=== design 1 ===
<file path="config.mk">
export PLATFORM = sky130hd
export DESIGN_NAME = mem_port_arbiter
export DESIGN_NICKNAME = d
export VERILOG_FILES = /design/src/rtl/mem_arb_pkg.sv /design/src/rtl/mem_arb_sel.sv /design/src/rtl/mem_port_arbiter.sv
export SDC_FILE = /design/constraint.sdc
export NUM_CORES = 1
export LEC_CHECK = 0
export CAP_MARGIN = 30
export CORE_MARGIN = 3
export CORE_UTILIZATION = 36
export DETAILED_ROUTE_END_ITERATION = 16
export PLACE_DENSITY = 0.85
export SETUP_SLACK_MARGIN = 0.2
export SYNTH_ARGS = -nofsm -noshare
export SYNTH_HDL_FRONTEND = slang
export SYNTH_SLANG_ARGS = --single-unit
</file>
<file path="constraint.sdc">
create_clock -name iCLK -period 1.35 [get_ports iCLK]
set_input_delay 0.27 -clock iCLK [delete_from_list [all_inputs] [get_ports iCLK]]
set_output_delay 0.27 -clock iCLK [all_outputs]
set_load 0.02 [all_outputs]
</file>
<file path="src/rtl/mem_arb_pkg.sv">
// Shared types and defaults for the unified-memory port arbiter.
package mem_arb_pkg;

  localparam int DEF_AW     = 32;
  localparam int DEF_DW     = 32;
  localparam int DEF_RD_LAT = 1;

  // Arbiter sequencing states; exported on the top's debug port.
  typedef enum logic [1:0] {
    ST_IDLE  = 2'd0,
    ST_ISSUE = 2'd1,
    ST_WAIT  = 2'd2,
    ST_DONE  = 2'd3
  } arb_state_t;

  // Which requester owns the memory for the current access.
  typedef enum logic {
    OWN_I = 1'b0,
    OWN_D = 1'b1
  } owner_t;

endpackage

</file>
<file path="src/rtl/mem_arb_sel.sv">
// Combinational grant select for the memory port arbiter.
// Build option MEMARB_RR_EN: on a tie, grant the requester not served last;
// otherwise data always wins a tie. A lone requester always wins.
module mem_arb_sel
  import mem_arb_pkg::*;
(
  input  logic   iIReq,
  input  logic   iDReq,
  input  owner_t iLastOwner,
  output logic   oGrantValid,
  output owner_t oGrantOwner
);

  owner_t tieOwner;

`ifdef MEMARB_RR_EN
  assign tieOwner = (iLastOwner == OWN_D) ? OWN_I : OWN_D;
`else
  logic unusedLastOwner;
  assign unusedLastOwner = iLastOwner;
  assign tieOwner = OWN_D;
`endif

  // Pick the owner of the next access from the pending requests.
  always_comb begin
    oGrantValid = iIReq | iDReq;
    oGrantOwner = OWN_I;
    if (iIReq && iDReq) begin
      oGrantOwner = tieOwner;
    end else if (iDReq) begin
      oGrantOwner = OWN_D;
    end
  end

endmodule

</file>
<file path="src/rtl/mem_port_arbiter.sv">
// Shares one single-port instruction/data memory between the fetch and the
// load/store requesters, one access at a time.
// Build option MEMARB_RR_EN selects round-robin tie-breaking (see mem_arb_sel).
//
// Handshake: a requester raises its req with stable address (and store data/we)
// and holds it until its ack pulse. The ack is high for exactly one cycle; a req
// still high during that ack cycle is taken as a brand-new request, so the
// requester drops req in the ack cycle unless it wants another access.
module mem_port_arbiter
  import mem_arb_pkg::*;
#(
  parameter int AW     = DEF_AW,
  parameter int DW     = DEF_DW,
  parameter int RD_LAT = DEF_RD_LAT
) (
  input  logic          iCLK,
  input  logic          iRST,
  input  logic          iIReq,
  input  logic [AW-1:0] iIAddr,
  output logic          oIAck,
  output logic [DW-1:0] oInstr,
  input  logic          iDReq,
  input  logic          iDWe,
  input  logic [AW-1:0] iDAddr,
  input  logic [DW-1:0] iDWData,
  output logic          oDAck,
  output logic [DW-1:0] oDRData,
  output logic [AW-1:0] oMemAddr,
  output logic [DW-1:0] oMemWData,
  output logic          oMemWe,
  output logic          oMemRe,
  input  logic [DW-1:0] iMemRData,
  output logic          oBusy,
  output arb_state_t    oDbgState
);

  // Remaining wait edges after the memory samples a read (RD_LAT is 1..3).
  localparam logic [1:0] LAT_INIT = 2'(RD_LAT - 1);

  arb_state_t stateQ, stateNext;
  owner_t     ownerQ, lastOwnerQ, grantOwner;
  logic [1:0] cntQ;
  logic       grantValid;
  logic       doGrant, finish, capture;

  mem_arb_sel uSel (
    .iIReq       (iIReq),
    .iDReq       (iDReq),
    .iLastOwner  (lastOwnerQ),
    .oGrantValid (grantValid),
    .oGrantOwner (grantOwner)
  );

  // Next-state logic: arbitrate in IDLE/DONE, one issue cycle, then wait out the read.
  always_comb begin
    stateNext = stateQ;
    doGrant   = 1'b0;
    finish    = 1'b0;
    capture   = 1'b0;
    case (stateQ)
      ST_IDLE, ST_DONE: begin
        if (grantValid) begin
          doGrant   = 1'b1;
          stateNext = ST_ISSUE;
        end else begin
          stateNext = ST_IDLE;
        end
      end
      ST_ISSUE: begin
        // oMemWe is only ever set for a granted store, so it tells the two apart.
        if (oMemWe) begin
          stateNext = ST_DONE;
          finish    = 1'b1;
        end else begin
          stateNext = ST_WAIT;
        end
      end
      ST_WAIT: begin
        if (cntQ == 2'd0) begin
          stateNext = ST_DONE;
          finish    = 1'b1;
          capture   = 1'b1;
        end
      end
      default: stateNext = ST_IDLE;
    endcase
  end

  // State register; reset aborts any access in flight without an ack.
  always_ff @(posedge iCLK) begin
    if (iRST) begin
      stateQ <= ST_IDLE;
    end else begin
      stateQ <= stateNext;
    end
  end

  // Datapath: latch the granted request, time the read, return data and acks.
  always_ff @(posedge iCLK) begin
    if (iRST) begin
      ownerQ     <= OWN_I;
      lastOwnerQ <= OWN_I;
      cntQ       <= 2'd0;
      oMemAddr   <= '0;
      oMemWData  <= '0;
      oMemWe     <= 1'b0;
      oMemRe     <= 1'b0;
      oIAck      <= 1'b0;
      oDAck      <= 1'b0;
      oInstr     <= '0;
      oDRData    <= '0;
    end else begin
      oIAck <= finish && (ownerQ == OWN_I);
      oDAck <= finish && (ownerQ == OWN_D);

      if (doGrant) begin
        ownerQ     <= grantOwner;
        lastOwnerQ <= grantOwner;
        if (grantOwner == OWN_D) begin
          oMemAddr  <= iDAddr;
          oMemWData <= iDWData;
          oMemWe    <= iDWe;
          oMemRe    <= ~iDWe;
        end else begin
          oMemAddr  <= iIAddr;
          oMemWe    <= 1'b0;
          oMemRe    <= 1'b1;
        end
      end else begin
        // Strobes live only for the ISSUE cycle that follows a grant.
        oMemWe <= 1'b0;
        oMemRe <= 1'b0;
      end

      if (stateQ == ST_ISSUE) begin
        cntQ <= LAT_INIT;
      end else if ((stateQ == ST_WAIT) && (cntQ != 2'd0)) begin
        cntQ <= cntQ - 2'd1;
      end

      if (capture) begin
        if (ownerQ == OWN_I) begin
          oInstr <= iMemRData;
        end else begin
          oDRData <= iMemRData;
        end
      end
    end
  end

  assign oBusy     = (stateQ == ST_ISSUE) || (stateQ == ST_WAIT);
  assign oDbgState = stateQ;

endmodule

</file>
==> impl_metrics.toml <==
# synthesis and place-and-route metrics
[run_status]
status = "finished, violations left"
violations = "negative setup slack"

[drt]
postRouteAntennaNets = 0

[logic_synthesis]
top_area_cell = "dfxtp_1"
yosysSeqAreaShare_pct = 52.0

[cells_and_area]
ff_count = 137
num-clock-buffers = 20
layout_top_cell = "buf_6"

[sta]
setup_violations = 98
setup_tns_ns = -7.42
layout_setup_ws_ns = -0.176

[clock_network]
clk_path_buf_depth = 2
cts-root-buf = "clkbuf_16"

[power_and_ir_drop]
power_frac_comb_pct = 48.4
p_seq_w = 0.00613
ir_drop_mv = 1.25

[run]
warnings = 30

[hold_path]
whs_path_depth = 2
hp-class = "input pin to flip-flop"

[grt]
grt_pass1_vias = 5404
flip-flops by register name, indices dropped and copies added, names as in the netlist:
signal	count
oMemWe	1
oMemAddr	32
oInstr	32
oMemWData	32
oDRData	32
oDAck	1
oMemRe	1
oDbgState	2
cntQ	2
ownerQ	1
oIAck	1
metal layers:
layer	GRT usage [%]	share of wire, %	vias up
li1	-	-	2691
met1	23.5	35	2904
met2	37.4	52	353
met3	7.19	7.9	77
met4	10.4	4.7	0
met5	0	0	-
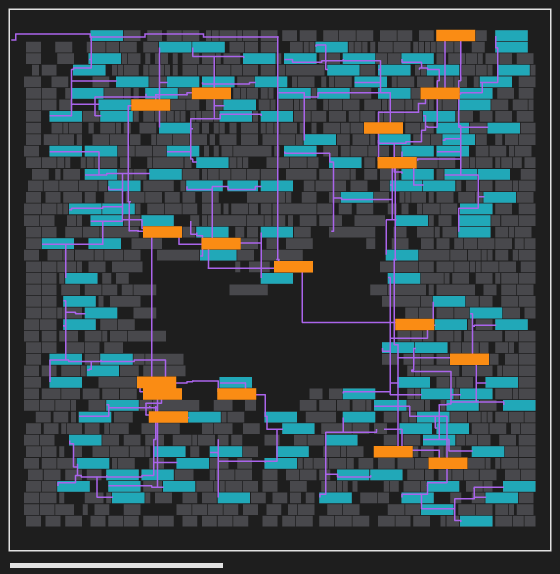
Fig. 1. Clock network drawn from the DEF (design 1).
The bar under the picture is 50 um long.
[purple] clock wires | length: 1750 um
[orange] cells driving clock nets | count: 17
[cyan] flip-flops | count: 137
routed clock nets: 18
Clk Latency, worst-skew pair: 0.42 ns
clock power share: 22.1%

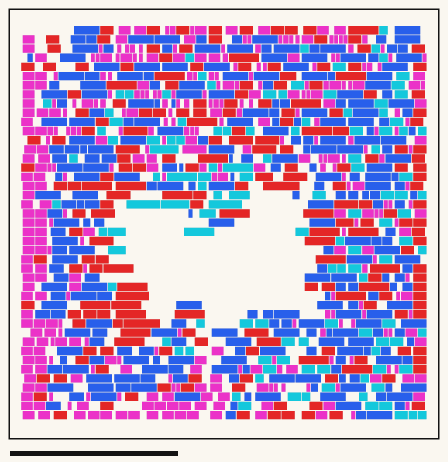
Fig. 2. Cells by drive strength (design 1).
The bar under the picture is 50 um long.
[magenta] drive 1 or less | cells: 354 | share: 37%
[blue] drive 2 | cells: 277 | share: 29%
[cyan] drive 3 to 4 | cells: 119 | share: 13%
[red] drive 6 and up | cells: 202 | share: 21%
Area Growth Syn to Fin: 106%
post-route cell area: 0.0109 sq mm
bufs w/o clock: 362
worst setup margin: -0.176 ns


=== design 2 ===
`src/rtl/reg_access_arbiter.sv`:
```
// Two-port arbiter in front of the single register-file access port.
// Serialises port A (SPI decoder) and port B (PWM engine) accesses and rejects out-of-range addresses.
module reg_access_arbiter #(
   parameter int ADDR_W     = 6,
   parameter int DATA_W     = 8,
   parameter int NUM_REGS   = 16,
   parameter int FIXED_PRIO = 0
) (
   input  logic              clk,
   input  logic              rst,
   input  logic              a_req,
   input  logic              a_write,
   input  logic [ADDR_W-1:0] a_addr,
   input  logic [DATA_W-1:0] a_wdata,
   output logic              a_gnt,
   output logic              a_rvalid,
   output logic [DATA_W-1:0] a_rdata,
   input  logic              b_req,
   input  logic              b_write,
   input  logic [ADDR_W-1:0] b_addr,
   input  logic [DATA_W-1:0] b_wdata,
   output logic              b_gnt,
   output logic              b_rvalid,
   output logic [DATA_W-1:0] b_rdata,
   output logic              rf_read,
   output logic              rf_write,
   output logic [ADDR_W-1:0] rf_addr,
   output logic [DATA_W-1:0] rf_wdata,
   input  logic [DATA_W-1:0] rf_rdata,
   output logic              addr_err,
   output logic              busy
);

   typedef enum logic [1:0] {IDLE, ACCESS, RDWAIT, RDRET} state_t;

   state_t            state;
   logic              last_b;
   logic              win_b_p0;
   logic              wr_p0;
   logic              err_p0;
   logic              pick_b;
   logic              sel_write;
   logic [ADDR_W-1:0] sel_addr;
   logic [DATA_W-1:0] sel_wdata;
   logic              sel_ok;

   // One extra bit so NUM_REGS == 2**ADDR_W still compares correctly.
   function automatic logic in_range(input logic [ADDR_W-1:0] addr);
      return ({1'b0, addr} < (ADDR_W+1)'(NUM_REGS));
   endfunction

   always_comb begin
      pick_b = b_req;
      if (a_req && b_req)
         pick_b = (FIXED_PRIO != 0) ? 1'b0 : ~last_b;
      sel_write = pick_b ? b_write : a_write;
      sel_addr  = pick_b ? b_addr  : a_addr;
      sel_wdata = pick_b ? b_wdata : a_wdata;
      sel_ok    = in_range(sel_addr);
   end

   always_ff @(posedge clk) begin
      if (rst) begin
         state    <= IDLE;
         last_b   <= 1'b1;
         a_gnt    <= 1'b0;
         b_gnt    <= 1'b0;
         a_rvalid <= 1'b0;
         b_rvalid <= 1'b0;
         a_rdata  <= '0;
         b_rdata  <= '0;
         rf_read  <= 1'b0;
         rf_write <= 1'b0;
         rf_addr  <= '0;
         rf_wdata <= '0;
         addr_err <= 1'b0;
         busy     <= 1'b0;
      end else begin
         a_gnt    <= 1'b0;
         b_gnt    <= 1'b0;
         a_rvalid <= 1'b0;
         b_rvalid <= 1'b0;
         rf_read  <= 1'b0;
         rf_write <= 1'b0;
         rf_addr  <= '0;
         rf_wdata <= '0;
         addr_err <= 1'b0;
         case (state)
            IDLE: begin
               if (a_req || b_req) begin
                  win_b_p0 <= pick_b;
                  wr_p0    <= sel_write;
                  err_p0   <= ~sel_ok;
                  last_b   <= pick_b;
                  a_gnt    <= ~pick_b;
                  b_gnt    <= pick_b;
                  if (sel_ok) begin
                     rf_write <= sel_write;
                     rf_read  <= ~sel_write;
                     rf_addr  <= sel_addr;
                     rf_wdata <= sel_wdata;
                  end else begin
                     addr_err <= 1'b1;
                  end
                  busy  <= 1'b1;
                  state <= ACCESS;
               end
            end
            ACCESS: begin
               busy  <= ~wr_p0;
               state <= wr_p0 ? IDLE : RDWAIT;
            end
            RDWAIT: begin
               // rf_rdata answers the strobe issued during ACCESS.
               if (win_b_p0) b_rdata <= err_p0 ? '0 : rf_rdata;
               else          a_rdata <= err_p0 ? '0 : rf_rdata;
               a_rvalid <= ~win_b_p0;
               b_rvalid <= win_b_p0;
               state    <= RDRET;
            end
            RDRET: begin
               busy  <= 1'b0;
               state <= IDLE;
            end
            default: begin
               busy  <= 1'b0;
               state <= IDLE;
            end
         endcase
      end
   end

endmodule
```
`config.mk`:
```
export PLATFORM = sky130hd
export DESIGN_NAME = reg_access_arbiter
export DESIGN_NICKNAME = d
export VERILOG_FILES = /design/src/rtl/reg_access_arbiter.sv
export SDC_FILE = /design/constraint.sdc
export NUM_CORES = 1
export LEC_CHECK = 0
export CAP_MARGIN = 0
export CORE_ASPECT_RATIO = 2
export CORE_UTILIZATION = 43
export DETAILED_ROUTE_END_ITERATION = 6
export GPL_ROUTABILITY_DRIVEN = 0
export PLACE_DENSITY = 0.89
export SLEW_MARGIN = 0
export SYNTH_ARGS = -nofsm -noshare
export SYNTH_HDL_FRONTEND = slang
export SYNTH_SLANG_ARGS = --single-unit
```
`constraint.sdc`:
```
create_clock -name clk -period 3.7 [get_ports clk]
set_input_delay 0.74 -clock clk [delete_from_list [all_inputs] [get_ports clk]]
set_output_delay 0.74 -clock clk [all_outputs]
set_load 0.01 [all_outputs]
```
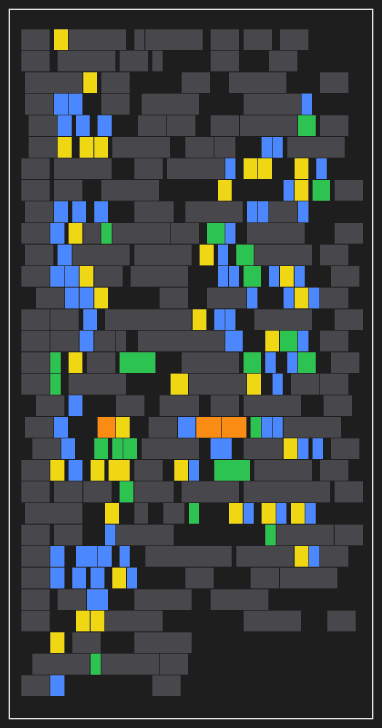
Fig. 3. Gate families picked out (design 2).
[yellow] inverting AOI/OAI gates | cells: 36 | most used: a21oi_1
[orange] AND and OR gates | cells: 3
[green] NOR gates | cells: 21
[blue] NAND gates | cells: 67 | most used: nand2_1
combinational fraction of the cell area: 25.7%
most used logic cell in the final layout: clkdlybuf4s50_1
Layout Cells excl Fill: 315

==> impl_metrics.toml <==
# synthesis and place-and-route metrics
[run_status]
status = "completed"

[worst_setup_path]
worstSetupPathType = "input pin to flip-flop"
worstPathArrival_ns = 2.09
crit_path_cell_trace = "clkdlybuf4s50_1, buf_4, nor3_1, o21ai_1, inv_1"

[floorplan]
die_w_um = 45.7

[power_and_ir_drop]
swShare_pct = 22.4
p_seq_w = 0.000505

[run]
warnings = 26

[clock_network]
cts_setup_buffers = 0
cts_tree = "yes"
ctsResizeCount = 0

[logic_synthesis]
syn_area_per_cell_sq_um = 8.74
netlist_instances = 188
ys_sh_aoi_pct = 11.8
edf_count = 3

[sta]
rsz0062_at_grt = "no"
setup_tns_ns = 0

[drt]
top_layer = "met4"
route.layer.met1.wl_um = 1430

[hold_path]
whs_path_depth = 2

[placed_design]
dp_hpwl_um = 3210
io_buffers = 79
## layout make-up
| type | instances | area, sq um |
|---|---|---|
| fillers | 313 | 1090 |
| flip-flops and latches | 44 | 911 |
| repair buffers | 81 | 806 |
| multi-input cells | 131 | 656 |
| clock buffers | 5 | 68.8 |
| well taps | 49 | 61.3 |
| clock inverters | 3 | 42.5 |
| inverters | 2 | 10.0 |
## cells by family (layout without fill, tap and decap cells)
group / Yosys count / in the layout
muxes: 1 / 1
other: 1 / 2
buffers and inverters: 14 / 91
and+or+nand+nor: 91 / 91
AOI/OAI and AO/OA: 37 / 37
DFF: 44 / 44

=== design 3 ===
Fig. 4: design 3, sequential cells colored by netlist name
Other sequential cells in the stronger gray, the rest of the logic in the fainter gray.
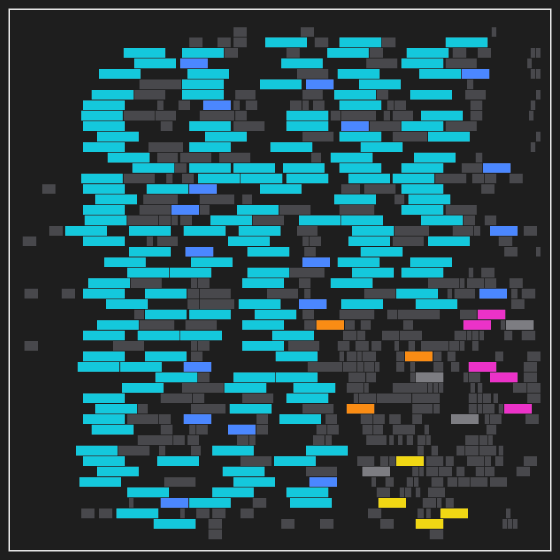
Fig. 5: design 3, M4 wires
Supply wires on this layer in gray.
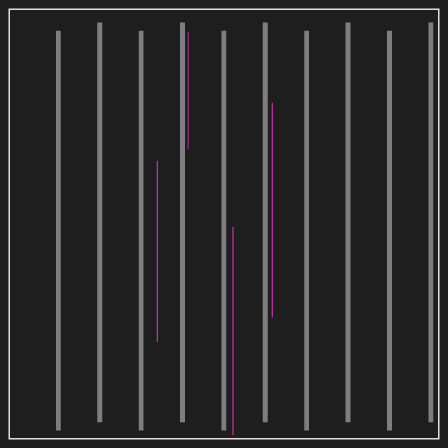
`config.mk`:
```
export PLATFORM = sky130hd
export DESIGN_NAME = result_history
export DESIGN_NICKNAME = d
export VERILOG_FILES = /design/src/rtl/sw_result_pkg.sv /design/src/rtl/rise_detect.sv /design/src/rtl/result_history.sv
export SDC_FILE = /design/constraint.sdc
export NUM_CORES = 1
export LEC_CHECK = 0
export CAP_MARGIN = 10
export CORE_MARGIN = 2
export CORE_UTILIZATION = 40
export CTS_BUF_LIST = sky130_fd_sc_hd__clkbuf_4 sky130_fd_sc_hd__clkbuf_8 sky130_fd_sc_hd__clkbuf_16
export CTS_CLUSTER_DIAMETER = 30
export CTS_CLUSTER_SIZE = 16
export DETAILED_ROUTE_END_ITERATION = 8
export PLACE_DENSITY = 0.56
export SLEW_MARGIN = 40
export SYNTH_ARGS = -nofsm -noshare
export SYNTH_HDL_FRONTEND = slang
export SYNTH_SLANG_ARGS = --single-unit
```
`constraint.sdc`:
```
create_clock -name clk -period 11 [get_ports clk]
set_input_delay 1.1 -clock clk [delete_from_list [all_inputs] [get_ports clk]]
set_output_delay 1.1 -clock clk [all_outputs]
set_load 0.01 [all_outputs]
```
`src/rtl/sw_result_pkg.sv`:
```
// Shared types and helpers for the Smith-Waterman result path.
package sw_result_pkg;

    typedef logic [17:0] score_t;

    localparam int unsigned RESULT_HISTORY_DEPTH_DEFAULT = 8;

    typedef enum logic [1:0] {
        S_EMPTY,
        S_FILL,
        S_FULL
    } hist_state_e;

    // Next view slot, wrapping back to the newest entry after the oldest.
    function automatic logic [3:0] view_next(input logic [3:0] index, input logic [4:0] count);
        logic [4:0] bumped;
        bumped = {1'b0, index} + 5'd1;
        return (bumped >= count) ? 4'd0 : bumped[3:0];
    endfunction

endpackage

```
`src/rtl/rise_detect.sv`:
```
// Registers a level and pulses for one cycle on its 0->1 transition.
module rise_detect (
    input  logic clk,
    input  logic rst_n,
    input  logic level,
    output logic pulse
);

    logic prev;

    // History resets high so a level already held during reset is not a rise.
    always_ff @(posedge clk) begin
        if (!rst_n) begin
            prev <= 1'b1;
        end else begin
            prev <= level;
        end
    end

    assign pulse = level & ~prev;

endmodule

```
`src/rtl/result_history.sv`:
```
// Circular history of alignment scores with a key-stepped view.
// Optional running-maximum tracking is enabled by defining RESULT_HISTORY_MAX_EN.
module result_history
    import sw_result_pkg::*;
#(
    parameter int unsigned DEPTH = RESULT_HISTORY_DEPTH_DEFAULT
) (
    input  logic        clk,
    input  logic        rst_n,
    input  logic        i_valid,
    input  logic [17:0] i_result,
    input  logic        i_next,
    input  logic        i_clear,
    output logic [17:0] o_data,
    output logic [3:0]  o_index,
    output logic [4:0]  o_count,
    output logic [17:0] o_max,
    output logic        o_empty,
    output logic        o_full,
    output logic        o_overflow
);

    localparam int unsigned PW = $clog2(DEPTH);

    score_t          mem [DEPTH];
    logic [PW-1:0]   wr_ptr;
    hist_state_e     state;
    hist_state_e     state_next;
    logic            next_rise;
    logic            do_write;
    logic            do_step;
    logic [3:0]      step_index;
    logic [PW-1:0]   step_slot;

    rise_detect u_next_rise (
        .clk   (clk),
        .rst_n (rst_n),
        .level (i_next),
        .pulse (next_rise)
    );

    // View slot k lives k entries behind the newest one at wr_ptr-1.
    assign step_index = view_next(o_index, o_count);
    assign step_slot  = wr_ptr - PW'(1) - PW'(step_index);

    always_ff @(posedge clk) begin
        if (!rst_n) begin
            state <= S_EMPTY;
        end else begin
            state <= state_next;
        end
    end

    always_comb begin
        state_next = state;
        do_write   = 1'b0;
        do_step    = 1'b0;
        if (i_clear) begin
            state_next = S_EMPTY;
        end else if (i_valid) begin
            do_write = 1'b1;
            case (state)
                S_EMPTY: state_next = S_FILL;
                S_FILL:  if (o_count == 5'(DEPTH - 1)) state_next = S_FULL;
                default: state_next = state;
            endcase
        end else if (next_rise && (state != S_EMPTY)) begin
            do_step = 1'b1;
        end
    end

    always_ff @(posedge clk) begin
        if (rst_n && do_write) begin
            mem[wr_ptr] <= i_result;
        end
    end

    // Overflow is sticky until reset; clearing the history leaves it set.
    always_ff @(posedge clk) begin
        if (!rst_n) begin
            wr_ptr     <= '0;
            o_index    <= '0;
            o_count    <= '0;
            o_data     <= '0;
            o_overflow <= 1'b0;
        end else if (i_clear) begin
            wr_ptr  <= '0;
            o_index <= '0;
            o_count <= '0;
            o_data  <= '0;
        end else if (do_write) begin
            wr_ptr  <= wr_ptr + PW'(1);
            o_index <= '0;
            o_data  <= i_result;
            if (state == S_FULL) begin
                o_overflow <= 1'b1;
            end else begin
                o_count <= o_count + 5'd1;
            end
        end else if (do_step) begin
            o_index <= step_index;
            o_data  <= mem[step_slot];
        end
    end

    assign o_empty = (state == S_EMPTY);
    assign o_full  = (state == S_FULL);

`ifdef RESULT_HISTORY_MAX_EN
    score_t max_q;

    always_ff @(posedge clk) begin
        if (!rst_n) begin
            max_q <= '0;
        end else if (i_clear) begin
            max_q <= '0;
        end else if (do_write && (i_result > max_q)) begin
            max_q <= i_result;
        end
    end

    assign o_max = max_q;
`else
    assign o_max = '0;
`endif

endmodule

```
==> impl_metrics.toml <==
# synthesis and place-and-route metrics
[logic_synthesis]
synthTopCellsByCount = "edfxtp_1, o221ai_1, mux4_2"
ys_sh_adder_pct = 1.78
netlist_instances = 441
top_cell = "edfxtp_1"

[floorplan]
rows = 49
io_pins = 71

[cells_and_area]
largest_reg_flops = 144
stdcell_count = 743
regMostFlops = "mem"
inverters = 9
drive_gt1_share_pct = 21.4
buffers = 68

[power_and_ir_drop]
power_frac_comb_pct = 4.9
p_per_area_mw_per_mm2 = 162
pg_clk_w = 0.000620
finalPower_w = 0.00143
seqPwrFrac_pct = 51.6
maxPowerGroup = "sequential cells"

[sta]
setup_violations = 0

[worst_setup_path]
regToRegEndpoint = "o_data[16]$_SDFFE_PP0P_"
timing.critical_path.from = "o_index[0]$_SDFFE_PP0P_"
path_common_cell = "ha_1"
reg2reg_from = "o_index[0]$_SDFFE_PP0P_"
worstPathArrival_ns = 4.72
cp-endpoint = "o_data[16]$_SDFFE_PP0P_"
r2r_cells = 13
cp.required_ns = 11.30

[run]
cap_violations = 0

[clock_network]
path_clk_slew_ns = 0.07
clkLatencyLatePin_ns = 0.43
cts_tree = "yes"
hold_buffers = 0

[hold_path]
whs_path_depth = 2

[drt]
avgViaCountPerCell = 5.65

[placed_design]
dp_slack_ns = 6.58

[run_status]
status = "completed"
Notes on Fig. 4 above:
[magenta] o_count | placed flops: 5
[cyan] mem | placed flops: 144
[orange] wr_ptr | placed flops: 3
[blue] o_data | placed flops: 18
[yellow] o_index | placed flops: 4 | where: lower right
not colored: 4
Flop area: 0.00500 sq mm
total sequential power: 0.000736 W
fin util: 48.8%
flop share of the area: 56.7%

Notes on Fig. 5 above:
main direction: vertical
wire length on this layer: 235 um
share of all routed wire: 1.5%
longest straight run: 70.0 um
vias: 4198
final wirelength: 16000 um

layout by cell type (no fill, tap or decap), types with 2 or more instances in the layout:
cell,instances
edfxtp_1,144
clkdlybuf4s50_1,52
o221ai_1,42
mux4_2,36
dfxtp_1,34
a21oi_1,24
conb_1,18
clkbuf_16,17
nand2_1,15
nor2_1,15
buf_4,15
o221ai_2,10
inv_1,9
ha_1,8
nor2b_1,5
nand3_1,5
xnor2_1,5
nand2b_1,5
clkbuf_4,5
nand4_1,4
xor2_1,3
nor3_2,3
nor4_2,3
bufinv_16,3
and3_1,2
o211a_1,2
mux2i_1,2
clkinvlp_4,2
clkinv_2,2

=== design 4 ===
===== src/rtl/pipeline_hazard_ctrl.sv =====
// Pipeline sequencer for the 5-stage core: forwarding, load-use stall, branch flush,
// debug halt/step/resume drain FSM and saturating stall/flush event counters.
//
// state  | meaning
// RUN    | normal execution, hazards handled inline
// DRAIN  | fetch frozen, older instructions retire until drain counter expires
// HALTED | pipeline empty and frozen, waiting for step or resume
// STEP   | one cycle letting the PC instruction into D, then back to DRAIN
module pipeline_hazard_ctrl #(
  parameter int DRAIN_CYCLES = 4,
  parameter int CNT_W        = 16
) (
  input  logic             clk,
  input  logic             rst,
  input  logic [4:0]       rs1D,
  input  logic [4:0]       rs2D,
  input  logic [4:0]       rs1E,
  input  logic [4:0]       rs2E,
  input  logic [4:0]       rdE,
  input  logic [1:0]       resultsrcE,
  input  logic             pcsrcE,
  input  logic [4:0]       rdM,
  input  logic [4:0]       rdW,
  input  logic             regwriteM,
  input  logic             regwriteW,
  input  logic             dbg_halt_req,
  input  logic             dbg_step,
  input  logic             dbg_resume,
  input  logic             cnt_clr,
  output logic             stallF,
  output logic             stallD,
  output logic             flushD,
  output logic             flushE,
  output logic [1:0]       forwardAE,
  output logic [1:0]       forwardBE,
  output logic             dbg_halted,
  output logic [CNT_W-1:0] stall_cnt,
  output logic [CNT_W-1:0] flush_cnt
);

  localparam int DW = $clog2(DRAIN_CYCLES + 1);

  typedef enum logic [1:0] {S_RUN, S_DRAIN, S_HALTED, S_STEP} state_t;

  state_t           state_q, state_d;
  logic [DW-1:0]    drain_q, drain_d;
  logic [CNT_W-1:0] stall_cnt_q, stall_cnt_d;
  logic [CNT_W-1:0] flush_cnt_q, flush_cnt_d;
  logic             lw_stall;

  // M-stage result is newer than W, so it wins when both match
  always_comb begin
    forwardAE = 2'b00;
    if (regwriteM && rdM != 5'd0 && rdM == rs1E)      forwardAE = 2'b10;
    else if (regwriteW && rdW != 5'd0 && rdW == rs1E) forwardAE = 2'b01;
    forwardBE = 2'b00;
    if (regwriteM && rdM != 5'd0 && rdM == rs2E)      forwardBE = 2'b10;
    else if (regwriteW && rdW != 5'd0 && rdW == rs2E) forwardBE = 2'b01;
  end

  assign lw_stall = (resultsrcE == 2'b01) && (rdE != 5'd0) &&
                    ((rdE == rs1D) || (rdE == rs2D));

  always_ff @(posedge clk) begin
    if (rst) begin
      state_q     <= S_RUN;
      drain_q     <= '0;
      stall_cnt_q <= '0;
      flush_cnt_q <= '0;
    end else begin
      state_q     <= state_d;
      drain_q     <= drain_d;
      stall_cnt_q <= stall_cnt_d;
      flush_cnt_q <= flush_cnt_d;
    end
  end

  always_comb begin
    state_d = state_q;
    drain_d = drain_q;
    case (state_q)
      S_RUN: begin
        if (dbg_halt_req) begin
          state_d = S_DRAIN;
          drain_d = DW'(DRAIN_CYCLES);
        end
      end
      S_DRAIN: begin
        // only bubble-free cycles move an instruction toward retirement
        if (!lw_stall && !pcsrcE) begin
          if (drain_q <= DW'(1)) begin
            state_d = S_HALTED;
            drain_d = '0;
          end else begin
            drain_d = drain_q - DW'(1);
          end
        end
      end
      S_HALTED: begin
        if (dbg_resume)    state_d = S_RUN;
        else if (dbg_step) state_d = S_STEP;
      end
      S_STEP: begin
        state_d = S_DRAIN;
        drain_d = DW'(DRAIN_CYCLES);
      end
      default: state_d = S_RUN;
    endcase
  end

  always_comb begin
    stallF     = 1'b0;
    stallD     = 1'b0;
    flushD     = 1'b0;
    flushE     = 1'b0;
    dbg_halted = 1'b0;
    case (state_q)
      S_RUN: begin
        stallF = lw_stall;
        stallD = lw_stall;
        flushD = pcsrcE;
        flushE = lw_stall | pcsrcE;
      end
      S_DRAIN: begin
        // a redirect must still load the PC so the target is not lost
        stallF = ~pcsrcE;
        stallD = lw_stall & ~pcsrcE;
        flushD = ~lw_stall | pcsrcE;
        flushE = lw_stall | pcsrcE;
      end
      S_HALTED: begin
        stallF     = 1'b1;
        stallD     = 1'b1;
        flushE     = 1'b1;
        dbg_halted = 1'b1;
      end
      default: ;
    endcase
    if (rst) begin
      stallF     = 1'b0;
      stallD     = 1'b0;
      flushD     = 1'b1;
      flushE     = 1'b1;
      dbg_halted = 1'b0;
    end
  end

  always_comb begin
    stall_cnt_d = stall_cnt_q;
    flush_cnt_d = flush_cnt_q;
    if (cnt_clr) begin
      stall_cnt_d = '0;
      flush_cnt_d = '0;
    end else begin
      if (lw_stall && (state_q == S_RUN || state_q == S_DRAIN) && stall_cnt_q != '1)
        stall_cnt_d = stall_cnt_q + CNT_W'(1);
      if (pcsrcE && flush_cnt_q != '1)
        flush_cnt_d = flush_cnt_q + CNT_W'(1);
    end
  end

  assign stall_cnt = stall_cnt_q;
  assign flush_cnt = flush_cnt_q;

endmodule


===== config.mk =====
export PLATFORM = sky130hd
export DESIGN_NAME = pipeline_hazard_ctrl
export DESIGN_NICKNAME = d
export VERILOG_FILES = /design/src/rtl/pipeline_hazard_ctrl.sv
export SDC_FILE = /design/constraint.sdc
export NUM_CORES = 1
export LEC_CHECK = 0
export CAP_MARGIN = 20
export CORE_ASPECT_RATIO = 1.25
export CORE_UTILIZATION = 41
export DETAILED_ROUTE_END_ITERATION = 10
export PLACE_DENSITY = 0.77
export SYNTH_ARGS = -nofsm -noshare
export SYNTH_HDL_FRONTEND = slang
export SYNTH_SLANG_ARGS = --single-unit

===== constraint.sdc =====
create_clock -name clk -period 1.8 [get_ports clk]
set_input_delay 0.18 -clock clk [delete_from_list [all_inputs] [get_ports clk]]
set_output_delay 0.18 -clock clk [all_outputs]
set_load 0.05 [all_outputs]

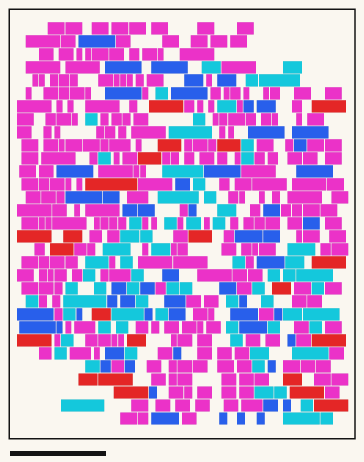
Fig. 6. Cells by drive strength (design 4).
The bar under the picture is 20 um long.
[red] drive 6 and up | cells: 22 | share: 5.0%
[magenta] drive 1 or less | cells: 291 | share: 66%
[blue] drive 2 | cells: 56 | share: 13%
[cyan] drive 3 to 4 | cells: 71 | share: 16%
post-route cell area: 0.00423 sq mm
Area Growth Syn to Fin: 68.2%

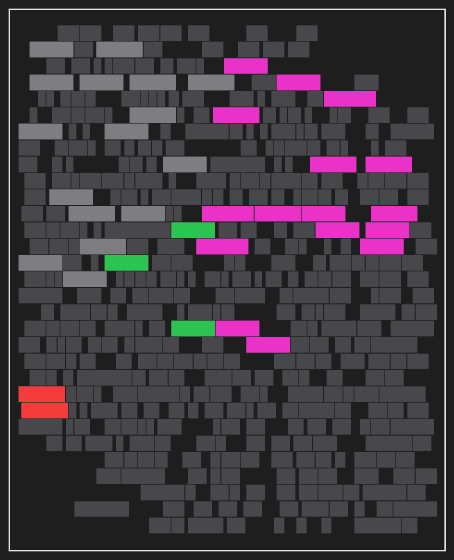
Fig. 7. Sequential cells colored by netlist name (design 4).
Other sequential cells in the stronger gray, the rest of the logic in the fainter gray.
[magenta] stall_cnt | placed flops: 16
[red] state_q | placed flops: 2
[green] drain_q | placed flops: 3
not colored: 16
Flop area: 768 sq um
flop share of the area: 18.2%
total sequential power: 0.000863 W
fin util: 72.2%

## layer usage
layer / global-route usage (%) / up-vias / part of all wire [%]
li1: - / 1376 / -
met1: 25.5 / 1297 / 39
met2: 44.5 / 63 / 55
met3: 4.62 / 12 / 3.6
met4: 5.17 / 0 / 1.5
met5: 0 / - / 0
## where the power goes
part	leakage (nW)	total (W)	switching, W	internal (W)
Clock	0.0552	0.000714	0.000302	0.000411
Sequential	0.308	0.000863	0.0000219	0.000841
Combinational	1.32	0.000969	0.000450	0.000519
## flip-flops by register name, summed over array words and instances (netlist names)
signal and cells:
flush_cnt 16, stall_cnt 16, drain_q 3, state_q 2
==> impl_metrics.toml <==
# synthesis and place-and-route metrics
[run_status]
status = "completed"

[logic_synthesis]
area_leaders = "dfxtp_1, xor2_1, xnor2_1"
netlist_instances = 308
top_area_cell = "dfxtp_1"
syn_area_per_cell_sq_um = 8.16
ys.flop_type = "dfxtp_1"
ys_cells = 308
ys_warn_count = 0
fp_nets = 362
ys_sh_aoi_pct = 15.0
async_flop_share_pct = 0
ys_chip_area_sq_mm = 0.00251
ys_sh_adder_pct = 3.98

[worst_setup_path]
reg2reg_from = "state_q[1]$_SDFFE_PP0P_"
r2r_slack_ns = 0.03
worstPathArrival_ns = 1.60
path_common_cell = "nor4_4"
cpLargestDelayFamily = "simple AND/OR/NAND/NOR gates"
cp.required_ns = 1.62
worstPathMaxFanout = 2
regToRegEndpoint = "drain_q[0]$_SDFFE_PP0P_"
crit_path_cell_trace = "buf_6, or4_4, o21ai_4, nor4_4, nor4_4, buf_12"
cpPeakStageDelay_ns = 0.53
worstSetupPathType = "input pin to primary output"

[sta]
slew_headroom_pct = 66.0
hold_viol_final = 0
finalMaxSlewViolations = 0
setup_violations = 0
max_clock_freq_mhz = 561
layout_setup_ws_ns = 0.0185

[run]
warnings = 32

[floorplan]
initCoreUtil_pct = 42.9
rows = 31
die_y_um = 89.5

[cells_and_area]
n_antenna_cell = 0
comb_share_pct = 45.6
buffers = 137
bufAreaShareNonClock_pct = 30.6

[grt]
grt_max_degree = 21
antenna_found_initial = 0

[power_and_ir_drop]
power.static_leakage_nw = 1.68

[hold_path]
whs_path_depth = 2

[placed_design]
dp_slack_ns = -0.405
dp_hpwl_um = 5250

[clock_network]
hold_buffers = 0
ctsResizeCount = 63

[drt]
drc = 0
vias = 2748

=== design 5 ===
Fig. 8: design 5, the clock network
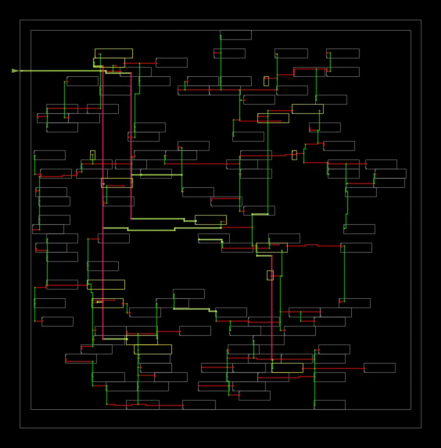
Fig. 9: design 5, clock network drawn from the DEF
The bar under the picture is 20 um long.
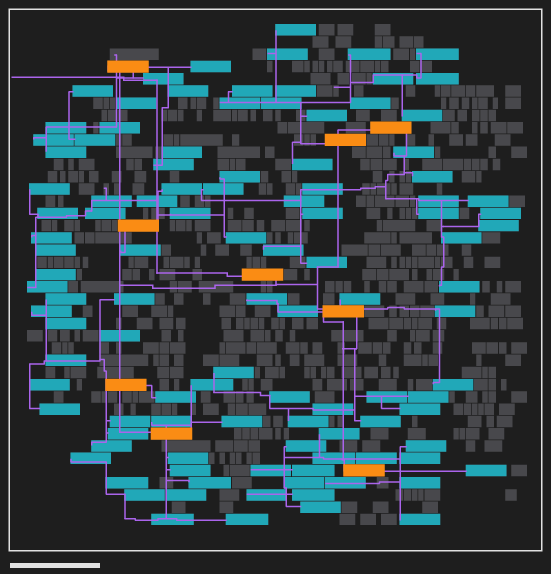
Fig. 10: design 5, sequential cells colored by netlist name
Other sequential cells in the stronger gray, the rest of the logic in the fainter gray.
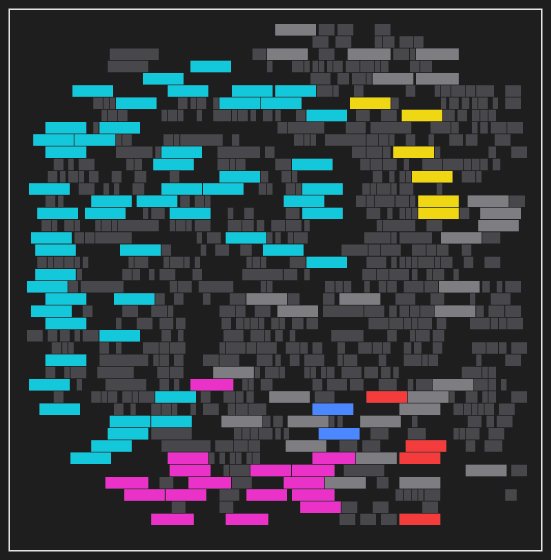
**src/rtl/card_dealer.sv**
```systemverilog
// Single 52-card deck: free-running LFSR picks a card, a used-card bitmap prevents repeats, and soft-ace hand totals are kept per side.
// A deal completes 2 cycles after the request plus one cycle per used card skipped; requests while busy or with an empty deck are dropped.
module card_dealer #(
  parameter logic [15:0] LFSR_SEED = 16'hACE1,
  parameter int          DECK_SIZE = 52
) (
  input  logic       Clock,
  input  logic       resetn,
  input  logic       shuffle,
  input  logic       clear_hands,
  input  logic       deal_req,
  input  logic       deal_to,
  output logic       busy,
  output logic       deal_valid,
  output logic [3:0] card_rank,
  output logic [1:0] card_suit,
  output logic [3:0] card_value,
  output logic       card_dest,
  output logic [4:0] player_total,
  output logic [4:0] dealer_total,
  output logic       player_soft,
  output logic       dealer_soft,
  output logic [5:0] cards_left,
  output logic       deck_empty
);

  typedef enum logic {IDLE, CHECK} state_e;

  localparam logic [5:0] FULL_DECK = 6'(DECK_SIZE);
  localparam logic [5:0] LAST_CARD = 6'(DECK_SIZE - 1);
  localparam logic [5:0] FOLD_OFS  = 6'(64 - DECK_SIZE);

  state_e                 state_q, state_d;
  logic [15:0]            lfsr_q, lfsr_d;
  logic [DECK_SIZE-1:0]   bitmap_q, bitmap_d;
  logic [5:0]             cand_q, cand_d;
  logic                   dest_q, dest_d;
  logic [5:0]             left_q, left_d;
  logic [3:0]             rank_q, rank_d;
  logic [1:0]             suit_q, suit_d;
  logic [3:0]             value_q, value_d;
  logic                   cdest_q, cdest_d;
  logic                   valid_q, valid_d;
  logic [5:0]             p_hard_q, p_hard_d, d_hard_q, d_hard_d;
  logic                   p_ace_q, p_ace_d, d_ace_q, d_ace_d;

  logic [1:0] suit_c;
  logic [5:0] base_c, off_c;
  logic [3:0] rank_c, value_c;

  function automatic logic [5:0] sat_add(input logic [5:0] hard, input logic [3:0] val);
    logic [6:0] sum;
    sum = {1'b0, hard} + {3'b000, val};
    return sum[6] ? 6'd63 : sum[5:0];
  endfunction

  // Returns {soft, total}: an ace counts 11 only when that keeps the hand at 21 or below.
  function automatic logic [5:0] hand_eval(input logic [5:0] hard, input logic ace);
    logic [6:0] soft_sum;
    soft_sum = {1'b0, hard} + 7'd10;
    if (ace && soft_sum <= 7'd21) return {1'b1, soft_sum[4:0]};
    else if (hard > 6'd31)        return {1'b0, 5'd31};
    else                          return {1'b0, hard[4:0]};
  endfunction

  always_comb begin
    if      (cand_q >= 6'd39) suit_c = 2'd3;
    else if (cand_q >= 6'd26) suit_c = 2'd2;
    else if (cand_q >= 6'd13) suit_c = 2'd1;
    else                      suit_c = 2'd0;
    case (suit_c)
      2'd0:    base_c = 6'd0;
      2'd1:    base_c = 6'd13;
      2'd2:    base_c = 6'd26;
      default: base_c = 6'd39;
    endcase
    off_c   = cand_q - base_c;
    rank_c  = off_c[3:0] + 4'd1;
    value_c = (rank_c > 4'd10) ? 4'd10 : rank_c;
  end

  always_comb begin
    state_d  = state_q;
    lfsr_d   = {1'b0, lfsr_q[15:1]} ^ (lfsr_q[0] ? 16'hB400 : 16'h0000);
    bitmap_d = bitmap_q;
    cand_d   = cand_q;
    dest_d   = dest_q;
    left_d   = left_q;
    rank_d   = rank_q;
    suit_d   = suit_q;
    value_d  = value_q;
    cdest_d  = cdest_q;
    valid_d  = 1'b0;
    p_hard_d = p_hard_q;
    p_ace_d  = p_ace_q;
    d_hard_d = d_hard_q;
    d_ace_d  = d_ace_q;

    if (shuffle) begin
      state_d  = IDLE;
      bitmap_d = '0;
      left_d   = FULL_DECK;
      p_hard_d = 6'd0;
      p_ace_d  = 1'b0;
      d_hard_d = 6'd0;
      d_ace_d  = 1'b0;
    end else begin
      if (clear_hands) begin
        p_hard_d = 6'd0;
        p_ace_d  = 1'b0;
        d_hard_d = 6'd0;
        d_ace_d  = 1'b0;
      end
      case (state_q)
        IDLE: begin
          if (deal_req && !clear_hands && left_q != 6'd0) begin
            dest_d  = deal_to;
            cand_d  = (lfsr_q[5:0] >= FULL_DECK) ? lfsr_q[5:0] - FOLD_OFS : lfsr_q[5:0];
            state_d = CHECK;
          end
        end
        CHECK: begin
          if (!bitmap_q[cand_q]) begin
            bitmap_d[cand_q] = 1'b1;
            left_d  = left_q - 6'd1;
            rank_d  = rank_c;
            suit_d  = suit_c;
            value_d = value_c;
            cdest_d = dest_q;
            valid_d = 1'b1;
            state_d = IDLE;
            // Builds on the possibly just-cleared hand so a same-cycle clear keeps this card.
            if (dest_q) begin
              d_hard_d = sat_add(d_hard_d, value_c);
              d_ace_d  = d_ace_d | (rank_c == 4'd1);
            end else begin
              p_hard_d = sat_add(p_hard_d, value_c);
              p_ace_d  = p_ace_d | (rank_c == 4'd1);
            end
          end else begin
            cand_d = (cand_q == LAST_CARD) ? 6'd0 : cand_q + 6'd1;
          end
        end
        default: state_d = IDLE;
      endcase
    end
  end

  always_ff @(posedge Clock or negedge resetn) begin
    if (!resetn) begin
      state_q  <= IDLE;
      lfsr_q   <= LFSR_SEED;
      bitmap_q <= '0;
      cand_q   <= 6'd0;
      dest_q   <= 1'b0;
      left_q   <= FULL_DECK;
      rank_q   <= 4'd0;
      suit_q   <= 2'd0;
      value_q  <= 4'd0;
      cdest_q  <= 1'b0;
      valid_q  <= 1'b0;
      p_hard_q <= 6'd0;
      p_ace_q  <= 1'b0;
      d_hard_q <= 6'd0;
      d_ace_q  <= 1'b0;
    end else begin
      state_q  <= state_d;
      lfsr_q   <= lfsr_d;
      bitmap_q <= bitmap_d;
      cand_q   <= cand_d;
      dest_q   <= dest_d;
      left_q   <= left_d;
      rank_q   <= rank_d;
      suit_q   <= suit_d;
      value_q  <= value_d;
      cdest_q  <= cdest_d;
      valid_q  <= valid_d;
      p_hard_q <= p_hard_d;
      p_ace_q  <= p_ace_d;
      d_hard_q <= d_hard_d;
      d_ace_q  <= d_ace_d;
    end
  end

  assign busy       = (state_q == CHECK);
  assign deal_valid = valid_q;
  assign card_rank  = rank_q;
  assign card_suit  = suit_q;
  assign card_value = value_q;
  assign card_dest  = cdest_q;
  assign cards_left = left_q;
  assign deck_empty = (left_q == 6'd0);
  assign {player_soft, player_total} = hand_eval(p_hard_q, p_ace_q);
  assign {dealer_soft, dealer_total} = hand_eval(d_hard_q, d_ace_q);

endmodule

```
**config.mk**
```make
export PLATFORM = sky130hd
export DESIGN_NAME = card_dealer
export DESIGN_NICKNAME = d
export VERILOG_FILES = /design/src/rtl/card_dealer.sv
export SDC_FILE = /design/constraint.sdc
export NUM_CORES = 1
export LEC_CHECK = 0
export CORE_AREA = 3 3 115 117
export CTS_BUF_LIST = sky130_fd_sc_hd__clkbuf_16
export DETAILED_ROUTE_END_ITERATION = 16
export DIE_AREA = 0 0 118 120
export PLACE_DENSITY = 0.65
export SYNTH_ARGS = -nofsm -noshare
export SYNTH_HDL_FRONTEND = slang
export SYNTH_SLANG_ARGS = --single-unit
export TNS_END_PERCENT = 1
```
**constraint.sdc**
```tcl
create_clock -name Clock -period 10.65 [get_ports Clock]
set_clock_uncertainty 0.15 [all_clocks]
set_input_delay 2.13 -clock Clock [delete_from_list [all_inputs] [get_ports Clock]]
set_output_delay 2.13 -clock Clock [all_outputs]
set_load 0.03 [all_outputs]
```
==> impl_metrics.toml <==
# synthesis and place-and-route metrics
[logic_synthesis]
syn_area_per_cell_sq_um = 9.86
ys_sh_adder_pct = 6.55
netlist_logic_family_top = "AND-OR/OR-AND gates"
async_flop_share_pct = 100
ys_chip_area_sq_mm = 0.00607

[run]
warnings = 36
cap_violations = 0

[sta]
setup_violations = 0
max_clock_freq_mhz = 178
worst_slew_pin_slew_ns = 1.03

[run_status]
status = "completed"

[worst_setup_path]
worstPathArrival_ns = 3.34
cp-endpoint = "dealer_total[2]"
r2r_slack_ns = 5.05
reg2reg_from = "cand_q[1]$_DFFE_PN0P_"

[cells_and_area]
regMostFlops = "bitmap_q"

[power_and_ir_drop]
power_frac_comb_pct = 41.2
p_per_area_mw_per_mm2 = 214

[floorplan]
io_pins = 38

[placed_design]
dp_hpwl_um = 9550

[drt]
drc = 0
drtIter0Drc = 394
dr_wl_met3_um = 544

[grt]
met1_usage_pct = 26.6
About Fig. 8:
FFs & Latches: 108
clk_buf instances: 9
TritonCTS Sinks: 108
clock network power: 0.000371 W
cts bufs inserted: 9

About Fig. 9:
[cyan] flip-flops | count: 108
[orange] cells driving clock nets | count: 9
[purple] clock wires | length: 1300 um
flops lie: widely spread
clock power share: 25.4%
Clk Latency, worst-skew pair: 0.35 ns

About Fig. 10:
[yellow] d_hard_q | placed flops: 6
[blue] card_suit | placed flops: 2
[cyan] bitmap_q | placed flops: 52
[magenta] lfsr_q | placed flops: 16 | where: bottom center
[red] card_value | placed flops: 4 | where: lower right
not colored: 28
fin util: 54.9%
Flop area: 0.00272 sq mm

-- power by group through the flow --
stage,clock network [W],registers [W],logic [W]
4_1_cts,0.000383,0.000490,0.000608
6_report,0.000371,0.000490,0.000603
3_3_place_gp,0,0.000496,0.000595
2_1_floorplan,0,0.000520,0.000404
5_1_grt,0.000399,0.000497,0.000666
3_5_place_dp,0,0.000497,0.000607
-- cell type report --
cell class	instances	share of cell area (%)
tap	172	3.14
multi-input combinational	410	43.0
clock buffer	9	3.29
clock inverter	7	1.55
sequential	108	39.7
timing repair buffer	43	5.96
inverter	61	3.34

=== design 6 ===
==> src/rtl/cam_pkg.sv <==
// Camera pipeline constants shared across the capture and readback blocks,
// plus the state type of the bitmask frame reader.
package cam_pkg;
   localparam int FRAME_W        = 320;
   localparam int FRAME_H        = 240;
   localparam int FRAME_PIXELS   = FRAME_W * FRAME_H;
   localparam int PIX_ADDR_W     = 17;
   localparam int BYTES_PER_LINE = FRAME_W / 8;

   typedef enum logic [1:0] {
      ST_IDLE,
      ST_FETCH,
      ST_DRAIN,
      ST_EMIT
   } rd_state_t;
endpackage

==> src/rtl/bitmask_frame_reader_bit_packer.sv <==
// Collects SPRAM read returns (one clock behind the strobe) into a byte, leftmost pixel in bit 7.
module bit_packer (
   input  logic       clk,
   input  logic       nreset,
   input  logic       clear,
   input  logic       bit_valid,
   input  logic       bit_in,
   output logic [7:0] packed_byte,
   output logic       byte_full
);
   logic       cap_v;
   logic [6:0] sh;
   logic [2:0] cnt;

   // Only 7 bits are stored; the 8th arrives live on bit_in in the cycle the byte completes.
   always_ff @(posedge clk or negedge nreset) begin
      if (!nreset) begin
         cap_v <= 1'b0;
         sh    <= '0;
         cnt   <= '0;
      end else if (clear) begin
         cap_v <= 1'b0;
         sh    <= '0;
         cnt   <= '0;
      end else begin
         cap_v <= bit_valid;
         if (cap_v) begin
            sh  <= {sh[5:0], bit_in};
            cnt <= cnt + 3'd1;
         end
      end
   end

   assign packed_byte = {sh, bit_in};
   assign byte_full   = cap_v && (cnt == 3'd7);
endmodule

==> src/rtl/bitmask_frame_reader.sv <==
// Streams a stored 1-bit frame out of SPRAM as packed bytes with line/frame markers.
module bitmask_frame_reader
   import cam_pkg::*;
#(
   parameter int H_PIXELS = FRAME_W,
   parameter int V_LINES  = FRAME_H,
   parameter int ADDR_W   = PIX_ADDR_W
) (
   input  logic              clk,
   input  logic              nreset,
   input  logic              start,
   input  logic              abort,
   output logic              rd_en,
   output logic [ADDR_W-1:0] rd_addr,
   input  logic              rd_data,
   output logic [7:0]        out_data,
   output logic              out_valid,
   input  logic              out_ready,
   output logic              out_eol,
   output logic              out_eof,
   output logic              rd_busy,
   output logic              frame_done
);
   localparam int BPL   = H_PIXELS / 8;
   localparam int BIL_W = (BPL > 1) ? $clog2(BPL) : 1;
   localparam int LN_W  = (V_LINES > 1) ? $clog2(V_LINES) : 1;
   localparam logic [ADDR_W-1:0] LAST_ADDR = ADDR_W'(H_PIXELS * V_LINES - 1);

   rd_state_t        state, state_nxt;
   logic [2:0]       fcnt;
   logic [BIL_W-1:0] byte_in_line;
   logic [LN_W-1:0]  line_cnt;
   logic             eol, eof;
   logic [7:0]       packed_byte;
   logic             byte_full;

   bit_packer u_packer (
      .clk         (clk),
      .nreset      (nreset),
      .clear       (abort),
      .bit_valid   (rd_en),
      .bit_in      (rd_data),
      .packed_byte (packed_byte),
      .byte_full   (byte_full)
   );

   assign eol       = (byte_in_line == BIL_W'(BPL - 1));
   assign eof       = eol && (line_cnt == LN_W'(V_LINES - 1));
   assign rd_en     = (state == ST_FETCH);
   assign out_valid = (state == ST_EMIT);
   assign rd_busy   = (state != ST_IDLE);

   always_ff @(posedge clk or negedge nreset) begin
      if (!nreset) state <= ST_IDLE;
      else         state <= state_nxt;
   end

   always_comb begin
      state_nxt = state;
      case (state)
         ST_IDLE:  if (start) state_nxt = ST_FETCH;
         ST_FETCH: if (fcnt == 3'd7) state_nxt = ST_DRAIN;
         ST_DRAIN: if (byte_full) state_nxt = ST_EMIT;
         ST_EMIT:  if (out_ready) state_nxt = out_eof ? ST_IDLE : ST_FETCH;
         default:  state_nxt = ST_IDLE;
      endcase
      if (abort) state_nxt = ST_IDLE;
   end

   always_ff @(posedge clk or negedge nreset) begin
      if (!nreset) begin
         rd_addr      <= '0;
         fcnt         <= '0;
         byte_in_line <= '0;
         line_cnt     <= '0;
         out_data     <= '0;
         out_eol      <= 1'b0;
         out_eof      <= 1'b0;
         frame_done   <= 1'b0;
      end else begin
         frame_done <= 1'b0;
         if (abort) begin
            rd_addr      <= '0;
            fcnt         <= '0;
            byte_in_line <= '0;
            line_cnt     <= '0;
         end else begin
            case (state)
               ST_IDLE: if (start) begin
                  rd_addr <= '0;
                  fcnt    <= '0;
               end
               ST_FETCH: begin
                  rd_addr <= (rd_addr == LAST_ADDR) ? '0 : rd_addr + 1'b1;
                  fcnt    <= fcnt + 3'd1;
               end
               ST_DRAIN: if (byte_full) begin
                  out_data <= packed_byte;
                  out_eol  <= eol;
                  out_eof  <= eof;
               end
               ST_EMIT: if (out_ready) begin
                  frame_done <= out_eof;
                  // Position counters advance per accepted byte and wrap naturally at end of frame.
                  if (eol) begin
                     byte_in_line <= '0;
                     line_cnt     <= (line_cnt == LN_W'(V_LINES - 1)) ? '0 : line_cnt + 1'b1;
                  end else begin
                     byte_in_line <= byte_in_line + 1'b1;
                  end
               end
               default: ;
            endcase
         end
      end
   end
endmodule

==> config.mk <==
export PLATFORM = sky130hd
export DESIGN_NAME = bitmask_frame_reader
export DESIGN_NICKNAME = d
export VERILOG_FILES = /design/src/rtl/cam_pkg.sv /design/src/rtl/bitmask_frame_reader_bit_packer.sv /design/src/rtl/bitmask_frame_reader.sv
export SDC_FILE = /design/constraint.sdc
export NUM_CORES = 1
export LEC_CHECK = 0
export CELL_PAD_IN_SITES_DETAIL_PLACEMENT = 2
export CELL_PAD_IN_SITES_GLOBAL_PLACEMENT = 2
export CORE_MARGIN = 2
export CORE_UTILIZATION = 35
export DETAILED_ROUTE_END_ITERATION = 7
export PLACE_DENSITY_LB_ADDON = 0.08
export SYNTH_ARGS = -nofsm -noshare
export SYNTH_HDL_FRONTEND = slang
export SYNTH_HIERARCHICAL = 1
export SYNTH_SLANG_ARGS = --single-unit
==> constraint.sdc <==
create_clock -name clk -period 2.7 [get_ports clk]
set_input_delay 0.54 -clock clk [delete_from_list [all_inputs] [get_ports clk]]
set_output_delay 0.54 -clock clk [all_outputs]
set_load 0.01 [all_outputs]
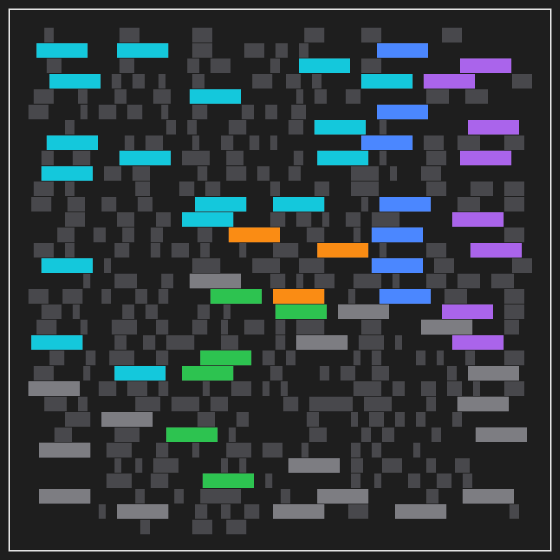
Fig. 11. Sequential cells colored by netlist name (design 6).
Other sequential cells in the stronger gray, the rest of the logic in the fainter gray.
[blue] u_packer/sh | placed flops: 7
[cyan] rd_addr | placed flops: 17
[green] byte_in_line | placed flops: 6
[purple] out_data | placed flops: 8
[orange] u_packer/cnt | placed flops: 3
not colored: 17
total sequential power: 0.000938 W
Flop area: 0.00145 sq mm
flop share of the area: 40.5%
fin util: 43.9%

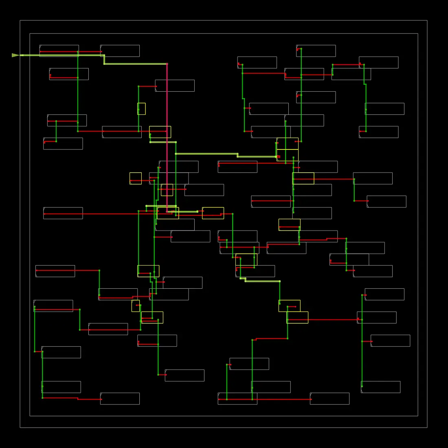
Fig. 12. The clock network (design 6).
Clock Skew: 0.00922 ns
clock network power: 0.000760 W

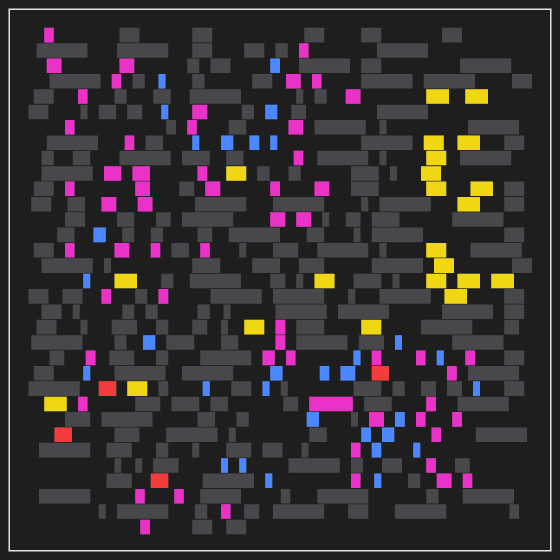
Fig. 13. Gate families picked out (design 6).
[red] AND-OR and OR-AND gates | cells: 4 | most used: a22o_1
[magenta] inverting AOI/OAI gates | cells: 58 | most used: o21ai_0 | where: widely spread
[blue] NAND gates | cells: 31 | most used: nand2_1
[yellow] multiplexers | cells: 22 | most used: mux2i_1
Layout Cells excl Fill: 427
most used logic cell in the final layout: dfrtp_1
combinational fraction of the cell area: 37.9%

per-stage QoR:
step / total power [W] / area (sq um) / hold WS (ns) / std cells
6_report: 0.00213 / 3590 / 0.158 / 427
2_1_floorplan: 0.00123 / 2930 / 0.244 / 275
4_1_cts: 0.00218 / 3590 / 0.166 / 427
5_1_grt: 0.00227 / 3590 / 0.178 / 427
3_5_place_dp: 0.00140 / 3400 / 0.483 / 411
3_3_place_gp: 0.00138 / 3400 / 0.466 / 411
power by group:
group          internal (W)  switching [W]  leakage (nW)
logic              0.000181       0.000255         0.646
registers          0.000904      0.0000341         0.807
clock network      0.000405       0.000355        0.0944
==> impl_metrics.toml <==
# synthesis and place-and-route metrics
[placed_design]
io_buffers = 36
dp_hpwl_um = 5190
dp_slack_ns = 0.359
gp_congestion = 0.743

[clock_network]
clk_path_buf_depth = 2
clkLatencyLatePin_ns = 0.33
numCtsBuffers = 9
cts_max_level = 3
ctsResizeCount = 0

[sta]
max_clock_freq_mhz = 447
min_period_over_period_pct = 82.9
rsz0062_at_grt = "no"
finalMaxSlewViolations = 0
worst_slew_pin_slew_ns = 0.594
period_needed_ns = 2.24
setup_tns_ns = 0

[worst_setup_path]
timing.critical_path.from = "state[1]$_DFFE_PN0P_"
cpPeakStageDelay_ns = 0.57
worstPathMaxFanout = 5
worstSetupPathType = "flip-flop to primary output"
r2r_cells = 7
endpoint_kind = "primary output"
reg2reg_from = "state[0]$_DFFE_PN0P_"
regToRegEndpoint = "rd_addr[16]$_DFFE_PN0P_"

[floorplan]
io_pins = 37
rows = 33
coreArea_sq_mm = 0.00818
dieArea_sq_mm = 0.00913
num_tap_cells = 105
initCoreUtil_pct = 35.9

[logic_synthesis]
async_flop_share_pct = 100
netlist_logic_family_top = "simple AND/OR/NAND/NOR gates"
synth-simple-area-share_pct = 16.7
fp_nets = 293
ys.flop_type = "dfrtp_1"
ys_cells = 275
netlist_instances = 275
edf_count = 0
synthMuxAreaShare_pct = 7.93
top_cell = "dfrtp_1"
top_area_cell = "dfrtp_1"
yosysSeqAreaShare_pct = 49.5
ys_chip_area_sq_mm = 0.00293
synthTopCellsByCount = "dfrtp_1, o21ai_0, nor2_1"

[grt]
grt_max_degree = 37
grt_usage_pct = 17.9
grt.met2_usage_pct = 29.5
grt_pass1_wl_um = 12500
antenna_found_initial = 0
grt.overflow.total = 0

[cells_and_area]
n_antenna_cell = 0
lay_top_cells = "dfrtp_1, clkdlybuf4s50_1, o21ai_0, nor2_1"
regMostFlops = "rd_addr"
largest_class = "registers"
comb.multi_input.count = 197
inverters = 7

[drt]
drc = 0
dr_wl_met3_um = 164
top_layer = "met4"
routed_wl_um = 7360
route.layer.met1.wl_um = 3560

[power_and_ir_drop]
ir_drop_mv = 0.288
power.static_leakage_nw = 1.55

[run]
warnings = 30

[run_status]
status = "completed"

[hold_path]
hp-class = "input pin to asynchronous set/reset pin"

=== design 7 ===
Fig. 14: design 7, sequential cells colored by netlist name
Other sequential cells in the stronger gray, the rest of the logic in the fainter gray.
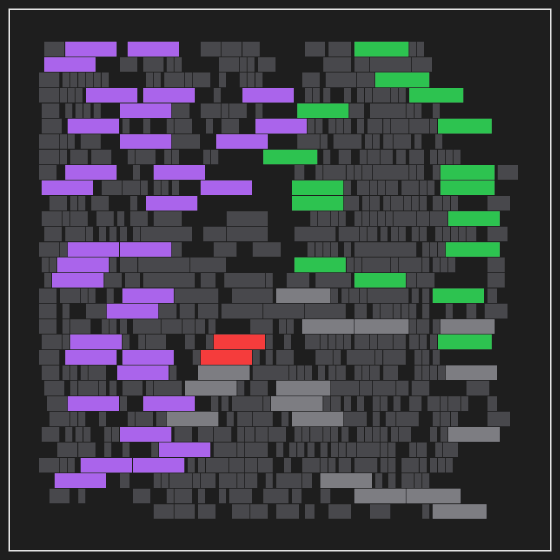
Fig. 15: design 7, the clock network
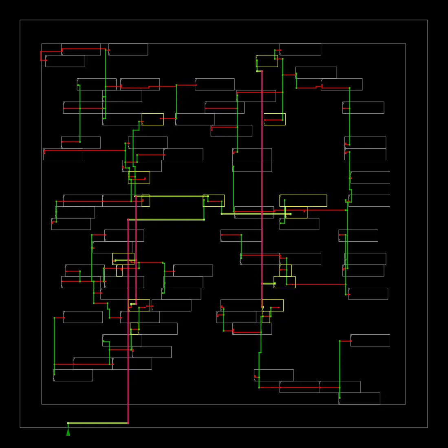
[src/rtl/noc_pkg.sv]
// Shared constants for the NoC fanout block and its helpers.
package noc_pkg;

  localparam int WIDTH_PACKAGE_DEFAULT = 33;
  localparam int NUM_OUT_MAX           = 16;
  localparam int COUNT_W_DEFAULT       = 16;

endpackage : noc_pkg

[src/rtl/sat_counter.sv]
// Saturating up-counter: holds at all ones instead of wrapping.
module sat_counter #(
  parameter int W = 16
) (
  input  logic         clk,
  input  logic         rst_n,
  input  logic         clear,
  input  logic         inc,
  output logic [W-1:0] value
);

  logic [W-1:0] value_q;
  logic [W-1:0] value_d;

  // Next count: clear wins, otherwise increment unless already saturated.
  always_comb begin
    value_d = value_q;
    if (clear) begin
      value_d = '0;
    end else if (inc && (value_q != {W{1'b1}})) begin
      value_d = value_q + 1'b1;
    end
  end

  // Count register.
  always_ff @(posedge clk or negedge rst_n) begin
    if (!rst_n) begin
      value_q <= '0;
    end else begin
      value_q <= value_d;
    end
  end

  assign value = value_q;

endmodule : sat_counter

[src/rtl/noc_fanout.sv]
// N-way packet replicator: one input packet is held until every port in its
// effective mask has taken a copy; each port handshakes independently.
module noc_fanout
  import noc_pkg::*;
#(
  parameter int WIDTH_PACKAGE = WIDTH_PACKAGE_DEFAULT,
  parameter int NUM_OUT       = 2,
  parameter int MULTICAST     = 1,
  parameter int COUNT_W       = COUNT_W_DEFAULT
) (
  input  logic                     clk,
  input  logic                     rst_n,
  input  logic                     in_valid,
  output logic                     in_ready,
  input  logic [WIDTH_PACKAGE-1:0] in_data,
  input  logic [NUM_OUT-1:0]       in_mask,
  output logic [NUM_OUT-1:0]       out_valid,
  input  logic [NUM_OUT-1:0]       out_ready,
  output logic [WIDTH_PACKAGE-1:0] out_data,
  output logic                     busy,
  output logic [COUNT_W-1:0]       pkt_count,
  output logic [COUNT_W-1:0]       drop_count
);

  if (NUM_OUT < 2 || NUM_OUT > NUM_OUT_MAX) begin : g_bad_num_out
    $error("noc_fanout: NUM_OUT out of range");
  end

  logic [WIDTH_PACKAGE-1:0] data_q;
  logic [WIDTH_PACKAGE-1:0] data_d;
  logic [NUM_OUT-1:0]       pending_q;
  logic [NUM_OUT-1:0]       pending_d;
  logic [NUM_OUT-1:0]       pending_next;
  logic [NUM_OUT-1:0]       eff_mask;
  logic [NUM_OUT-1:0]       done;
  logic                     accept;
  logic                     pkt_inc;
  logic                     drop_inc;

  // Handshake bookkeeping; in_ready looks through this cycle's completions
  // so a new packet can load in the cycle the last copy leaves.
  always_comb begin
    eff_mask     = (MULTICAST != 0) ? in_mask : {NUM_OUT{1'b1}};
    done         = pending_q & out_ready;
    pending_next = pending_q & ~done;
    in_ready     = rst_n && (pending_next == '0);
    accept       = in_valid && in_ready;
  end

  // Load a new packet, drop an empty-mask one, or retire completed ports.
  always_comb begin
    data_d    = data_q;
    pending_d = pending_next;
    pkt_inc   = 1'b0;
    drop_inc  = 1'b0;
    if (accept) begin
      if (eff_mask != '0) begin
        data_d    = in_data;
        pending_d = eff_mask;
        pkt_inc   = 1'b1;
      end else begin
        drop_inc  = 1'b1;
      end
    end
  end

  // Packet holding register and per-port pending flags.
  always_ff @(posedge clk or negedge rst_n) begin
    if (!rst_n) begin
      data_q    <= '0;
      pending_q <= '0;
    end else begin
      data_q    <= data_d;
      pending_q <= pending_d;
    end
  end

  sat_counter #(.W(COUNT_W)) u_pkt_cnt (
    .clk   (clk),
    .rst_n (rst_n),
    .clear (1'b0),
    .inc   (pkt_inc),
    .value (pkt_count)
  );

  sat_counter #(.W(COUNT_W)) u_drop_cnt (
    .clk   (clk),
    .rst_n (rst_n),
    .clear (1'b0),
    .inc   (drop_inc),
    .value (drop_count)
  );

  assign out_valid = pending_q;
  assign out_data  = data_q;
  assign busy      = |pending_q;

endmodule : noc_fanout

[config.mk]
export PLATFORM = sky130hd
export DESIGN_NAME = noc_fanout
export DESIGN_NICKNAME = d
export VERILOG_FILES = /design/src/rtl/noc_pkg.sv /design/src/rtl/sat_counter.sv /design/src/rtl/noc_fanout.sv
export SDC_FILE = /design/constraint.sdc
export NUM_CORES = 1
export LEC_CHECK = 0
export ABC_AREA = 1
export ABC_CLOCK_PERIOD_IN_PS = 1800
export CAP_MARGIN = 20
export CORE_MARGIN = 5
export CORE_UTILIZATION = 47
export DETAILED_ROUTE_END_ITERATION = 10
export PLACE_DENSITY = 0.82
export REMOVE_ABC_BUFFERS = 1
export SETUP_SLACK_MARGIN = 0.3
export SYNTH_ARGS = -nofsm -noshare
export SYNTH_HDL_FRONTEND = slang
export SYNTH_SLANG_ARGS = --single-unit
[constraint.sdc]
create_clock -name clk -period 1.8 [get_ports clk]
set_input_delay 0.36 -clock clk [delete_from_list [all_inputs] [get_ports clk]]
set_output_delay 0.36 -clock clk [all_outputs]
set_load 0.02 [all_outputs]
==> impl_metrics.toml <==
# synthesis and place-and-route metrics
[logic_synthesis]
ys_cells = 450
synthDistinctLibCells = 26
ys_sh_aoi_pct = 1.02
numSynthFlops = 67
ys_sh_xor_pct = 3.59
synth-simple-area-share_pct = 40.9
syn_area_per_cell_sq_um = 7.60
area_leaders = "dfrtp_1, nand2_1, nor2_1"
yosysSeqAreaShare_pct = 49.0
edf_count = 0
async_flop_share_pct = 100
synthTopCellsByCount = "nand2_1, dfrtp_1, nor2_1"

[grt]
grt-busiest-layer = "met2"
grt_max_degree = 68
grt_use_met3_pct = 7.50
grt.met2_usage_pct = 36.2

[placed_design]
dp_hpwl_um = 6360
dp_slack_ns = -0.281
io_buffers = 108

[worst_setup_path]
endpoint_kind = "primary output"
worstSetupPathType = "flip-flop to primary output"
path_common_cell = "nand2_2"
regToRegEndpoint = "u_drop_cnt.value[14]$_DFFE_PN0P_"
path_depth = 4
worstPathArrival_ns = 1.15
cpLargestDelayFamily = "flip-flops"
cpPeakStageDelay_ns = 0.42
slowest_stage = "dfrtp_1"
crit_path_cell_trace = "nand2_2, nand2_2, nor2_4, buf_6"
timing.critical_path.from = "out_valid[1]$_DFF_PN0_"
start_kind = "flip-flop"

[sta]
worst_slew_pin_slew_ns = 0.822
rsz0062_at_grt = "yes"
fin_skew_ns = 0.00901
max_clock_freq_mhz = 663

[clock_network]
cts_tree = "yes"
hold_buffers = 0
ctsResizeCount = 119
clk_path_buf_depth = 2
path_clk_slew_ns = 0.07

[power_and_ir_drop]
clockPowerShare_pct = 27.8
p_per_area_mw_per_mm2 = 862
p_seq_w = 0.00193
ir_drop_mv = 0.532
p_sw_w = 0.00149
power.static_leakage_nw = 2.65

[floorplan]
die_w_um = 95.3
dieArea_sq_mm = 0.00908
num_tap_cells = 99

[cells_and_area]
drive_gt1_share_pct = 21.6
lay_top_cells = "nand2_1, dfrtp_1, dlygate4sd2_1, clkdlybuf4s50_1, nor2_1"
buffers = 132
seq_share_pct = 32.8
comb.multi_input.count = 349
largest_class = "combinational gates"
n_antenna_cell = 0
stdcell_count = 688
bufAreaShareNonClock_pct = 25.4
n_fill_cell = 540

[drt]
routed_wl_um = 9710
route.layer.met1.wl_um = 3870
drc = 0
avgViaCountPerCell = 4.86
postRouteAntennaNets = 0
wl_per_cell_um = 14.1
top_layer = "met4"
vias = 3346

[run_status]
status = "completed"

[run]
warnings = 27
About Fig. 14:
[green] u_drop_cnt.value | placed flops: 16
[purple] out_data | placed flops: 33
[red] out_valid | placed flops: 2
Flop area: 0.00170 sq mm
fin util: 72.1%

About Fig. 15:
TritonCTS Sinks: 67
clk_buf instances: 11
FFs & Latches: 67
cts bufs inserted: 9
clock network power: 0.00124 W

==> through the flow <==
stage / utilization (%) / instance area [sq um] / TNS [ns]
6_report: 72.1 / 5170 / 0
5_1_grt: 72.1 / 5170 / 0
4_1_cts: 68.5 / 4910 / 0
3_5_place_dp: 65.2 / 4680 / -1.75
3_3_place_gp: 65.2 / 4680 / -0.662
2_1_floorplan: - / 3350 / -0.921
==> sequential cells by signal, summed over array words and instances, names as in the netlist <==
signal	flops
out_data	33
out_valid	2
u_drop_cnt.value	16
u_pkt_cnt.value	16

=== design 8 ===
Fig. 16: design 8, gate families picked out
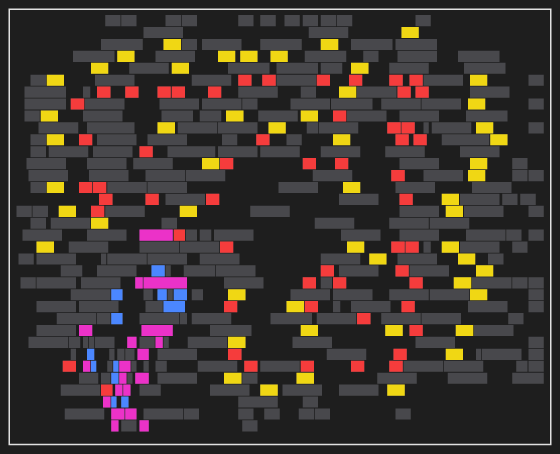
`src/rtl/config_receiver.sv`:
```
// Serial configuration receiver: synchronizes an external en/sclk/data loader,
// shifts a CFG_BITS frame LSB-first and commits it atomically to the field outputs.
module config_receiver #(
    parameter int CFG_BITS    = 52,
    parameter int SYNC_STAGES = 2
) (
    input  logic        clk,
    input  logic        rst_n,
    input  logic        cfg_en,
    input  logic        cfg_sclk,
    input  logic        cfg_data,
    output logic [15:0] scale,
    output logic [15:0] start,
    output logic [6:0]  max_iter,
    output logic [2:0]  palette,
    output logic [9:0]  ctr_mask,
    output logic        cfg_valid,
    output logic        cfg_error,
    output logic        busy
);

    // state  | meaning
    // IDLE   | waiting for a qualified en rise
    // SHIFT  | accepting bits on sclk rises until en falls
    // COMMIT | one cycle: load outputs from the shift register, pulse cfg_valid
    localparam logic [1:0] ST_IDLE   = 2'd0;
    localparam logic [1:0] ST_SHIFT  = 2'd1;
    localparam logic [1:0] ST_COMMIT = 2'd2;

    logic [SYNC_STAGES-1:0] en_sync_q,   en_sync_d;
    logic [SYNC_STAGES-1:0] sclk_sync_q, sclk_sync_d;
    logic [SYNC_STAGES-1:0] data_sync_q, data_sync_d;
    logic [SYNC_STAGES-1:0] flush_q,     flush_d;
    logic                   en_prev_q,   en_prev_d;
    logic                   sclk_prev_q, sclk_prev_d;
    logic                   armed_q,     armed_d;

    logic [1:0]             state_q,     state_d;
    logic [5:0]             cnt_q,       cnt_d;
    logic [CFG_BITS-1:0]    shreg_q,     shreg_d;

    logic [15:0]            scale_q,     scale_d;
    logic [15:0]            start_q,     start_d;
    logic [6:0]             max_iter_q,  max_iter_d;
    logic [2:0]             palette_q,   palette_d;
    logic [9:0]             ctr_mask_q,  ctr_mask_d;
    logic                   cfg_valid_q, cfg_valid_d;
    logic                   cfg_error_q, cfg_error_d;

    logic en_s, sclk_s, data_s, sync_ready;
    logic en_rise, en_fall, sclk_rise;

    assign en_s       = en_sync_q[SYNC_STAGES-1];
    assign sclk_s     = sclk_sync_q[SYNC_STAGES-1];
    assign data_s     = data_sync_q[SYNC_STAGES-1];
    assign sync_ready = flush_q[SYNC_STAGES-1];

    // en must be seen low through a flushed synchronizer before a rise counts,
    // so an en held high across reset cannot restart a frame on release.
    assign en_rise   = en_s & ~en_prev_q & armed_q;
    assign en_fall   = ~en_s & en_prev_q;
    assign sclk_rise = sclk_s & ~sclk_prev_q;

    always_comb begin
        en_sync_d   = {en_sync_q[SYNC_STAGES-2:0],   cfg_en};
        sclk_sync_d = {sclk_sync_q[SYNC_STAGES-2:0], cfg_sclk};
        data_sync_d = {data_sync_q[SYNC_STAGES-2:0], cfg_data};
        flush_d     = {flush_q[SYNC_STAGES-2:0],     1'b1};
        en_prev_d   = en_s;
        sclk_prev_d = sclk_s;
        armed_d     = armed_q | (sync_ready & ~en_s);
    end

    always_comb begin
        state_d     = state_q;
        cnt_d       = cnt_q;
        shreg_d     = shreg_q;
        scale_d     = scale_q;
        start_d     = start_q;
        max_iter_d  = max_iter_q;
        palette_d   = palette_q;
        ctr_mask_d  = ctr_mask_q;
        cfg_valid_d = 1'b0;
        cfg_error_d = cfg_error_q;
        case (state_q)
            ST_IDLE: begin
                if (en_rise) begin
                    state_d     = ST_SHIFT;
                    cnt_d       = 6'd0;
                    shreg_d     = '0;
                    cfg_error_d = 1'b0;
                end
            end
            ST_SHIFT: begin
                if (en_fall) begin
                    if (cnt_q == 6'(CFG_BITS)) begin
                        state_d = ST_COMMIT;
                    end else begin
                        state_d     = ST_IDLE;
                        cfg_error_d = 1'b1;
                        shreg_d     = '0;
                    end
                end else if (sclk_rise && en_s) begin
                    shreg_d = {data_s, shreg_q[CFG_BITS-1:1]};
                    if (cnt_q != 6'd63) begin
                        cnt_d = cnt_q + 6'd1;
                    end
                end
            end
            ST_COMMIT: begin
                scale_d     = shreg_q[15:0];
                start_d     = shreg_q[31:16];
                max_iter_d  = shreg_q[38:32];
                palette_d   = shreg_q[41:39];
                ctr_mask_d  = shreg_q[51:42];
                cfg_valid_d = 1'b1;
                state_d     = ST_IDLE;
            end
            default: begin
                state_d = ST_IDLE;
            end
        endcase
    end

    always_ff @(posedge clk or negedge rst_n) begin
        if (!rst_n) begin
            en_sync_q   <= '0;
            sclk_sync_q <= '0;
            data_sync_q <= '0;
            flush_q     <= '0;
            en_prev_q   <= 1'b0;
            sclk_prev_q <= 1'b0;
            armed_q     <= 1'b0;
            state_q     <= ST_IDLE;
            cnt_q       <= 6'd0;
            shreg_q     <= '0;
            scale_q     <= 16'h8080;
            start_q     <= 16'hC400;
            max_iter_q  <= 7'h7F;
            palette_q   <= 3'b000;
            ctr_mask_q  <= 10'h00F;
            cfg_valid_q <= 1'b0;
            cfg_error_q <= 1'b0;
        end else begin
            en_sync_q   <= en_sync_d;
            sclk_sync_q <= sclk_sync_d;
            data_sync_q <= data_sync_d;
            flush_q     <= flush_d;
            en_prev_q   <= en_prev_d;
            sclk_prev_q <= sclk_prev_d;
            armed_q     <= armed_d;
            state_q     <= state_d;
            cnt_q       <= cnt_d;
            shreg_q     <= shreg_d;
            scale_q     <= scale_d;
            start_q     <= start_d;
            max_iter_q  <= max_iter_d;
            palette_q   <= palette_d;
            ctr_mask_q  <= ctr_mask_d;
            cfg_valid_q <= cfg_valid_d;
            cfg_error_q <= cfg_error_d;
        end
    end

    assign scale     = scale_q;
    assign start     = start_q;
    assign max_iter  = max_iter_q;
    assign palette   = palette_q;
    assign ctr_mask  = ctr_mask_q;
    assign cfg_valid = cfg_valid_q;
    assign cfg_error = cfg_error_q;
    assign busy      = (state_q == ST_SHIFT);

endmodule

```
`config.mk`:
```
export PLATFORM = sky130hd
export DESIGN_NAME = config_receiver
export DESIGN_NICKNAME = d
export VERILOG_FILES = /design/src/rtl/config_receiver.sv
export SDC_FILE = /design/constraint.sdc
export NUM_CORES = 1
export LEC_CHECK = 0
export ABC_AREA = 0
export ABC_CLOCK_PERIOD_IN_PS = 2190
export CAP_MARGIN = 15
export CORE_ASPECT_RATIO = 0.8
export CORE_MARGIN = 1
export CORE_UTILIZATION = 40
export CTS_CLUSTER_SIZE = 40
export DETAILED_ROUTE_END_ITERATION = 8
export GPL_TIMING_DRIVEN = 1
export MAX_ROUTING_LAYER = met4
export SYNTH_ARGS = -nofsm -noshare
export SYNTH_HDL_FRONTEND = slang
export SYNTH_SLANG_ARGS = --single-unit
```
`constraint.sdc`:
```
create_clock -name clk -period 2.19 [get_ports clk]
set_input_delay 0.219 -clock clk [delete_from_list [all_inputs] [get_ports clk]]
set_output_delay 0.219 -clock clk [all_outputs]
set_load 0.005 [all_outputs]
```
==> impl_metrics.toml <==
# synthesis and place-and-route metrics
[grt]
grt_use_met3_pct = 6.19
grt.met2_usage_pct = 21.0
grt_pass1_vias = 2689

[logic_synthesis]
netlist_area_sq_mm = 0.00470
synthDistinctLibCells = 39
top_cell = "dfrtp_1"
synthTopCellsByCount = "dfrtp_1, a22o_1, mux2_2"
yosysSeqAreaShare_pct = 66.9

[cells_and_area]
seq_share_pct = 51.8
bufAreaShareNonClock_pct = 11.2
flop_area_sq_mm = 0.00315

[placed_design]
dp_cells = 499
placed_area_sq_mm = 0.00545

[sta]
setup_tns_ns = 0
layout_setup_ws_ns = 0.127
hold_viol_final = 0

[floorplan]
die_w_um = 123
num_tap_cells = 148

[drt]
first_pass_iters = 4

[run_status]
status = "completed"

[clock_network]
cts_max_level = 4
ctsResizeCount = 1

[worst_setup_path]
start_kind = "flip-flop"
cp.required_ns = 1.97
crit_buf_inv = 3

[hold_path]
worstHoldStart = "cfg_sclk"

[power_and_ir_drop]
pg_clk_w = 0.00282
About Fig. 16:
[yellow] multiplexers | cells: 52 | most used: mux2_2 | where: widely spread
[blue] NAND gates | cells: 12 | where: lower left
[magenta] inverting AOI/OAI gates | cells: 19 | most used: a21oi_1 | where: lower left
[red] AND-OR and OR-AND gates | cells: 55 | most used: a22o_1
combinational fraction of the cell area: 23.4%
most used logic cell in the final layout: dfrtp_1
Layout Cells excl Fill: 532

path summary, 6_finish.rpt:
kind / endpoint / cells after the start
min: sclk_sync_q[0]$_DFF_PN0_ / 1
max: busy / 4
min in group asynchronous: cfg_valid$_DFF_PN0_ / 3
max reg2reg: shreg_q[11]$_DFFE_PN0P_ / 5
min reg2reg: data_sync_q[1]$_DFF_PN0_ / 0
max in group asynchronous: scale[0]$_DFFE_PN0P_ / 3
flip-flops by register name (all words and copies together) (netlist names), 3 cells and up:
name,cells
palette,3
scale,16
shreg_q,52
ctr_mask,10
cnt_q,6
max_iter,7
start,16

=== design 9 ===
`src/rtl/onehot_strobe_decoder.sv`:
```
// Binary index to one-hot strobe decoder.
// Each accepted index drives a registered one-hot line for HOLD cycles.
module onehot_strobe_decoder #(
    parameter int IDX_W = 2,
    parameter int HOLD  = 4
) (
    input  logic                  clk,
    input  logic                  rst_n,
    input  logic [IDX_W-1:0]      in_code,
    input  logic                  in_valid,
    output logic                  in_ready,
    input  logic                  abort,
    output logic [(2**IDX_W)-1:0] out_onehot,
    output logic                  out_valid,
    output logic                  done
);

    localparam int N = 2 ** IDX_W;
    localparam logic [N-1:0] ONE = N'(1);
    localparam logic [7:0] RELOAD = 8'(HOLD - 1);

    if (HOLD < 1 || HOLD > 255) begin : g_hold_check
        $error("HOLD must be in 1..255");
    end

    typedef enum logic {
        S_IDLE,
        S_HOLD
    } state_t;

    state_t     state;
    logic [7:0] cnt;
    logic       last;
    logic       accept;

    assign last     = (state == S_HOLD) && (cnt == 8'd0);
    assign in_ready = (state == S_IDLE) || (cnt == 8'd0);
    assign done     = last && !abort;
    assign accept   = in_valid && in_ready && !abort;

    // Abort outranks accept; a reload in the last cycle leaves no gap.
    always_ff @(posedge clk or negedge rst_n) begin
        if (!rst_n) begin
            state      <= S_IDLE;
            cnt        <= 8'd0;
            out_onehot <= '0;
            out_valid  <= 1'b0;
        end else if (abort) begin
            state      <= S_IDLE;
            cnt        <= 8'd0;
            out_onehot <= '0;
            out_valid  <= 1'b0;
        end else if (accept) begin
            state      <= S_HOLD;
            cnt        <= RELOAD;
            out_onehot <= ONE << in_code;
            out_valid  <= 1'b1;
        end else if (state == S_HOLD) begin
            if (cnt == 8'd0) begin
                state      <= S_IDLE;
                out_onehot <= '0;
                out_valid  <= 1'b0;
            end else begin
                cnt <= cnt - 8'd1;
            end
        end
    end

endmodule

```
`config.mk`:
```
export PLATFORM = sky130hd
export DESIGN_NAME = onehot_strobe_decoder
export DESIGN_NICKNAME = d
export VERILOG_FILES = /design/src/rtl/onehot_strobe_decoder.sv
export SDC_FILE = /design/constraint.sdc
export NUM_CORES = 1
export LEC_CHECK = 0
export CAP_MARGIN = 15
export CORE_AREA = 2 2 42 44
export DETAILED_ROUTE_END_ITERATION = 12
export DIE_AREA = 0 0 44 46
export PLACE_DENSITY = 0.73
export SETUP_SLACK_MARGIN = 0.05
export SKIP_CTS_REPAIR_TIMING = 1
export SLEW_MARGIN = 20
export SYNTH_ARGS = -nofsm -noshare
export SYNTH_HDL_FRONTEND = slang
export SYNTH_SLANG_ARGS = --single-unit
```
`constraint.sdc`:
```
create_clock -name clk -period 2.1 [get_ports clk]
set_clock_uncertainty 0.15 [all_clocks]
set_input_delay 0.315 -clock clk [delete_from_list [all_inputs] [get_ports clk]]
set_output_delay 0.315 -clock clk [all_outputs]
set_load 0.005 [all_outputs]
```
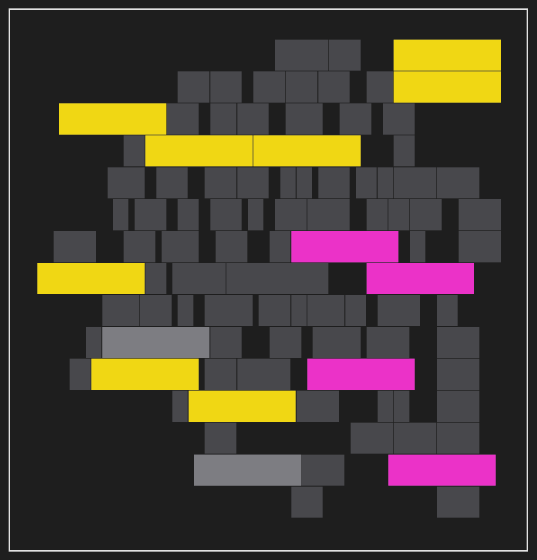
Fig. 17. Sequential cells colored by netlist name (design 9).
Other sequential cells in the stronger gray, the rest of the logic in the fainter gray.
[yellow] cnt | placed flops: 8
[magenta] out_onehot | placed flops: 4
total sequential power: 0.000313 W
Flop area: 350 sq um
fin util: 61.0%
flop share of the area: 35.6%

==> impl_metrics.toml <==
# synthesis and place-and-route metrics
[sta]
rsz0062_at_grt = "yes"
max_clock_freq_mhz = 494
hold_viol_final = 0
setup_violations = 0
setup_tns_ns = 0

[logic_synthesis]
async_flop_share_pct = 100
ys_sh_aoi_pct = 17.0
syn_area_per_cell_sq_um = 10.5
ys_sh_xor_pct = 2.36
edf_count = 0

[drt]
first_pass_iters = 4
postRouteAntennaNets = 0

[cells_and_area]
largest_class = "combinational gates"
num-clock-buffers = 3
comb_share_pct = 37.4
n_antenna_cell = 0
final_nets = 104
regMostFlops = "cnt"
inverters = 6
drive_gt1_share_pct = 26.6
bufAreaShareNonClock_pct = 20.3

[worst_setup_path]
r2r_slack_ns = 0.08
crit_buf_inv = 2
cp-endpoint = "cnt[7]$_DFFE_PN0P_"
worstPathMaxFanout = 3

[grt]
grt_pass1_vias = 606
antenna_found_initial = 0
met1_usage_pct = 23.9

[floorplan]
num_tap_cells = 17
die_y_um = 46

[clock_network]
cts-root-buf = "clkbuf_4"
path_clk_slew_ns = 0.08

[power_and_ir_drop]
swShare_pct = 30.3
finalPower_w = 0.000669
power_frac_comb_pct = 30.4
ir_drop_mv = 0.312
p_sw_w = 0.000203
seqPwrFrac_pct = 46.7

[run_status]
status = "completed"

[hold_path]
hp-class = "input pin to asynchronous set/reset pin"
-- power by group through the flow --
stage / registers, W / logic (W) / clock network, W
floorplan: 0.000314 / 0.000109 / 0
global placement: 0.000315 / 0.000186 / 0
detailed placement: 0.000315 / 0.000191 / 0
CTS: 0.000310 / 0.000193 / 0.000156
global route: 0.000317 / 0.000222 / 0.000170
finish: 0.000313 / 0.000204 / 0.000153
-- stage by stage --
step	utilization, %	instances
global route	61.0	111
finish	61.0	111
CTS	59.5	109
detailed placement	58.1	106
floorplan	-	71
global placement	58.1	106

=== design 10 ===
==> config.mk <==
export PLATFORM = sky130hd
export DESIGN_NAME = conv_window_reader
export DESIGN_NICKNAME = d
export VERILOG_FILES = /design/src/rtl/conv_window_reader.sv
export SDC_FILE = /design/constraint.sdc
export NUM_CORES = 1
export LEC_CHECK = 0
export CORE_AREA = 2 2 335 337
export CTS_CLUSTER_DIAMETER = 120
export DETAILED_ROUTE_END_ITERATION = 10
export DIE_AREA = 0 0 337 339
export GPL_TIMING_DRIVEN = 0
export PLACE_DENSITY = 0.46
export SLEW_MARGIN = 15
export SYNTH_ARGS = -nofsm -noshare
export SYNTH_HDL_FRONTEND = slang
export SYNTH_SLANG_ARGS = --single-unit
export TNS_END_PERCENT = 30
==> constraint.sdc <==
create_clock -name clk -period 15 [get_ports clk]
set_clock_uncertainty 0.2 [all_clocks]
set_input_delay 4.5 -clock clk [delete_from_list [all_inputs] [get_ports clk]]
set_output_delay 4.5 -clock clk [all_outputs]
set_load 0.05 [all_outputs]
==> src/rtl/conv_window_reader.sv <==
`default_nettype none
// ============================================================================
// Module      : conv_window_reader
// Description : Accepts a top-left anchor and gathers a KLxKW window for every
//               channel from the flattened image, one element per clock, then
//               holds it for the MAC stage under a valid/ready handshake.
//               Optional zero padding / oob_err: CONV_WINDOW_BOUNDS_CHECK_EN
// Revision    : 1.0 - initial release
// ============================================================================
module conv_window_reader #(
    parameter int DATA_WIDTH    = 16,
    parameter int INPUT_CHANNEL = 2,
    parameter int IMAGE_LENGTH  = 4,
    parameter int IMAGE_WIDTH   = 4,
    parameter int WEIGHT_LENGTH = 3,
    parameter int WEIGHT_WIDTH  = 3,
    parameter int RESULT_LENGTH = 2,
    parameter int RESULT_WIDTH  = 2
) (
    input  logic                  clk,
    input  logic                  reset,
    input  logic                  conv_en,
    input  logic [0:INPUT_CHANNEL*IMAGE_LENGTH*IMAGE_WIDTH*DATA_WIDTH-1] image,
    input  logic                  anchor_valid,
    input  logic [DATA_WIDTH-1:0] anchor_row,
    input  logic [DATA_WIDTH-1:0] anchor_col,
    output logic                  anchor_ready,
    output logic [0:INPUT_CHANNEL*WEIGHT_LENGTH*WEIGHT_WIDTH*DATA_WIDTH-1] window,
    output logic                  window_valid,
    input  logic                  window_ready,
    output logic                  window_last,
    output logic [15:0]           win_cnt,
    output logic                  oob_err
);

    localparam int c_num_elem  = INPUT_CHANNEL*WEIGHT_LENGTH*WEIGHT_WIDTH;
    localparam int c_img_elems = INPUT_CHANNEL*IMAGE_LENGTH*IMAGE_WIDTH;
    localparam int c_win_bits  = c_num_elem*DATA_WIDTH;

    localparam logic [7:0]  c_kw_last  = 8'(WEIGHT_WIDTH-1);
    localparam logic [7:0]  c_kl_last  = 8'(WEIGHT_LENGTH-1);
    localparam logic [7:0]  c_ch_last  = 8'(INPUT_CHANNEL-1);
    localparam logic [15:0] c_win_last = 16'(RESULT_LENGTH*RESULT_WIDTH-1);

    typedef enum logic [1:0] {
        ST_IDLE  = 2'd0,
        ST_FETCH = 2'd1,
        ST_HOLD  = 2'd2
    } state_t;

    state_t                  state_q, state_d;
    logic [DATA_WIDTH-1:0]   row_q, row_d, col_q, col_d;
    logic [7:0]              ch_q, ch_d, kr_q, kr_d, kc_q, kc_d;
    logic [0:c_win_bits-1]   window_q, window_d;
    logic [15:0]             win_cnt_q, win_cnt_d;
    logic                    oob_acc_q, oob_acc_d;
    logic                    oob_err_q, oob_err_d;

    logic [DATA_WIDTH:0]     w_row_sum, w_col_sum;
    logic [31:0]             w_img_idx, w_slot_idx;
    logic [DATA_WIDTH-1:0]   w_elem;
    logic                    w_oob;

    // Sums carry one extra bit so a large anchor can never alias back into range.
    assign w_row_sum  = {1'b0, row_q} + (DATA_WIDTH+1)'(kr_q);
    assign w_col_sum  = {1'b0, col_q} + (DATA_WIDTH+1)'(kc_q);
    assign w_img_idx  = (32'(ch_q) * 32'(IMAGE_LENGTH) + 32'(w_row_sum)) * 32'(IMAGE_WIDTH)
                        + 32'(w_col_sum);
    assign w_slot_idx = (32'(ch_q) * 32'(WEIGHT_LENGTH) + 32'(kr_q)) * 32'(WEIGHT_WIDTH)
                        + 32'(kc_q);

    always_comb begin
        w_elem = '0;
        for (int k = 0; k < c_img_elems; k++) begin
            if (w_img_idx == 32'(k)) begin
                w_elem = image[k*DATA_WIDTH +: DATA_WIDTH];
            end
        end
`ifdef CONV_WINDOW_BOUNDS_CHECK_EN
        w_oob = (w_row_sum >= (DATA_WIDTH+1)'(IMAGE_LENGTH)) ||
                (w_col_sum >= (DATA_WIDTH+1)'(IMAGE_WIDTH));
        if (w_oob) begin
            w_elem = '0;
        end
`else
        w_oob = 1'b0;
`endif
    end

    always_comb begin
        state_d   = state_q;
        row_d     = row_q;
        col_d     = col_q;
        ch_d      = ch_q;
        kr_d      = kr_q;
        kc_d      = kc_q;
        window_d  = window_q;
        win_cnt_d = win_cnt_q;
        oob_acc_d = oob_acc_q;
        oob_err_d = 1'b0;
        case (state_q)
            ST_IDLE: begin
                if (anchor_valid) begin
                    row_d     = anchor_row;
                    col_d     = anchor_col;
                    ch_d      = '0;
                    kr_d      = '0;
                    kc_d      = '0;
                    oob_acc_d = 1'b0;
                    state_d   = ST_FETCH;
                end
            end
            ST_FETCH: begin
                for (int s = 0; s < c_num_elem; s++) begin
                    if (w_slot_idx == 32'(s)) begin
                        window_d[s*DATA_WIDTH +: DATA_WIDTH] = w_elem;
                    end
                end
                oob_acc_d = oob_acc_q | w_oob;
                if (kc_q == c_kw_last) begin
                    kc_d = '0;
                    if (kr_q == c_kl_last) begin
                        kr_d = '0;
                        if (ch_q == c_ch_last) begin
                            state_d   = ST_HOLD;
                            oob_err_d = oob_acc_q | w_oob;
                        end else begin
                            ch_d = ch_q + 8'd1;
                        end
                    end else begin
                        kr_d = kr_q + 8'd1;
                    end
                end else begin
                    kc_d = kc_q + 8'd1;
                end
            end
            ST_HOLD: begin
                if (window_ready) begin
                    state_d   = ST_IDLE;
                    win_cnt_d = (win_cnt_q == c_win_last) ? 16'd0 : win_cnt_q + 16'd1;
                end
            end
            default: state_d = ST_IDLE;
        endcase
    end

    // Dropping conv_en is an abort with exactly the same effect as reset.
    always_ff @(posedge clk) begin
        if (reset || !conv_en) begin
            state_q   <= ST_IDLE;
            row_q     <= '0;
            col_q     <= '0;
            ch_q      <= '0;
            kr_q      <= '0;
            kc_q      <= '0;
            window_q  <= '0;
            win_cnt_q <= '0;
            oob_acc_q <= 1'b0;
            oob_err_q <= 1'b0;
        end else begin
            state_q   <= state_d;
            row_q     <= row_d;
            col_q     <= col_d;
            ch_q      <= ch_d;
            kr_q      <= kr_d;
            kc_q      <= kc_d;
            window_q  <= window_d;
            win_cnt_q <= win_cnt_d;
            oob_acc_q <= oob_acc_d;
            oob_err_q <= oob_err_d;
        end
    end

    assign anchor_ready = (state_q == ST_IDLE) && !reset && conv_en;
    assign window       = window_q;
    assign window_valid = (state_q == ST_HOLD);
    assign window_last  = (state_q == ST_HOLD) && (win_cnt_q == c_win_last);
    assign win_cnt      = win_cnt_q;
    assign oob_err      = oob_err_q;

endmodule
`default_nettype wire

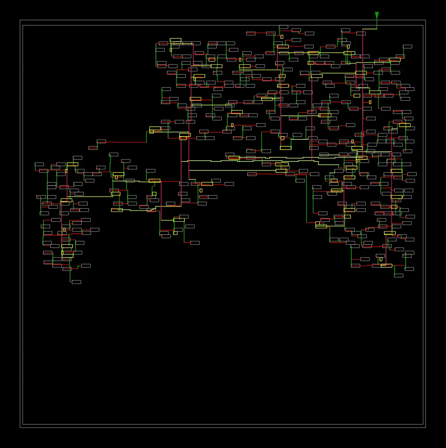
Fig. 18. The clock network (design 10).
cts bufs inserted: 41
clk_buf instances: 60
clock network power: 0.00102 W
Clk Latency, worst-skew pair: 0.58 ns

==> impl_metrics.toml <==
# synthesis and place-and-route metrics
[logic_synthesis]
async_flop_share_pct = 0
netlist_instances = 2751
edf_count = 0
ys_sh_aoi_pct = 26.4
fp_nets = 3407
ys_sh_adder_pct = 7.04
ys_cells = 2751

[hold_path]
worstHoldStart = "window[76]$_SDFFE_PP0P_"
hp-class = "flip-flop to flip-flop"
whs_path_depth = 2

[drt]
route.met2.wl_um = 67000
avgViaCountPerCell = 5.31
drc = 0
top_layer = "met5"
drtIter0Drc = 3132
wl_per_cell_um = 31.4

[cells_and_area]
final_cell_area_sq_mm = 0.0342
bufAreaShareNonClock_pct = 28.2
buffers = 1089
seq_share_pct = 21.2
flop_area_sq_mm = 0.00725

[sta]
rsz0062_at_grt = "no"
finalMaxSlewViolations = 0
setup_violations = 0

[grt]
met1_usage_pct = 38.6
grt.overflow.total = 0
grt_max_degree = 14

[worst_setup_path]
worstPathMaxFanout = 10
cpLargestDelayFamily = "buffers and inverters"
r2r_slack_ns = 6.47
crit_buf_inv = 5
cpPeakStageDelay_ns = 0.90
slowest_stage = "clkbuf_1"
start_kind = "input pin"

[power_and_ir_drop]
p_sw_w = 0.000857
ir_drop_mv = 0.0478
swShare_pct = 32.4
comb_power_w = 0.000657
power_frac_comb_pct = 24.9

[placed_design]
dp_cells = 5103
gp_congestion = 1.01

[floorplan]
io_pins = 857

[run_status]
status = "completed"

[clock_network]
path_clk_slew_ns = 0.06
## Yosys cell counts, types with 32 or more instances
library cell  instances  area, sq um
a211oi_1             84          631
a21oi_1             221         1110
a31oi_1              51          319
a32o_1               39          390
and3_1               35          219
buf_2                49          245
clkbuf_1            148          556
dfxtp_1             362         7250
ha_1                 77          963
inv_1                67          251
mux2i_1              64          641
nand2_1             293         1100
nand3_1             169          846
nand4_1              46          288
nor2_1              223          837
nor3_1               70          350
o21ai_0             221         1110
o22ai_1              39          244
xnor2_1              32          280

=== design 11 ===
Fig. 19: design 11, sequential cells colored by netlist name
Other sequential cells in the stronger gray, the rest of the logic in the fainter gray.
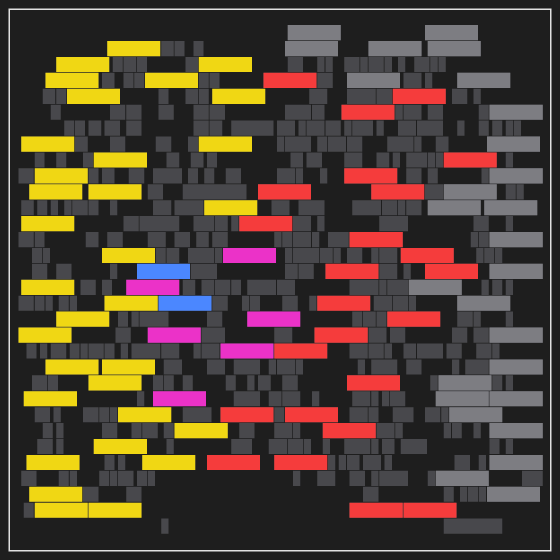
Fig. 20: design 11, clock network drawn from the DEF
The bar under the picture is 20 um long.
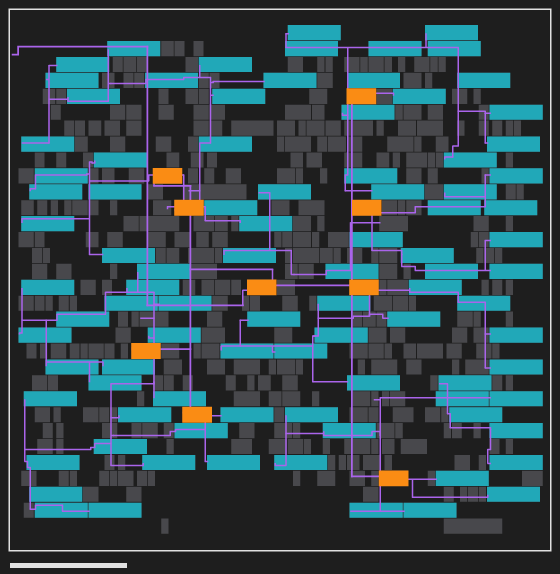
### config.mk
export PLATFORM = sky130hd
export DESIGN_NAME = score_bcd_converter
export DESIGN_NICKNAME = d
export VERILOG_FILES = /design/src/rtl/score_display_pkg.sv /design/src/rtl/score_bcd_converter_add3_cell.sv /design/src/rtl/score_bcd_converter.sv
export SDC_FILE = /design/constraint.sdc
export NUM_CORES = 1
export LEC_CHECK = 0
export CORE_UTILIZATION = 54
export CTS_BUF_LIST = sky130_fd_sc_hd__clkbuf_8
export CTS_CLUSTER_DIAMETER = 30
export DETAILED_ROUTE_END_ITERATION = 12
export DONT_BUFFER_PORTS = 1
export PLACE_DENSITY = 0.69
export SLEW_MARGIN = 20
export SYNTH_ARGS = -nofsm -noshare
export SYNTH_HDL_FRONTEND = slang
export SYNTH_SLANG_ARGS = --single-unit
### constraint.sdc
create_clock -name clock -period 2.7 [get_ports clock]
set_input_delay 0.27 -clock clock [delete_from_list [all_inputs] [get_ports clock]]
set_output_delay 0.27 -clock clock [all_outputs]
set_load 0.01 [all_outputs]
### src/rtl/score_display_pkg.sv
// Shared types and constants for the score display path (binary score -> packed BCD digits).
package score_display_pkg;

   localparam int DIGIT_W    = 4;
   localparam int MAX_DIGITS = 16;
   localparam logic [DIGIT_W-1:0] BCD_BLANK = 4'hF;

   typedef enum logic [1:0] {
      IDLE  = 2'd0,
      SHIFT = 2'd1,
      DONE  = 2'd2
   } state_t;

   // Saturation pattern: the lowest 'digits' nibbles set to 9, everything above zero.
   function automatic logic [DIGIT_W*MAX_DIGITS-1:0] digit_sat_all9(input int digits);
      logic [DIGIT_W*MAX_DIGITS-1:0] sat;
      sat = '0;
      for (int i = 0; i < MAX_DIGITS; i++) begin
         if (i < digits) begin
            sat[i*DIGIT_W +: DIGIT_W] = 4'd9;
         end
      end
      return sat;
   endfunction

endpackage

### src/rtl/score_bcd_converter_add3_cell.sv
// Double-dabble correction cell: adds 3 to a BCD digit that is 5 or more, before the shift.
module bcd_add3_cell (
   input  logic [3:0] i_digit,
   output logic [3:0] o_digit
);

   assign o_digit = (i_digit >= 4'd5) ? (i_digit + 4'd3) : i_digit;

endmodule

### src/rtl/score_bcd_converter.sv
// Sequential binary-to-BCD converter (shift-add-3, one bit per clock) feeding the score display.
// Optional build macro SCORE_BCD_BLANK_EN: leading zeros above the ones digit are shown as blank code.
module score_bcd_converter
   import score_display_pkg::*;
#(
   parameter int BIN_W  = 32,
   parameter int DIGITS = 6
) (
   input  logic                  clock,
   input  logic                  resetn,
   input  logic                  start,
   input  logic [BIN_W-1:0]      bin_in,
   output logic                  busy,
   output logic                  done,
   output logic [4*DIGITS-1:0]   bcd_out,
   output logic                  overflow
);

   localparam int CNT_W = $clog2(BIN_W + 1);
   localparam int BCD_W = DIGIT_W * DIGITS;
   localparam logic [DIGIT_W*MAX_DIGITS-1:0] SAT_FULL = digit_sat_all9(DIGITS);
   localparam logic [BCD_W-1:0] SAT_VAL = SAT_FULL[BCD_W-1:0];
`ifdef SCORE_BCD_BLANK_EN
   localparam logic [BCD_W-1:0] RESET_BCD = {DIGITS{BCD_BLANK}} ^ BCD_W'(BCD_BLANK);
`else
   localparam logic [BCD_W-1:0] RESET_BCD = '0;
`endif

   state_t             r_state;
   state_t             w_nextState;
   logic [CNT_W-1:0]   r_cnt;
   logic [BIN_W-1:0]   r_shift;
   logic [BCD_W-1:0]   r_bcd;
   logic               r_ovfS;
   logic [BCD_W-1:0]   r_bcdOut;
   logic               r_overflow;
   logic               r_done;
   logic [BCD_W-1:0]   w_adj;
   logic [BCD_W-1:0]   w_display;

   genvar g;
   generate
      for (g = 0; g < DIGITS; g++) begin : g_cells
         bcd_add3_cell u_cell (
            .i_digit (r_bcd[g*DIGIT_W +: DIGIT_W]),
            .o_digit (w_adj[g*DIGIT_W +: DIGIT_W])
         );
      end
   endgenerate

   always_ff @(posedge clock or negedge resetn) begin
      if (!resetn) begin
         r_state <= IDLE;
      end else begin
         r_state <= w_nextState;
      end
   end

   always_comb begin
      w_nextState = r_state;
      busy        = (r_state != IDLE);
      case (r_state)
         IDLE:    if (start) w_nextState = SHIFT;
         SHIFT:   if (r_cnt == CNT_W'(1)) w_nextState = DONE;
         DONE:    w_nextState = IDLE;
         default: w_nextState = IDLE;
      endcase
   end

`ifdef SCORE_BCD_BLANK_EN
   // Walk down from the top digit, blanking zeros until the first non-zero; ones stays numeric.
   always_comb begin
      logic lead;
      w_display = r_bcd;
      lead      = 1'b1;
      for (int i = DIGITS - 1; i >= 1; i--) begin
         if (lead && (r_bcd[i*DIGIT_W +: DIGIT_W] == 4'd0)) begin
            w_display[i*DIGIT_W +: DIGIT_W] = BCD_BLANK;
         end else begin
            lead = 1'b0;
         end
      end
   end
`else
   always_comb begin
      w_display = r_bcd;
   end
`endif

   always_ff @(posedge clock or negedge resetn) begin
      if (!resetn) begin
         r_cnt      <= '0;
         r_shift    <= '0;
         r_bcd      <= '0;
         r_ovfS     <= 1'b0;
         r_bcdOut   <= RESET_BCD;
         r_overflow <= 1'b0;
         r_done     <= 1'b0;
      end else begin
         r_done <= 1'b0;
         case (r_state)
            IDLE: begin
               if (start) begin
                  r_shift <= bin_in;
                  r_bcd   <= '0;
                  r_ovfS  <= 1'b0;
                  r_cnt   <= CNT_W'(BIN_W);
               end
            end
            SHIFT: begin
               // A bit leaving the top digit means the value no longer fits in DIGITS digits.
               {r_bcd, r_shift} <= {w_adj[BCD_W-2:0], r_shift, 1'b0};
               r_ovfS           <= r_ovfS | w_adj[BCD_W-1];
               r_cnt            <= r_cnt - CNT_W'(1);
            end
            DONE: begin
               r_bcdOut   <= r_ovfS ? SAT_VAL : w_display;
               r_overflow <= r_ovfS;
               r_done     <= 1'b1;
            end
            default: ;
         endcase
      end
   end

   assign bcd_out  = r_bcdOut;
   assign overflow = r_overflow;
   assign done     = r_done;

endmodule

==> impl_metrics.toml <==
# synthesis and place-and-route metrics
[cells_and_area]
largest_class = "registers"
seq_share_pct = 48.3
buffers = 11
lay_top_cells = "dfrtp_1, nand2_1, o21ai_0, a22oi_1, inv_1"
inverters = 28

[logic_synthesis]
synthDistinctLibCells = 37
syn_area_per_cell_sq_um = 9.87
top_area_cell = "dfrtp_1"
fp_nets = 495

[sta]
rsz0062_at_grt = "no"
hold_ws_ns = 0.0484
finalMaxSlewViolations = 0
max_clock_freq_mhz = 541
min_period_over_period_pct = 68.4

[power_and_ir_drop]
finalPower_w = 0.00523
swShare_pct = 39.3
power_frac_comb_pct = 38.7

[grt]
grt_max_degree = 92
grt.met2_usage_pct = 36.0

[run]
warnings = 33

[placed_design]
io_buffers = 0
dp_hpwl_um = 5840

[worst_setup_path]
cp-endpoint = "busy"
crit_path_cell_trace = "buf_4, or2_2"
regToRegEndpoint = "r_bcd[5]$_DFFE_PN0P_"

[floorplan]
die_w_um = 92.3
rows = 32
num_tap_cells = 102
dieArea_sq_mm = 0.00851

[drt]
vias = 3266
avgViaCountPerCell = 6.01
first_pass_iters = 4
postRouteAntennaNets = 0

[clock_network]
cts.sinks = 91

[run_status]
status = "completed"
About Fig. 19:
[yellow] r_shift | placed flops: 32
[red] r_bcd | placed flops: 24
[magenta] r_cnt | placed flops: 6
[blue] r_state | placed flops: 2
not colored: 27
total sequential power: 0.00226 W
Flop area: 0.00228 sq mm

About Fig. 20:
[cyan] flip-flops | count: 91
[purple] clock wires | length: 1070 um
[orange] cells driving clock nets | count: 9
flops lie: widely spread
routed clock nets: 10
clock network power: 0.000945 W
Clock Skew: 0.00906 ns
clock power share: 18.1%
Clk Latency, worst-skew pair: 0.36 ns

## state kept, by name (all words and copies together) (netlist names)
signal    cells
r_cnt         6
done          1
overflow      1
r_bcd        24
bcd_out      24
r_state       2
r_ovfS        1
r_shift      32
## cell families (layout without fill, tap and decap cells)
kind of cell | Yosys count | count (layout) | synth area share (%)
flops | 91 | 91 | 51.7
compound gates | 164 | 164 | 25.4
xor+xnor | 6 | 6 | 1.19
fa+ha+maj | 14 | 14 | 3.98
simple gates | 110 | 110 | 11.8
buf+inv | 60 | 55 | 5.63
mux | 1 | 1 | 0.256

=== design 12 ===
--- src/rtl/mod_counter.sv ---
`default_nettype none
// ============================================================================
// Module   : mod_counter
// Purpose  : Modulo up-counter (0..max) with synchronous preload and a
//            registered one-cycle wrap pulse; UART receiver bit-timing divider.
//            Optional clock enable port when MOD_COUNTER_CE_EN is defined.
// Revision : 1.0 - initial release
// ============================================================================
module mod_counter #(
    parameter int WIDTH = 8
) (
    input  logic             inc,
    input  logic             rst_n,
    input  logic [WIDTH-1:0] max,
    input  logic [WIDTH-1:0] value_to_set,
    input  logic             set_value,
`ifdef MOD_COUNTER_CE_EN
    input  logic             ce,
`endif
    output logic [WIDTH-1:0] value,
    output logic             overflow
);

    localparam logic [WIDTH-1:0] c_ONE  = WIDTH'(1);
    localparam logic [WIDTH-1:0] c_ZERO = '0;

    logic [WIDTH-1:0] r_value;
    logic             r_overflow;
    logic             w_advance;
    logic             w_at_limit;

`ifdef MOD_COUNTER_CE_EN
    assign w_advance = ce;
`else
    assign w_advance = 1'b1;
`endif

    // ">=" rather than "==" so a preload above max still wraps instead of
    // running on to 2^WIDTH.
    assign w_at_limit = (r_value >= max);

    always_ff @(posedge inc or negedge rst_n) begin
        if (!rst_n) begin
            r_value    <= c_ZERO;
            r_overflow <= 1'b0;
        end else if (set_value) begin
            r_value    <= value_to_set;
            r_overflow <= 1'b0;
        end else if (!w_advance) begin
            r_overflow <= 1'b0;
        end else if (w_at_limit) begin
            r_value    <= c_ZERO;
            r_overflow <= 1'b1;
        end else begin
            r_value    <= r_value + c_ONE;
            r_overflow <= 1'b0;
        end
    end

    assign value    = r_value;
    assign overflow = r_overflow;

endmodule
`default_nettype wire

--- config.mk ---
export PLATFORM = sky130hd
export DESIGN_NAME = mod_counter
export DESIGN_NICKNAME = d
export VERILOG_FILES = /design/src/rtl/mod_counter.sv
export SDC_FILE = /design/constraint.sdc
export NUM_CORES = 1
export LEC_CHECK = 0
export CORE_MARGIN = 1
export CORE_UTILIZATION = 37
export CTS_CLUSTER_DIAMETER = 150
export CTS_CLUSTER_SIZE = 20
export DETAILED_ROUTE_END_ITERATION = 10
export PLACE_DENSITY_LB_ADDON = 0.3
export RECOVER_POWER = 100
export SLEW_MARGIN = 20
export SYNTH_ARGS = -nofsm -noshare
export SYNTH_HDL_FRONTEND = slang
export SYNTH_SLANG_ARGS = --single-unit
--- constraint.sdc ---
create_clock -name inc -period 1.7 [get_ports inc]
set_input_delay 0.425 -clock inc [delete_from_list [all_inputs] [get_ports inc]]
set_output_delay 0.425 -clock inc [all_outputs]
set_load 0.005 [all_outputs]
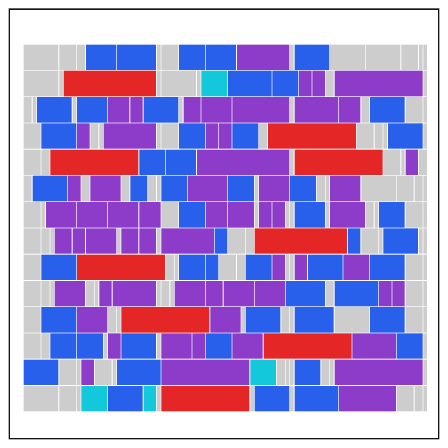
Fig. 21. Cell classes on the final placement (design 12).
Fill, decap, tap and diode cells in gray.
[red] flip-flops | cells: 9
[purple] all other logic | cells: 60
[blue] other buffers and delay cells | cells: 51
[cyan] clock drivers and dummy loads | cells: 4
row count: 14
post-route cell area: 0.00125 sq mm
flop share of the area: 18.2%
fin util: 78.4%
Core Area: 0.00159 sq mm

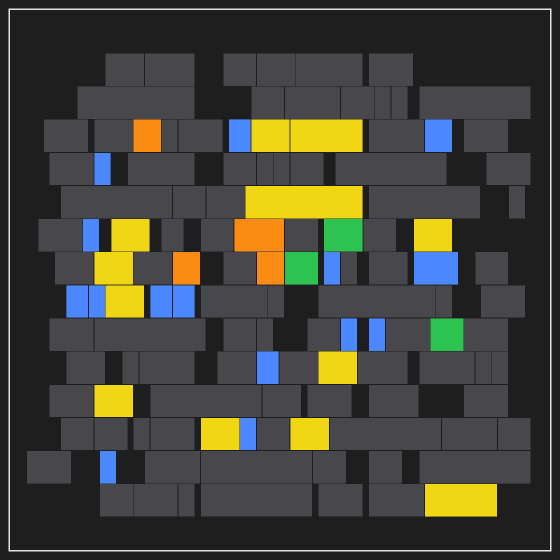
Fig. 22. Gate families picked out (design 12).
[yellow] inverting AOI/OAI gates | cells: 12 | most used: o21ai_2
[blue] NAND gates | cells: 15 | most used: nand2_1
[orange] AND and OR gates | cells: 4 | most used: and3_1 | where: center
[green] AND-OR and OR-AND gates | cells: 3
combinational fraction of the cell area: 38.1%
Layout Cells excl Fill: 148

==> impl_metrics.toml <==
# synthesis and place-and-route metrics
[run_status]
status = "finished, violations left"
violations = "negative setup slack"

[sta]
fin_skew_ns = 0.000941
setup_violations = 8
layout_setup_ws_ns = -0.0539
setup_tns_ns = -0.266
finalMaxSlewViolations = 0
hold_ws_ns = 0.527

[clock_network]
cts.sinks = 9
hold_buffers = 0
path_clk_slew_ns = 0.06
cts_setup_buffers = 7
cts-root-buf = "clkbuf_4"
clkLatencyLatePin_ns = 0.27
numCtsBuffers = 3

[floorplan]
die_w_um = 44.3
initCoreUtil_pct = 41.6
num_tap_cells = 24

[logic_synthesis]
edf_count = 0
top_cell = "inv_1"
synthDistinctLibCells = 21
synth-simple-area-share_pct = 15.1
netlist_instances = 70
fp_nets = 98
numSynthFlops = 9
ys_warn_count = 0
synth_top_area_share_pct = 34.0
ys_cells = 70
ys_sh_adder_pct = 17.0
ys.flop_type = "dfrtp_1"

[placed_design]
dp_slack_ns = -0.566
gp_congestion = 0.813
io_buffers = 27

[drt]
drtIter0Drc = 7
wl_per_cell_um = 15.3
drc = 0
postRouteAntennaNets = 0
route.met2.wl_um = 1160

[grt]
antenna_found_initial = 0
grt.met2_usage_pct = 39.1
grt-busiest-layer = "met2"
grt_pass1_wl_um = 3040
grt_use_met3_pct = 5.31
grt_usage_pct = 22.6

[worst_setup_path]
cpPeakStageDelay_ns = 0.33
regToRegEndpoint = "value[6]$_DFF_PN0_"
r2r_slack_ns = -0.04
cpLargestDelayFamily = "AND-OR/OR-AND gates"
slowest_stage = "or3_1"
worstPathArrival_ns = 1.96
crit_buf_inv = 3
worstPathMaxFanout = 5

[cells_and_area]
final_nets = 153
area_growth_pct = 88.5
inverters = 10
n_fill_cell = 105
drive_gt1_share_pct = 38.7
buffers = 51
largest_class = "combinational gates"

[power_and_ir_drop]
pg_clk_w = 0.000176
ir_drop_mv = 0.605
seqPwrFrac_pct = 29.6

[run]
cap_violations = 0

[hold_path]
hp-class = "input pin to asynchronous set/reset pin"
[placed cells by master, fill, tap and decap left out, types with 4 or more instances in the layout]
| cell | netlist | layout |
|---|---|---|
| xor2_1 | 5 | 5 |
| inv_1 | 10 | 8 |
| buf_4 | 0 | 16 |
| clkbuf_4 | 0 | 4 |
| dlygate4sd2_1 | 0 | 5 |
| o21ai_2 | 4 | 7 |
| nand2_1 | 8 | 8 |
| dfrtp_1 | 9 | 7 |
| nand3_1 | 6 | 5 |
| clkbuf_1 | 0 | 4 |
| clkdlybuf4s50_1 | 0 | 15 |
| dlymetal6s2s_1 | 0 | 4 |

=== design 13 ===
--- src/rtl/comb_pkg.sv ---
// Shared types for the combination engine: FSM state encoding, error codes, stack entry.
package comb_pkg;

    typedef enum logic [1:0] {
        ST_IDLE = 2'd0,
        ST_EVAL = 2'd1,
        ST_POP  = 2'd2,
        ST_DONE = 2'd3
    } state_e;

    localparam logic [1:0] ERR_OK    = 2'b00;
    localparam logic [1:0] ERR_RANGE = 2'b01;
    localparam logic [1:0] ERR_STK   = 2'b10;
    localparam logic [1:0] ERR_SAT   = 2'b11;

    localparam int unsigned PAIR_N_W = 6;

    // Layout of one saved {n,m} pair at the default operand width; the stack
    // itself stores the same packing as a flat 2*N_W vector, n in the upper half.
    typedef struct packed {
        logic [PAIR_N_W-1:0] n;
        logic [PAIR_N_W-1:0] m;
    } pair_t;

endpackage

--- src/rtl/comb_pair_stack.sv ---
// LIFO of pending {n,m} pairs for the combination engine; contents are never reset,
// only the stack pointer is.
module comb_pair_stack #(
    parameter int unsigned W     = 12,
    parameter int unsigned DEPTH = 16,
    parameter int unsigned SP_W  = $clog2(DEPTH + 1)
) (
    input  logic            clk,
    input  logic            rst_n,
    input  logic            clr_i,
    input  logic            push_i,
    input  logic            pop_i,
    input  logic [W-1:0]    push_data_i,
    output logic [W-1:0]    pop_data_o,
    output logic [SP_W-1:0] sp_o,
    output logic            full_o,
    output logic            empty_o
);

    localparam int unsigned IDX_W = (DEPTH > 1) ? $clog2(DEPTH) : 1;

    logic [W-1:0]     mem_q [DEPTH];
    logic [SP_W-1:0]  sp_q;
    logic [SP_W-1:0]  sp_d;
    logic [IDX_W-1:0] wr_idx;
    logic [IDX_W-1:0] rd_idx;

    assign full_o  = (sp_q == SP_W'(DEPTH));
    assign empty_o = (sp_q == '0);
    assign sp_o    = sp_q;

    assign wr_idx     = IDX_W'(sp_q);
    assign rd_idx     = IDX_W'(sp_q - SP_W'(1));
    assign pop_data_o = mem_q[rd_idx];

    always_comb begin
        sp_d = sp_q;
        if (clr_i) begin
            sp_d = '0;
        end else if (push_i && !full_o) begin
            sp_d = sp_q + SP_W'(1);
        end else if (pop_i && !empty_o) begin
            sp_d = sp_q - SP_W'(1);
        end
    end

    always_ff @(posedge clk) begin
        if (push_i && !full_o) begin
            mem_q[wr_idx] <= push_data_i;
        end
    end

    always_ff @(posedge clk or negedge rst_n) begin
        if (!rst_n) begin
            sp_q <= '0;
        end else begin
            sp_q <= sp_d;
        end
    end

endmodule

--- src/rtl/comb_stack_engine.sv ---
// Iterative C(n,m) evaluator using an explicit pair stack and saturating accumulator.
// Build option COMB_SHORTCUT_EN: also treat m==1 / m==n-1 as leaves worth n.
//
// state   | meaning
// IDLE    | waiting for start; result/err hold last completion
// EVAL    | examine current {n,m}: count a leaf, or push {n-1,m-1} and descend
// POP     | reload {n,m} from the top of the stack
// DONE    | one-cycle done pulse, result/err valid
module comb_stack_engine
    import comb_pkg::*;
#(
    parameter int unsigned N_W   = 6,
    parameter int unsigned ACC_W = 16,
    parameter int unsigned DEPTH = 16
) (
    input  logic             clk,
    input  logic             rst_n,
    input  logic             start_i,
    input  logic [N_W-1:0]   n_in_i,
    input  logic [N_W-1:0]   m_in_i,
    output logic             busy_o,
    output logic             done_o,
    output logic [ACC_W-1:0] result_o,
    output logic [1:0]       err_o
);

    localparam int unsigned SP_W = $clog2(DEPTH + 1);

    state_e           state_q, state_d;
    logic [N_W-1:0]   n_q, n_d;
    logic [N_W-1:0]   m_q, m_d;
    logic [ACC_W-1:0] acc_q, acc_d;
    logic [ACC_W-1:0] result_q, result_d;
    logic [1:0]       err_q, err_d;

    logic             stk_clr;
    logic             stk_push;
    logic             stk_pop;
    logic             stk_full;
    logic             stk_empty;
    logic [SP_W-1:0]  stk_sp;
    logic [2*N_W-1:0] stk_rd;

    logic             leaf;
    logic [ACC_W-1:0] leaf_add;
    logic [ACC_W:0]   acc_sum;
    logic             acc_ovf;
    logic [ACC_W-1:0] acc_sat;

`ifdef COMB_SHORTCUT_EN
    logic edge_leaf;
    logic near_leaf;

    assign edge_leaf = (m_q == '0) || (m_q == n_q);
    assign near_leaf = !edge_leaf && ((m_q == N_W'(1)) || (m_q == n_q - N_W'(1)));
    assign leaf      = edge_leaf || near_leaf;
    // C(n,1) == C(n,n-1) == n, so the whole subtree collapses into one add.
    assign leaf_add  = near_leaf ? ACC_W'(n_q) : ACC_W'(1);
`else
    assign leaf      = (m_q == '0) || (m_q == n_q);
    assign leaf_add  = ACC_W'(1);
`endif

    assign acc_sum = {1'b0, acc_q} + {1'b0, leaf_add};
    assign acc_ovf = acc_sum[ACC_W];
    assign acc_sat = acc_ovf ? '1 : acc_sum[ACC_W-1:0];

    comb_pair_stack #(
        .W     (2 * N_W),
        .DEPTH (DEPTH),
        .SP_W  (SP_W)
    ) u_stack (
        .clk         (clk),
        .rst_n       (rst_n),
        .clr_i       (stk_clr),
        .push_i      (stk_push),
        .pop_i       (stk_pop),
        .push_data_i ({n_q - N_W'(1), m_q - N_W'(1)}),
        .pop_data_o  (stk_rd),
        .sp_o        (stk_sp),
        .full_o      (stk_full),
        .empty_o     (stk_empty)
    );

    always_ff @(posedge clk or negedge rst_n) begin
        if (!rst_n) begin
            state_q  <= ST_IDLE;
            n_q      <= '0;
            m_q      <= '0;
            acc_q    <= '0;
            result_q <= '0;
            err_q    <= ERR_OK;
        end else begin
            state_q  <= state_d;
            n_q      <= n_d;
            m_q      <= m_d;
            acc_q    <= acc_d;
            result_q <= result_d;
            err_q    <= err_d;
        end
    end

    always_comb begin
        state_d  = state_q;
        n_d      = n_q;
        m_d      = m_q;
        acc_d    = acc_q;
        result_d = result_q;
        err_d    = err_q;
        stk_clr  = 1'b0;
        stk_push = 1'b0;
        stk_pop  = 1'b0;

        case (state_q)
            ST_IDLE: begin
                if (start_i) begin
                    n_d     = n_in_i;
                    m_d     = m_in_i;
                    acc_d   = '0;
                    err_d   = ERR_OK;
                    stk_clr = 1'b1;
                    if (m_in_i > n_in_i) begin
                        err_d    = ERR_RANGE;
                        result_d = '0;
                        state_d  = ST_DONE;
                    end else begin
                        state_d  = ST_EVAL;
                    end
                end
            end

            ST_EVAL: begin
                if (leaf) begin
                    acc_d = acc_sat;
                    if (acc_ovf && (err_q == ERR_OK)) begin
                        err_d = ERR_SAT;
                    end
                    if (stk_empty) begin
                        result_d = acc_sat;
                        state_d  = ST_DONE;
                    end else begin
                        state_d  = ST_POP;
                    end
                end else if (stk_full) begin
                    // Overflow outranks an earlier saturation flag.
                    err_d    = ERR_STK;
                    result_d = acc_q;
                    state_d  = ST_DONE;
                end else begin
                    stk_push = 1'b1;
                    n_d      = n_q - N_W'(1);
                    state_d  = ST_EVAL;
                end
            end

            ST_POP: begin
                stk_pop = (stk_sp != '0);
                n_d     = stk_rd[2*N_W-1:N_W];
                m_d     = stk_rd[N_W-1:0];
                state_d = ST_EVAL;
            end

            ST_DONE: begin
                state_d = ST_IDLE;
            end

            default: begin
                state_d = ST_IDLE;
            end
        endcase
    end

    assign busy_o   = (state_q != ST_IDLE);
    assign done_o   = (state_q == ST_DONE);
    assign result_o = result_q;
    assign err_o    = err_q;

endmodule

--- config.mk ---
export PLATFORM = sky130hd
export DESIGN_NAME = comb_stack_engine
export DESIGN_NICKNAME = d
export VERILOG_FILES = /design/src/rtl/comb_pkg.sv /design/src/rtl/comb_pair_stack.sv /design/src/rtl/comb_stack_engine.sv
export SDC_FILE = /design/constraint.sdc
export NUM_CORES = 1
export LEC_CHECK = 0
export CORE_MARGIN = 8
export CORE_UTILIZATION = 40
export DETAILED_ROUTE_END_ITERATION = 16
export GPL_TIMING_DRIVEN = 0
export SYNTH_ARGS = -nofsm -noshare
export SYNTH_HDL_FRONTEND = slang
export SYNTH_SLANG_ARGS = --single-unit
--- constraint.sdc ---
create_clock -name clk -period 3.6 [get_ports clk]
set_clock_uncertainty 0.15 [all_clocks]
set_input_delay 0.72 -clock clk [delete_from_list [all_inputs] [get_ports clk]]
set_output_delay 0.72 -clock clk [all_outputs]
set_load 0.02 [all_outputs]
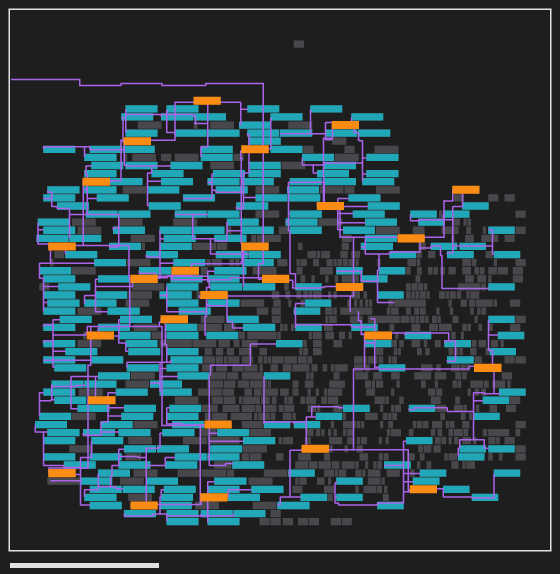
Fig. 23. Clock network drawn from the DEF (design 13).
The bar under the picture is 50 um long.
[purple] clock wires | length: 3030 um
[cyan] flip-flops | count: 245
[orange] cells driving clock nets | count: 26
routed clock nets: 27
Clk Latency, worst-skew pair: 0.56 ns
clock power share: 24.0%
clock network power: 0.00289 W

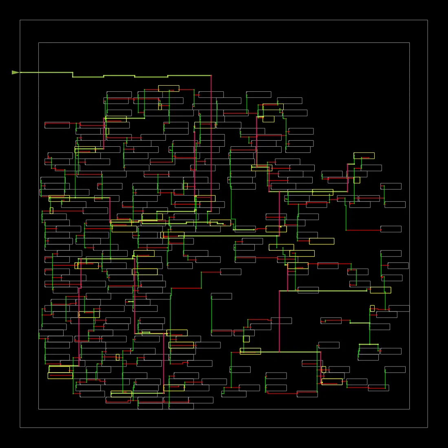
Fig. 24. The clock network (design 13).
clk_buf instances: 29
TritonCTS Sinks: 245
FFs & Latches: 245
cts bufs inserted: 26

==> impl_metrics.toml <==
# synthesis and place-and-route metrics
[run_status]
status = "completed"

[sta]
setup_violations = 0
hold_ws_ns = 0.0569
max_clock_freq_mhz = 293

[cells_and_area]
inverters = 23
logic_area_sq_mm = 0.00374
flop_area_sq_mm = 0.00709
final_nets = 844
n_antenna_cell = 0
finish.utilization_pct = 48.8

[worst_setup_path]
worstPathArrival_ns = 3.52
crit_buf_inv = 6
timing.critical_path.from = "u_stack.sp_o[0]$_DFFE_PN0P_"

[drt]
vias = 6717

[run]
warnings = 33

[grt]
antenna_found_initial = 0

[power_and_ir_drop]
power.static_leakage_nw = 4.61
maxPowerGroup = "combinational logic"
p_per_area_mw_per_mm2 = 915
swShare_pct = 35.9

[logic_synthesis]
yosysSeqAreaShare_pct = 64.8
ys_chip_area_sq_mm = 0.0110
synthDistinctLibCells = 71
numSynthFlops = 245

[floorplan]
dieArea_sq_mm = 0.0329
die_w_um = 181
initCoreUtil_pct = 40.6

[clock_network]
cts_max_level = 1
cts-root-buf = "clkbuf_16"

[placed_design]
io_buffers = 34
## logic make-up after synthesis
| kind of cell | Yosys count |
|---|---|
| xor+xnor | 21 |
| fa+ha+maj | 18 |
| buf+inv | 61 |
| simple gates | 179 |
| mux | 70 |
| compound gates | 130 |
| flops | 245 |
## per-layer routing
| layer | vias to the layer above | global-route usage, % | wire, um |
|---|---|---|---|
| li1 | 3005 | - | - |
| met1 | 3406 | 22.3 | 11600 |
| met2 | 252 | 28.1 | 13500 |
| met3 | 54 | 2.99 | 1810 |
| met4 | 0 | 5.12 | 789 |
| met5 | - | 0 | 0 |

=== design 14 ===
### src/rtl/norm_shift8_pipe.sv
// norm_shift8_pipe
//
// Two-stage pipelined normalizer for an 8-bit mantissa with a biased,
// unsigned exponent. The mantissa is shifted left until its MSB is set,
// and the exponent is reduced by the same amount. The exponent never goes
// below zero: when the leading-zero count exceeds the exponent, the shift
// is clamped to the exponent and the result is flagged as denormal
// (uflow_out). An all-zero mantissa gives a canonical zero result.
//
// Stage S1 registers the operand together with its leading-zero count.
// Stage S2 applies the clamped shift and drives the outputs directly.
// Both stages use valid/ready handshaking, so a full pipe can take a new
// operand in the same cycle that it hands one downstream.
//
// Ports
//   clk        sole clock, rising edge
//   rst        synchronous, active-high reset
//   in_valid   upstream holds a valid operand
//   in_ready   operand is accepted this cycle (combinational from out_ready)
//   mant_in    unnormalized mantissa, bit 7 is the MSB
//   exp_in     biased exponent of mant_in
//   out_valid  result registers hold a valid result
//   out_ready  downstream accepts the result this cycle
//   mant_out   normalized mantissa
//   exp_out    adjusted exponent
//   zero_out   the operand mantissa was zero
//   uflow_out  shift was clamped by the exponent (denormal result)

module norm_shift8_pipe #(
    parameter int EXP_W = 8
) (
    input  logic             clk,
    input  logic             rst,
    input  logic             in_valid,
    output logic             in_ready,
    input  logic [7:0]       mant_in,
    input  logic [EXP_W-1:0] exp_in,
    output logic             out_valid,
    input  logic             out_ready,
    output logic [7:0]       mant_out,
    output logic [EXP_W-1:0] exp_out,
    output logic             zero_out,
    output logic             uflow_out
);

    // Compare width wide enough for both the 3-bit count and the exponent.
    localparam int CW = (EXP_W > 3) ? EXP_W : 3;

    // Stage S1 state
    logic             s1_valid;
    logic [7:0]       s1_mant;
    logic [EXP_W-1:0] s1_exp;
    logic [2:0]       s1_lz;
    logic             s1_zero;

    // Stage S2 valid; S2 data lives in the output registers themselves
    logic             s2_valid;

    // Handshake / advance conditions
    logic             s2_adv;
    logic             s1_adv;

    // Combinational next values
    logic [2:0]       lz_in;
    logic [CW-1:0]    lz_ext;
    logic [CW-1:0]    exp_ext;
    logic             clamp;
    logic [2:0]       sh;
    logic [7:0]       mant_nxt;
    logic [EXP_W-1:0] exp_nxt;
    logic             uflow_nxt;

    // S2 moves when empty or when its result leaves; S1 moves when empty or
    // when S2 moves. Because out_valid is S2's valid, a transfer out only
    // needs out_ready once S2 is known full.
    assign s2_adv    = ~s2_valid | out_ready;
    assign s1_adv    = ~s1_valid | s2_adv;
    assign in_ready  = s1_adv;
    assign out_valid = s2_valid;

    // Leading-zero count of the incoming mantissa. 0x01 and 0x00 both
    // saturate at 7; zero is handled separately through s1_zero.
    always_comb begin
        lz_in = 3'd7;
        casez (mant_in)
            8'b1???????: lz_in = 3'd0;
            8'b01??????: lz_in = 3'd1;
            8'b001?????: lz_in = 3'd2;
            8'b0001????: lz_in = 3'd3;
            8'b00001???: lz_in = 3'd4;
            8'b000001??: lz_in = 3'd5;
            8'b0000001?: lz_in = 3'd6;
            default:     lz_in = 3'd7;
        endcase
    end

    // Clamped shift for S2. When the count exceeds the exponent the
    // exponent is below 7, so its low three bits are the full shift amount
    // and the resulting exponent is exactly zero.
    always_comb begin
        lz_ext    = CW'(s1_lz);
        exp_ext   = CW'(s1_exp);
        clamp     = lz_ext > exp_ext;
        sh        = clamp ? exp_ext[2:0] : s1_lz;
        mant_nxt  = s1_mant << sh;
        exp_nxt   = s1_exp - EXP_W'(sh);
        uflow_nxt = clamp;
        if (s1_zero) begin
            mant_nxt  = 8'h00;
            exp_nxt   = '0;
            uflow_nxt = 1'b0;
        end
    end

    // Pipeline registers. Data only loads on a stage advance; when the
    // matching valid is low the data contents are meaningless.
    always_ff @(posedge clk) begin
        if (rst) begin
            s1_valid  <= 1'b0;
            s2_valid  <= 1'b0;
            mant_out  <= 8'h00;
            exp_out   <= '0;
            zero_out  <= 1'b0;
            uflow_out <= 1'b0;
        end else begin
            if (s1_adv) begin
                s1_valid <= in_valid;
                s1_mant  <= mant_in;
                s1_exp   <= exp_in;
                s1_lz    <= lz_in;
                s1_zero  <= (mant_in == 8'h00);
            end
            if (s2_adv) begin
                s2_valid  <= s1_valid;
                mant_out  <= mant_nxt;
                exp_out   <= exp_nxt;
                zero_out  <= s1_zero;
                uflow_out <= uflow_nxt;
            end
        end
    end

endmodule

### config.mk
export PLATFORM = sky130hd
export DESIGN_NAME = norm_shift8_pipe
export DESIGN_NICKNAME = d
export VERILOG_FILES = /design/src/rtl/norm_shift8_pipe.sv
export SDC_FILE = /design/constraint.sdc
export NUM_CORES = 1
export LEC_CHECK = 0
export CAP_MARGIN = 40
export CORE_MARGIN = 2
export CORE_UTILIZATION = 47
export CTS_CLUSTER_SIZE = 40
export DETAILED_ROUTE_END_ITERATION = 10
export PLACE_DENSITY_LB_ADDON = 0.2
export SLEW_MARGIN = 20
export SYNTH_ARGS = -nofsm -noshare
export SYNTH_HDL_FRONTEND = slang
export SYNTH_SLANG_ARGS = --single-unit
### constraint.sdc
create_clock -name clk -period 2.9 [get_ports clk]
set_input_delay 0.435 -clock clk [delete_from_list [all_inputs] [get_ports clk]]
set_output_delay 0.435 -clock clk [all_outputs]
set_load 0.1 [all_outputs]
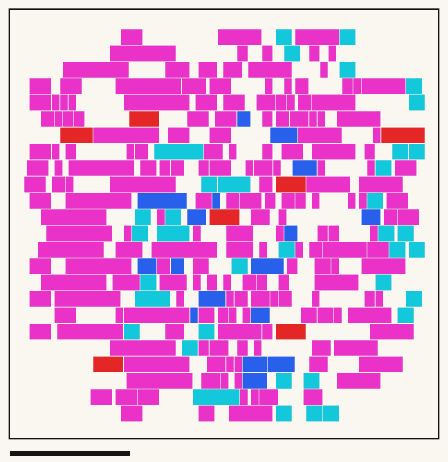
Fig. 25. Cells by drive strength (design 14).
The bar under the picture is 20 um long.
[red] drive 6 and up | cells: 7 | share: 2.7%
[cyan] drive 3 to 4 | cells: 37 | share: 14%
[magenta] drive 1 or less | cells: 195 | share: 76%
[blue] drive 2 | cells: 17 | share: 6.6%
Area Growth Syn to Fin: 26.5%
post-route cell area: 0.00268 sq mm

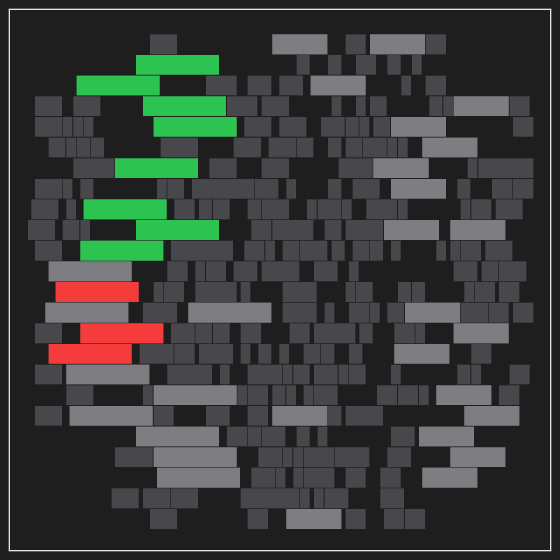
Fig. 26. Sequential cells colored by netlist name (design 14).
Other sequential cells in the stronger gray, the rest of the logic in the fainter gray.
[red] s1_lz | placed flops: 3
[green] s1_mant | placed flops: 8
not colored: 29
fin util: 61.6%
flop share of the area: 37.3%
Flop area: 0.00100 sq mm

==> impl_metrics.toml <==
# synthesis and place-and-route metrics
[run_status]
status = "completed"

[sta]
max_clock_freq_mhz = 369
slew_headroom_pct = 60.9

[power_and_ir_drop]
swShare_pct = 32.3
ir_drop_mv = 0.312

[worst_setup_path]
cpLargestDelayFamily = "AND-OR/OR-AND gates"
crit_path_cell_trace = "inv_2, ha_1, a31oi_1, nand2_2, a21o_4, mux2i_4, inv_2, ha_1, a211oi_1, a211oi_2, o211ai_1, xnor2_1, a22o_1"
r2r_slack_ns = 0.19
regToRegEndpoint = "exp_out[7]$_SDFFE_PP0P_"
worstPathArrival_ns = 2.90
cpPeakStageDelay_ns = 0.40
slowest_stage = "edfxtp_1"

[floorplan]
coreArea_sq_mm = 0.00435
die_w_um = 71.2

[clock_network]
cts_tree = "yes"

[cells_and_area]
n_antenna_cell = 0
comb_share_pct = 38.8
comb.multi_input.count = 147
layout_top_cell = "buf_4"
bufAreaShareNonClock_pct = 17.4

[logic_synthesis]
area_leaders = "edfxtp_1, dfxtp_1, mux2i_1"
synthTopCellsByCount = "nor2_1, dfxtp_1, edfxtp_1"
yosysSeqAreaShare_pct = 47.2
synth_top_area_share_pct = 28.3
top_area_cell = "edfxtp_1"
fp_nets = 229

[drt]
wl_per_cell_um = 14.2
routed_wl_um = 4360

[run]
warnings = 27

[placed_design]
placed_area_sq_mm = 0.00258

[hold_path]
worstHoldStart = "mant_out[1]$_SDFFE_PP0P_"
hp-class = "flip-flop to flip-flop"
-- layer usage --
metal | global-route usage [%] | share of wire (%)
met1 | 24.7 | 47
met5 | 0 | 0
met2 | 27.4 | 46
met4 | 6.08 | 1.3
met3 | 5.27 | 5.7
-- cell families (layout without fill, tap and decap cells) --
family	after synthesis	in the layout	synth area share [%]
flops	40	40	47.2
fa+ha+maj	6	6	3.54
xor+xnor	4	4	1.65
compound gates	50	50	16.5
mux	18	18	10.2
simple gates	69	69	16.1
buf+inv	16	69	4.84

=== design 15 ===
Fig. 27: design 15, sequential cells colored by netlist name
Other sequential cells in the stronger gray, the rest of the logic in the fainter gray.
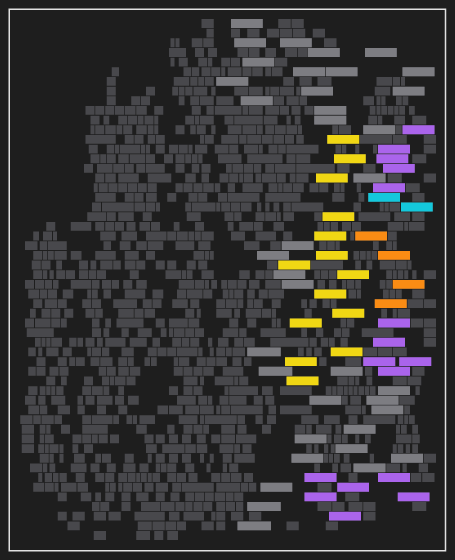
`src/rtl/credit_bank.sv`:
```
// Slot machine credit register with coin/win/bet arithmetic and an
// iterative double-dabble BCD converter feeding the display digits.
module credit_bank #(
  parameter int BET        = 10,
  parameter int MAX_CREDIT = 9999
) (
  input  logic        clk,
  input  logic        clr,
  input  logic        b1,
  input  logic        b10,
  input  logic        b50,
  input  logic        b100,
  input  logic        spin_req,
  input  logic        win_valid,
  input  logic [13:0] win_amt,
  output logic        spin_grant,
  output logic        spin_deny,
  output logic [13:0] credit,
  output logic [3:0]  num1,
  output logic [3:0]  num2,
  output logic [3:0]  num3,
  output logic [3:0]  num4,
  output logic        conv_busy
);

  localparam logic [15:0] MAX16 = 16'(MAX_CREDIT);
  localparam logic [15:0] BET16 = 16'(BET);

  typedef enum logic [1:0] {
    IDLE,
    LOAD,
    SHIFT,
    DONE
  } st_e;

  st_e         st_q, st_d;
  logic [3:0]  btn, prev_q, rise;
  logic [15:0] add, sum, tmp, res;
  logic [13:0] credit_q, credit_d;
  logic        grant_q, grant_d;
  logic        deny_q, deny_d;
  logic        changed;
  logic        dirty_q, dirty_d;
  logic [15:0] bcd_q, bcd_adj, bcd_sh;
  logic [13:0] bin_q, bin_sh;
  logic [3:0]  cnt_q;
  logic [15:0] dig_q;

  assign btn  = {b100, b50, b10, b1};
  assign rise = btn & ~prev_q;

  always_comb begin
    add = {2'b00, win_amt & {14{win_valid}}};
    if (rise[0]) add = add + 16'd1;
    if (rise[1]) add = add + 16'd10;
    if (rise[2]) add = add + 16'd50;
    if (rise[3]) add = add + 16'd100;
    sum = {2'b00, credit_q} + add;
    tmp = (sum > MAX16) ? MAX16 : sum;
  end

  always_comb begin
    res     = tmp;
    grant_d = 1'b0;
    deny_d  = 1'b0;
    unique case (1'b1)
      spin_req && (tmp >= BET16): begin
        res     = tmp - BET16;
        grant_d = 1'b1;
      end
      spin_req && (tmp < BET16): deny_d = 1'b1;
      default: ;
    endcase
    credit_d = res[13:0];
    changed  = credit_d != credit_q;
  end

  // A change on the same edge as the snapshot keeps dirty set
  always_comb begin
    dirty_d = dirty_q | changed;
    if (st_q == IDLE && dirty_q) dirty_d = changed;
  end

  always_ff @(posedge clk or negedge clr) begin
    if (!clr) begin
      prev_q   <= 4'hF;
      credit_q <= '0;
      grant_q  <= 1'b0;
      deny_q   <= 1'b0;
      dirty_q  <= 1'b0;
    end else begin
      prev_q   <= btn;
      credit_q <= credit_d;
      grant_q  <= grant_d;
      deny_q   <= deny_d;
      dirty_q  <= dirty_d;
    end
  end

  always_comb begin
    bcd_adj = bcd_q;
    for (int i = 0; i < 4; i++) begin
      if (bcd_q[4*i +: 4] >= 4'd5)
        bcd_adj[4*i +: 4] = bcd_q[4*i +: 4] + 4'd3;
    end
    bcd_sh = {bcd_adj[14:0], bin_q[13]};
    bin_sh = {bin_q[12:0], 1'b0};
  end

  always_ff @(posedge clk or negedge clr) begin
    if (!clr) st_q <= IDLE;
    else      st_q <= st_d;
  end

  always_comb begin
    st_d = st_q;
    unique case (st_q)
      IDLE:  if (dirty_q) st_d = LOAD;
      LOAD:  st_d = SHIFT;
      SHIFT: if (cnt_q == 4'd1) st_d = DONE;
      DONE:  st_d = IDLE;
      default: st_d = IDLE;
    endcase
  end

  // Snapshot is taken on the edge entering LOAD; shifts run out of LOAD/SHIFT
  always_ff @(posedge clk or negedge clr) begin
    if (!clr) begin
      bcd_q <= '0;
      bin_q <= '0;
      cnt_q <= '0;
      dig_q <= '0;
    end else begin
      unique case (st_q)
        IDLE: begin
          if (dirty_q) begin
            bcd_q <= '0;
            bin_q <= credit_q;
            cnt_q <= 4'd14;
          end
        end
        LOAD, SHIFT: begin
          bcd_q <= bcd_sh;
          bin_q <= bin_sh;
          cnt_q <= cnt_q - 4'd1;
        end
        DONE: dig_q <= bcd_q;
        default: ;
      endcase
    end
  end

  always_comb begin
    conv_busy = st_q != IDLE;
  end

  assign spin_grant = grant_q;
  assign spin_deny  = deny_q;
  assign credit     = credit_q;
  assign num1       = dig_q[15:12];
  assign num2       = dig_q[11:8];
  assign num3       = dig_q[7:4];
  assign num4       = dig_q[3:0];

endmodule

```
`config.mk`:
```
export PLATFORM = sky130hd
export DESIGN_NAME = credit_bank
export DESIGN_NICKNAME = d
export VERILOG_FILES = /design/src/rtl/credit_bank.sv
export SDC_FILE = /design/constraint.sdc
export NUM_CORES = 1
export LEC_CHECK = 0
export CORE_ASPECT_RATIO = 1.25
export CORE_MARGIN = 2
export CORE_UTILIZATION = 36
export DETAILED_ROUTE_END_ITERATION = 7
export HOLD_SLACK_MARGIN = 0.1
export PLACE_DENSITY = 0.55
export SETUP_SLACK_MARGIN = 0.15
export SLEW_MARGIN = 20
export SYNTH_ARGS = -nofsm -noshare
export SYNTH_HDL_FRONTEND = slang
export SYNTH_SLANG_ARGS = --single-unit
```
`constraint.sdc`:
```
create_clock -name clk -period 7.29 [get_ports clk]
set_input_delay 1.458 -clock clk [delete_from_list [all_inputs] [get_ports clk]]
set_output_delay 1.458 -clock clk [all_outputs]
set_load 0.01 [all_outputs]
```
==> impl_metrics.toml <==
# synthesis and place-and-route metrics
[run_status]
violations = "negative setup slack"
status = "finished, violations left"

[sta]
worst_slew_pin_slew_ns = 0.974
hold_ws_ns = 0.486
min_period_over_period_pct = 111
finalMaxSlewViolations = 0
setup_violations = 6
fin_skew_ns = 0.00730
hold_viol_final = 0
layout_setup_ws_ns = -0.824

[cells_and_area]
inverters = 34
final_cell_area_sq_mm = 0.00968
stdcell_count = 1238
n_fill_cell = 1561
n_antenna_cell = 0
seq_share_pct = 18.9
area_growth_pct = 53.4
largest_class = "combinational gates"
bufAreaShareNonClock_pct = 24.3
final_nets = 1066

[worst_setup_path]
crit_buf_inv = 7
cpLargestDelayFamily = "simple AND/OR/NAND/NOR gates"
path_common_cell = "buf_6"
worstPathMaxFanout = 4
cp.required_ns = 7.49

[grt]
grt_pass1_vias = 6813
met1_usage_pct = 24.4
grt_pass1_wl_um = 32500
grt.overflow.total = 0

[floorplan]
dieArea_sq_mm = 0.0186
die_y_um = 152
num_tap_cells = 224
die_w_um = 122

[logic_synthesis]
synthDistinctLibCells = 81
netlist_instances = 744
top_cell = "dfrtp_1"
numSynthFlops = 73
ys_chip_area_sq_mm = 0.00631

[power_and_ir_drop]
ir_drop_mv = 0.213
power.static_leakage_nw = 4.20

[drt]
wl_per_cell_um = 15.9
route.layer.met1.wl_um = 7840
postRouteAntennaNets = 0

[placed_design]
io_buffers = 54
placed_area_sq_mm = 0.00860
dp_slack_ns = -1.93
dp_hpwl_um = 15200

[hold_path]
hp-class = "flip-flop to flip-flop"
About Fig. 27:
[cyan] st_q | placed flops: 2
[purple] dig_q | placed flops: 16
[orange] cnt_q | placed flops: 4 | where: middle right
[yellow] bin_q | placed flops: 14 | where: middle right
not colored: 37
total sequential power: 0.000732 W
fin util: 56.0%

## report_power, final
part	switching (W)	internal (W)
Sequential	0.000169	0.000563
Combinational	0.00114	0.00122
Clock	0.000155	0.000306
## what timing repair did
item | CTS | global route
resized | 69 | 57
setup buffers | 29 | 7
pin swaps | 37 | 22
endpoints found under the hold margin | 0 | 0
cloned | 0 | 0
setup endpoints to repair | 17 | 17

=== design 16 ===
Fig. 28: design 16, cells by drive strength
The bar under the picture is 50 um long.
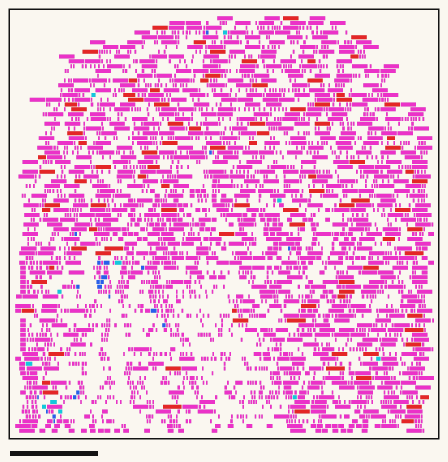
Fig. 29: design 16, the clock network
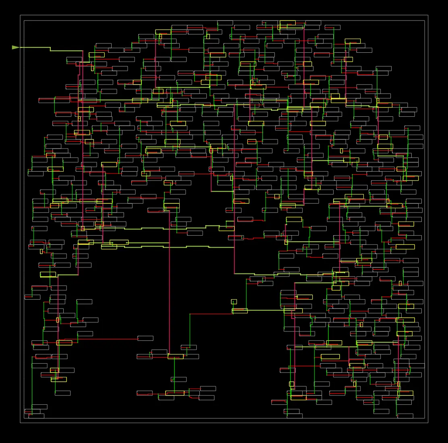
Fig. 30: design 16, M4 wires
Supply wires on this layer in gray.
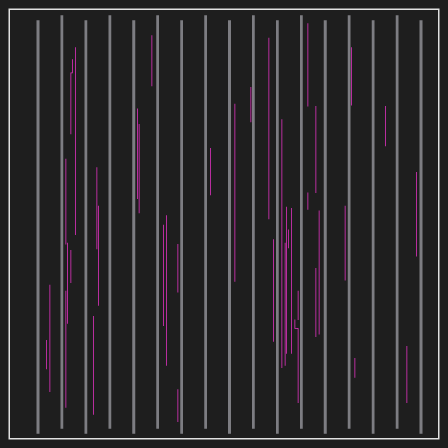
`src/rtl/sha256_pkg.sv`:
```
// Shared constants and types for the SHA-256 message-schedule sequencer.
package sha256_pkg;

  localparam int WORD_W      = 32;
  localparam int BLOCK_WORDS = 16;
  localparam int MAX_ROUNDS  = 64;
  localparam int IDX_W       = 6;
  localparam int CNT_W       = 4;

  typedef logic [WORD_W-1:0] word_t;

  typedef enum logic {
    LOAD = 1'b0,
    EMIT = 1'b1
  } sched_state_e;

endpackage

```
`src/rtl/sha256_msg_sched_if.sv`:
```
// Stream bundle between block padder (input side), schedule sequencer and round engine (output side).
interface sha256_msg_sched_if;
  import sha256_pkg::*;

  logic               clear;
  logic               in_valid;
  logic               in_ready;
  word_t              in_data;
  logic               out_valid;
  logic               out_ready;
  word_t              out_data;
  logic [IDX_W-1:0]   out_idx;
  logic               out_last;
  logic               busy;

  modport master (
    output clear, in_valid, in_data, out_ready,
    input  in_ready, out_valid, out_data, out_idx, out_last, busy
  );

  modport slave (
    input  clear, in_valid, in_data, out_ready,
    output in_ready, out_valid, out_data, out_idx, out_last, busy
  );

endinterface

```
`src/rtl/sha256_msg_sched_word_gen.sv`:
```
// Small-sigma functions and the combinational schedule-word generator
// W[t+16] = s1(W[t+14]) + W[t+9] + s0(W[t+1]) + W[t].
module lsigma0
  import sha256_pkg::*;
(
  input  word_t x,
  output word_t y
);
  assign y = {x[6:0], x[31:7]} ^ {x[17:0], x[31:18]} ^ (x >> 3);
endmodule

module lsigma1
  import sha256_pkg::*;
(
  input  word_t x,
  output word_t y
);
  assign y = {x[16:0], x[31:17]} ^ {x[18:0], x[31:19]} ^ (x >> 10);
endmodule

module msg_word_gen
  import sha256_pkg::*;
(
  input  word_t w0,
  input  word_t w1,
  input  word_t w9,
  input  word_t w14,
  output word_t new_word
);
  word_t s0;
  word_t s1;

  lsigma0 u_s0 (
    .x (w1),
    .y (s0)
  );

  lsigma1 u_s1 (
    .x (w14),
    .y (s1)
  );

  // Carries out of bit 31 drop naturally in the 32-bit sum.
  assign new_word = s1 + w9 + s0 + w0;
endmodule

```
`src/rtl/sha256_msg_sched.sv`:
```
// SHA-256 message schedule sequencer: loads 16 words into a sliding window,
// then emits W[0..NUM_ROUNDS-1] one word per output handshake.
module sha256_msg_sched
  import sha256_pkg::*;
#(
  parameter int NUM_ROUNDS = 64
) (
  input logic               clk,
  input logic               rst_n,
  sha256_msg_sched_if.slave bus
);

  localparam logic [IDX_W-1:0] LAST_IDX  = IDX_W'(NUM_ROUNDS - 1);
  localparam logic [CNT_W-1:0] LAST_LOAD = CNT_W'(BLOCK_WORDS - 1);

  sched_state_e       state_reg;
  sched_state_e       state_next;
  logic [CNT_W-1:0]   load_cnt_reg;
  logic [CNT_W-1:0]   load_cnt_next;
  logic [IDX_W-1:0]   idx_reg;
  logic [IDX_W-1:0]   idx_next;
  word_t              win_reg [BLOCK_WORDS];
  word_t              new_word;
  word_t              shift_word;
  logic               shift_en;

  msg_word_gen u_gen (
    .w0       (win_reg[0]),
    .w1       (win_reg[1]),
    .w9       (win_reg[9]),
    .w14      (win_reg[14]),
    .new_word (new_word)
  );

  always_ff @(posedge clk or negedge rst_n) begin
    if (!rst_n) begin
      state_reg    <= LOAD;
      load_cnt_reg <= '0;
      idx_reg      <= '0;
    end else begin
      state_reg    <= state_next;
      load_cnt_reg <= load_cnt_next;
      idx_reg      <= idx_next;
    end
  end

  always_comb begin
    state_next    = state_reg;
    load_cnt_next = load_cnt_reg;
    idx_next      = idx_reg;
    shift_en      = 1'b0;
    shift_word    = new_word;

    bus.in_ready  = (state_reg == LOAD);
    bus.out_valid = (state_reg == EMIT);
    bus.busy      = (state_reg == EMIT);
    bus.out_last  = (state_reg == EMIT) && (idx_reg == LAST_IDX);
    bus.out_data  = win_reg[0];
    bus.out_idx   = idx_reg;

    // clear outranks any handshake in the same cycle, which is then discarded.
    if (bus.clear) begin
      state_next    = LOAD;
      load_cnt_next = '0;
      idx_next      = '0;
    end else begin
      case (state_reg)
        LOAD: begin
          if (bus.in_valid) begin
            shift_en   = 1'b1;
            shift_word = bus.in_data;
            if (load_cnt_reg == LAST_LOAD) begin
              load_cnt_next = '0;
              state_next    = EMIT;
            end else begin
              load_cnt_next = load_cnt_reg + 1'b1;
            end
          end
        end
        EMIT: begin
          if (bus.out_ready) begin
            shift_en = 1'b1;
            if (idx_reg == LAST_IDX) begin
              idx_next   = '0;
              state_next = LOAD;
            end else begin
              idx_next = idx_reg + 1'b1;
            end
          end
        end
        default: begin
          state_next = LOAD;
        end
      endcase
    end
  end

  // Sliding window: each stage takes its upper neighbour, the top takes the new word.
  for (genvar gi = 0; gi < BLOCK_WORDS; gi++) begin : g_win
    if (gi < BLOCK_WORDS - 1) begin : g_mid
      always_ff @(posedge clk or negedge rst_n) begin
        if (!rst_n) begin
          win_reg[gi] <= '0;
        end else if (shift_en) begin
          win_reg[gi] <= win_reg[gi+1];
        end
      end
    end else begin : g_top
      always_ff @(posedge clk or negedge rst_n) begin
        if (!rst_n) begin
          win_reg[gi] <= '0;
        end else if (shift_en) begin
          win_reg[gi] <= shift_word;
        end
      end
    end
  end

endmodule

```
`src/flat_wrapper.sv`:
```
// flat-port wrapper written by rule: the top's interface ports become plain ports
module sha256_msg_sched_flat import sha256_pkg::*;
#(
  parameter int NUM_ROUNDS = 64
)
  (clk, rst_n, bus_clear, bus_in_valid, bus_in_data, bus_out_ready, bus_in_ready, bus_out_valid, bus_out_data, bus_out_idx, bus_out_last, bus_busy);
  sha256_msg_sched_if bus_i ();
  input logic clk;
  input logic rst_n;
  input wire logic [$bits(bus_i.clear)-1:0] bus_clear;
  input wire logic [$bits(bus_i.in_valid)-1:0] bus_in_valid;
  input wire logic [$bits(bus_i.in_data)-1:0] bus_in_data;
  input wire logic [$bits(bus_i.out_ready)-1:0] bus_out_ready;
  output wire logic [$bits(bus_i.in_ready)-1:0] bus_in_ready;
  output wire logic [$bits(bus_i.out_valid)-1:0] bus_out_valid;
  output wire logic [$bits(bus_i.out_data)-1:0] bus_out_data;
  output wire logic [$bits(bus_i.out_idx)-1:0] bus_out_idx;
  output wire logic [$bits(bus_i.out_last)-1:0] bus_out_last;
  output wire logic [$bits(bus_i.busy)-1:0] bus_busy;
  assign bus_i.clear = bus_clear;
  assign bus_i.in_valid = bus_in_valid;
  assign bus_i.in_data = bus_in_data;
  assign bus_i.out_ready = bus_out_ready;
  assign bus_in_ready = bus_i.in_ready;
  assign bus_out_valid = bus_i.out_valid;
  assign bus_out_data = bus_i.out_data;
  assign bus_out_idx = bus_i.out_idx;
  assign bus_out_last = bus_i.out_last;
  assign bus_busy = bus_i.busy;
  sha256_msg_sched #(.NUM_ROUNDS(NUM_ROUNDS)) u_core (.clk(clk), .rst_n(rst_n), .bus(bus_i));
endmodule
```
`config.mk`:
```
export PLATFORM = sky130hd
export DESIGN_NAME = sha256_msg_sched_flat
export DESIGN_NICKNAME = d
export VERILOG_FILES = /design/src/rtl/sha256_pkg.sv /design/src/rtl/sha256_msg_sched_if.sv /design/src/rtl/sha256_msg_sched_word_gen.sv /design/src/rtl/sha256_msg_sched.sv /design/src/flat_wrapper.sv
export SDC_FILE = /design/constraint.sdc
export NUM_CORES = 1
export LEC_CHECK = 0
export ABC_AREA = 1
export CORE_MARGIN = 2
export CORE_UTILIZATION = 45
export DETAILED_ROUTE_END_ITERATION = 8
export SKIP_CTS_REPAIR_TIMING = 1
export SLEW_MARGIN = 0
export SYNTH_ARGS = -nofsm -noshare
export SYNTH_HDL_FRONTEND = slang
export SYNTH_SLANG_ARGS = --single-unit
```
`constraint.sdc`:
```
create_clock -name clk -period 5.48 [get_ports clk]
set_input_delay 1.096 -clock clk [delete_from_list [all_inputs] [get_ports clk]]
set_output_delay 1.096 -clock clk [all_outputs]
set_load 0.05 [all_outputs]
```
==> impl_metrics.toml <==
# synthesis and place-and-route metrics
[drt]
postRouteAntennaNets = 0

[floorplan]
io_pins = 79
die_w_um = 243

[power_and_ir_drop]
clockPowerShare_pct = 21.5
p_sw_w = 0.00861
seqPwrFrac_pct = 30.6
swShare_pct = 45.8
power.static_leakage_nw = 15.3

[run_status]
status = "completed"

[logic_synthesis]
ys_sh_adder_pct = 6.45
edf_count = 0
synthMuxAreaShare_pct = 0
ys_cells = 3124

[cells_and_area]
final_nets = 3231
lay_top_cells = "nand2_1, dfrtp_1, inv_1, o21ai_0, nor2_1"
comb_share_pct = 35.7

[sta]
setup_violations = 0
hold_viol_final = 0

[worst_setup_path]
cpPeakStageDelay_ns = 0.54
path_common_cell = "inv_1"
reg2reg_from = "u_core.win_reg[33]$_DFFE_PN0P_"
worstPathMaxFanout = 5

[placed_design]
gp_congestion = 1.02

[run]
warnings = 38

[hold_path]
min_to = "u_core.win_reg[348]$_DFFE_PN0P_"
worstHoldStart = "u_core.win_reg[316]$_DFFE_PN0P_"
hp-class = "flip-flop to flip-flop"

[grt]
grt_pass1_vias = 18500
grt.overflow.total = 0
grt_pass1_wl_um = 109000
## Picture notes: Fig. 28
[blue] drive 2 | cells: 21 | share: 0.67%
[cyan] drive 3 to 4 | cells: 11 | share: 0.35%
[magenta] drive 1 or less | cells: 3019 | share: 96%
[red] drive 6 and up | cells: 95 | share: 3.0%
bufs w/o clock: 92
Area Growth Syn to Fin: 11.4%
worst setup margin: 1.38 ns

## Picture notes: Fig. 29
Clock Skew: 0.0358 ns
TritonCTS Sinks: 523
FFs & Latches: 523

## Picture notes: Fig. 30
wire length on this layer: 2040 um
nets with wire on the layer: 26
share of all routed wire: 2.9%
final wirelength: 70300 um
vias: 19100

[worst max-delay path: cells and delay by family, from the launching register on]
kind                     cells  cell delay [ns]
XOR/XNOR                     2             0.60
adder cells (fa/ha/maj)      3             1.44
buffers and inverters        4             0.32
flip-flops                   1             0.47
AND/OR/NAND/NOR              8             1.14
[power by group through the flow]
stage	Clock (W)	Sequential (W)	Combinational (W)
2_1_floorplan	0	0.00534	0.00616
3_3_place_gp	0	0.00579	0.00886
3_5_place_dp	0	0.00582	0.00889
4_1_cts	0.00412	0.00576	0.00897
5_1_grt	0.00428	0.00587	0.0101
6_report	0.00404	0.00576	0.00902

=== design 17 ===
Fig. 31: design 17, clock network drawn from the DEF
The bar under the picture is 20 um long.
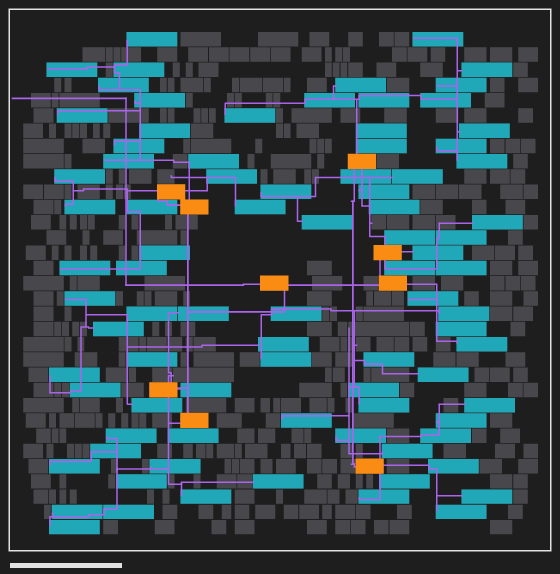
===== config.mk =====
export PLATFORM = sky130hd
export DESIGN_NAME = sram_controller
export DESIGN_NICKNAME = d
export VERILOG_FILES = /design/src/rtl/sram_pkg.sv /design/src/rtl/sram_wait_counter.sv /design/src/rtl/sram_controller.sv
export SDC_FILE = /design/constraint.sdc
export NUM_CORES = 1
export LEC_CHECK = 0
export CORE_MARGIN = 2
export CORE_UTILIZATION = 42
export CTS_CLUSTER_DIAMETER = 60
export DETAILED_ROUTE_END_ITERATION = 10
export PLACE_DENSITY_LB_ADDON = 0.3
export SLEW_MARGIN = 25
export SYNTH_ARGS = -nofsm -noshare
export SYNTH_HDL_FRONTEND = slang
export SYNTH_SLANG_ARGS = --single-unit

===== constraint.sdc =====
create_clock -name clk -period 2.5 [get_ports clk]
set_input_delay 0.25 -clock clk [delete_from_list [all_inputs] [get_ports clk]]
set_output_delay 0.25 -clock clk [all_outputs]
set_load 0.1 [all_outputs]

===== src/rtl/sram_pkg.sv =====
// Shared encodings for the 16-bit SRAM controller: FSM states, op codes and bus constants.
package sram_pkg;

  localparam int          SRAM_DQ_W         = 16;
  localparam logic [31:0] DEFAULT_BASE_ADDR = 32'd1024;

  localparam logic [1:0] ST_IDLE = 2'd0;
  localparam logic [1:0] ST_LOW  = 2'd1;
  localparam logic [1:0] ST_HIGH = 2'd2;
  localparam logic [1:0] ST_DONE = 2'd3;

  typedef enum logic {
    OP_RD = 1'b0,
    OP_WR = 1'b1
  } op_e;

endpackage


===== src/rtl/sram_wait_counter.sv =====
// Per-phase wait-state counter: runs 0..ACCESS_CYCLES-1 and flags the final cycle of a phase.
module sram_wait_counter #(
  parameter int ACCESS_CYCLES = 2
) (
  input  logic clk,
  input  logic rst,
  input  logic clear,
  output logic last
);

  localparam int CNT_W = (ACCESS_CYCLES > 2) ? $clog2(ACCESS_CYCLES) : 1;

  logic [CNT_W-1:0] count;

  // NOTE: state is updated with non-blocking assignments so every flop samples pre-edge values.
  always_ff @(posedge clk or negedge rst) begin
    if (!rst)       count <= '0;
    else if (clear) count <= '0;
    else            count <= count + 1'b1;
  end

  assign last = (count == CNT_W'(ACCESS_CYCLES - 1));

endmodule


===== src/rtl/sram_controller.sv =====
// Sequences a 32-bit load/store into two 16-bit SRAM halfword phases with programmable wait states.
module sram_controller
  import sram_pkg::*;
#(
  parameter int          ADDR_W        = 18,
  parameter int          ACCESS_CYCLES = 2,
  parameter logic [31:0] BASE_ADDR     = DEFAULT_BASE_ADDR
) (
  input  logic                 clk,
  input  logic                 rst,
  input  logic                 rd_en,
  input  logic                 wr_en,
  input  logic [31:0]          address,
  input  logic [31:0]          write_data,
  output logic [31:0]          read_data,
  output logic                 ready,
  output logic [ADDR_W-1:0]    sram_addr,
  output logic [SRAM_DQ_W-1:0] sram_dq_out,
  input  logic [SRAM_DQ_W-1:0] sram_dq_in,
  output logic                 sram_dq_oe,
  output logic                 sram_we_n,
  output logic                 sram_oe_n,
  output logic                 sram_ce_n
);

  logic [1:0]        state, state_nxt;
  op_e               op_q;
  logic [ADDR_W-2:0] word_addr_q;
  logic [31:0]       wdata_q;
  logic [31:0]       offset;
  logic              active, is_wr, last, req;
  logic              unused_offset_bits;

  assign req    = rd_en | wr_en;
  assign offset = address - BASE_ADDR;
  assign active = (state == ST_LOW) || (state == ST_HIGH);
  assign is_wr  = (op_q == OP_WR);

  // Only the word-aligned slice reaches the pins; the rest wraps away silently.
  assign unused_offset_bits = ^{offset[31:ADDR_W+1], offset[1:0]};

  sram_wait_counter #(
    .ACCESS_CYCLES(ACCESS_CYCLES)
  ) u_wait_counter (
    .clk  (clk),
    .rst  (rst),
    .clear(!active || last),
    .last (last)
  );

  // NOTE: next-state logic assigns a default first, so no path leaves state_nxt unassigned (no latch).
  always_comb begin
    state_nxt = state;
    case (state)
      ST_IDLE: if (req)  state_nxt = ST_LOW;
      ST_LOW:  if (last) state_nxt = ST_HIGH;
      ST_HIGH: if (last) state_nxt = ST_DONE;
      default:           state_nxt = ST_IDLE;
    endcase
  end

  always_ff @(posedge clk or negedge rst) begin
    if (!rst) begin
      state       <= ST_IDLE;
      op_q        <= OP_RD;
      word_addr_q <= '0;
      wdata_q     <= '0;
    end else begin
      state <= state_nxt;
      if (state == ST_IDLE && req) begin
        op_q        <= wr_en ? OP_WR : OP_RD;
        word_addr_q <= offset[ADDR_W:2];
        wdata_q     <= write_data;
      end
    end
  end

  // Each halfword is captured on the final wait-state cycle of its phase.
  always_ff @(posedge clk or negedge rst) begin
    if (!rst) begin
      read_data <= '0;
    end else if (active && last && !is_wr) begin
      if (state == ST_LOW) read_data[15:0]  <= sram_dq_in;
      else                 read_data[31:16] <= sram_dq_in;
    end
  end

  always_comb begin
    ready = 1'b0;
    case (state)
      ST_IDLE: ready = !req;
      ST_DONE: ready = 1'b1;
      default: ready = 1'b0;
    endcase
  end

  // The strobe rises on the last cycle of a phase so data is held before the address moves.
  assign sram_ce_n   = !active;
  assign sram_we_n   = !(active && is_wr && !last);
  assign sram_oe_n   = !(active && !is_wr);
  assign sram_dq_oe  = active && is_wr;
  assign sram_addr   = {word_addr_q, (state == ST_HIGH)};
  assign sram_dq_out = (state == ST_HIGH) ? wdata_q[31:16] : wdata_q[15:0];

endmodule


==> impl_metrics.toml <==
# synthesis and place-and-route metrics
[cells_and_area]
bufAreaShareNonClock_pct = 27.8
largest_class = "registers"
ff_count = 85
num-clock-buffers = 9
inverters = 5
comb.multi_input.count = 225

[sta]
period_needed_ns = 2.23
finalMaxSlewViolations = 0
setup_tns_ns = 0
max_clock_freq_mhz = 448

[logic_synthesis]
ys_chip_area_sq_mm = 0.00358
synthMuxAreaShare_pct = 15.4

[floorplan]
io_pins = 155

[drt]
vias = 2813
route.met2.wl_um = 3830

[worst_setup_path]
slowest_stage = "ha_2"
r2r_cells = 6

[run_status]
status = "completed"
Notes on Fig. 31 above:
[orange] cells driving clock nets | count: 9
[cyan] flip-flops | count: 85
[purple] clock wires | length: 1000 um
flops lie: widely spread
routed clock nets: 10
Clk Latency, worst-skew pair: 0.35 ns
Clock Skew: 0.00437 ns

## routing by layer
metal | vias to the layer above | track usage [%]
met1 | 1337 | 21.8
met2 | 100 | 29.3
li1 | 1365 | -
met4 | 0 | 6.92
met5 | - | 0
met3 | 11 | 6.03
## state kept, by name, indices dropped and copies added (netlist names)
signal	count
read_data	32
wdata_q	32
word_addr_q	17
state	2
is_wr	1
u_wait_counter.last	1
## repair_timing
action | in CTS | in global routing
endpoints found under the setup margin | 0 | 0
setup buffers | 0 | 0
hold buffers | 1 | 0
hold endpoints to repair | 42 | 0

=== design 18 ===
`src/rtl/pipeline_stage_decode.sv`:
```
// rtl/pipeline_stage_decode.sv - decode stage: field decode, bypassed register file, load-use stall, wrong-path squash
// Define PIPELINE_DECODE_STATS_EN to add the saturating stallCount/squashCount ports.
module pipeline_stage_decode #(
  parameter int REG_COUNT  = 32,
  parameter int DATA_WIDTH = 32
) (
  input  logic                         clock,
  input  logic                         reset,
  input  logic [DATA_WIDTH-1:0]        fetchProgramCounter,
  input  logic                         fetchChangedTimes,
  input  logic [DATA_WIDTH-1:0]        fetchInstruction,
  input  logic                         jumpEnabled,
  input  logic                         writeEnable,
  input  logic [$clog2(REG_COUNT)-1:0] writeIndex,
  input  logic [DATA_WIDTH-1:0]        writeValue,
  output logic                         stallOnDecode,
  output logic                         decValid,
  output logic [DATA_WIDTH-1:0]        decProgramCounter,
  output logic [DATA_WIDTH-1:0]        decRsValue,
  output logic [DATA_WIDTH-1:0]        decRtValue,
  output logic [DATA_WIDTH-1:0]        decImmediate,
  output logic [$clog2(REG_COUNT)-1:0] decDestIndex,
  output logic [5:0]                   decOpcode,
  output logic [5:0]                   decFunct,
  output logic                         decMemRead,
  output logic                         decMemWrite,
  output logic                         decRegWrite
`ifdef PIPELINE_DECODE_STATS_EN
  ,
  output logic [31:0]                  stallCount,
  output logic [31:0]                  squashCount
`endif
);

  localparam int IDX_W = $clog2(REG_COUNT);

  localparam logic [5:0] OP_RTYPE = 6'b000000;
  localparam logic [5:0] OP_LW    = 6'b100011;
  localparam logic [5:0] OP_SW    = 6'b101011;
  localparam logic [5:0] OP_ADDI  = 6'b001000;
  localparam logic [5:0] OP_ANDI  = 6'b001100;
  localparam logic [5:0] OP_ORI   = 6'b001101;
  localparam logic [5:0] OP_LUI   = 6'b001111;
  localparam logic [5:0] OP_BEQ   = 6'b000100;
  localparam logic [5:0] OP_J     = 6'b000010;

  logic [DATA_WIDTH-1:0] regFile [REG_COUNT];

  logic [5:0]            opcode;
  logic [5:0]            funct;
  logic [IDX_W-1:0]      rsIdx;
  logic [IDX_W-1:0]      rtIdx;
  logic [IDX_W-1:0]      rdIdx;
  logic [15:0]           imm16;

  logic [DATA_WIDTH-1:0] immediate;
  logic [IDX_W-1:0]      destIndex;
  logic                  memRead;
  logic                  memWrite;
  logic                  regWrite;
  logic                  usesRt;

  logic [DATA_WIDTH-1:0] rsValue;
  logic [DATA_WIDTH-1:0] rtValue;

  logic                  expectedToggle;
  logic                  primed;
  logic                  onPath;
  logic                  live;
  logic                  hazard;

  assign opcode = fetchInstruction[31:26];
  assign funct  = fetchInstruction[5:0];
  assign rsIdx  = IDX_W'(fetchInstruction[25:21]);
  assign rtIdx  = IDX_W'(fetchInstruction[20:16]);
  assign rdIdx  = IDX_W'(fetchInstruction[15:11]);
  assign imm16  = fetchInstruction[15:0];

  always_comb begin
    immediate = {{(DATA_WIDTH-16){imm16[15]}}, imm16};
    destIndex = '0;
    memRead   = 1'b0;
    memWrite  = 1'b0;
    usesRt    = 1'b0;
    case (opcode)
      OP_RTYPE: begin
        destIndex = rdIdx;
        usesRt    = 1'b1;
      end
      OP_LW: begin
        destIndex = rtIdx;
        memRead   = 1'b1;
      end
      OP_SW: begin
        memWrite  = 1'b1;
        usesRt    = 1'b1;
      end
      OP_ADDI: destIndex = rtIdx;
      OP_ANDI, OP_ORI: begin
        destIndex = rtIdx;
        immediate = {{(DATA_WIDTH-16){1'b0}}, imm16};
      end
      OP_LUI: begin
        destIndex = rtIdx;
        immediate = {imm16, {(DATA_WIDTH-16){1'b0}}};
      end
      OP_BEQ:  usesRt = 1'b1;
      OP_J:    immediate = {{(DATA_WIDTH-26){1'b0}}, fetchInstruction[25:0]};
      default: ;
    endcase
  end

  // Register 0 is never a real destination, so it never asks for a write.
  assign regWrite = (destIndex != '0);

  always_ff @(posedge clock) begin
    if (reset) begin
      for (int i = 0; i < REG_COUNT; i++) begin
        regFile[i] <= '0;
      end
    end else if (writeEnable && writeIndex != '0) begin
      regFile[writeIndex] <= writeValue;
    end
  end

  // Same-cycle writeback is forwarded so decode never reads a stale value.
  always_comb begin
    rsValue = '0;
    if (rsIdx != '0) begin
      if (writeEnable && writeIndex == rsIdx) rsValue = writeValue;
      else                                    rsValue = regFile[rsIdx];
    end
  end

  always_comb begin
    rtValue = '0;
    if (rtIdx != '0) begin
      if (writeEnable && writeIndex == rtIdx) rtValue = writeValue;
      else                                    rtValue = regFile[rtIdx];
    end
  end

  always_ff @(posedge clock) begin
    if (reset) begin
      expectedToggle <= 1'b0;
      primed         <= 1'b0;
    end else begin
      primed <= 1'b1;
      if (jumpEnabled) expectedToggle <= ~expectedToggle;
    end
  end

  assign onPath = (fetchChangedTimes == expectedToggle);
  assign live   = primed && onPath && !jumpEnabled;

  // Only a load still sitting in the execute input can cause a stall; one cycle later MEM forwards it.
  assign hazard = live && decValid && decMemRead && (decDestIndex != '0) &&
                  ((decDestIndex == rsIdx) || (usesRt && decDestIndex == rtIdx));

  assign stallOnDecode = hazard && !reset;

  always_ff @(posedge clock) begin
    if (reset || !live || hazard) begin
      decValid          <= 1'b0;
      decProgramCounter <= '0;
      decRsValue        <= '0;
      decRtValue        <= '0;
      decImmediate      <= '0;
      decDestIndex      <= '0;
      decOpcode         <= '0;
      decFunct          <= '0;
      decMemRead        <= 1'b0;
      decMemWrite       <= 1'b0;
      decRegWrite       <= 1'b0;
    end else begin
      decValid          <= 1'b1;
      decProgramCounter <= fetchProgramCounter;
      decRsValue        <= rsValue;
      decRtValue        <= rtValue;
      decImmediate      <= immediate;
      decDestIndex      <= destIndex;
      decOpcode         <= opcode;
      decFunct          <= funct;
      decMemRead        <= memRead;
      decMemWrite       <= memWrite;
      decRegWrite       <= regWrite;
    end
  end

`ifdef PIPELINE_DECODE_STATS_EN
  always_ff @(posedge clock) begin
    if (reset) begin
      stallCount  <= '0;
      squashCount <= '0;
    end else begin
      if (hazard && stallCount != '1) stallCount <= stallCount + 32'd1;
      if (((primed && !onPath) || jumpEnabled) && squashCount != '1) squashCount <= squashCount + 32'd1;
    end
  end
`endif

endmodule

```
`config.mk`:
```
export PLATFORM = sky130hd
export DESIGN_NAME = pipeline_stage_decode
export DESIGN_NICKNAME = d
export VERILOG_FILES = /design/src/rtl/pipeline_stage_decode.sv
export SDC_FILE = /design/constraint.sdc
export NUM_CORES = 2
export LEC_CHECK = 0
export ABC_AREA = 0
export ABC_CLOCK_PERIOD_IN_PS = 8000
export CORE_MARGIN = 1.5
export CORE_UTILIZATION = 54
export CTS_CLUSTER_DIAMETER = 60
export DETAILED_ROUTE_END_ITERATION = 8
export HOLD_SLACK_MARGIN = 0.1
export PLACE_DENSITY = 0.69
export SYNTH_ARGS = -nofsm -noshare
export SYNTH_HDL_FRONTEND = slang
export SYNTH_SLANG_ARGS = --single-unit
```
`constraint.sdc`:
```
create_clock -name clock -period 8 [get_ports clock]
set_input_delay 1.6 -clock clock [delete_from_list [all_inputs] [get_ports clock]]
set_output_delay 1.6 -clock clock [all_outputs]
set_load 0.01 [all_outputs]
```
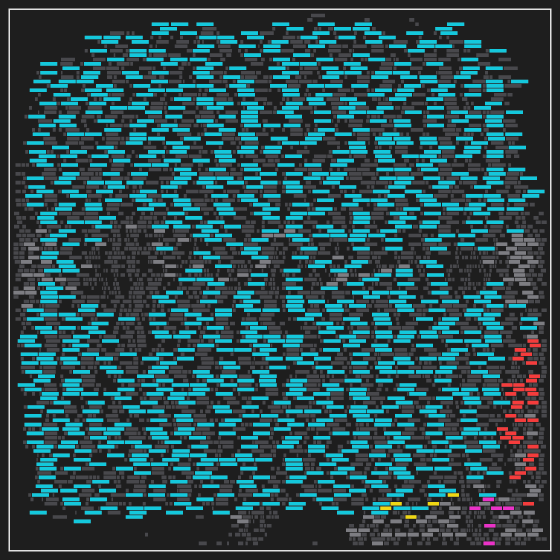
Fig. 32. Sequential cells colored by netlist name (design 18).
Other sequential cells in the stronger gray, the rest of the logic in the fainter gray.
[magenta] decOpcode | placed flops: 6 | where: lower right
[red] decImmediate | placed flops: 32 | where: lower right
[yellow] decDestIndex | placed flops: 5 | where: lower right
[cyan] regFile | placed flops: 1024 | where: widely spread
fin util: 62.2%
flop share of the area: 50.0%
Flop area: 0.0338 sq mm
total sequential power: 0.00713 W

==> impl_metrics.toml <==
# synthesis and place-and-route metrics
[power_and_ir_drop]
power_frac_comb_pct = 11.0
p_per_area_mw_per_mm2 = 219
comb_power_w = 0.00163
swShare_pct = 24.3
maxPowerGroup = "sequential cells"

[drt]
first_pass_iters = 7
top_layer = "met5"
drc = 0

[hold_path]
hp-class = "flip-flop to flip-flop"
worstHoldStart = "expectedToggle$_SDFFE_PP0P_"

[worst_setup_path]
cp-endpoint = "stallOnDecode"
path_common_cell = "clkdlybuf4s50_1"
regToRegEndpoint = "decRsValue[16]$_SDFF_PP0_"
reg2reg_from = "decDestIndex[4]$_SDFF_PN0_"
crit_path_cell_trace = "clkdlybuf4s50_1, nor4_1, a41oi_1, or4_1, a211o_1, nor2_1, clkdlybuf4s50_1"
start_kind = "input pin"
worstPathMaxFanout = 8
slowest_stage = "or4_1"
cp.required_ns = 6.40
endpoint_kind = "primary output"
timing.critical_path.from = "fetchInstruction[26]"

[logic_synthesis]
ys.flop_type = "edfxtp_1"
ys_sh_adder_pct = 0
async_flop_share_pct = 0
ys_sh_aoi_pct = 2.40
yosysSeqAreaShare_pct = 57.1
area_leaders = "edfxtp_1, mux4_2, and2_1"
synthMuxAreaShare_pct = 23.8
top_area_cell = "edfxtp_1"
synth_top_area_share_pct = 52.0
synthTopCellsByCount = "and2_1, edfxtp_1, mux4_2"
top_cell = "and2_1"

[cells_and_area]
comb_share_pct = 35.7
num-clock-buffers = 162
area_growth_pct = 14.3
buffers = 379
final_nets = 4153
largest_reg_flops = 1024
inverters = 4
regMostFlops = "regFile"
drive_gt1_share_pct = 22.6
comb.multi_input.count = 2355

[sta]
fin_skew_ns = 0.0261
slew_headroom_pct = 10.1
hold_viol_final = 0
period_needed_ns = 5.88
min_period_over_period_pct = 73.5
worst_slew_pin_slew_ns = 1.34
finalMaxSlewViolations = 0

[floorplan]
die_y_um = 334
die_w_um = 334
io_pins = 256
num_tap_cells = 1414
rows = 121
initCoreUtil_pct = 54.4

[clock_network]
numCtsBuffers = 132
ctsResizeCount = 0
path_clk_slew_ns = 0.06

[grt]
grt_use_met3_pct = 8.63
grt_usage_pct = 33.5
grt_pass1_vias = 37300
grt_pass1_wl_um = 265000

[run_status]
status = "completed"
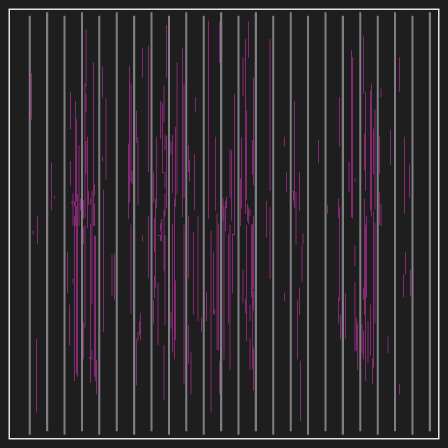
Fig. 33. M4 wires (design 18).
Supply wires on this layer in gray.
longest straight run: 154 um
main direction: vertical
vias: 37100
final wirelength: 186000 um

stage by stage:
step | hold slack (ns) | total power (W) | cells | area (sq um) | setup slack [ns]
after global routing | 0.599 | 0.0152 | 5570 | 67600 | 1.94
final | 0.555 | 0.0148 | 5579 | 67600 | 2.12
after detailed placement | 0.553 | 0.00885 | 5327 | 63300 | 2.14
after global placement | 0.524 | 0.00882 | 5327 | 63300 | 2.00
after floorplan | 0.502 | 0.00821 | 3944 | 59200 | 2.76
after CTS | 0.561 | 0.0148 | 5570 | 67600 | 2.13

=== design 19 ===
===== src/rtl/udp_pkg.sv =====
// Shared types, constants and the UDP header byte mux for the UDP header insert stage.
package udp_pkg;

    localparam int UDP_HDR_LEN = 8;

    typedef enum logic [1:0] {
        IDLE    = 2'd0,
        HDR     = 2'd1,
        PAYLOAD = 2'd2
    } udp_state_t;

    typedef logic [15:0] udp_len_t;

    // Header byte idx of a UDP header, big-endian fields, checksum fixed at zero.
    function automatic logic [7:0] udp_hdr_byte(
        input logic [2:0] idx,
        input logic [15:0] src,
        input logic [15:0] dst,
        input udp_len_t    ulen
    );
        logic [7:0] b;
        case (idx)
            3'd0:    b = src[15:8];
            3'd1:    b = src[7:0];
            3'd2:    b = dst[15:8];
            3'd3:    b = dst[7:0];
            3'd4:    b = ulen[15:8];
            3'd5:    b = ulen[7:0];
            default: b = 8'h00;
        endcase
        return b;
    endfunction

endpackage


===== src/rtl/udp_hdr_insert.sv =====
// UDP header insert: takes a payload length word and the payload byte stream,
// emits an 8-byte UDP header followed by the payload passed straight through.
//
// Handshake semantics (all three streams): a byte/word moves on a cycle where
// valid && ready are both high at the rising clock edge. A producer holds valid
// and its data stable until the transfer happens. m_tvalid never looks at
// m_tready; in PAYLOAD it is a straight copy of s_tvalid.
module udp_hdr_insert
    import udp_pkg::*;
#(
    parameter logic [15:0] SRC_PORT = 16'h1234,
    parameter logic [15:0] DST_PORT = 16'h5678
) (
    input  logic        clk,
    input  logic        reset,
    input  logic        length_tvalid,
    output logic        length_tready,
    input  logic [15:0] length_tdata,
    input  logic        s_tvalid,
    output logic        s_tready,
    input  logic [7:0]  s_tdata,
    input  logic        s_tlast,
    output logic        m_tvalid,
    input  logic        m_tready,
    output logic [7:0]  m_tdata,
    output logic        m_tlast,
    output logic        len_err,
    output logic [1:0]  dbg_state
);

    udp_state_t state_q, state_d;
    logic [2:0] hcnt_q, hcnt_d;
    udp_len_t   pcnt_q, pcnt_d;
    udp_len_t   plen_q;
    udp_len_t   ulen_q;
    logic       ovf_q;
    logic       len_err_q, len_err_d;
    logic       len_load;

    assign len_err   = len_err_q;
    assign dbg_state = state_q;

    // Next-state, counters and stream outputs; everything is forced quiet while reset is high.
    always_comb begin
        state_d       = state_q;
        hcnt_d        = hcnt_q;
        pcnt_d        = pcnt_q;
        len_err_d     = 1'b0;
        len_load      = 1'b0;
        length_tready = 1'b0;
        s_tready      = 1'b0;
        m_tvalid      = 1'b0;
        m_tdata       = 8'h00;
        m_tlast       = 1'b0;

        case (state_q)
            IDLE: begin
                length_tready = 1'b1;
                if (length_tvalid) begin
                    len_load = 1'b1;
                    hcnt_d   = 3'd0;
                    pcnt_d   = '0;
                    state_d  = HDR;
                end
            end

            HDR: begin
                m_tvalid = 1'b1;
                m_tdata  = udp_hdr_byte(hcnt_q, SRC_PORT, DST_PORT, ulen_q);
                // An empty datagram ends on the last checksum byte.
                m_tlast  = (hcnt_q == 3'(UDP_HDR_LEN - 1)) && (plen_q == '0);
                if (m_tready) begin
                    if (hcnt_q == 3'(UDP_HDR_LEN - 1)) begin
                        state_d   = (plen_q != '0) ? PAYLOAD : IDLE;
                        len_err_d = ovf_q;
                    end else begin
                        hcnt_d = hcnt_q + 3'd1;
                    end
                end
            end

            PAYLOAD: begin
                m_tvalid = s_tvalid;
                m_tdata  = s_tdata;
                m_tlast  = s_tlast;
                s_tready = m_tready;
                if (s_tvalid && m_tready) begin
                    pcnt_d = pcnt_q + 16'd1;
                    // s_tlast alone frames the packet; the length only feeds the error flag.
                    if (s_tlast) begin
                        state_d   = IDLE;
                        len_err_d = ((pcnt_q + 16'd1) != plen_q);
                    end
                end
            end

            default: begin
                state_d = IDLE;
            end
        endcase

        if (reset) begin
            length_tready = 1'b0;
            s_tready      = 1'b0;
            m_tvalid      = 1'b0;
            m_tdata       = 8'h00;
            m_tlast       = 1'b0;
            len_load      = 1'b0;
        end
    end

    // State, counters, captured lengths and the registered error pulse.
    always_ff @(posedge clk) begin
        if (reset) begin
            state_q   <= IDLE;
            hcnt_q    <= 3'd0;
            pcnt_q    <= '0;
            plen_q    <= '0;
            ulen_q    <= '0;
            ovf_q     <= 1'b0;
            len_err_q <= 1'b0;
        end else begin
            state_q   <= state_d;
            hcnt_q    <= hcnt_d;
            pcnt_q    <= pcnt_d;
            len_err_q <= len_err_d;
            if (len_load) begin
                plen_q <= length_tdata;
                ulen_q <= length_tdata + 16'd8;
                ovf_q  <= (length_tdata > 16'd65527);
            end
        end
    end

endmodule


===== config.mk =====
export PLATFORM = sky130hd
export DESIGN_NAME = udp_hdr_insert
export DESIGN_NICKNAME = d
export VERILOG_FILES = /design/src/rtl/udp_pkg.sv /design/src/rtl/udp_hdr_insert.sv
export SDC_FILE = /design/constraint.sdc
export NUM_CORES = 1
export LEC_CHECK = 0
export CAP_MARGIN = 30
export CORE_ASPECT_RATIO = 1.2
export CORE_MARGIN = 5
export CORE_UTILIZATION = 50
export CTS_BUF_LIST = sky130_fd_sc_hd__clkbuf_8
export DETAILED_ROUTE_END_ITERATION = 8
export HOLD_SLACK_MARGIN = 0.05
export PLACE_DENSITY = 0.78
export SKIP_CTS_REPAIR_TIMING = 1
export SLEW_MARGIN = 20
export SYNTH_ARGS = -nofsm -noshare
export SYNTH_HDL_FRONTEND = slang
export SYNTH_SLANG_ARGS = --single-unit

===== constraint.sdc =====
create_clock -name clk -period 2.08 [get_ports clk]
set_input_delay 0.416 -clock clk [delete_from_list [all_inputs] [get_ports clk]]
set_output_delay 0.416 -clock clk [all_outputs]
set_load 0.005 [all_outputs]

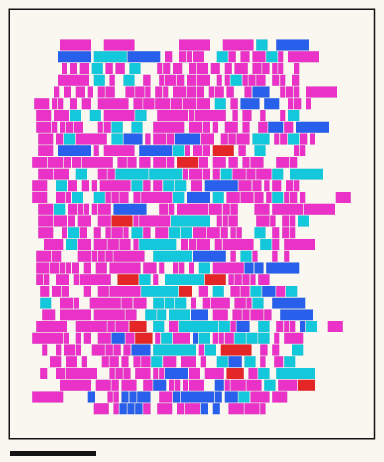
Fig. 34. Cells by drive strength (design 19).
The bar under the picture is 20 um long.
[cyan] drive 3 to 4 | cells: 86 | share: 16%
[blue] drive 2 | cells: 45 | share: 8.3%
[magenta] drive 1 or less | cells: 402 | share: 74%
[red] drive 6 and up | cells: 11 | share: 2.0%
Area Growth Syn to Fin: 38.1%
worst setup margin: -0.186 ns
bufs w/o clock: 118
post-route cell area: 0.00458 sq mm

==> impl_metrics.toml <==
# synthesis and place-and-route metrics
[drt]
drc = 2
route.met2.wl_um = 5030
postRouteAntennaNets = 0
dr_wl_met3_um = 573
top_layer = "met4"
first_pass_iters = 9

[cells_and_area]
drive_gt1_share_pct = 26.1
inverters = 9
final_nets = 585
num-clock-buffers = 5
logic_area_sq_mm = 0.00231
seq_share_pct = 23.2
finish.utilization_pct = 71.1
ff_count = 52

[power_and_ir_drop]
p_per_area_mw_per_mm2 = 774
p_int_w = 0.00220
maxPowerGroup = "combinational logic"
finalPower_w = 0.00355
pg_clk_w = 0.000582
clockPowerShare_pct = 16.4
p_seq_w = 0.00124
seqPwrFrac_pct = 35.0

[floorplan]
rows = 32
initCoreUtil_pct = 51.5

[grt]
grt.overflow.total = 0
met1_usage_pct = 25.8
grt_use_met3_pct = 3.31
grt_pass1_vias = 3249
grt-busiest-layer = "met2"
grt_usage_pct = 21.0

[worst_setup_path]
timing.critical_path.from = "hcnt_q[0]$_SDFFE_PP0P_"
r2r_cells = 6
reg2reg_from = "pcnt_q[7]$_SDFFE_PP0P_"
endpoint_kind = "primary output"
start_kind = "flip-flop"

[sta]
layout_setup_ws_ns = -0.186
period_needed_ns = 2.27
setup_violations = 9

[logic_synthesis]
netlist_area_sq_mm = 0.00332
async_flop_share_pct = 0
area_leaders = "dfxtp_1, nand2_1, nor2_1"
yosysSeqAreaShare_pct = 31.4
synth_top_area_share_pct = 31.4
synthDistinctLibCells = 50
synthTopCellsByCount = "nand2_1, nor2_1, dfxtp_1"
numSynthFlops = 52
fp_nets = 491
netlist_instances = 450
ys_chip_area_sq_mm = 0.00332

[placed_design]
dp_hpwl_um = 6730

[hold_path]
min_to = "pcnt_q[1]$_SDFFE_PP0P_"
whs_path_depth = 2

[run_status]
violations = "design-rule violations, negative setup slack"
status = "finished, violations left"

[clock_network]
numCtsBuffers = 5
logic make-up after synthesis:
group           share of synthesized area, %
simple gates                            31.7
compound gates                          19.1
flops                                   31.4
buf+inv                                 4.94
xor+xnor                                7.12
fa+ha+maj                               4.15
mux                                     1.58
flip-flops by register name, indices dropped and copies added, names as in the netlist:
name,flops
dbg_state,2
pcnt_q,16
plen_q,16
ulen_q,13
hcnt_q,3
ovf_q,1
len_err,1
critical path: stages, from the launching register on:
cell,delay [ns]
dfxtp_4,0.37
buf_4,0.14
ha_4,0.18
o41a_1,0.46
a32oi_1,0.20
nor2_1,0.08
clkbuf_2,0.12

=== design 20 ===
## src/rtl/cpu_pkg.sv

```systemverilog
// Shared definitions for the 8-bit datapath: opcodes, ALU operations,
// sequencer states and instruction field positions.
package cpu_pkg;

  localparam int DATA_W   = 8;
  localparam int NUM_REGS = 16;
  localparam int REG_AW   = 4;
  localparam int INSTR_W  = 16;

  localparam int OPC_LSB  = 12;
  localparam int WA_LSB   = 8;
  localparam int RA1_LSB  = 4;
  localparam int RA2_LSB  = 0;
  localparam int IMM_LSB  = 0;

  typedef enum logic [3:0] {
    OP_NOP  = 4'h0,
    OP_ADD  = 4'h1,
    OP_SUB  = 4'h2,
    OP_AND  = 4'h3,
    OP_OR   = 4'h4,
    OP_XOR  = 4'h5,
    OP_LDI  = 4'h6,
    OP_MOV  = 4'h7,
    OP_JMP  = 4'h8,
    OP_BZ   = 4'h9,
    OP_HALT = 4'hF
  } opcode_t;

  typedef enum logic [2:0] {
    ALU_ADD    = 3'd0,
    ALU_SUB    = 3'd1,
    ALU_AND    = 3'd2,
    ALU_OR     = 3'd3,
    ALU_XOR    = 3'd4,
    ALU_PASS_A = 3'd5
  } alu_op_t;

  typedef enum logic [2:0] {
    ST_IDLE   = 3'd0,
    ST_FETCH  = 3'd1,
    ST_DECODE = 3'd2,
    ST_EXEC   = 3'd3,
    ST_WB     = 3'd4,
    ST_HALTED = 3'd5
  } state_t;

  function automatic logic [REG_AW-1:0] reg_field(input logic [INSTR_W-1:0] ir, input int lsb);
    return ir[lsb +: REG_AW];
  endfunction

endpackage

```

## src/rtl/instr_sequencer_if.sv

```systemverilog
// Bus bundle between instr_sequencer and its ROM, register file and ALU.
interface instr_sequencer_if #(
  parameter int PC_W = 8
);
  import cpu_pkg::*;

  logic                 start;
  logic [INSTR_W-1:0]   instr;
  logic                 alu_zero;
  logic [PC_W-1:0]      pc;
  logic [REG_AW-1:0]    RA1;
  logic [REG_AW-1:0]    RA2;
  logic [REG_AW-1:0]    WA;
  logic [DATA_W-1:0]    imm;
  logic                 imm_sel;
  alu_op_t              alu_op;
  logic                 write_enable;
  logic                 busy;
  logic                 halted;
  logic                 illegal;

  modport master (
    input  start, instr, alu_zero,
    output pc, RA1, RA2, WA, imm, imm_sel, alu_op, write_enable, busy, halted, illegal
  );

  modport slave (
    output start, instr, alu_zero,
    input  pc, RA1, RA2, WA, imm, imm_sel, alu_op, write_enable, busy, halted, illegal
  );

endinterface

```

## src/rtl/instr_decode.sv

```systemverilog
// Combinational instruction decoder: splits an instruction word into register
// addresses, immediate and ALU control, and classifies the opcode.
module instr_decode
  import cpu_pkg::*;
(
  input  logic [INSTR_W-1:0] i_ir,
  output logic [REG_AW-1:0]  o_ra1,
  output logic [REG_AW-1:0]  o_ra2,
  output logic [REG_AW-1:0]  o_wa,
  output logic [DATA_W-1:0]  o_imm,
  output alu_op_t            o_alu_op,
  output logic               o_imm_sel,
  output logic               o_is_write,
  output logic               o_is_branch,
  output logic               o_is_illegal
);

  logic [3:0] w_opc;

  assign w_opc = i_ir[OPC_LSB +: 4];
  assign o_ra1 = reg_field(i_ir, RA1_LSB);
  assign o_ra2 = reg_field(i_ir, RA2_LSB);
  assign o_wa  = reg_field(i_ir, WA_LSB);
  assign o_imm = i_ir[IMM_LSB +: DATA_W];

  always_comb begin
    o_alu_op     = ALU_ADD;
    o_imm_sel    = 1'b0;
    o_is_write   = 1'b0;
    o_is_branch  = 1'b0;
    o_is_illegal = 1'b0;
    case (w_opc)
      OP_NOP, OP_HALT: begin
        o_is_write = 1'b0;
      end
      OP_ADD: begin o_alu_op = ALU_ADD; o_is_write = 1'b1; end
      OP_SUB: begin o_alu_op = ALU_SUB; o_is_write = 1'b1; end
      OP_AND: begin o_alu_op = ALU_AND; o_is_write = 1'b1; end
      OP_OR:  begin o_alu_op = ALU_OR;  o_is_write = 1'b1; end
      OP_XOR: begin o_alu_op = ALU_XOR; o_is_write = 1'b1; end
      OP_LDI: begin o_imm_sel = 1'b1;   o_is_write = 1'b1; end
      OP_MOV: begin o_alu_op = ALU_PASS_A; o_is_write = 1'b1; end
      OP_JMP, OP_BZ: begin
        o_is_branch = 1'b1;
      end
      default: begin
        o_is_illegal = 1'b1;
      end
    endcase
  end

endmodule

```

## src/rtl/instr_sequencer.sv

```systemverilog
// Multi-cycle fetch/decode/execute/write-back sequencer driving the register
// file and ALU; owns the FSM, program counter, instruction register and Z flag.
module instr_sequencer
  import cpu_pkg::*;
#(
  parameter int PC_W = 8
) (
  input  logic              CLK,
  input  logic              RST_N,
  instr_sequencer_if.master bus
);

  state_t              r_state, w_state_nxt;
  logic [PC_W-1:0]     r_pc, w_pc_nxt;
  logic [INSTR_W-1:0]  r_ir, w_ir_nxt;
  logic                r_z, w_z_nxt;
  logic                r_rst_done;
  logic                w_start_ok;
  logic                w_dec_stage;
  logic [3:0]          w_opc;

  logic [REG_AW-1:0]   w_ra1, w_ra2, w_wa;
  logic [DATA_W-1:0]   w_imm;
  alu_op_t             w_alu_op;
  logic                w_imm_sel, w_is_write, w_is_branch, w_is_illegal;

  logic [REG_AW-1:0]   r_ra1, r_ra2, r_wa;
  logic [DATA_W-1:0]   r_imm;
  alu_op_t             r_alu_op;
  logic                r_imm_sel, r_we, r_busy, r_halted, r_illegal;

  // Decoding the next IR lets every control output be a plain register.
  instr_decode u_decode (
    .i_ir         (w_ir_nxt),
    .o_ra1        (w_ra1),
    .o_ra2        (w_ra2),
    .o_wa         (w_wa),
    .o_imm        (w_imm),
    .o_alu_op     (w_alu_op),
    .o_imm_sel    (w_imm_sel),
    .o_is_write   (w_is_write),
    .o_is_branch  (w_is_branch),
    .o_is_illegal (w_is_illegal)
  );

  assign w_opc       = r_ir[OPC_LSB +: 4];
  assign w_start_ok  = bus.start & r_rst_done;
  assign w_dec_stage = (w_state_nxt == ST_DECODE) || (w_state_nxt == ST_EXEC) ||
                       (w_state_nxt == ST_WB);

  always_comb begin
    w_ir_nxt = r_ir;
    if (r_state == ST_FETCH) begin
      w_ir_nxt = bus.instr;
    end else begin
      w_ir_nxt = r_ir;
    end
  end

  always_comb begin
    w_state_nxt = r_state;
    w_pc_nxt    = r_pc;
    w_z_nxt     = r_z;
    case (r_state)
      ST_IDLE: begin
        if (w_start_ok) w_state_nxt = ST_FETCH;
        else            w_state_nxt = ST_IDLE;
      end
      ST_FETCH:  w_state_nxt = ST_DECODE;
      ST_DECODE: w_state_nxt = ST_EXEC;
      ST_EXEC: begin
        if (w_opc == OP_HALT) w_state_nxt = ST_HALTED;
        else                  w_state_nxt = ST_WB;
      end
      ST_WB: begin
        w_state_nxt = ST_FETCH;
        case (w_opc)
          OP_ADD, OP_SUB, OP_AND, OP_OR, OP_XOR, OP_MOV: w_z_nxt = bus.alu_zero;
          OP_LDI:  w_z_nxt = (w_imm == {DATA_W{1'b0}});
          default: w_z_nxt = r_z;
        endcase
        // BZ tests the flag left by the previous instruction.
        if (w_is_branch && ((w_opc == OP_JMP) || r_z)) begin
          w_pc_nxt = PC_W'(w_imm);
        end else begin
          w_pc_nxt = r_pc + PC_W'(1);
        end
      end
      ST_HALTED: begin
        if (w_start_ok) begin
          w_state_nxt = ST_FETCH;
          w_pc_nxt    = {PC_W{1'b0}};
          w_z_nxt     = 1'b0;
        end else begin
          w_state_nxt = ST_HALTED;
        end
      end
      default: w_state_nxt = ST_IDLE;
    endcase
  end

  // Start is not honoured on the first edge after reset release.
  always_ff @(posedge CLK or negedge RST_N) begin
    if (!RST_N) r_rst_done <= 1'b0;
    else        r_rst_done <= 1'b1;
  end

  // FSM state, program counter, instruction register and Z flag.
  always_ff @(posedge CLK or negedge RST_N) begin
    if (!RST_N) begin
      r_state <= ST_IDLE;
      r_pc    <= {PC_W{1'b0}};
      r_ir    <= {INSTR_W{1'b0}};
      r_z     <= 1'b0;
    end else begin
      r_state <= w_state_nxt;
      r_pc    <= w_pc_nxt;
      r_ir    <= w_ir_nxt;
      r_z     <= w_z_nxt;
    end
  end

  // Registered control outputs, valid from DECODE through WB and zero elsewhere.
  always_ff @(posedge CLK or negedge RST_N) begin
    if (!RST_N) begin
      r_ra1     <= {REG_AW{1'b0}};
      r_ra2     <= {REG_AW{1'b0}};
      r_wa      <= {REG_AW{1'b0}};
      r_imm     <= {DATA_W{1'b0}};
      r_alu_op  <= ALU_ADD;
      r_imm_sel <= 1'b0;
      r_we      <= 1'b0;
      r_busy    <= 1'b0;
      r_halted  <= 1'b0;
      r_illegal <= 1'b0;
    end else begin
      r_ra1     <= w_dec_stage ? w_ra1 : {REG_AW{1'b0}};
      r_ra2     <= w_dec_stage ? w_ra2 : {REG_AW{1'b0}};
      r_wa      <= w_dec_stage ? w_wa  : {REG_AW{1'b0}};
      r_imm     <= w_dec_stage ? w_imm : {DATA_W{1'b0}};
      r_alu_op  <= w_dec_stage ? w_alu_op : ALU_ADD;
      r_imm_sel <= w_dec_stage & w_imm_sel;
      r_we      <= (w_state_nxt == ST_WB) & w_is_write;
      r_busy    <= (w_state_nxt == ST_FETCH) | w_dec_stage;
      r_halted  <= (w_state_nxt == ST_HALTED);
      r_illegal <= (w_state_nxt == ST_EXEC) & w_is_illegal;
    end
  end

  assign bus.pc           = r_pc;
  assign bus.RA1          = r_ra1;
  assign bus.RA2          = r_ra2;
  assign bus.WA           = r_wa;
  assign bus.imm          = r_imm;
  assign bus.imm_sel      = r_imm_sel;
  assign bus.alu_op       = r_alu_op;
  assign bus.write_enable = r_we;
  assign bus.busy         = r_busy;
  assign bus.halted       = r_halted;
  assign bus.illegal      = r_illegal;

endmodule

```

## src/flat_wrapper.sv

```systemverilog
// flat-port wrapper written by rule: the top's interface ports become plain ports
module instr_sequencer_flat import cpu_pkg::*;
#(
  parameter int PC_W = 8
)
  (CLK, RST_N, bus_start, bus_instr, bus_alu_zero, bus_pc, bus_RA1, bus_RA2, bus_WA, bus_imm, bus_imm_sel, bus_alu_op, bus_write_enable, bus_busy, bus_halted, bus_illegal);
  instr_sequencer_if #(.PC_W(PC_W)) bus_i ();
  input  logic CLK;
  input  logic RST_N;
  input wire logic [$bits(bus_i.start)-1:0] bus_start;
  input wire logic [$bits(bus_i.instr)-1:0] bus_instr;
  input wire logic [$bits(bus_i.alu_zero)-1:0] bus_alu_zero;
  output wire logic [$bits(bus_i.pc)-1:0] bus_pc;
  output wire logic [$bits(bus_i.RA1)-1:0] bus_RA1;
  output wire logic [$bits(bus_i.RA2)-1:0] bus_RA2;
  output wire logic [$bits(bus_i.WA)-1:0] bus_WA;
  output wire logic [$bits(bus_i.imm)-1:0] bus_imm;
  output wire logic [$bits(bus_i.imm_sel)-1:0] bus_imm_sel;
  output wire logic [$bits(bus_i.alu_op)-1:0] bus_alu_op;
  output wire logic [$bits(bus_i.write_enable)-1:0] bus_write_enable;
  output wire logic [$bits(bus_i.busy)-1:0] bus_busy;
  output wire logic [$bits(bus_i.halted)-1:0] bus_halted;
  output wire logic [$bits(bus_i.illegal)-1:0] bus_illegal;
  assign bus_i.start = bus_start;
  assign bus_i.instr = bus_instr;
  assign bus_i.alu_zero = bus_alu_zero;
  assign bus_pc = bus_i.pc;
  assign bus_RA1 = bus_i.RA1;
  assign bus_RA2 = bus_i.RA2;
  assign bus_WA = bus_i.WA;
  assign bus_imm = bus_i.imm;
  assign bus_imm_sel = bus_i.imm_sel;
  assign bus_alu_op = bus_i.alu_op;
  assign bus_write_enable = bus_i.write_enable;
  assign bus_busy = bus_i.busy;
  assign bus_halted = bus_i.halted;
  assign bus_illegal = bus_i.illegal;
  instr_sequencer #(.PC_W(PC_W)) u_core (.CLK(CLK), .RST_N(RST_N), .bus(bus_i));
endmodule
```

## config.mk

```make
export PLATFORM = sky130hd
export DESIGN_NAME = instr_sequencer_flat
export DESIGN_NICKNAME = d
export VERILOG_FILES = /design/src/rtl/cpu_pkg.sv /design/src/rtl/instr_sequencer_if.sv /design/src/rtl/instr_decode.sv /design/src/rtl/instr_sequencer.sv /design/src/flat_wrapper.sv
export SDC_FILE = /design/constraint.sdc
export NUM_CORES = 1
export LEC_CHECK = 0
export CAP_MARGIN = 0
export CORE_MARGIN = 5
export CORE_UTILIZATION = 45
export CTS_CLUSTER_SIZE = 25
export DETAILED_ROUTE_END_ITERATION = 12
export PLACE_DENSITY = 0.77
export SETUP_SLACK_MARGIN = 0.05
export SLEW_MARGIN = 20
export SYNTH_ARGS = -nofsm -noshare
export SYNTH_HDL_FRONTEND = slang
export SYNTH_HIERARCHICAL = 1
export SYNTH_SLANG_ARGS = --single-unit
```

## constraint.sdc

```tcl
create_clock -name CLK -period 3 [get_ports CLK]
set_input_delay 0.3 -clock CLK [delete_from_list [all_inputs] [get_ports CLK]]
set_output_delay 0.3 -clock CLK [all_outputs]
set_load 0.01 [all_outputs]
```

==> impl_metrics.toml <==
# synthesis and place-and-route metrics
[power_and_ir_drop]
power.static_leakage_nw = 1.37
p_sw_w = 0.00132

[sta]
finalMaxSlewViolations = 0
rsz0062_at_grt = "no"

[clock_network]
cts-root-buf = "clkbuf_8"
ctsResizeCount = 0

[grt]
grt.overflow.total = 0
antenna_found_initial = 0

[logic_synthesis]
synthMuxAreaShare_pct = 8.88
edf_count = 0
yosysSeqAreaShare_pct = 54.7
ys_sh_adder_pct = 0.480
ys.flop_type = "dfrtp_1"
top_area_cell = "dfrtp_1"

[placed_design]
dp_cells = 320

[cells_and_area]
ff_count = 57

[drt]
routed_wl_um = 5210

[run_status]
status = "completed"

[worst_setup_path]
worstPathArrival_ns = 2.87
==> worst max-delay path, cell delays in order, from the launching register on <==
cell and delay (ns):
dfrtp_1 0.58, nor3b_2 0.40, mux2_2 0.46, nor3b_1 0.40, o21a_1 0.39, o21ai_0 0.15
o2bb2ai_1 0.15
==> routing by layer <==
| layer | global-route usage [%] | part of all wire [%] | vias to the layer above |
|---|---|---|---|
| met1 | 19.3 | 44 | 865 |
| li1 | - | - | 835 |
| met4 | 9.50 | 2.3 | 0 |
| met2 | 23.3 | 46 | 52 |
| met3 | 5.76 | 7.2 | 13 |
| met5 | 0 | 0 | - |
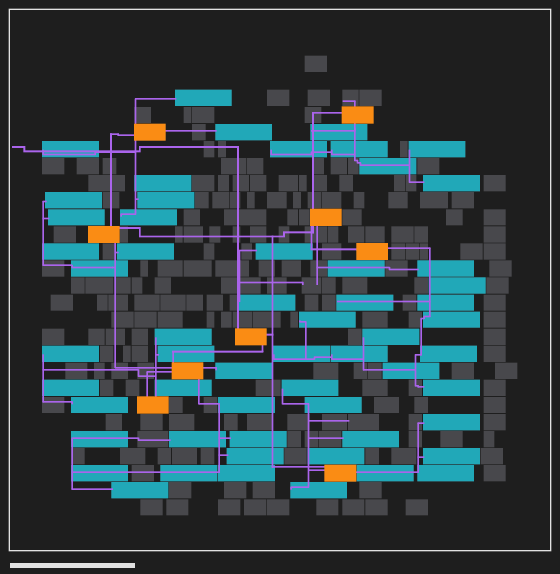
Fig. 35. Clock network drawn from the DEF (design 20).
The bar under the picture is 20 um long.
[cyan] flip-flops | count: 57
[orange] cells driving clock nets | count: 9
[purple] clock wires | length: 729 um
routed clock nets: 10
Clock Skew: 0.00723 ns
clock network power: 0.000663 W
clock power share: 18.2%

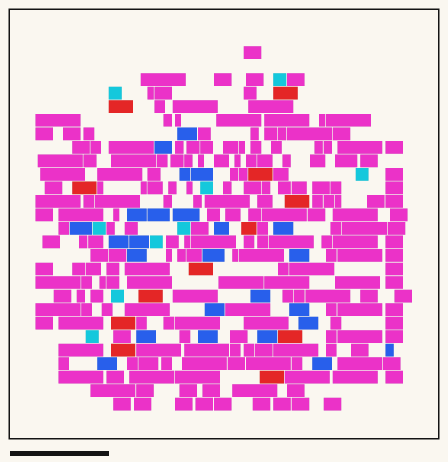
Fig. 36. Cells by drive strength (design 20).
The bar under the picture is 20 um long.
[cyan] drive 3 to 4 | cells: 9 | share: 3.4%
[red] drive 6 and up | cells: 12 | share: 4.5%
[blue] drive 2 | cells: 25 | share: 9.5%
[magenta] drive 1 or less | cells: 218 | share: 83%
bufs w/o clock: 60
Area Growth Syn to Fin: 24.7%
worst setup margin: 0.350 ns
post-route cell area: 0.00325 sq mm


=== design 21 ===
Fig. 37: design 21, sequential cells colored by netlist name
Other sequential cells in the stronger gray, the rest of the logic in the fainter gray.
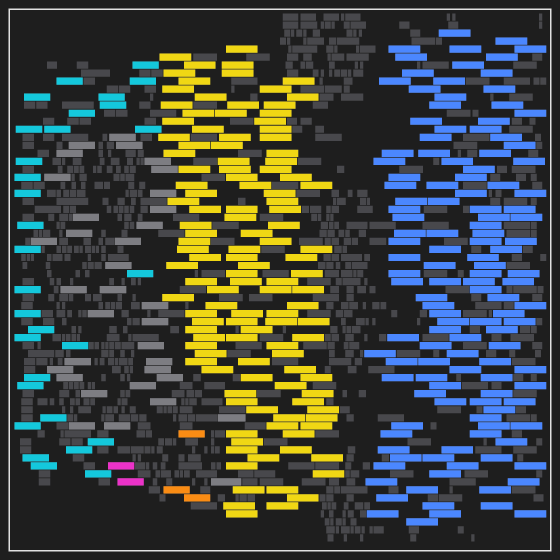
Fig. 38: design 21, clock network drawn from the DEF
The bar under the picture is 50 um long.
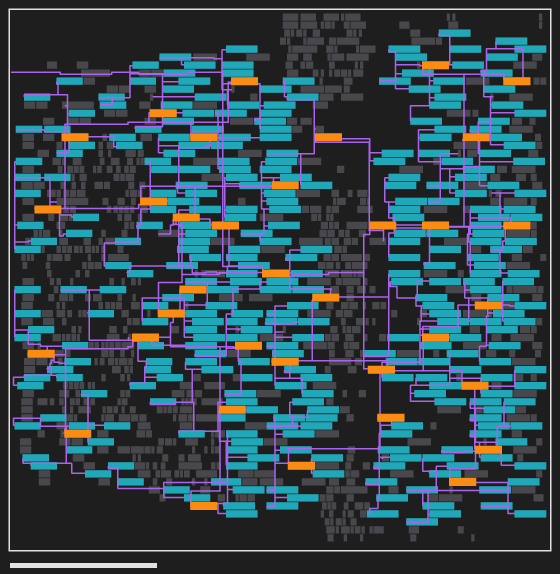
<file path="src/rtl/fetch_queue.sv">
// Instruction fetch queue: one outstanding memory request at a time feeding a DEPTH-entry
// FIFO of {instruction, pc} pairs, with redirect flush and stale-response discard.
module fetch_queue #(
  parameter int unsigned           DATA_WIDTH = 32,
  parameter int unsigned           DEPTH      = 4,
  parameter logic [DATA_WIDTH-1:0] RESET_PC   = '0
) (
  input  logic                  CLK,
  input  logic                  RST,
  input  logic                  Redirect,
  input  logic [DATA_WIDTH-1:0] RedirectPC,
  output logic                  MemReq,
  output logic [DATA_WIDTH-1:0] MemAddr,
  input  logic                  MemAck,
  input  logic [DATA_WIDTH-1:0] MemRData,
  output logic                  InstrValid,
  output logic [DATA_WIDTH-1:0] InstrF,
  output logic [DATA_WIDTH-1:0] PCF,
  output logic [DATA_WIDTH-1:0] PCPlus4F,
  input  logic                  InstrReady
);

  localparam int unsigned PtrW = (DEPTH > 1) ? $clog2(DEPTH) : 1;
  localparam int unsigned CntW = $clog2(DEPTH + 1);
  localparam logic [CntW-1:0] CntFull = CntW'(DEPTH);

  typedef enum logic [1:0] {
    StFetch,
    StFull,
    StDiscard
  } state_e;

  state_e                stateQ, stateD;
  logic [DATA_WIDTH-1:0] fetchPcQ, fetchPcD;
  logic [DATA_WIDTH-1:0] staleAddrQ, staleAddrD;
  logic [CntW-1:0]       countQ, countD;
  logic [PtrW-1:0]       wrPtrQ, wrPtrD;
  logic [PtrW-1:0]       rdPtrQ, rdPtrD;

  logic [DATA_WIDTH-1:0] instrMem [DEPTH];
  logic [DATA_WIDTH-1:0] pcMem    [DEPTH];

  logic                  headValid;
  logic                  push;
  logic                  pop;
  logic                  flush;
  logic [DATA_WIDTH-1:0] redirectTarget;
  logic [DATA_WIDTH-1:0] headPc;

  assign headValid      = (countQ != '0);
  assign redirectTarget = RedirectPC & ~DATA_WIDTH'(3);

  // Only FETCH can accept a returned word; a coincident redirect drops it.
  assign push  = (stateQ == StFetch) && MemAck && !Redirect;
  assign pop   = headValid && InstrReady && !Redirect;
  assign flush = Redirect && (stateQ != StDiscard);

  always_comb begin
    countD = countQ;
    wrPtrD = wrPtrQ;
    rdPtrD = rdPtrQ;
    if (flush) begin
      countD = '0;
      wrPtrD = '0;
      rdPtrD = '0;
    end else begin
      countD = countQ + CntW'(push) - CntW'(pop);
      if (push) wrPtrD = wrPtrQ + PtrW'(1);
      if (pop)  rdPtrD = rdPtrQ + PtrW'(1);
    end
  end

  always_comb begin
    stateD     = stateQ;
    fetchPcD   = fetchPcQ;
    staleAddrD = staleAddrQ;
    unique case (stateQ)
      StFetch: begin
        if (Redirect) begin
          fetchPcD = redirectTarget;
          // The in-flight request cannot be withdrawn; hold its address until it completes.
          if (!MemAck) begin
            stateD     = StDiscard;
            staleAddrD = fetchPcQ;
          end
        end else if (MemAck) begin
          fetchPcD = fetchPcQ + DATA_WIDTH'(4);
          if (countD == CntFull) stateD = StFull;
        end
      end
      StFull: begin
        if (Redirect) begin
          fetchPcD = redirectTarget;
          stateD   = StFetch;
        end else if (countD < CntFull) begin
          stateD = StFetch;
        end
      end
      StDiscard: begin
        if (Redirect) fetchPcD = redirectTarget;
        if (MemAck)   stateD   = StFetch;
      end
      default: stateD = StFetch;
    endcase
  end

  always_ff @(posedge CLK or negedge RST) begin
    if (!RST) begin
      stateQ     <= StFetch;
      fetchPcQ   <= RESET_PC;
      staleAddrQ <= '0;
      countQ     <= '0;
      wrPtrQ     <= '0;
      rdPtrQ     <= '0;
    end else begin
      stateQ     <= stateD;
      fetchPcQ   <= fetchPcD;
      staleAddrQ <= staleAddrD;
      countQ     <= countD;
      wrPtrQ     <= wrPtrD;
      rdPtrQ     <= rdPtrD;
    end
  end

  // Storage needs no reset: every read is gated by headValid.
  always_ff @(posedge CLK) begin
    if (push) begin
      instrMem[wrPtrQ] <= MemRData;
      pcMem[wrPtrQ]    <= fetchPcQ;
    end
  end

  assign MemReq  = RST && (stateQ != StFull);
  assign MemAddr = (stateQ == StDiscard) ? staleAddrQ : fetchPcQ;

  assign headPc     = pcMem[rdPtrQ];
  assign InstrValid = headValid;
  assign InstrF     = headValid ? instrMem[rdPtrQ] : '0;
  assign PCF        = headValid ? headPc : '0;
  assign PCPlus4F   = headValid ? (headPc + DATA_WIDTH'(4)) : '0;

endmodule

</file>
<file path="config.mk">
export PLATFORM = sky130hd
export DESIGN_NAME = fetch_queue
export DESIGN_NICKNAME = d
export VERILOG_FILES = /design/src/rtl/fetch_queue.sv
export SDC_FILE = /design/constraint.sdc
export NUM_CORES = 1
export LEC_CHECK = 0
export CORE_UTILIZATION = 43
export DETAILED_ROUTE_END_ITERATION = 10
export DONT_BUFFER_PORTS = 1
export PLACE_DENSITY = 0.59
export SKIP_LAST_GASP = 1
export SLEW_MARGIN = 30
export SYNTH_ARGS = -nofsm -noshare
export SYNTH_HDL_FRONTEND = slang
export SYNTH_SLANG_ARGS = --single-unit
</file>
<file path="constraint.sdc">
create_clock -name CLK -period 3.4 [get_ports CLK]
set_input_delay 0.34 -clock CLK [delete_from_list [all_inputs] [get_ports CLK]]
set_output_delay 0.34 -clock CLK [all_outputs]
set_load 0.02 [all_outputs]
</file>
==> impl_metrics.toml <==
# synthesis and place-and-route metrics
[floorplan]
io_pins = 199
coreArea_sq_mm = 0.0325
dieArea_sq_mm = 0.0336
rows = 66
num_tap_cells = 442

[drt]
vias = 8173
drc = 0
top_layer = "met5"
avgViaCountPerCell = 5.52
postRouteAntennaNets = 0
wl_per_cell_um = 21.4
first_pass_iters = 5
routed_wl_um = 31700
route.layer.met1.wl_um = 13800
dr_wl_met3_um = 2290
drtIter0Drc = 491

[cells_and_area]
n_fill_cell = 2721
largest_class = "registers"
bufAreaShareNonClock_pct = 5.66
comb.multi_input.count = 544
lay_top_cells = "edfxtp_1, dfrtp_1, and2_1, mux4_2, mux2_2"
final_cell_area_sq_mm = 0.0167
comb_share_pct = 29.0
inverters = 18

[sta]
setup_tns_ns = 0
setup_violations = 0
worst_slew_pin_slew_ns = 0.803
hold_viol_final = 0

[power_and_ir_drop]
ir_drop_mv = 0.542
power_frac_comb_pct = 39.1
seqPwrFrac_pct = 37.4
comb_power_w = 0.00596
finalPower_w = 0.0152
p_per_area_mw_per_mm2 = 914
swShare_pct = 38.4

[grt]
grt-busiest-layer = "met2"
grt.met2_usage_pct = 30.6
grt_max_degree = 70

[worst_setup_path]
crit_path_cell_trace = "buf_8, mux4_2, nand4_4, or4b_4, or3_4, a21oi_2, buf_4"
endpoint_kind = "primary output"
cp.required_ns = 3.06
path_depth = 7
slowest_stage = "or4b_4"
r2r_slack_ns = 0.33

[clock_network]
clk_path_buf_depth = 3
path_clk_slew_ns = 0.06
numCtsBuffers = 35
hold_buffers = 36
ctsResizeCount = 32
cts_tree = "yes"
cts_setup_buffers = 8

[logic_synthesis]
async_flop_share_pct = 21.8
edf_count = 248
synthMuxAreaShare_pct = 15.5
netlist_area_sq_mm = 0.0141
synth-simple-area-share_pct = 10.2
numSynthFlops = 317
top_area_cell = "edfxtp_1"
ys_sh_aoi_pct = 4.82
ys_chip_area_sq_mm = 0.0141
ys_warn_count = 0
ys_cells = 935
area_leaders = "edfxtp_1, dfrtp_1, mux4_2"

[placed_design]
io_buffers = 0

[hold_path]
worstHoldStart = "Redirect"
whs_path_depth = 2

[run_status]
status = "completed"

[run]
warnings = 35
## Picture notes: Fig. 37
[orange] countQ | placed flops: 3
[blue] instrMem | placed flops: 128 | where: a column on the right
[magenta] stateQ | placed flops: 2
[cyan] staleAddrQ | placed flops: 30 | where: a column on the left
[yellow] pcMem | placed flops: 120 | where: a column down the middle
not colored: 34
total sequential power: 0.00569 W
Flop area: 0.00918 sq mm
fin util: 51.4%
flop share of the area: 55.1%

## Picture notes: Fig. 38
[orange] cells driving clock nets | count: 35
[cyan] flip-flops | count: 317
[purple] clock wires | length: 3770 um
flops lie: widely spread
Clock Skew: 0.0116 ns
clock network power: 0.00358 W
Clk Latency, worst-skew pair: 0.51 ns
clock power share: 23.5%

registers in the layout, indices dropped and copies added (netlist names):
| signal | flops |
|---|---|
| countQ | 3 |
| fetchPcQ | 30 |
| instrMem | 128 |
| pcMem | 120 |
| rdPtrQ | 2 |
| staleAddrQ | 30 |
| stateQ | 2 |
| wrPtrQ | 2 |
per-stage QoR:
stage,setup slack (ns),hold WS [ns],instances
2_1_floorplan,0.112,0.0444,940
3_5_place_dp,0.190,0.0467,1354
6_report,0.0146,0.0325,1481
4_1_cts,-0.0332,0.0154,1462
5_1_grt,-0.0584,0.0435,1480
3_3_place_gp,0.231,0.0469,1354

=== design 22 ===
$ cat src/rtl/song_sequencer.sv
// Song memory playback controller: walks the note words at Addr, holds each note
// for its beat count, and presents a registered pitch, gate and per-note strobe.
module song_sequencer #(
    parameter int SONG_LEN       = 12,
    parameter int ENC_LEN        = 12,
    parameter int TICKS_PER_BEAT = 1000
) (
    input  logic               clk,
    input  logic               rst_n,
    input  logic               play,
    input  logic               restart,
    input  logic               loop,
    output logic [5:0]         Addr,
    input  logic [ENC_LEN-1:0] note_data,
    output logic [5:0]         pitch,
    output logic               note_on,
    output logic               note_strobe,
    output logic               done
);

    localparam int TW = (TICKS_PER_BEAT > 1) ? $clog2(TICKS_PER_BEAT) : 1;
    localparam logic [TW-1:0] TICK_LAST = TW'(TICKS_PER_BEAT - 1);
    localparam logic [5:0]    ADDR_LAST = 6'(SONG_LEN - 1);

    typedef enum logic [1:0] {
        S_IDLE,
        S_LOAD,
        S_PLAY,
        S_DONE
    } state_t;

    state_t        state, state_n;
    logic [5:0]    addr_n;
    logic [TW-1:0] tick, tick_n;
    logic [5:0]    beats_left, beats_n;
    logic [5:0]    pitch_n;
    logic          note_on_n, strobe_n, done_n;
    logic          take_end;
    logic [5:0]    word_pitch, word_dur;

    assign word_pitch = note_data[11:6];
    assign word_dur   = note_data[5:0];

    always_ff @(posedge clk or negedge rst_n) begin
        if (!rst_n) begin
            state       <= S_IDLE;
            Addr        <= 6'd0;
            tick        <= '0;
            beats_left  <= 6'd0;
            pitch       <= 6'd0;
            note_on     <= 1'b0;
            note_strobe <= 1'b0;
            done        <= 1'b0;
        end else begin
            state       <= state_n;
            Addr        <= addr_n;
            tick        <= tick_n;
            beats_left  <= beats_n;
            pitch       <= pitch_n;
            note_on     <= note_on_n;
            note_strobe <= strobe_n;
            done        <= done_n;
        end
    end

    always_comb begin
        state_n   = state;
        addr_n    = Addr;
        tick_n    = tick;
        beats_n   = beats_left;
        pitch_n   = pitch;
        note_on_n = note_on;
        strobe_n  = 1'b0;
        done_n    = done;
        take_end  = 1'b0;

        if (restart) begin
            state_n   = play ? S_LOAD : S_IDLE;
            addr_n    = 6'd0;
            tick_n    = '0;
            beats_n   = 6'd0;
            pitch_n   = 6'd0;
            note_on_n = 1'b0;
            done_n    = 1'b0;
        end else begin
            case (state)
                S_IDLE: begin
                    if (play) state_n = S_LOAD;
                end
                S_LOAD: begin
                    // LOAD ignores play: the note is always committed once sampled
                    note_on_n = 1'b0;
                    if (word_dur == 6'd0) begin
                        take_end = 1'b1;
                    end else begin
                        pitch_n   = word_pitch;
                        beats_n   = word_dur;
                        tick_n    = '0;
                        note_on_n = (word_pitch != 6'd0);
                        strobe_n  = 1'b1;
                        state_n   = S_PLAY;
                    end
                end
                S_PLAY: begin
                    if (play) begin
                        note_on_n = (pitch != 6'd0);
                        if (tick == TICK_LAST) begin
                            tick_n  = '0;
                            beats_n = beats_left - 6'd1;
                            if (beats_left == 6'd1) begin
                                note_on_n = 1'b0;
                                if (Addr == ADDR_LAST) begin
                                    take_end = 1'b1;
                                end else begin
                                    addr_n  = Addr + 6'd1;
                                    state_n = S_LOAD;
                                end
                            end
                        end else begin
                            tick_n = tick + TW'(1);
                        end
                    end else begin
                        // paused: counters hold, gate drops, pitch is kept for resume
                        note_on_n = 1'b0;
                    end
                end
                S_DONE: begin
                    state_n = S_DONE;
                end
            endcase

            if (take_end) begin
                note_on_n = 1'b0;
                if (loop) begin
                    addr_n  = 6'd0;
                    state_n = S_LOAD;
                end else begin
                    state_n = S_DONE;
                    done_n  = 1'b1;
                    pitch_n = 6'd0;
                end
            end
        end
    end

endmodule

$ cat config.mk
export PLATFORM = sky130hd
export DESIGN_NAME = song_sequencer
export DESIGN_NICKNAME = d
export VERILOG_FILES = /design/src/rtl/song_sequencer.sv
export SDC_FILE = /design/constraint.sdc
export NUM_CORES = 1
export LEC_CHECK = 0
export CORE_MARGIN = 4
export CORE_UTILIZATION = 40
export DETAILED_ROUTE_END_ITERATION = 12
export GPL_ROUTABILITY_DRIVEN = 0
export GPL_TIMING_DRIVEN = 0
export HOLD_SLACK_MARGIN = 0.08
export PLACE_DENSITY_LB_ADDON = 0.12
export SYNTH_ARGS = -nofsm -noshare
export SYNTH_HDL_FRONTEND = slang
export SYNTH_SLANG_ARGS = --single-unit
$ cat constraint.sdc
create_clock -name clk -period 2.45 [get_ports clk]
set_clock_uncertainty 0.1 [all_clocks]
set_input_delay 0.49 -clock clk [delete_from_list [all_inputs] [get_ports clk]]
set_output_delay 0.49 -clock clk [all_outputs]
set_load 0.01 [all_outputs]
==> impl_metrics.toml <==
# synthesis and place-and-route metrics
[clock_network]
numCtsBuffers = 5
cts_setup_buffers = 0
cts_max_level = 2
cts-root-buf = "clkbuf_8"
path_clk_slew_ns = 0.07
cts_tree = "yes"
hold_buffers = 0

[hold_path]
hp-class = "input pin to asynchronous set/reset pin"

[power_and_ir_drop]
power_frac_comb_pct = 48.3
swShare_pct = 40.0
p_sw_w = 0.000882
clockPowerShare_pct = 17.9
seqPwrFrac_pct = 33.8
finalPower_w = 0.00221

[drt]
route.met2.wl_um = 2350
dr_wl_met3_um = 178
postRouteAntennaNets = 0
drc = 0
first_pass_iters = 4
drtIter0Drc = 63

[cells_and_area]
buffers = 38
largest_reg_flops = 10
bufAreaShareNonClock_pct = 13.1
logic_area_sq_mm = 0.00127
regMostFlops = "tick"
n_fill_cell = 495
clock_cell_area_share_pct = 3.11
n_antenna_cell = 0

[floorplan]
io_pins = 32
die_y_um = 82.1
die_w_um = 82.1
initCoreUtil_pct = 42.1
rows = 26
num_tap_cells = 70

[sta]
setup_tns_ns = 0
layout_setup_ws_ns = 0.178
max_clock_freq_mhz = 440
hold_viol_final = 0
setup_violations = 0
finalMaxSlewViolations = 0

[grt]
grt.overflow.total = 0
grt_pass1_wl_um = 8460
grt_pass1_vias = 1763
grt_max_degree = 34
grt_usage_pct = 16.4
grt-busiest-layer = "met2"

[placed_design]
io_buffers = 30
placed_area_sq_mm = 0.00258
dp_hpwl_um = 3750

[worst_setup_path]
crit_path_cell_trace = "inv_1, ha_1, clkbuf_1, inv_1, nor4_4, mux2i_1, nor2_1"
crit_buf_inv = 3
cpPeakStageDelay_ns = 0.43
reg2reg_from = "state[0]$_DFFE_PN0P_"
cpLargestDelayFamily = "buffers and inverters"
endpoint_kind = "flip-flop"

[logic_synthesis]
area_leaders = "dfrtp_1, nor2_1, ha_1"
netlist_instances = 224
netlist_logic_family_top = "simple AND/OR/NAND/NOR gates"
edf_count = 0
top_area_cell = "dfrtp_1"
synth_top_area_share_pct = 37.6
ys_chip_area_sq_mm = 0.00219
synth-simple-area-share_pct = 24.8

[run_status]
status = "completed"

[run]
warnings = 31
[path summary, 6_finish.rpt]
check / slack (ns) / cells past startpoint / to
worst max-delay path: 0.18 / 7 / Addr[1]$_DFF_PN0_
worst min-delay path: 0.17 / 1 / tick[4]$_DFFE_PN0P_
worst max register to register: 0.18 / 7 / Addr[1]$_DFF_PN0_
worst min register to register: 0.40 / 2 / done$_DFFE_PN0P_
max in group asynchronous: 1.61 / 1 / note_strobe$_DFF_PN0_
min in group clk: 0.40 / 2 / done$_DFFE_PN0P_
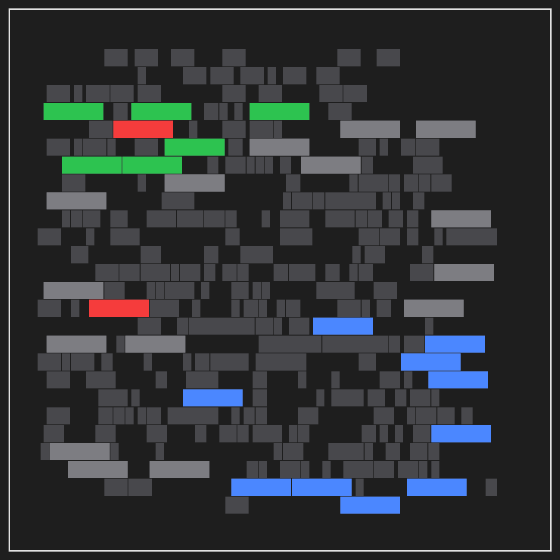
Fig. 39. Sequential cells colored by netlist name (design 22).
Other sequential cells in the stronger gray, the rest of the logic in the fainter gray.
[blue] tick | placed flops: 10
[green] pitch | placed flops: 6
[red] state | placed flops: 2
flop share of the area: 31.1%
total sequential power: 0.000746 W
fin util: 51.1%
Flop area: 826 sq um

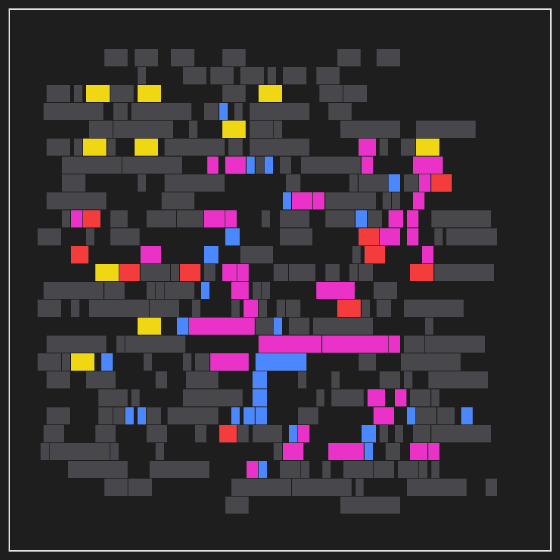
Fig. 40. Gate families picked out (design 22).
[blue] NAND gates | cells: 26 | most used: nand2_1
[red] AND-OR and OR-AND gates | cells: 10 | most used: a21o_1
[yellow] multiplexers | cells: 10 | most used: mux2i_1
[magenta] inverting AOI/OAI gates | cells: 37
combinational fraction of the cell area: 47.8%
Layout Cells excl Fill: 332
most used logic cell in the final layout: nor2_1

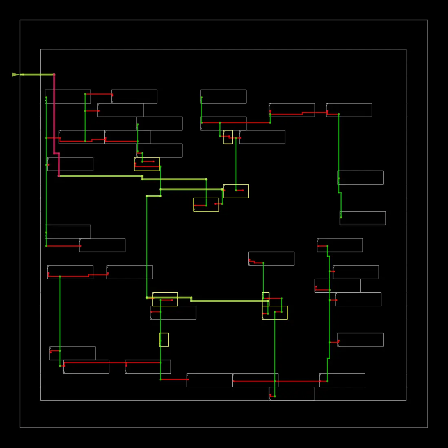
Fig. 41. The clock network (design 22).
Clk Latency, worst-skew pair: 0.28 ns
FFs & Latches: 33
clk_buf instances: 6
clock network power: 0.000395 W


=== design 23 ===
`src/rtl/cnn_pkg.sv`:
```
// Shared types for the CNN activation and dense-layer datapaths.
//   act_mode_e  : activation selected for a pass (2-bit encoding matches the mode port)
//   act_state_e : sequencing states of the in-place activation pass
package cnn_pkg;

    typedef enum logic [1:0] {
        ACT_RELU   = 2'd0,
        ACT_LEAKY  = 2'd1,
        ACT_CLIP   = 2'd2,
        ACT_BYPASS = 2'd3
    } act_mode_e;

    typedef enum logic [1:0] {
        IDLE  = 2'd0,
        RUN   = 2'd1,
        DRAIN = 2'd2,
        FIN   = 2'd3
    } act_state_e;

endpackage

```
`src/rtl/act_func.sv`:
```
// Combinational activation function y = f(x, mode) on signed fixed-point data.
// Shared with the dense-layer path, so it carries no state.
//   i_x    : signed input element
//   i_mode : ReLU / leaky / clip / bypass
//   o_y    : activated element, same width as i_x
module act_func
    import cnn_pkg::*;
#(
    parameter int DATA_WIDTH = 16,
    parameter int LEAK_SHIFT = 3,
    parameter int CLIP_MAX   = 768
) (
    input  logic signed [DATA_WIDTH-1:0] i_x,
    input  act_mode_e                    i_mode,
    output logic signed [DATA_WIDTH-1:0] o_y
);

    localparam logic signed [DATA_WIDTH-1:0] C_CLIP = DATA_WIDTH'(CLIP_MAX);

    logic w_neg;
    assign w_neg = i_x[DATA_WIDTH-1];

    always_comb begin
        o_y = i_x;
        case (i_mode)
            ACT_RELU: begin
                if (w_neg) o_y = '0;
            end
            ACT_LEAKY: begin
                // Arithmetic shift floors toward -inf, so small negatives settle at -1.
                if (w_neg) o_y = i_x >>> LEAK_SHIFT;
            end
            ACT_CLIP: begin
                if (w_neg)
                    o_y = '0;
                else if (i_x > C_CLIP)
                    o_y = C_CLIP;
            end
            default: o_y = i_x;
        endcase
    end

endmodule

```
`src/rtl/relu_act_pipe.sv`:
```
// In-place activation pass over a CHANNELS x IMG_SIZE x IMG_SIZE conv buffer.
// Element i is read on port A, activated, and written back on port B two cycles
// later at one element per cycle.
// Build option: define ACT_STATS_EN to add the neg_count port and counter.
// Ports:
//   clk, reset_n              : clock, asynchronous active-low reset
//   start, mode               : 1-cycle start pulse, activation mode sampled with it
//   busy, done                : pass in progress, 1-cycle completion pulse
//   conv_r_addr/_en, conv_r_q : sync-read port, data valid the cycle after en
//   conv_w_addr/_en/_we/_d    : write port
//   neg_count                 : (ACT_STATS_EN) negative inputs seen in the last pass
//
// state | meaning
// IDLE  | waiting for start
// RUN   | issuing reads 0..N-1
// DRAIN | reads done, waiting for the last write
// FIN   | done pulse, back to IDLE next cycle
module relu_act_pipe
    import cnn_pkg::*;
#(
    parameter int DATA_WIDTH = 16,
    parameter int FRAC_BITS  = 7,
    parameter int CHANNELS   = 1,
    parameter int IMG_SIZE   = 28,
    parameter int LEAK_SHIFT = 3,
    parameter int CLIP_MAX   = 6 << FRAC_BITS,
    localparam int N  = CHANNELS * IMG_SIZE * IMG_SIZE,
    localparam int AW = (N > 1) ? $clog2(N) : 1
) (
    input  logic                  clk,
    input  logic                  reset_n,
    input  logic                  start,
    input  logic [1:0]            mode,
    output logic                  busy,
    output logic [AW-1:0]         conv_r_addr,
    output logic                  conv_r_en,
    input  logic [DATA_WIDTH-1:0] conv_r_q,
    output logic [AW-1:0]         conv_w_addr,
    output logic                  conv_w_en,
    output logic                  conv_w_we,
    output logic [DATA_WIDTH-1:0] conv_w_d,
    output logic                  done
`ifdef ACT_STATS_EN
    ,
    output logic [AW:0]           neg_count
`endif
);

    localparam logic [AW-1:0] C_LAST = AW'(N - 1);

    act_state_e              r_state;
    act_mode_e               r_mode;
    logic                    r_v1;
    logic [AW-1:0]           r_a1;
    logic                    w_start_acc;
    logic signed [DATA_WIDTH-1:0] w_y;

    assign w_start_acc = start && (r_state == IDLE);
    assign conv_w_we   = conv_w_en;

    act_func #(
        .DATA_WIDTH (DATA_WIDTH),
        .LEAK_SHIFT (LEAK_SHIFT),
        .CLIP_MAX   (CLIP_MAX)
    ) u_act_func (
        .i_x    ($signed(conv_r_q)),
        .i_mode (r_mode),
        .o_y    (w_y)
    );

    always_ff @(posedge clk or negedge reset_n) begin
        if (!reset_n) begin
            r_state     <= IDLE;
            r_mode      <= ACT_RELU;
            r_v1        <= 1'b0;
            r_a1        <= '0;
            busy        <= 1'b0;
            done        <= 1'b0;
            conv_r_en   <= 1'b0;
            conv_r_addr <= '0;
            conv_w_en   <= 1'b0;
            conv_w_addr <= '0;
            conv_w_d    <= '0;
        end else begin
            // Stage 1 tracks which address the returning read data belongs to;
            // stage 2 is the registered write-back.
            r_v1      <= conv_r_en;
            r_a1      <= conv_r_addr;
            conv_w_en <= r_v1;
            if (r_v1) begin
                conv_w_addr <= r_a1;
                conv_w_d    <= w_y;
            end
            done <= 1'b0;

            case (r_state)
                IDLE: begin
                    if (w_start_acc) begin
                        r_mode <= act_mode_e'(mode);
                        busy   <= 1'b1;
                        if (act_mode_e'(mode) == ACT_BYPASS) begin
                            r_state <= FIN;
                            done    <= 1'b1;
                        end else begin
                            r_state     <= RUN;
                            conv_r_en   <= 1'b1;
                            conv_r_addr <= '0;
                        end
                    end
                end
                RUN: begin
                    if (conv_r_addr == C_LAST) begin
                        conv_r_en <= 1'b0;
                        r_state   <= DRAIN;
                    end else begin
                        conv_r_addr <= conv_r_addr + AW'(1);
                    end
                end
                DRAIN: begin
                    if (conv_w_en && (conv_w_addr == C_LAST)) begin
                        r_state <= FIN;
                        done    <= 1'b1;
                    end
                end
                FIN: begin
                    r_state <= IDLE;
                    busy    <= 1'b0;
                end
                default: r_state <= IDLE;
            endcase
        end
    end

`ifdef ACT_STATS_EN
    // Counts at stage 1, where the raw input element is visible.
    always_ff @(posedge clk or negedge reset_n) begin
        if (!reset_n)
            neg_count <= '0;
        else if (w_start_acc)
            neg_count <= '0;
        else if (r_v1 && conv_r_q[DATA_WIDTH-1])
            neg_count <= neg_count + (AW + 1)'(1);
    end
`endif

endmodule

```
`config.mk`:
```
export PLATFORM = sky130hd
export DESIGN_NAME = relu_act_pipe
export DESIGN_NICKNAME = d
export VERILOG_FILES = /design/src/rtl/cnn_pkg.sv /design/src/rtl/act_func.sv /design/src/rtl/relu_act_pipe.sv
export SDC_FILE = /design/constraint.sdc
export NUM_CORES = 1
export LEC_CHECK = 0
export CAP_MARGIN = 10
export CORE_MARGIN = 3
export CORE_UTILIZATION = 45
export DETAILED_ROUTE_END_ITERATION = 8
export PLACE_DENSITY = 0.7
export SKIP_LAST_GASP = 1
export SLEW_MARGIN = 15
export SYNTH_ARGS = -nofsm -noshare
export SYNTH_HDL_FRONTEND = slang
export SYNTH_HIERARCHICAL = 1
export SYNTH_SLANG_ARGS = --single-unit
```
`constraint.sdc`:
```
create_clock -name clk -period 3.14 [get_ports clk]
set_input_delay 0.314 -clock clk [delete_from_list [all_inputs] [get_ports clk]]
set_output_delay 0.314 -clock clk [all_outputs]
set_load 0.01 [all_outputs]
```
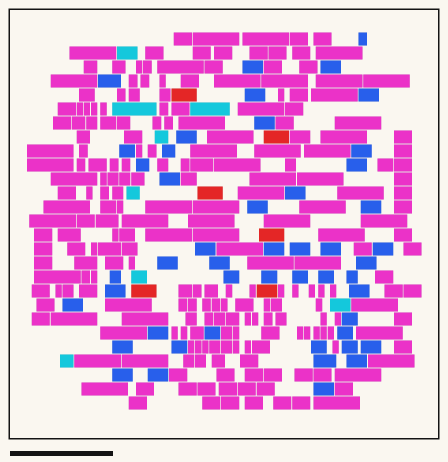
Fig. 42. Cells by drive strength (design 23).
The bar under the picture is 20 um long.
[magenta] drive 1 or less | cells: 232 | share: 79%
[cyan] drive 3 to 4 | cells: 8 | share: 2.7%
[blue] drive 2 | cells: 48 | share: 16%
[red] drive 6 and up | cells: 6 | share: 2.0%
post-route cell area: 0.00343 sq mm
Area Growth Syn to Fin: 28.2%
worst setup margin: 1.10 ns
bufs w/o clock: 63

==> impl_metrics.toml <==
# synthesis and place-and-route metrics
[clock_network]
clkLatencyLatePin_ns = 0.31
cts_setup_buffers = 0
cts_tree = "yes"
numCtsBuffers = 5
path_clk_slew_ns = 0.10
cts.sinks = 55

[worst_setup_path]
cp-endpoint = "conv_r_addr[3]$_DFFE_PN0P_"
reg2reg_from = "r_state[0]$_DFFE_PN0P_"
start_kind = "flip-flop"
slowest_stage = "a221o_2"
regToRegEndpoint = "conv_r_addr[3]$_DFFE_PN0P_"
path_depth = 6

[power_and_ir_drop]
finalPower_w = 0.00243
comb_power_w = 0.000985
seqPwrFrac_pct = 42.8
swShare_pct = 36.2
p_per_area_mw_per_mm2 = 708
power_frac_comb_pct = 40.5
power.static_leakage_nw = 1.51
p_seq_w = 0.00104

[drt]
wl_per_cell_um = 16.2
routed_wl_um = 5910
first_pass_iters = 4
route.layer.met1.wl_um = 2760
top_layer = "met4"

[logic_synthesis]
synthTopCellsByCount = "dfrtp_1, mux2_2, nand2_1"
synth_top_area_share_pct = 51.4
netlist_instances = 231
synth-simple-area-share_pct = 15.0
synthMuxAreaShare_pct = 13.3
ys_sh_aoi_pct = 14.7
area_leaders = "dfrtp_1, mux2_2, nand2_1"
top_cell = "dfrtp_1"
synthDistinctLibCells = 55
syn_area_per_cell_sq_um = 11.6
netlist_logic_family_top = "simple AND/OR/NAND/NOR gates"
top_area_cell = "dfrtp_1"

[sta]
period_needed_ns = 2.04
rsz0062_at_grt = "no"
hold_ws_ns = 0.0481
hold_viol_final = 0
setup_violations = 0

[run_status]
status = "completed"

[cells_and_area]
logic_area_sq_mm = 0.00122
n_antenna_cell = 0
largest_class = "registers"
clock_cell_area_share_pct = 2.81
finish.utilization_pct = 60.9
comb.multi_input.count = 159
n_fill_cell = 481

[grt]
met1_usage_pct = 25.0
grt_pass1_wl_um = 10100
grt_usage_pct = 17.7
grt_use_met3_pct = 3.17
grt_pass1_vias = 2014

[placed_design]
dp_hpwl_um = 4380
dp_slack_ns = 0.983

[floorplan]
die_y_um = 83.2
coreArea_sq_mm = 0.00564
## state kept, by name (all words and copies together), names as in the netlist
signal	count
busy	1
conv_r_addr	10
conv_r_en	1
conv_w_addr	10
conv_w_d	16
conv_w_en	1
done	1
r_a1	10
r_mode	2
r_state	2
r_v1	1
## worst register-to-register path: cells and delay by family, from the launching register on
family                     cells  cell delay (ns)
buffers and inverters          1             0.11
and+or+nand+nor                2             0.44
DFF                            1             0.43
AOI/OAI and AO/OA              2             0.63
adders and majority gates      1             0.31

=== design 24 ===
Fig. 43: design 24, cells by drive strength
The bar under the picture is 20 um long.
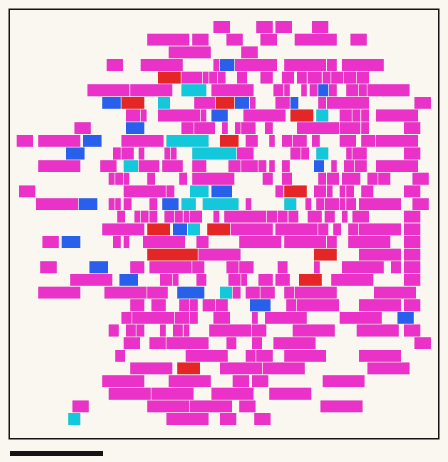
Fig. 44: design 24, sequential cells colored by netlist name
Other sequential cells in the stronger gray, the rest of the logic in the fainter gray.
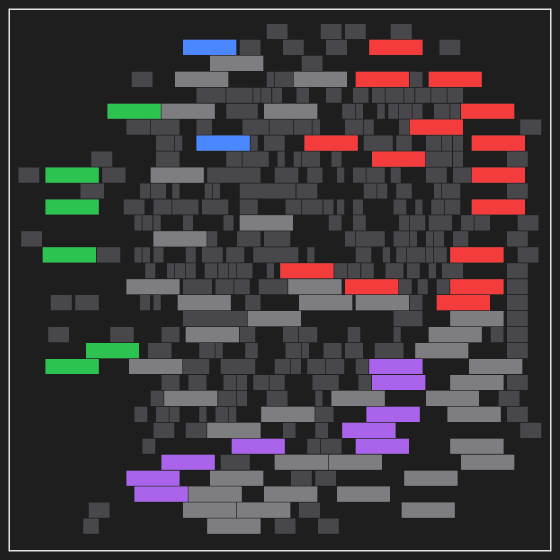
### src/rtl/fc_controller_if.sv
// Control bundle between the FC layer sequencer and the SRAM/MAC datapath.
// The controller uses the master modport; the datapath side uses slave.
interface fc_controller_if #(
  parameter int WADDR_W = 15,
  parameter int IADDR_W = 6,
  parameter int OIDX_W  = 9
);
  logic               start;
  logic [WADDR_W-1:0] sram_raddr_weight;
  logic [IADDR_W-1:0] sram_raddr_input;
  logic               accumulate_reset;
  logic               out_valid;
  logic [OIDX_W-1:0]  out_index;
  logic               busy;
  logic               done;

  modport master (
    input  start,
    output sram_raddr_weight, sram_raddr_input, accumulate_reset,
           out_valid, out_index, busy, done
  );

  modport slave (
    output start,
    input  sram_raddr_weight, sram_raddr_input, accumulate_reset,
           out_valid, out_index, busy, done
  );
endinterface

### src/rtl/fc_controller.sv
// Sequencer for one fully-connected layer pass: issues weight/input SRAM reads
// and aligns MAC control (accumulate_reset, out_valid) to the read pipeline.
//
// state | meaning
// IDLE  | waiting for start
// RUN   | issuing one (neuron j, chunk k) slot per cycle
// DRAIN | no issue; pipeline emptying until the last neuron is valid
// DONE  | one-cycle done pulse, then back to IDLE
module fc_controller #(
  parameter int IN_CHUNKS = 40,
  parameter int OUT_NUM   = 500,
  parameter int WADDR_W   = 15,
  parameter int IADDR_W   = 6,
  parameter int OIDX_W    = 9
) (
  input  logic            clk,
  input  logic            srstn,
  fc_controller_if.master bus
);

  typedef enum logic [1:0] {IDLE, RUN, DRAIN, DONE} state_t;

  localparam logic [IADDR_W-1:0] K_LAST = IADDR_W'(IN_CHUNKS - 1);
  localparam logic [OIDX_W-1:0]  J_LAST = OIDX_W'(OUT_NUM - 1);

  state_t             state;
  logic [IADDR_W-1:0] k_cnt;
  logic [OIDX_W-1:0]  j_cnt;
  logic [WADDR_W-1:0] waddr;
  logic [IADDR_W-1:0] iaddr;
  logic               busy_r;
  logic               done_r;

  // Tag pipeline: stage n is aligned with cycle c+n of the issuing slot.
  logic               s1_first, s2_first;
  logic               s1_last, s2_last, s3_last;
  logic [OIDX_W-1:0]  s1_idx, s2_idx, s3_idx;

  always_ff @(posedge clk or negedge srstn) begin
    if (!srstn) begin
      state    <= IDLE;
      k_cnt    <= '0;
      j_cnt    <= '0;
      waddr    <= '0;
      iaddr    <= '0;
      busy_r   <= 1'b0;
      done_r   <= 1'b0;
      s1_first <= 1'b0;
      s2_first <= 1'b0;
      s1_last  <= 1'b0;
      s2_last  <= 1'b0;
      s3_last  <= 1'b0;
      s1_idx   <= '0;
      s2_idx   <= '0;
      s3_idx   <= '0;
    end else begin
      s1_first <= 1'b0;
      s1_last  <= 1'b0;
      s1_idx   <= '0;
      s2_first <= s1_first;
      s2_last  <= s1_last;
      s2_idx   <= s1_idx;
      s3_last  <= s2_last;
      s3_idx   <= s2_idx;
      done_r   <= 1'b0;

      case (state)
        IDLE: begin
          if (bus.start) begin
            state  <= RUN;
            busy_r <= 1'b1;
            k_cnt  <= '0;
            j_cnt  <= '0;
            waddr  <= '0;
          end
        end
        RUN: begin
          s1_first <= (k_cnt == '0);
          s1_last  <= (k_cnt == K_LAST);
          s1_idx   <= j_cnt;
          iaddr    <= k_cnt;
          if (k_cnt == K_LAST) begin
            k_cnt <= '0;
            // Final slot: weight address stays on its last value.
            if (j_cnt == J_LAST) begin
              state <= DRAIN;
            end else begin
              j_cnt <= j_cnt + 1'b1;
              waddr <= waddr + 1'b1;
            end
          end else begin
            k_cnt <= k_cnt + 1'b1;
            waddr <= waddr + 1'b1;
          end
        end
        DRAIN: begin
          if (s3_last && (s3_idx == J_LAST)) begin
            state  <= DONE;
            done_r <= 1'b1;
          end
        end
        DONE: begin
          state  <= IDLE;
          busy_r <= 1'b0;
        end
      endcase
    end
  end

  assign bus.sram_raddr_weight = waddr;
  assign bus.sram_raddr_input  = iaddr;
  assign bus.accumulate_reset  = s2_first;
  assign bus.out_valid         = s3_last;
  assign bus.out_index         = s3_idx;
  assign bus.busy              = busy_r;
  assign bus.done              = done_r;

endmodule

### src/flat_wrapper.sv
// flat-port wrapper written by rule: the top's interface ports become plain ports
module fc_controller_flat 
#(
  parameter int IN_CHUNKS = 40,
  parameter int OUT_NUM   = 500,
  parameter int WADDR_W   = 15,
  parameter int IADDR_W   = 6,
  parameter int OIDX_W    = 9
)
  (clk, srstn, bus_start, bus_sram_raddr_weight, bus_sram_raddr_input, bus_accumulate_reset, bus_out_valid, bus_out_index, bus_busy, bus_done);
  fc_controller_if #(.WADDR_W(WADDR_W), .IADDR_W(IADDR_W), .OIDX_W(OIDX_W)) bus_i ();
  input  logic clk;
  input  logic srstn;
  input wire logic [$bits(bus_i.start)-1:0] bus_start;
  output wire logic [$bits(bus_i.sram_raddr_weight)-1:0] bus_sram_raddr_weight;
  output wire logic [$bits(bus_i.sram_raddr_input)-1:0] bus_sram_raddr_input;
  output wire logic [$bits(bus_i.accumulate_reset)-1:0] bus_accumulate_reset;
  output wire logic [$bits(bus_i.out_valid)-1:0] bus_out_valid;
  output wire logic [$bits(bus_i.out_index)-1:0] bus_out_index;
  output wire logic [$bits(bus_i.busy)-1:0] bus_busy;
  output wire logic [$bits(bus_i.done)-1:0] bus_done;
  assign bus_i.start = bus_start;
  assign bus_sram_raddr_weight = bus_i.sram_raddr_weight;
  assign bus_sram_raddr_input = bus_i.sram_raddr_input;
  assign bus_accumulate_reset = bus_i.accumulate_reset;
  assign bus_out_valid = bus_i.out_valid;
  assign bus_out_index = bus_i.out_index;
  assign bus_busy = bus_i.busy;
  assign bus_done = bus_i.done;
  fc_controller #(.IN_CHUNKS(IN_CHUNKS), .OUT_NUM(OUT_NUM), .WADDR_W(WADDR_W), .IADDR_W(IADDR_W), .OIDX_W(OIDX_W)) u_core (.clk(clk), .srstn(srstn), .bus(bus_i));
endmodule
### config.mk
export PLATFORM = sky130hd
export DESIGN_NAME = fc_controller_flat
export DESIGN_NICKNAME = d
export VERILOG_FILES = /design/src/rtl/fc_controller_if.sv /design/src/rtl/fc_controller.sv /design/src/flat_wrapper.sv
export SDC_FILE = /design/constraint.sdc
export NUM_CORES = 1
export LEC_CHECK = 0
export CAP_MARGIN = 15
export CORE_UTILIZATION = 40
export DETAILED_ROUTE_END_ITERATION = 7
export GPL_TIMING_DRIVEN = 0
export PLACE_DENSITY = 0.7
export REMOVE_ABC_BUFFERS = 1
export SYNTH_ARGS = -nofsm -noshare
export SYNTH_HDL_FRONTEND = slang
export SYNTH_SLANG_ARGS = --single-unit
### constraint.sdc
create_clock -name clk -period 2.6 [get_ports clk]
set_clock_uncertainty 0.1 [all_clocks]
set_input_delay 0.26 -clock clk [delete_from_list [all_inputs] [get_ports clk]]
set_output_delay 0.26 -clock clk [all_outputs]
set_load 0.05 [all_outputs]
==> impl_metrics.toml <==
# synthesis and place-and-route metrics
[floorplan]
dieArea_sq_mm = 0.00848
coreArea_sq_mm = 0.00777

[placed_design]
gp_congestion = 0.777
dp_hpwl_um = 4030

[sta]
setup_violations = 0
hold_ws_ns = 0.248
max_clock_freq_mhz = 422
slew_headroom_pct = 40.6

[worst_setup_path]
crit_path_cell_trace = "inv_1, ha_4, or3b_2, nor4_4, or2_2, o311ai_0"
slowest_stage = "or3b_2"
path_depth = 6
worstSetupPathType = "flip-flop to flip-flop"
reg2reg_from = "u_core.state[1]$_DFFE_PN0P_"
cpPeakStageDelay_ns = 0.51
start_kind = "flip-flop"
timing.critical_path.from = "u_core.state[1]$_DFFE_PN0P_"
regToRegEndpoint = "u_core.bus.sram_raddr_weight[4]$_DFFE_PN0P_"

[power_and_ir_drop]
finalPower_w = 0.00347
clockPowerShare_pct = 24.2
ir_drop_mv = 0.483
p_int_w = 0.00213
p_per_area_mw_per_mm2 = 887
p_sw_w = 0.00133

[clock_network]
ctsResizeCount = 1
cts_setup_buffers = 1
hold_buffers = 1
cts-root-buf = "clkbuf_8"

[logic_synthesis]
synthMuxAreaShare_pct = 3.55
edf_count = 0
ys_warn_count = 0
async_flop_share_pct = 100
ys_cells = 276

[grt]
grt_pass1_vias = 2226
grt_pass1_wl_um = 10800
antenna_found_initial = 0

[cells_and_area]
ff_count = 72
final_nets = 327
n_fill_cell = 701

[run]
cap_violations = 0

[run_status]
status = "completed"
## Picture notes: Fig. 43
[magenta] drive 1 or less | cells: 274 | share: 86%
[cyan] drive 3 to 4 | cells: 14 | share: 4.4%
[red] drive 6 and up | cells: 12 | share: 3.8%
[blue] drive 2 | cells: 20 | share: 6.3%
Area Growth Syn to Fin: 20.4%
bufs w/o clock: 43
post-route cell area: 0.00391 sq mm
worst setup margin: 0.232 ns

## Picture notes: Fig. 44
[purple] u_core.s1_idx | placed flops: 9
[red] u_core.bus.sram_raddr_weight | placed flops: 15
[green] u_core.bus.sram_raddr_input | placed flops: 6
[blue] u_core.state | placed flops: 2
not colored: 40
flop share of the area: 46.1%
fin util: 50.3%
Flop area: 0.00180 sq mm

==> power by group through the flow <==
stage	clock network, W	logic (W)	registers, W
global placement	0	0.00118	0.00138
detailed placement	0	0.00120	0.00139
CTS	0.000868	0.00125	0.00137
global route	0.000914	0.00138	0.00140
floorplan	0	0.000621	0.00160
finish	0.000838	0.00125	0.00137
==> routing by layer <==
metal	share of wire [%]	GRT usage, %	vias to the layer above
met3	4.2	2.99	6
met5	0	0	-
met2	47	25.2	61
li1	-	-	1111
met1	47	22.6	1153
met4	1.6	7.81	0

=== design 25 ===
Fig. 45: design 25, the clock network
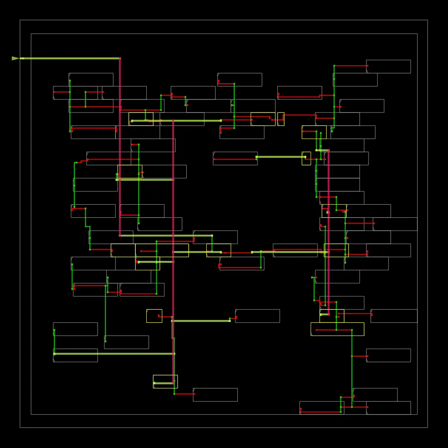
[src/rtl/ram2uart_pkg.sv]
// Shared types and ASCII constants for the register/memory UART dump engine.
package common;

  typedef enum logic [2:0] {
    IDLE,
    REG_HDR,
    REG_LOAD,
    REG_LINE,
    MEM_HDR,
    MEM_LOAD,
    MEM_LINE,
    DONE
  } ram2uart_state_t;

  localparam int unsigned CHAR_W      = 6;
  localparam int unsigned LINE_CHARS  = 34;
  localparam int unsigned REG_HDR_LEN = 7;
  localparam int unsigned MEM_HDR_LEN = 6;

  localparam logic [7:0] ASCII_0  = 8'h30;
  localparam logic [7:0] ASCII_1  = 8'h31;
  localparam logic [7:0] ASCII_CR = 8'h0D;
  localparam logic [7:0] ASCII_LF = 8'h0A;

  // Element 0 is the first byte sent: "REGS:\r\n" and "MEM:\r\n".
  localparam logic [6:0][7:0] REG_HDR_BYTES = {8'h0A, 8'h0D, 8'h3A, 8'h53, 8'h47, 8'h45, 8'h52};
  localparam logic [5:0][7:0] MEM_HDR_BYTES = {8'h0A, 8'h0D, 8'h3A, 8'h4D, 8'h45, 8'h4D};

  // Character idx of a dump line: bits 31..0 as '0'/'1', then CR, LF.
  function automatic logic [7:0] line_byte(input logic [31:0] word, input logic [CHAR_W-1:0] idx);
    logic [4:0] bit_sel;
    bit_sel = 5'd31 - idx[4:0];
    if (idx < CHAR_W'(32)) begin
      return word[bit_sel] ? ASCII_1 : ASCII_0;
    end else if (idx == CHAR_W'(32)) begin
      return ASCII_CR;
    end else begin
      return ASCII_LF;
    end
  endfunction

endpackage

[src/rtl/ram2uart.sv]
// Dumps the register file and data memory as ASCII binary lines to a byte-wide UART transmitter.
import common::*;

module ram2uart #(
  parameter int unsigned REG_COUNT          = 32,
  parameter int unsigned MEM_WORDS          = 64,
  parameter int unsigned DATA_ADDRESS_WIDTH = 6
) (
  input  logic                          clk,
  input  logic                          rst,
  input  logic                          start,
  output logic [4:0]                    reg_rd_addr,
  input  logic [31:0]                   reg_rd_data,
  output logic [DATA_ADDRESS_WIDTH-1:0] mem_rd_addr,
  input  logic [31:0]                   mem_rd_data,
  output logic [7:0]                    tx_byte,
  output logic                          tx_valid,
  input  logic                          tx_ready,
  output logic                          busy,
  output logic                          done
);

  localparam int unsigned MAX_LINES = (MEM_WORDS > REG_COUNT) ? MEM_WORDS : REG_COUNT;
  localparam int unsigned LINE_W    = (MAX_LINES > 2) ? $clog2(MAX_LINES) : 1;

  ram2uart_state_t                 r_state;
  logic [CHAR_W-1:0]               r_char;
  logic [LINE_W-1:0]               r_line;
  logic [31:0]                     r_shadow;
  logic                            r_start_d;
  logic [7:0]                      r_tx_byte;
  logic                            r_tx_valid;
  logic                            r_busy;
  logic                            r_done;
  logic [4:0]                      r_reg_addr;
  logic [DATA_ADDRESS_WIDTH-1:0]   r_mem_addr;

  ram2uart_state_t                 w_state_nxt;
  logic [CHAR_W-1:0]               w_char_nxt;
  logic [LINE_W-1:0]               w_line_nxt;
  logic [31:0]                     w_shadow_nxt;
  logic [7:0]                      w_tx_byte_nxt;
  logic                            w_fire;
  logic                            w_start_edge;

  // Next-state, counters and shadow word.
  always_comb begin
    w_state_nxt  = r_state;
    w_char_nxt   = r_char;
    w_line_nxt   = r_line;
    w_shadow_nxt = r_shadow;
    w_fire       = r_tx_valid & tx_ready;
    w_start_edge = start & ~r_start_d;

    case (r_state)
      IDLE: begin
        if (w_start_edge) begin
          w_state_nxt = REG_HDR;
          w_char_nxt  = '0;
          w_line_nxt  = '0;
        end
      end
      REG_HDR: begin
        if (w_fire) begin
          if (r_char == CHAR_W'(REG_HDR_LEN - 1)) begin
            w_state_nxt = REG_LOAD;
            w_char_nxt  = '0;
          end else begin
            w_char_nxt = r_char + CHAR_W'(1);
          end
        end
      end
      REG_LOAD: begin
        w_shadow_nxt = reg_rd_data;
        w_state_nxt  = REG_LINE;
      end
      REG_LINE: begin
        if (w_fire) begin
          if (r_char == CHAR_W'(LINE_CHARS - 1)) begin
            w_char_nxt = '0;
            if (r_line == LINE_W'(REG_COUNT - 1)) begin
              w_state_nxt = MEM_HDR;
              w_line_nxt  = '0;
            end else begin
              w_state_nxt = REG_LOAD;
              w_line_nxt  = r_line + LINE_W'(1);
            end
          end else begin
            w_char_nxt = r_char + CHAR_W'(1);
          end
        end
      end
      MEM_HDR: begin
        if (w_fire) begin
          if (r_char == CHAR_W'(MEM_HDR_LEN - 1)) begin
            w_state_nxt = MEM_LOAD;
            w_char_nxt  = '0;
          end else begin
            w_char_nxt = r_char + CHAR_W'(1);
          end
        end
      end
      MEM_LOAD: begin
        w_shadow_nxt = mem_rd_data;
        w_state_nxt  = MEM_LINE;
      end
      MEM_LINE: begin
        if (w_fire) begin
          if (r_char == CHAR_W'(LINE_CHARS - 1)) begin
            w_char_nxt = '0;
            if (r_line == LINE_W'(MEM_WORDS - 1)) begin
              w_state_nxt = DONE;
            end else begin
              w_state_nxt = MEM_LOAD;
              w_line_nxt  = r_line + LINE_W'(1);
            end
          end else begin
            w_char_nxt = r_char + CHAR_W'(1);
          end
        end
      end
      DONE:    w_state_nxt = IDLE;
      default: w_state_nxt = IDLE;
    endcase
  end

  // Byte to present next cycle, decoded from the next state so tx_byte is a register.
  always_comb begin
    w_tx_byte_nxt = 8'h00;
    case (w_state_nxt)
      REG_HDR:            w_tx_byte_nxt = REG_HDR_BYTES[w_char_nxt[2:0]];
      MEM_HDR:            w_tx_byte_nxt = MEM_HDR_BYTES[w_char_nxt[2:0]];
      REG_LINE, MEM_LINE: w_tx_byte_nxt = line_byte(w_shadow_nxt, w_char_nxt);
      default:            w_tx_byte_nxt = 8'h00;
    endcase
  end

  // State and registered outputs; start history resets high to ignore a held request.
  always_ff @(posedge clk or negedge rst) begin
    if (!rst) begin
      r_state    <= IDLE;
      r_char     <= '0;
      r_line     <= '0;
      r_shadow   <= '0;
      r_start_d  <= 1'b1;
      r_tx_byte  <= '0;
      r_tx_valid <= 1'b0;
      r_busy     <= 1'b0;
      r_done     <= 1'b0;
      r_reg_addr <= '0;
      r_mem_addr <= '0;
    end else begin
      r_state    <= w_state_nxt;
      r_char     <= w_char_nxt;
      r_line     <= w_line_nxt;
      r_shadow   <= w_shadow_nxt;
      r_start_d  <= start;
      r_tx_byte  <= w_tx_byte_nxt;
      r_tx_valid <= (w_state_nxt == REG_HDR) || (w_state_nxt == REG_LINE) ||
                    (w_state_nxt == MEM_HDR) || (w_state_nxt == MEM_LINE);
      r_busy     <= (w_state_nxt != IDLE);
      r_done     <= (w_state_nxt == DONE);
      r_reg_addr <= 5'(w_line_nxt);
      r_mem_addr <= DATA_ADDRESS_WIDTH'(w_line_nxt);
    end
  end

  assign reg_rd_addr = r_reg_addr;
  assign mem_rd_addr = r_mem_addr;
  assign tx_byte     = r_tx_byte;
  assign tx_valid    = r_tx_valid;
  assign busy        = r_busy;
  assign done        = r_done;

endmodule

[config.mk]
export PLATFORM = sky130hd
export DESIGN_NAME = ram2uart
export DESIGN_NICKNAME = d
export VERILOG_FILES = /design/src/rtl/ram2uart_pkg.sv /design/src/rtl/ram2uart.sv
export SDC_FILE = /design/constraint.sdc
export NUM_CORES = 1
export LEC_CHECK = 0
export CAP_MARGIN = 10
export CORE_MARGIN = 2
export CORE_UTILIZATION = 53
export DETAILED_ROUTE_END_ITERATION = 12
export PLACE_DENSITY = 0.86
export SLEW_MARGIN = 20
export SYNTH_ARGS = -nofsm -noshare
export SYNTH_HDL_FRONTEND = slang
export SYNTH_SLANG_ARGS = --single-unit
[constraint.sdc]
create_clock -name clk -period 5.8 [get_ports clk]
set_clock_uncertainty 0.1 [all_clocks]
set_input_delay 1.16 -clock clk [delete_from_list [all_inputs] [get_ports clk]]
set_output_delay 1.16 -clock clk [all_outputs]
set_load 0.02 [all_outputs]
==> impl_metrics.toml <==
# synthesis and place-and-route metrics
[run_status]
status = "completed"

[logic_synthesis]
netlist_instances = 390
syn_area_per_cell_sq_um = 8.80
synthDistinctLibCells = 70
ys_chip_area_sq_mm = 0.00343
fp_nets = 467
ys_cells = 390
netlist_area_sq_mm = 0.00343
top_area_cell = "dfrtp_1"

[placed_design]
io_buffers = 88
dp_cells = 534
gp_congestion = 0.845
dp_slack_ns = 1.39

[grt]
grt.overflow.total = 0
grt_use_met3_pct = 6.10

[power_and_ir_drop]
clockPowerShare_pct = 31.2
pg_clk_w = 0.000431
seqPwrFrac_pct = 37.7

[worst_setup_path]
slowest_stage = "or4b_1"
crit_buf_inv = 2
worstPathArrival_ns = 4.24
endpoint_kind = "flip-flop"
timing.critical_path.from = "start"

[floorplan]
dieArea_sq_mm = 0.00713
num_tap_cells = 77

[clock_network]
cts-root-buf = "clkbuf_8"
path_clk_slew_ns = 0.07
hold_buffers = 0
ctsResizeCount = 0

[sta]
worst_slew_pin_slew_ns = 1.11
hold_viol_final = 0

[cells_and_area]
seq_share_pct = 32.0
comb.multi_input.count = 298
comb_share_pct = 39.9
buffers = 91
flop_area_sq_mm = 0.00145
inverters = 10
clock_cell_area_share_pct = 5.05

[hold_path]
hp-class = "flip-flop to flip-flop"

[drt]
drc = 0
route.layer.met1.wl_um = 3890
Notes on Fig. 45 above:
FFs & Latches: 58
cts bufs inserted: 9
Clk Latency, worst-skew pair: 0.35 ns

[state kept, by name (all words and copies together), names as in the netlist]
signal and count:
busy 1, done 1, mem_rd_addr 6, r_char 6
r_shadow 32, r_start_d 1, r_state 3, tx_byte 7
tx_valid 1
[kinds of logic after synthesis]
| family | synth area share [%] |
|---|---|
| AND-OR/OR-AND | 20.6 |
| XOR/XNOR | 0.511 |
| adder cells (fa/ha/maj) | 3.28 |
| buffers and inverters | 5.36 |
| flip-flops | 42.3 |
| multiplexers | 3.03 |
| other | 0.109 |
| AND/OR/NAND/NOR | 24.7 |


==> screenshots <==
Gate families picked out.
picture 1
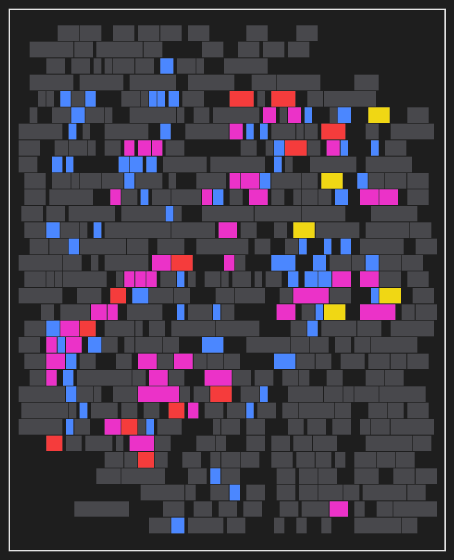
picture 2
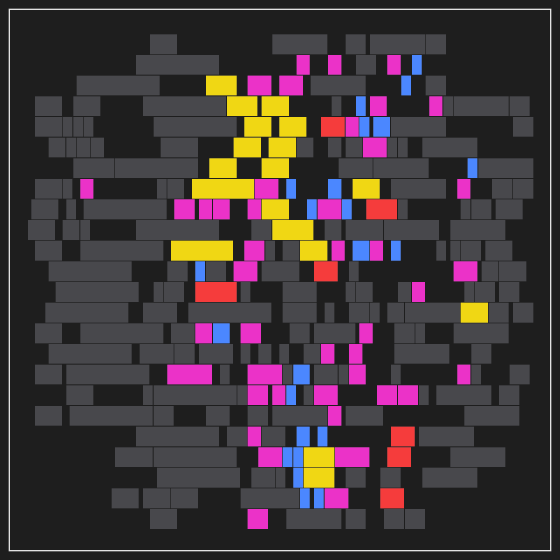
picture 3
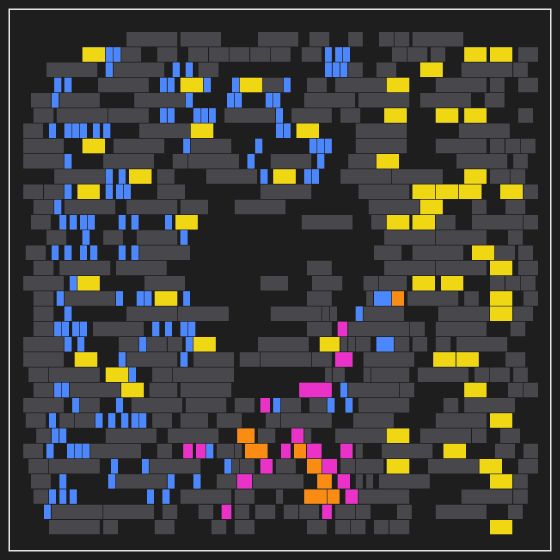
picture 4
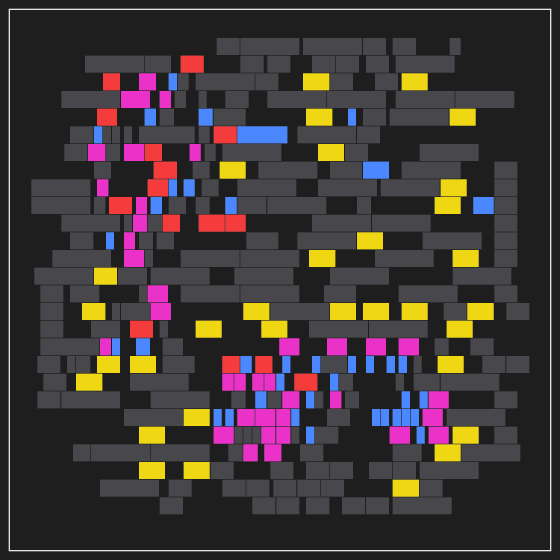
picture 5
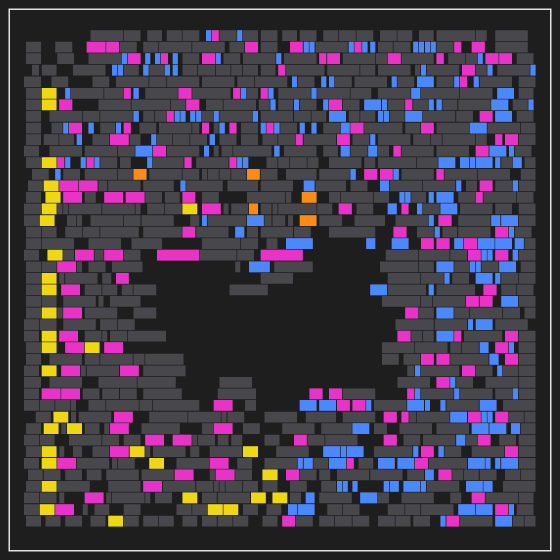
picture 6
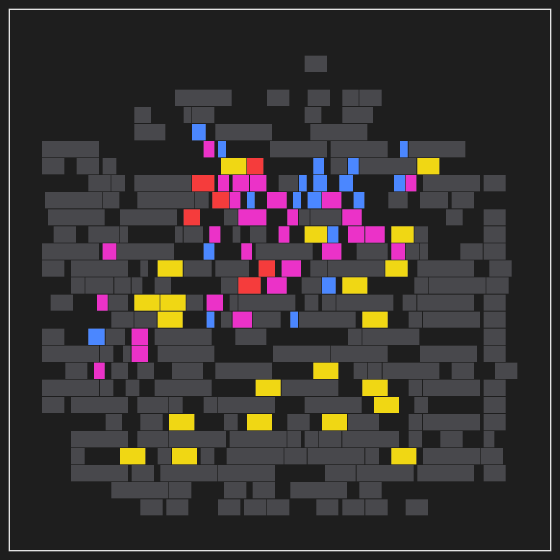
- picture 5 = design 1
- picture 4 = design 23
- picture 2 = design 14
- picture 1 = design 4
- picture 3 = design 17
- picture 6 = design 20
The one with the most cells is picture 5.


==> screenshots <==
Cells by drive strength.
(a)
The bar under the picture is 10 um long.
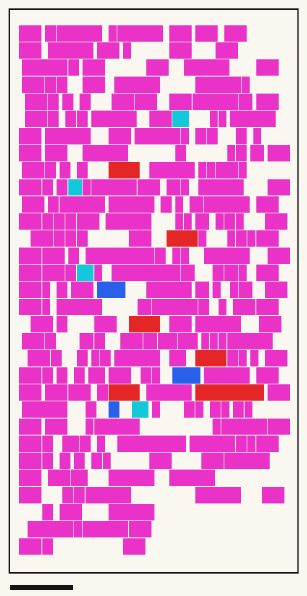
(b)
The bar under the picture is 20 um long.
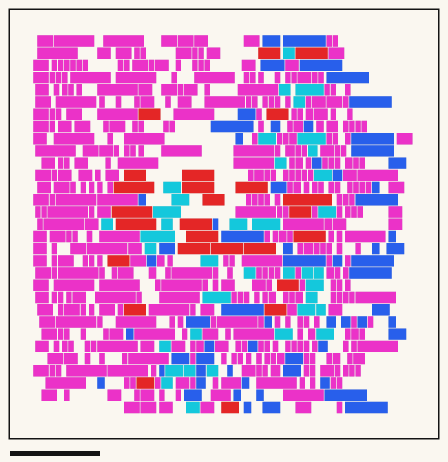
(c)
The bar under the picture is 10 um long.
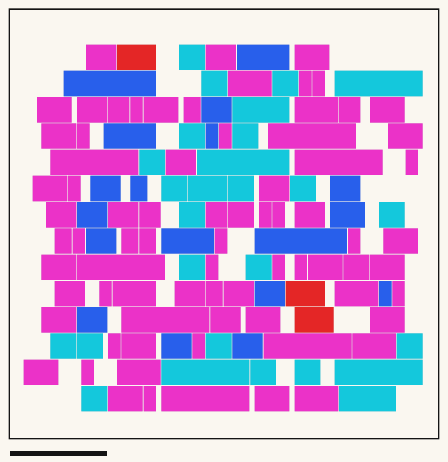
(d)
The bar under the picture is 20 um long.
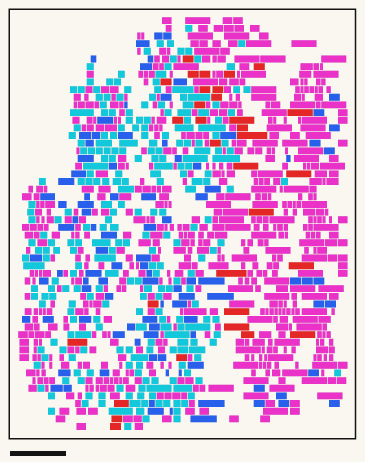
(e)
The bar under the picture is 50 um long.
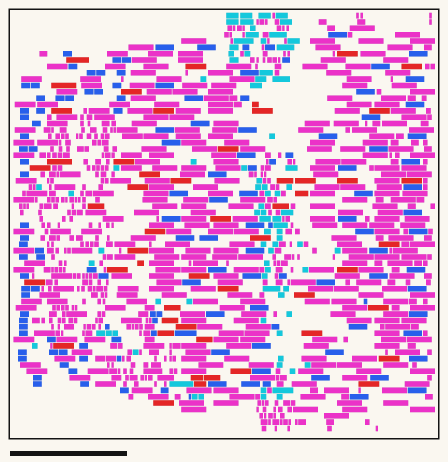
(f)
The bar under the picture is 20 um long.
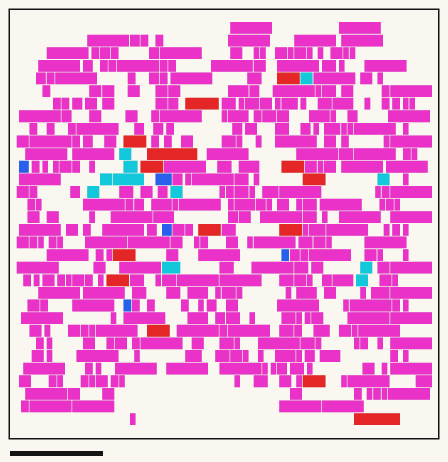
design 11: (f)
design 2: (a)
design 7: (b)
design 21: (e)
design 15: (d)
design 12: (c)
The one with the fewest cells is (c).
The one with the smallest die is (c).

Power figures rest on the tool's default switching activity, not on a simulated workload.
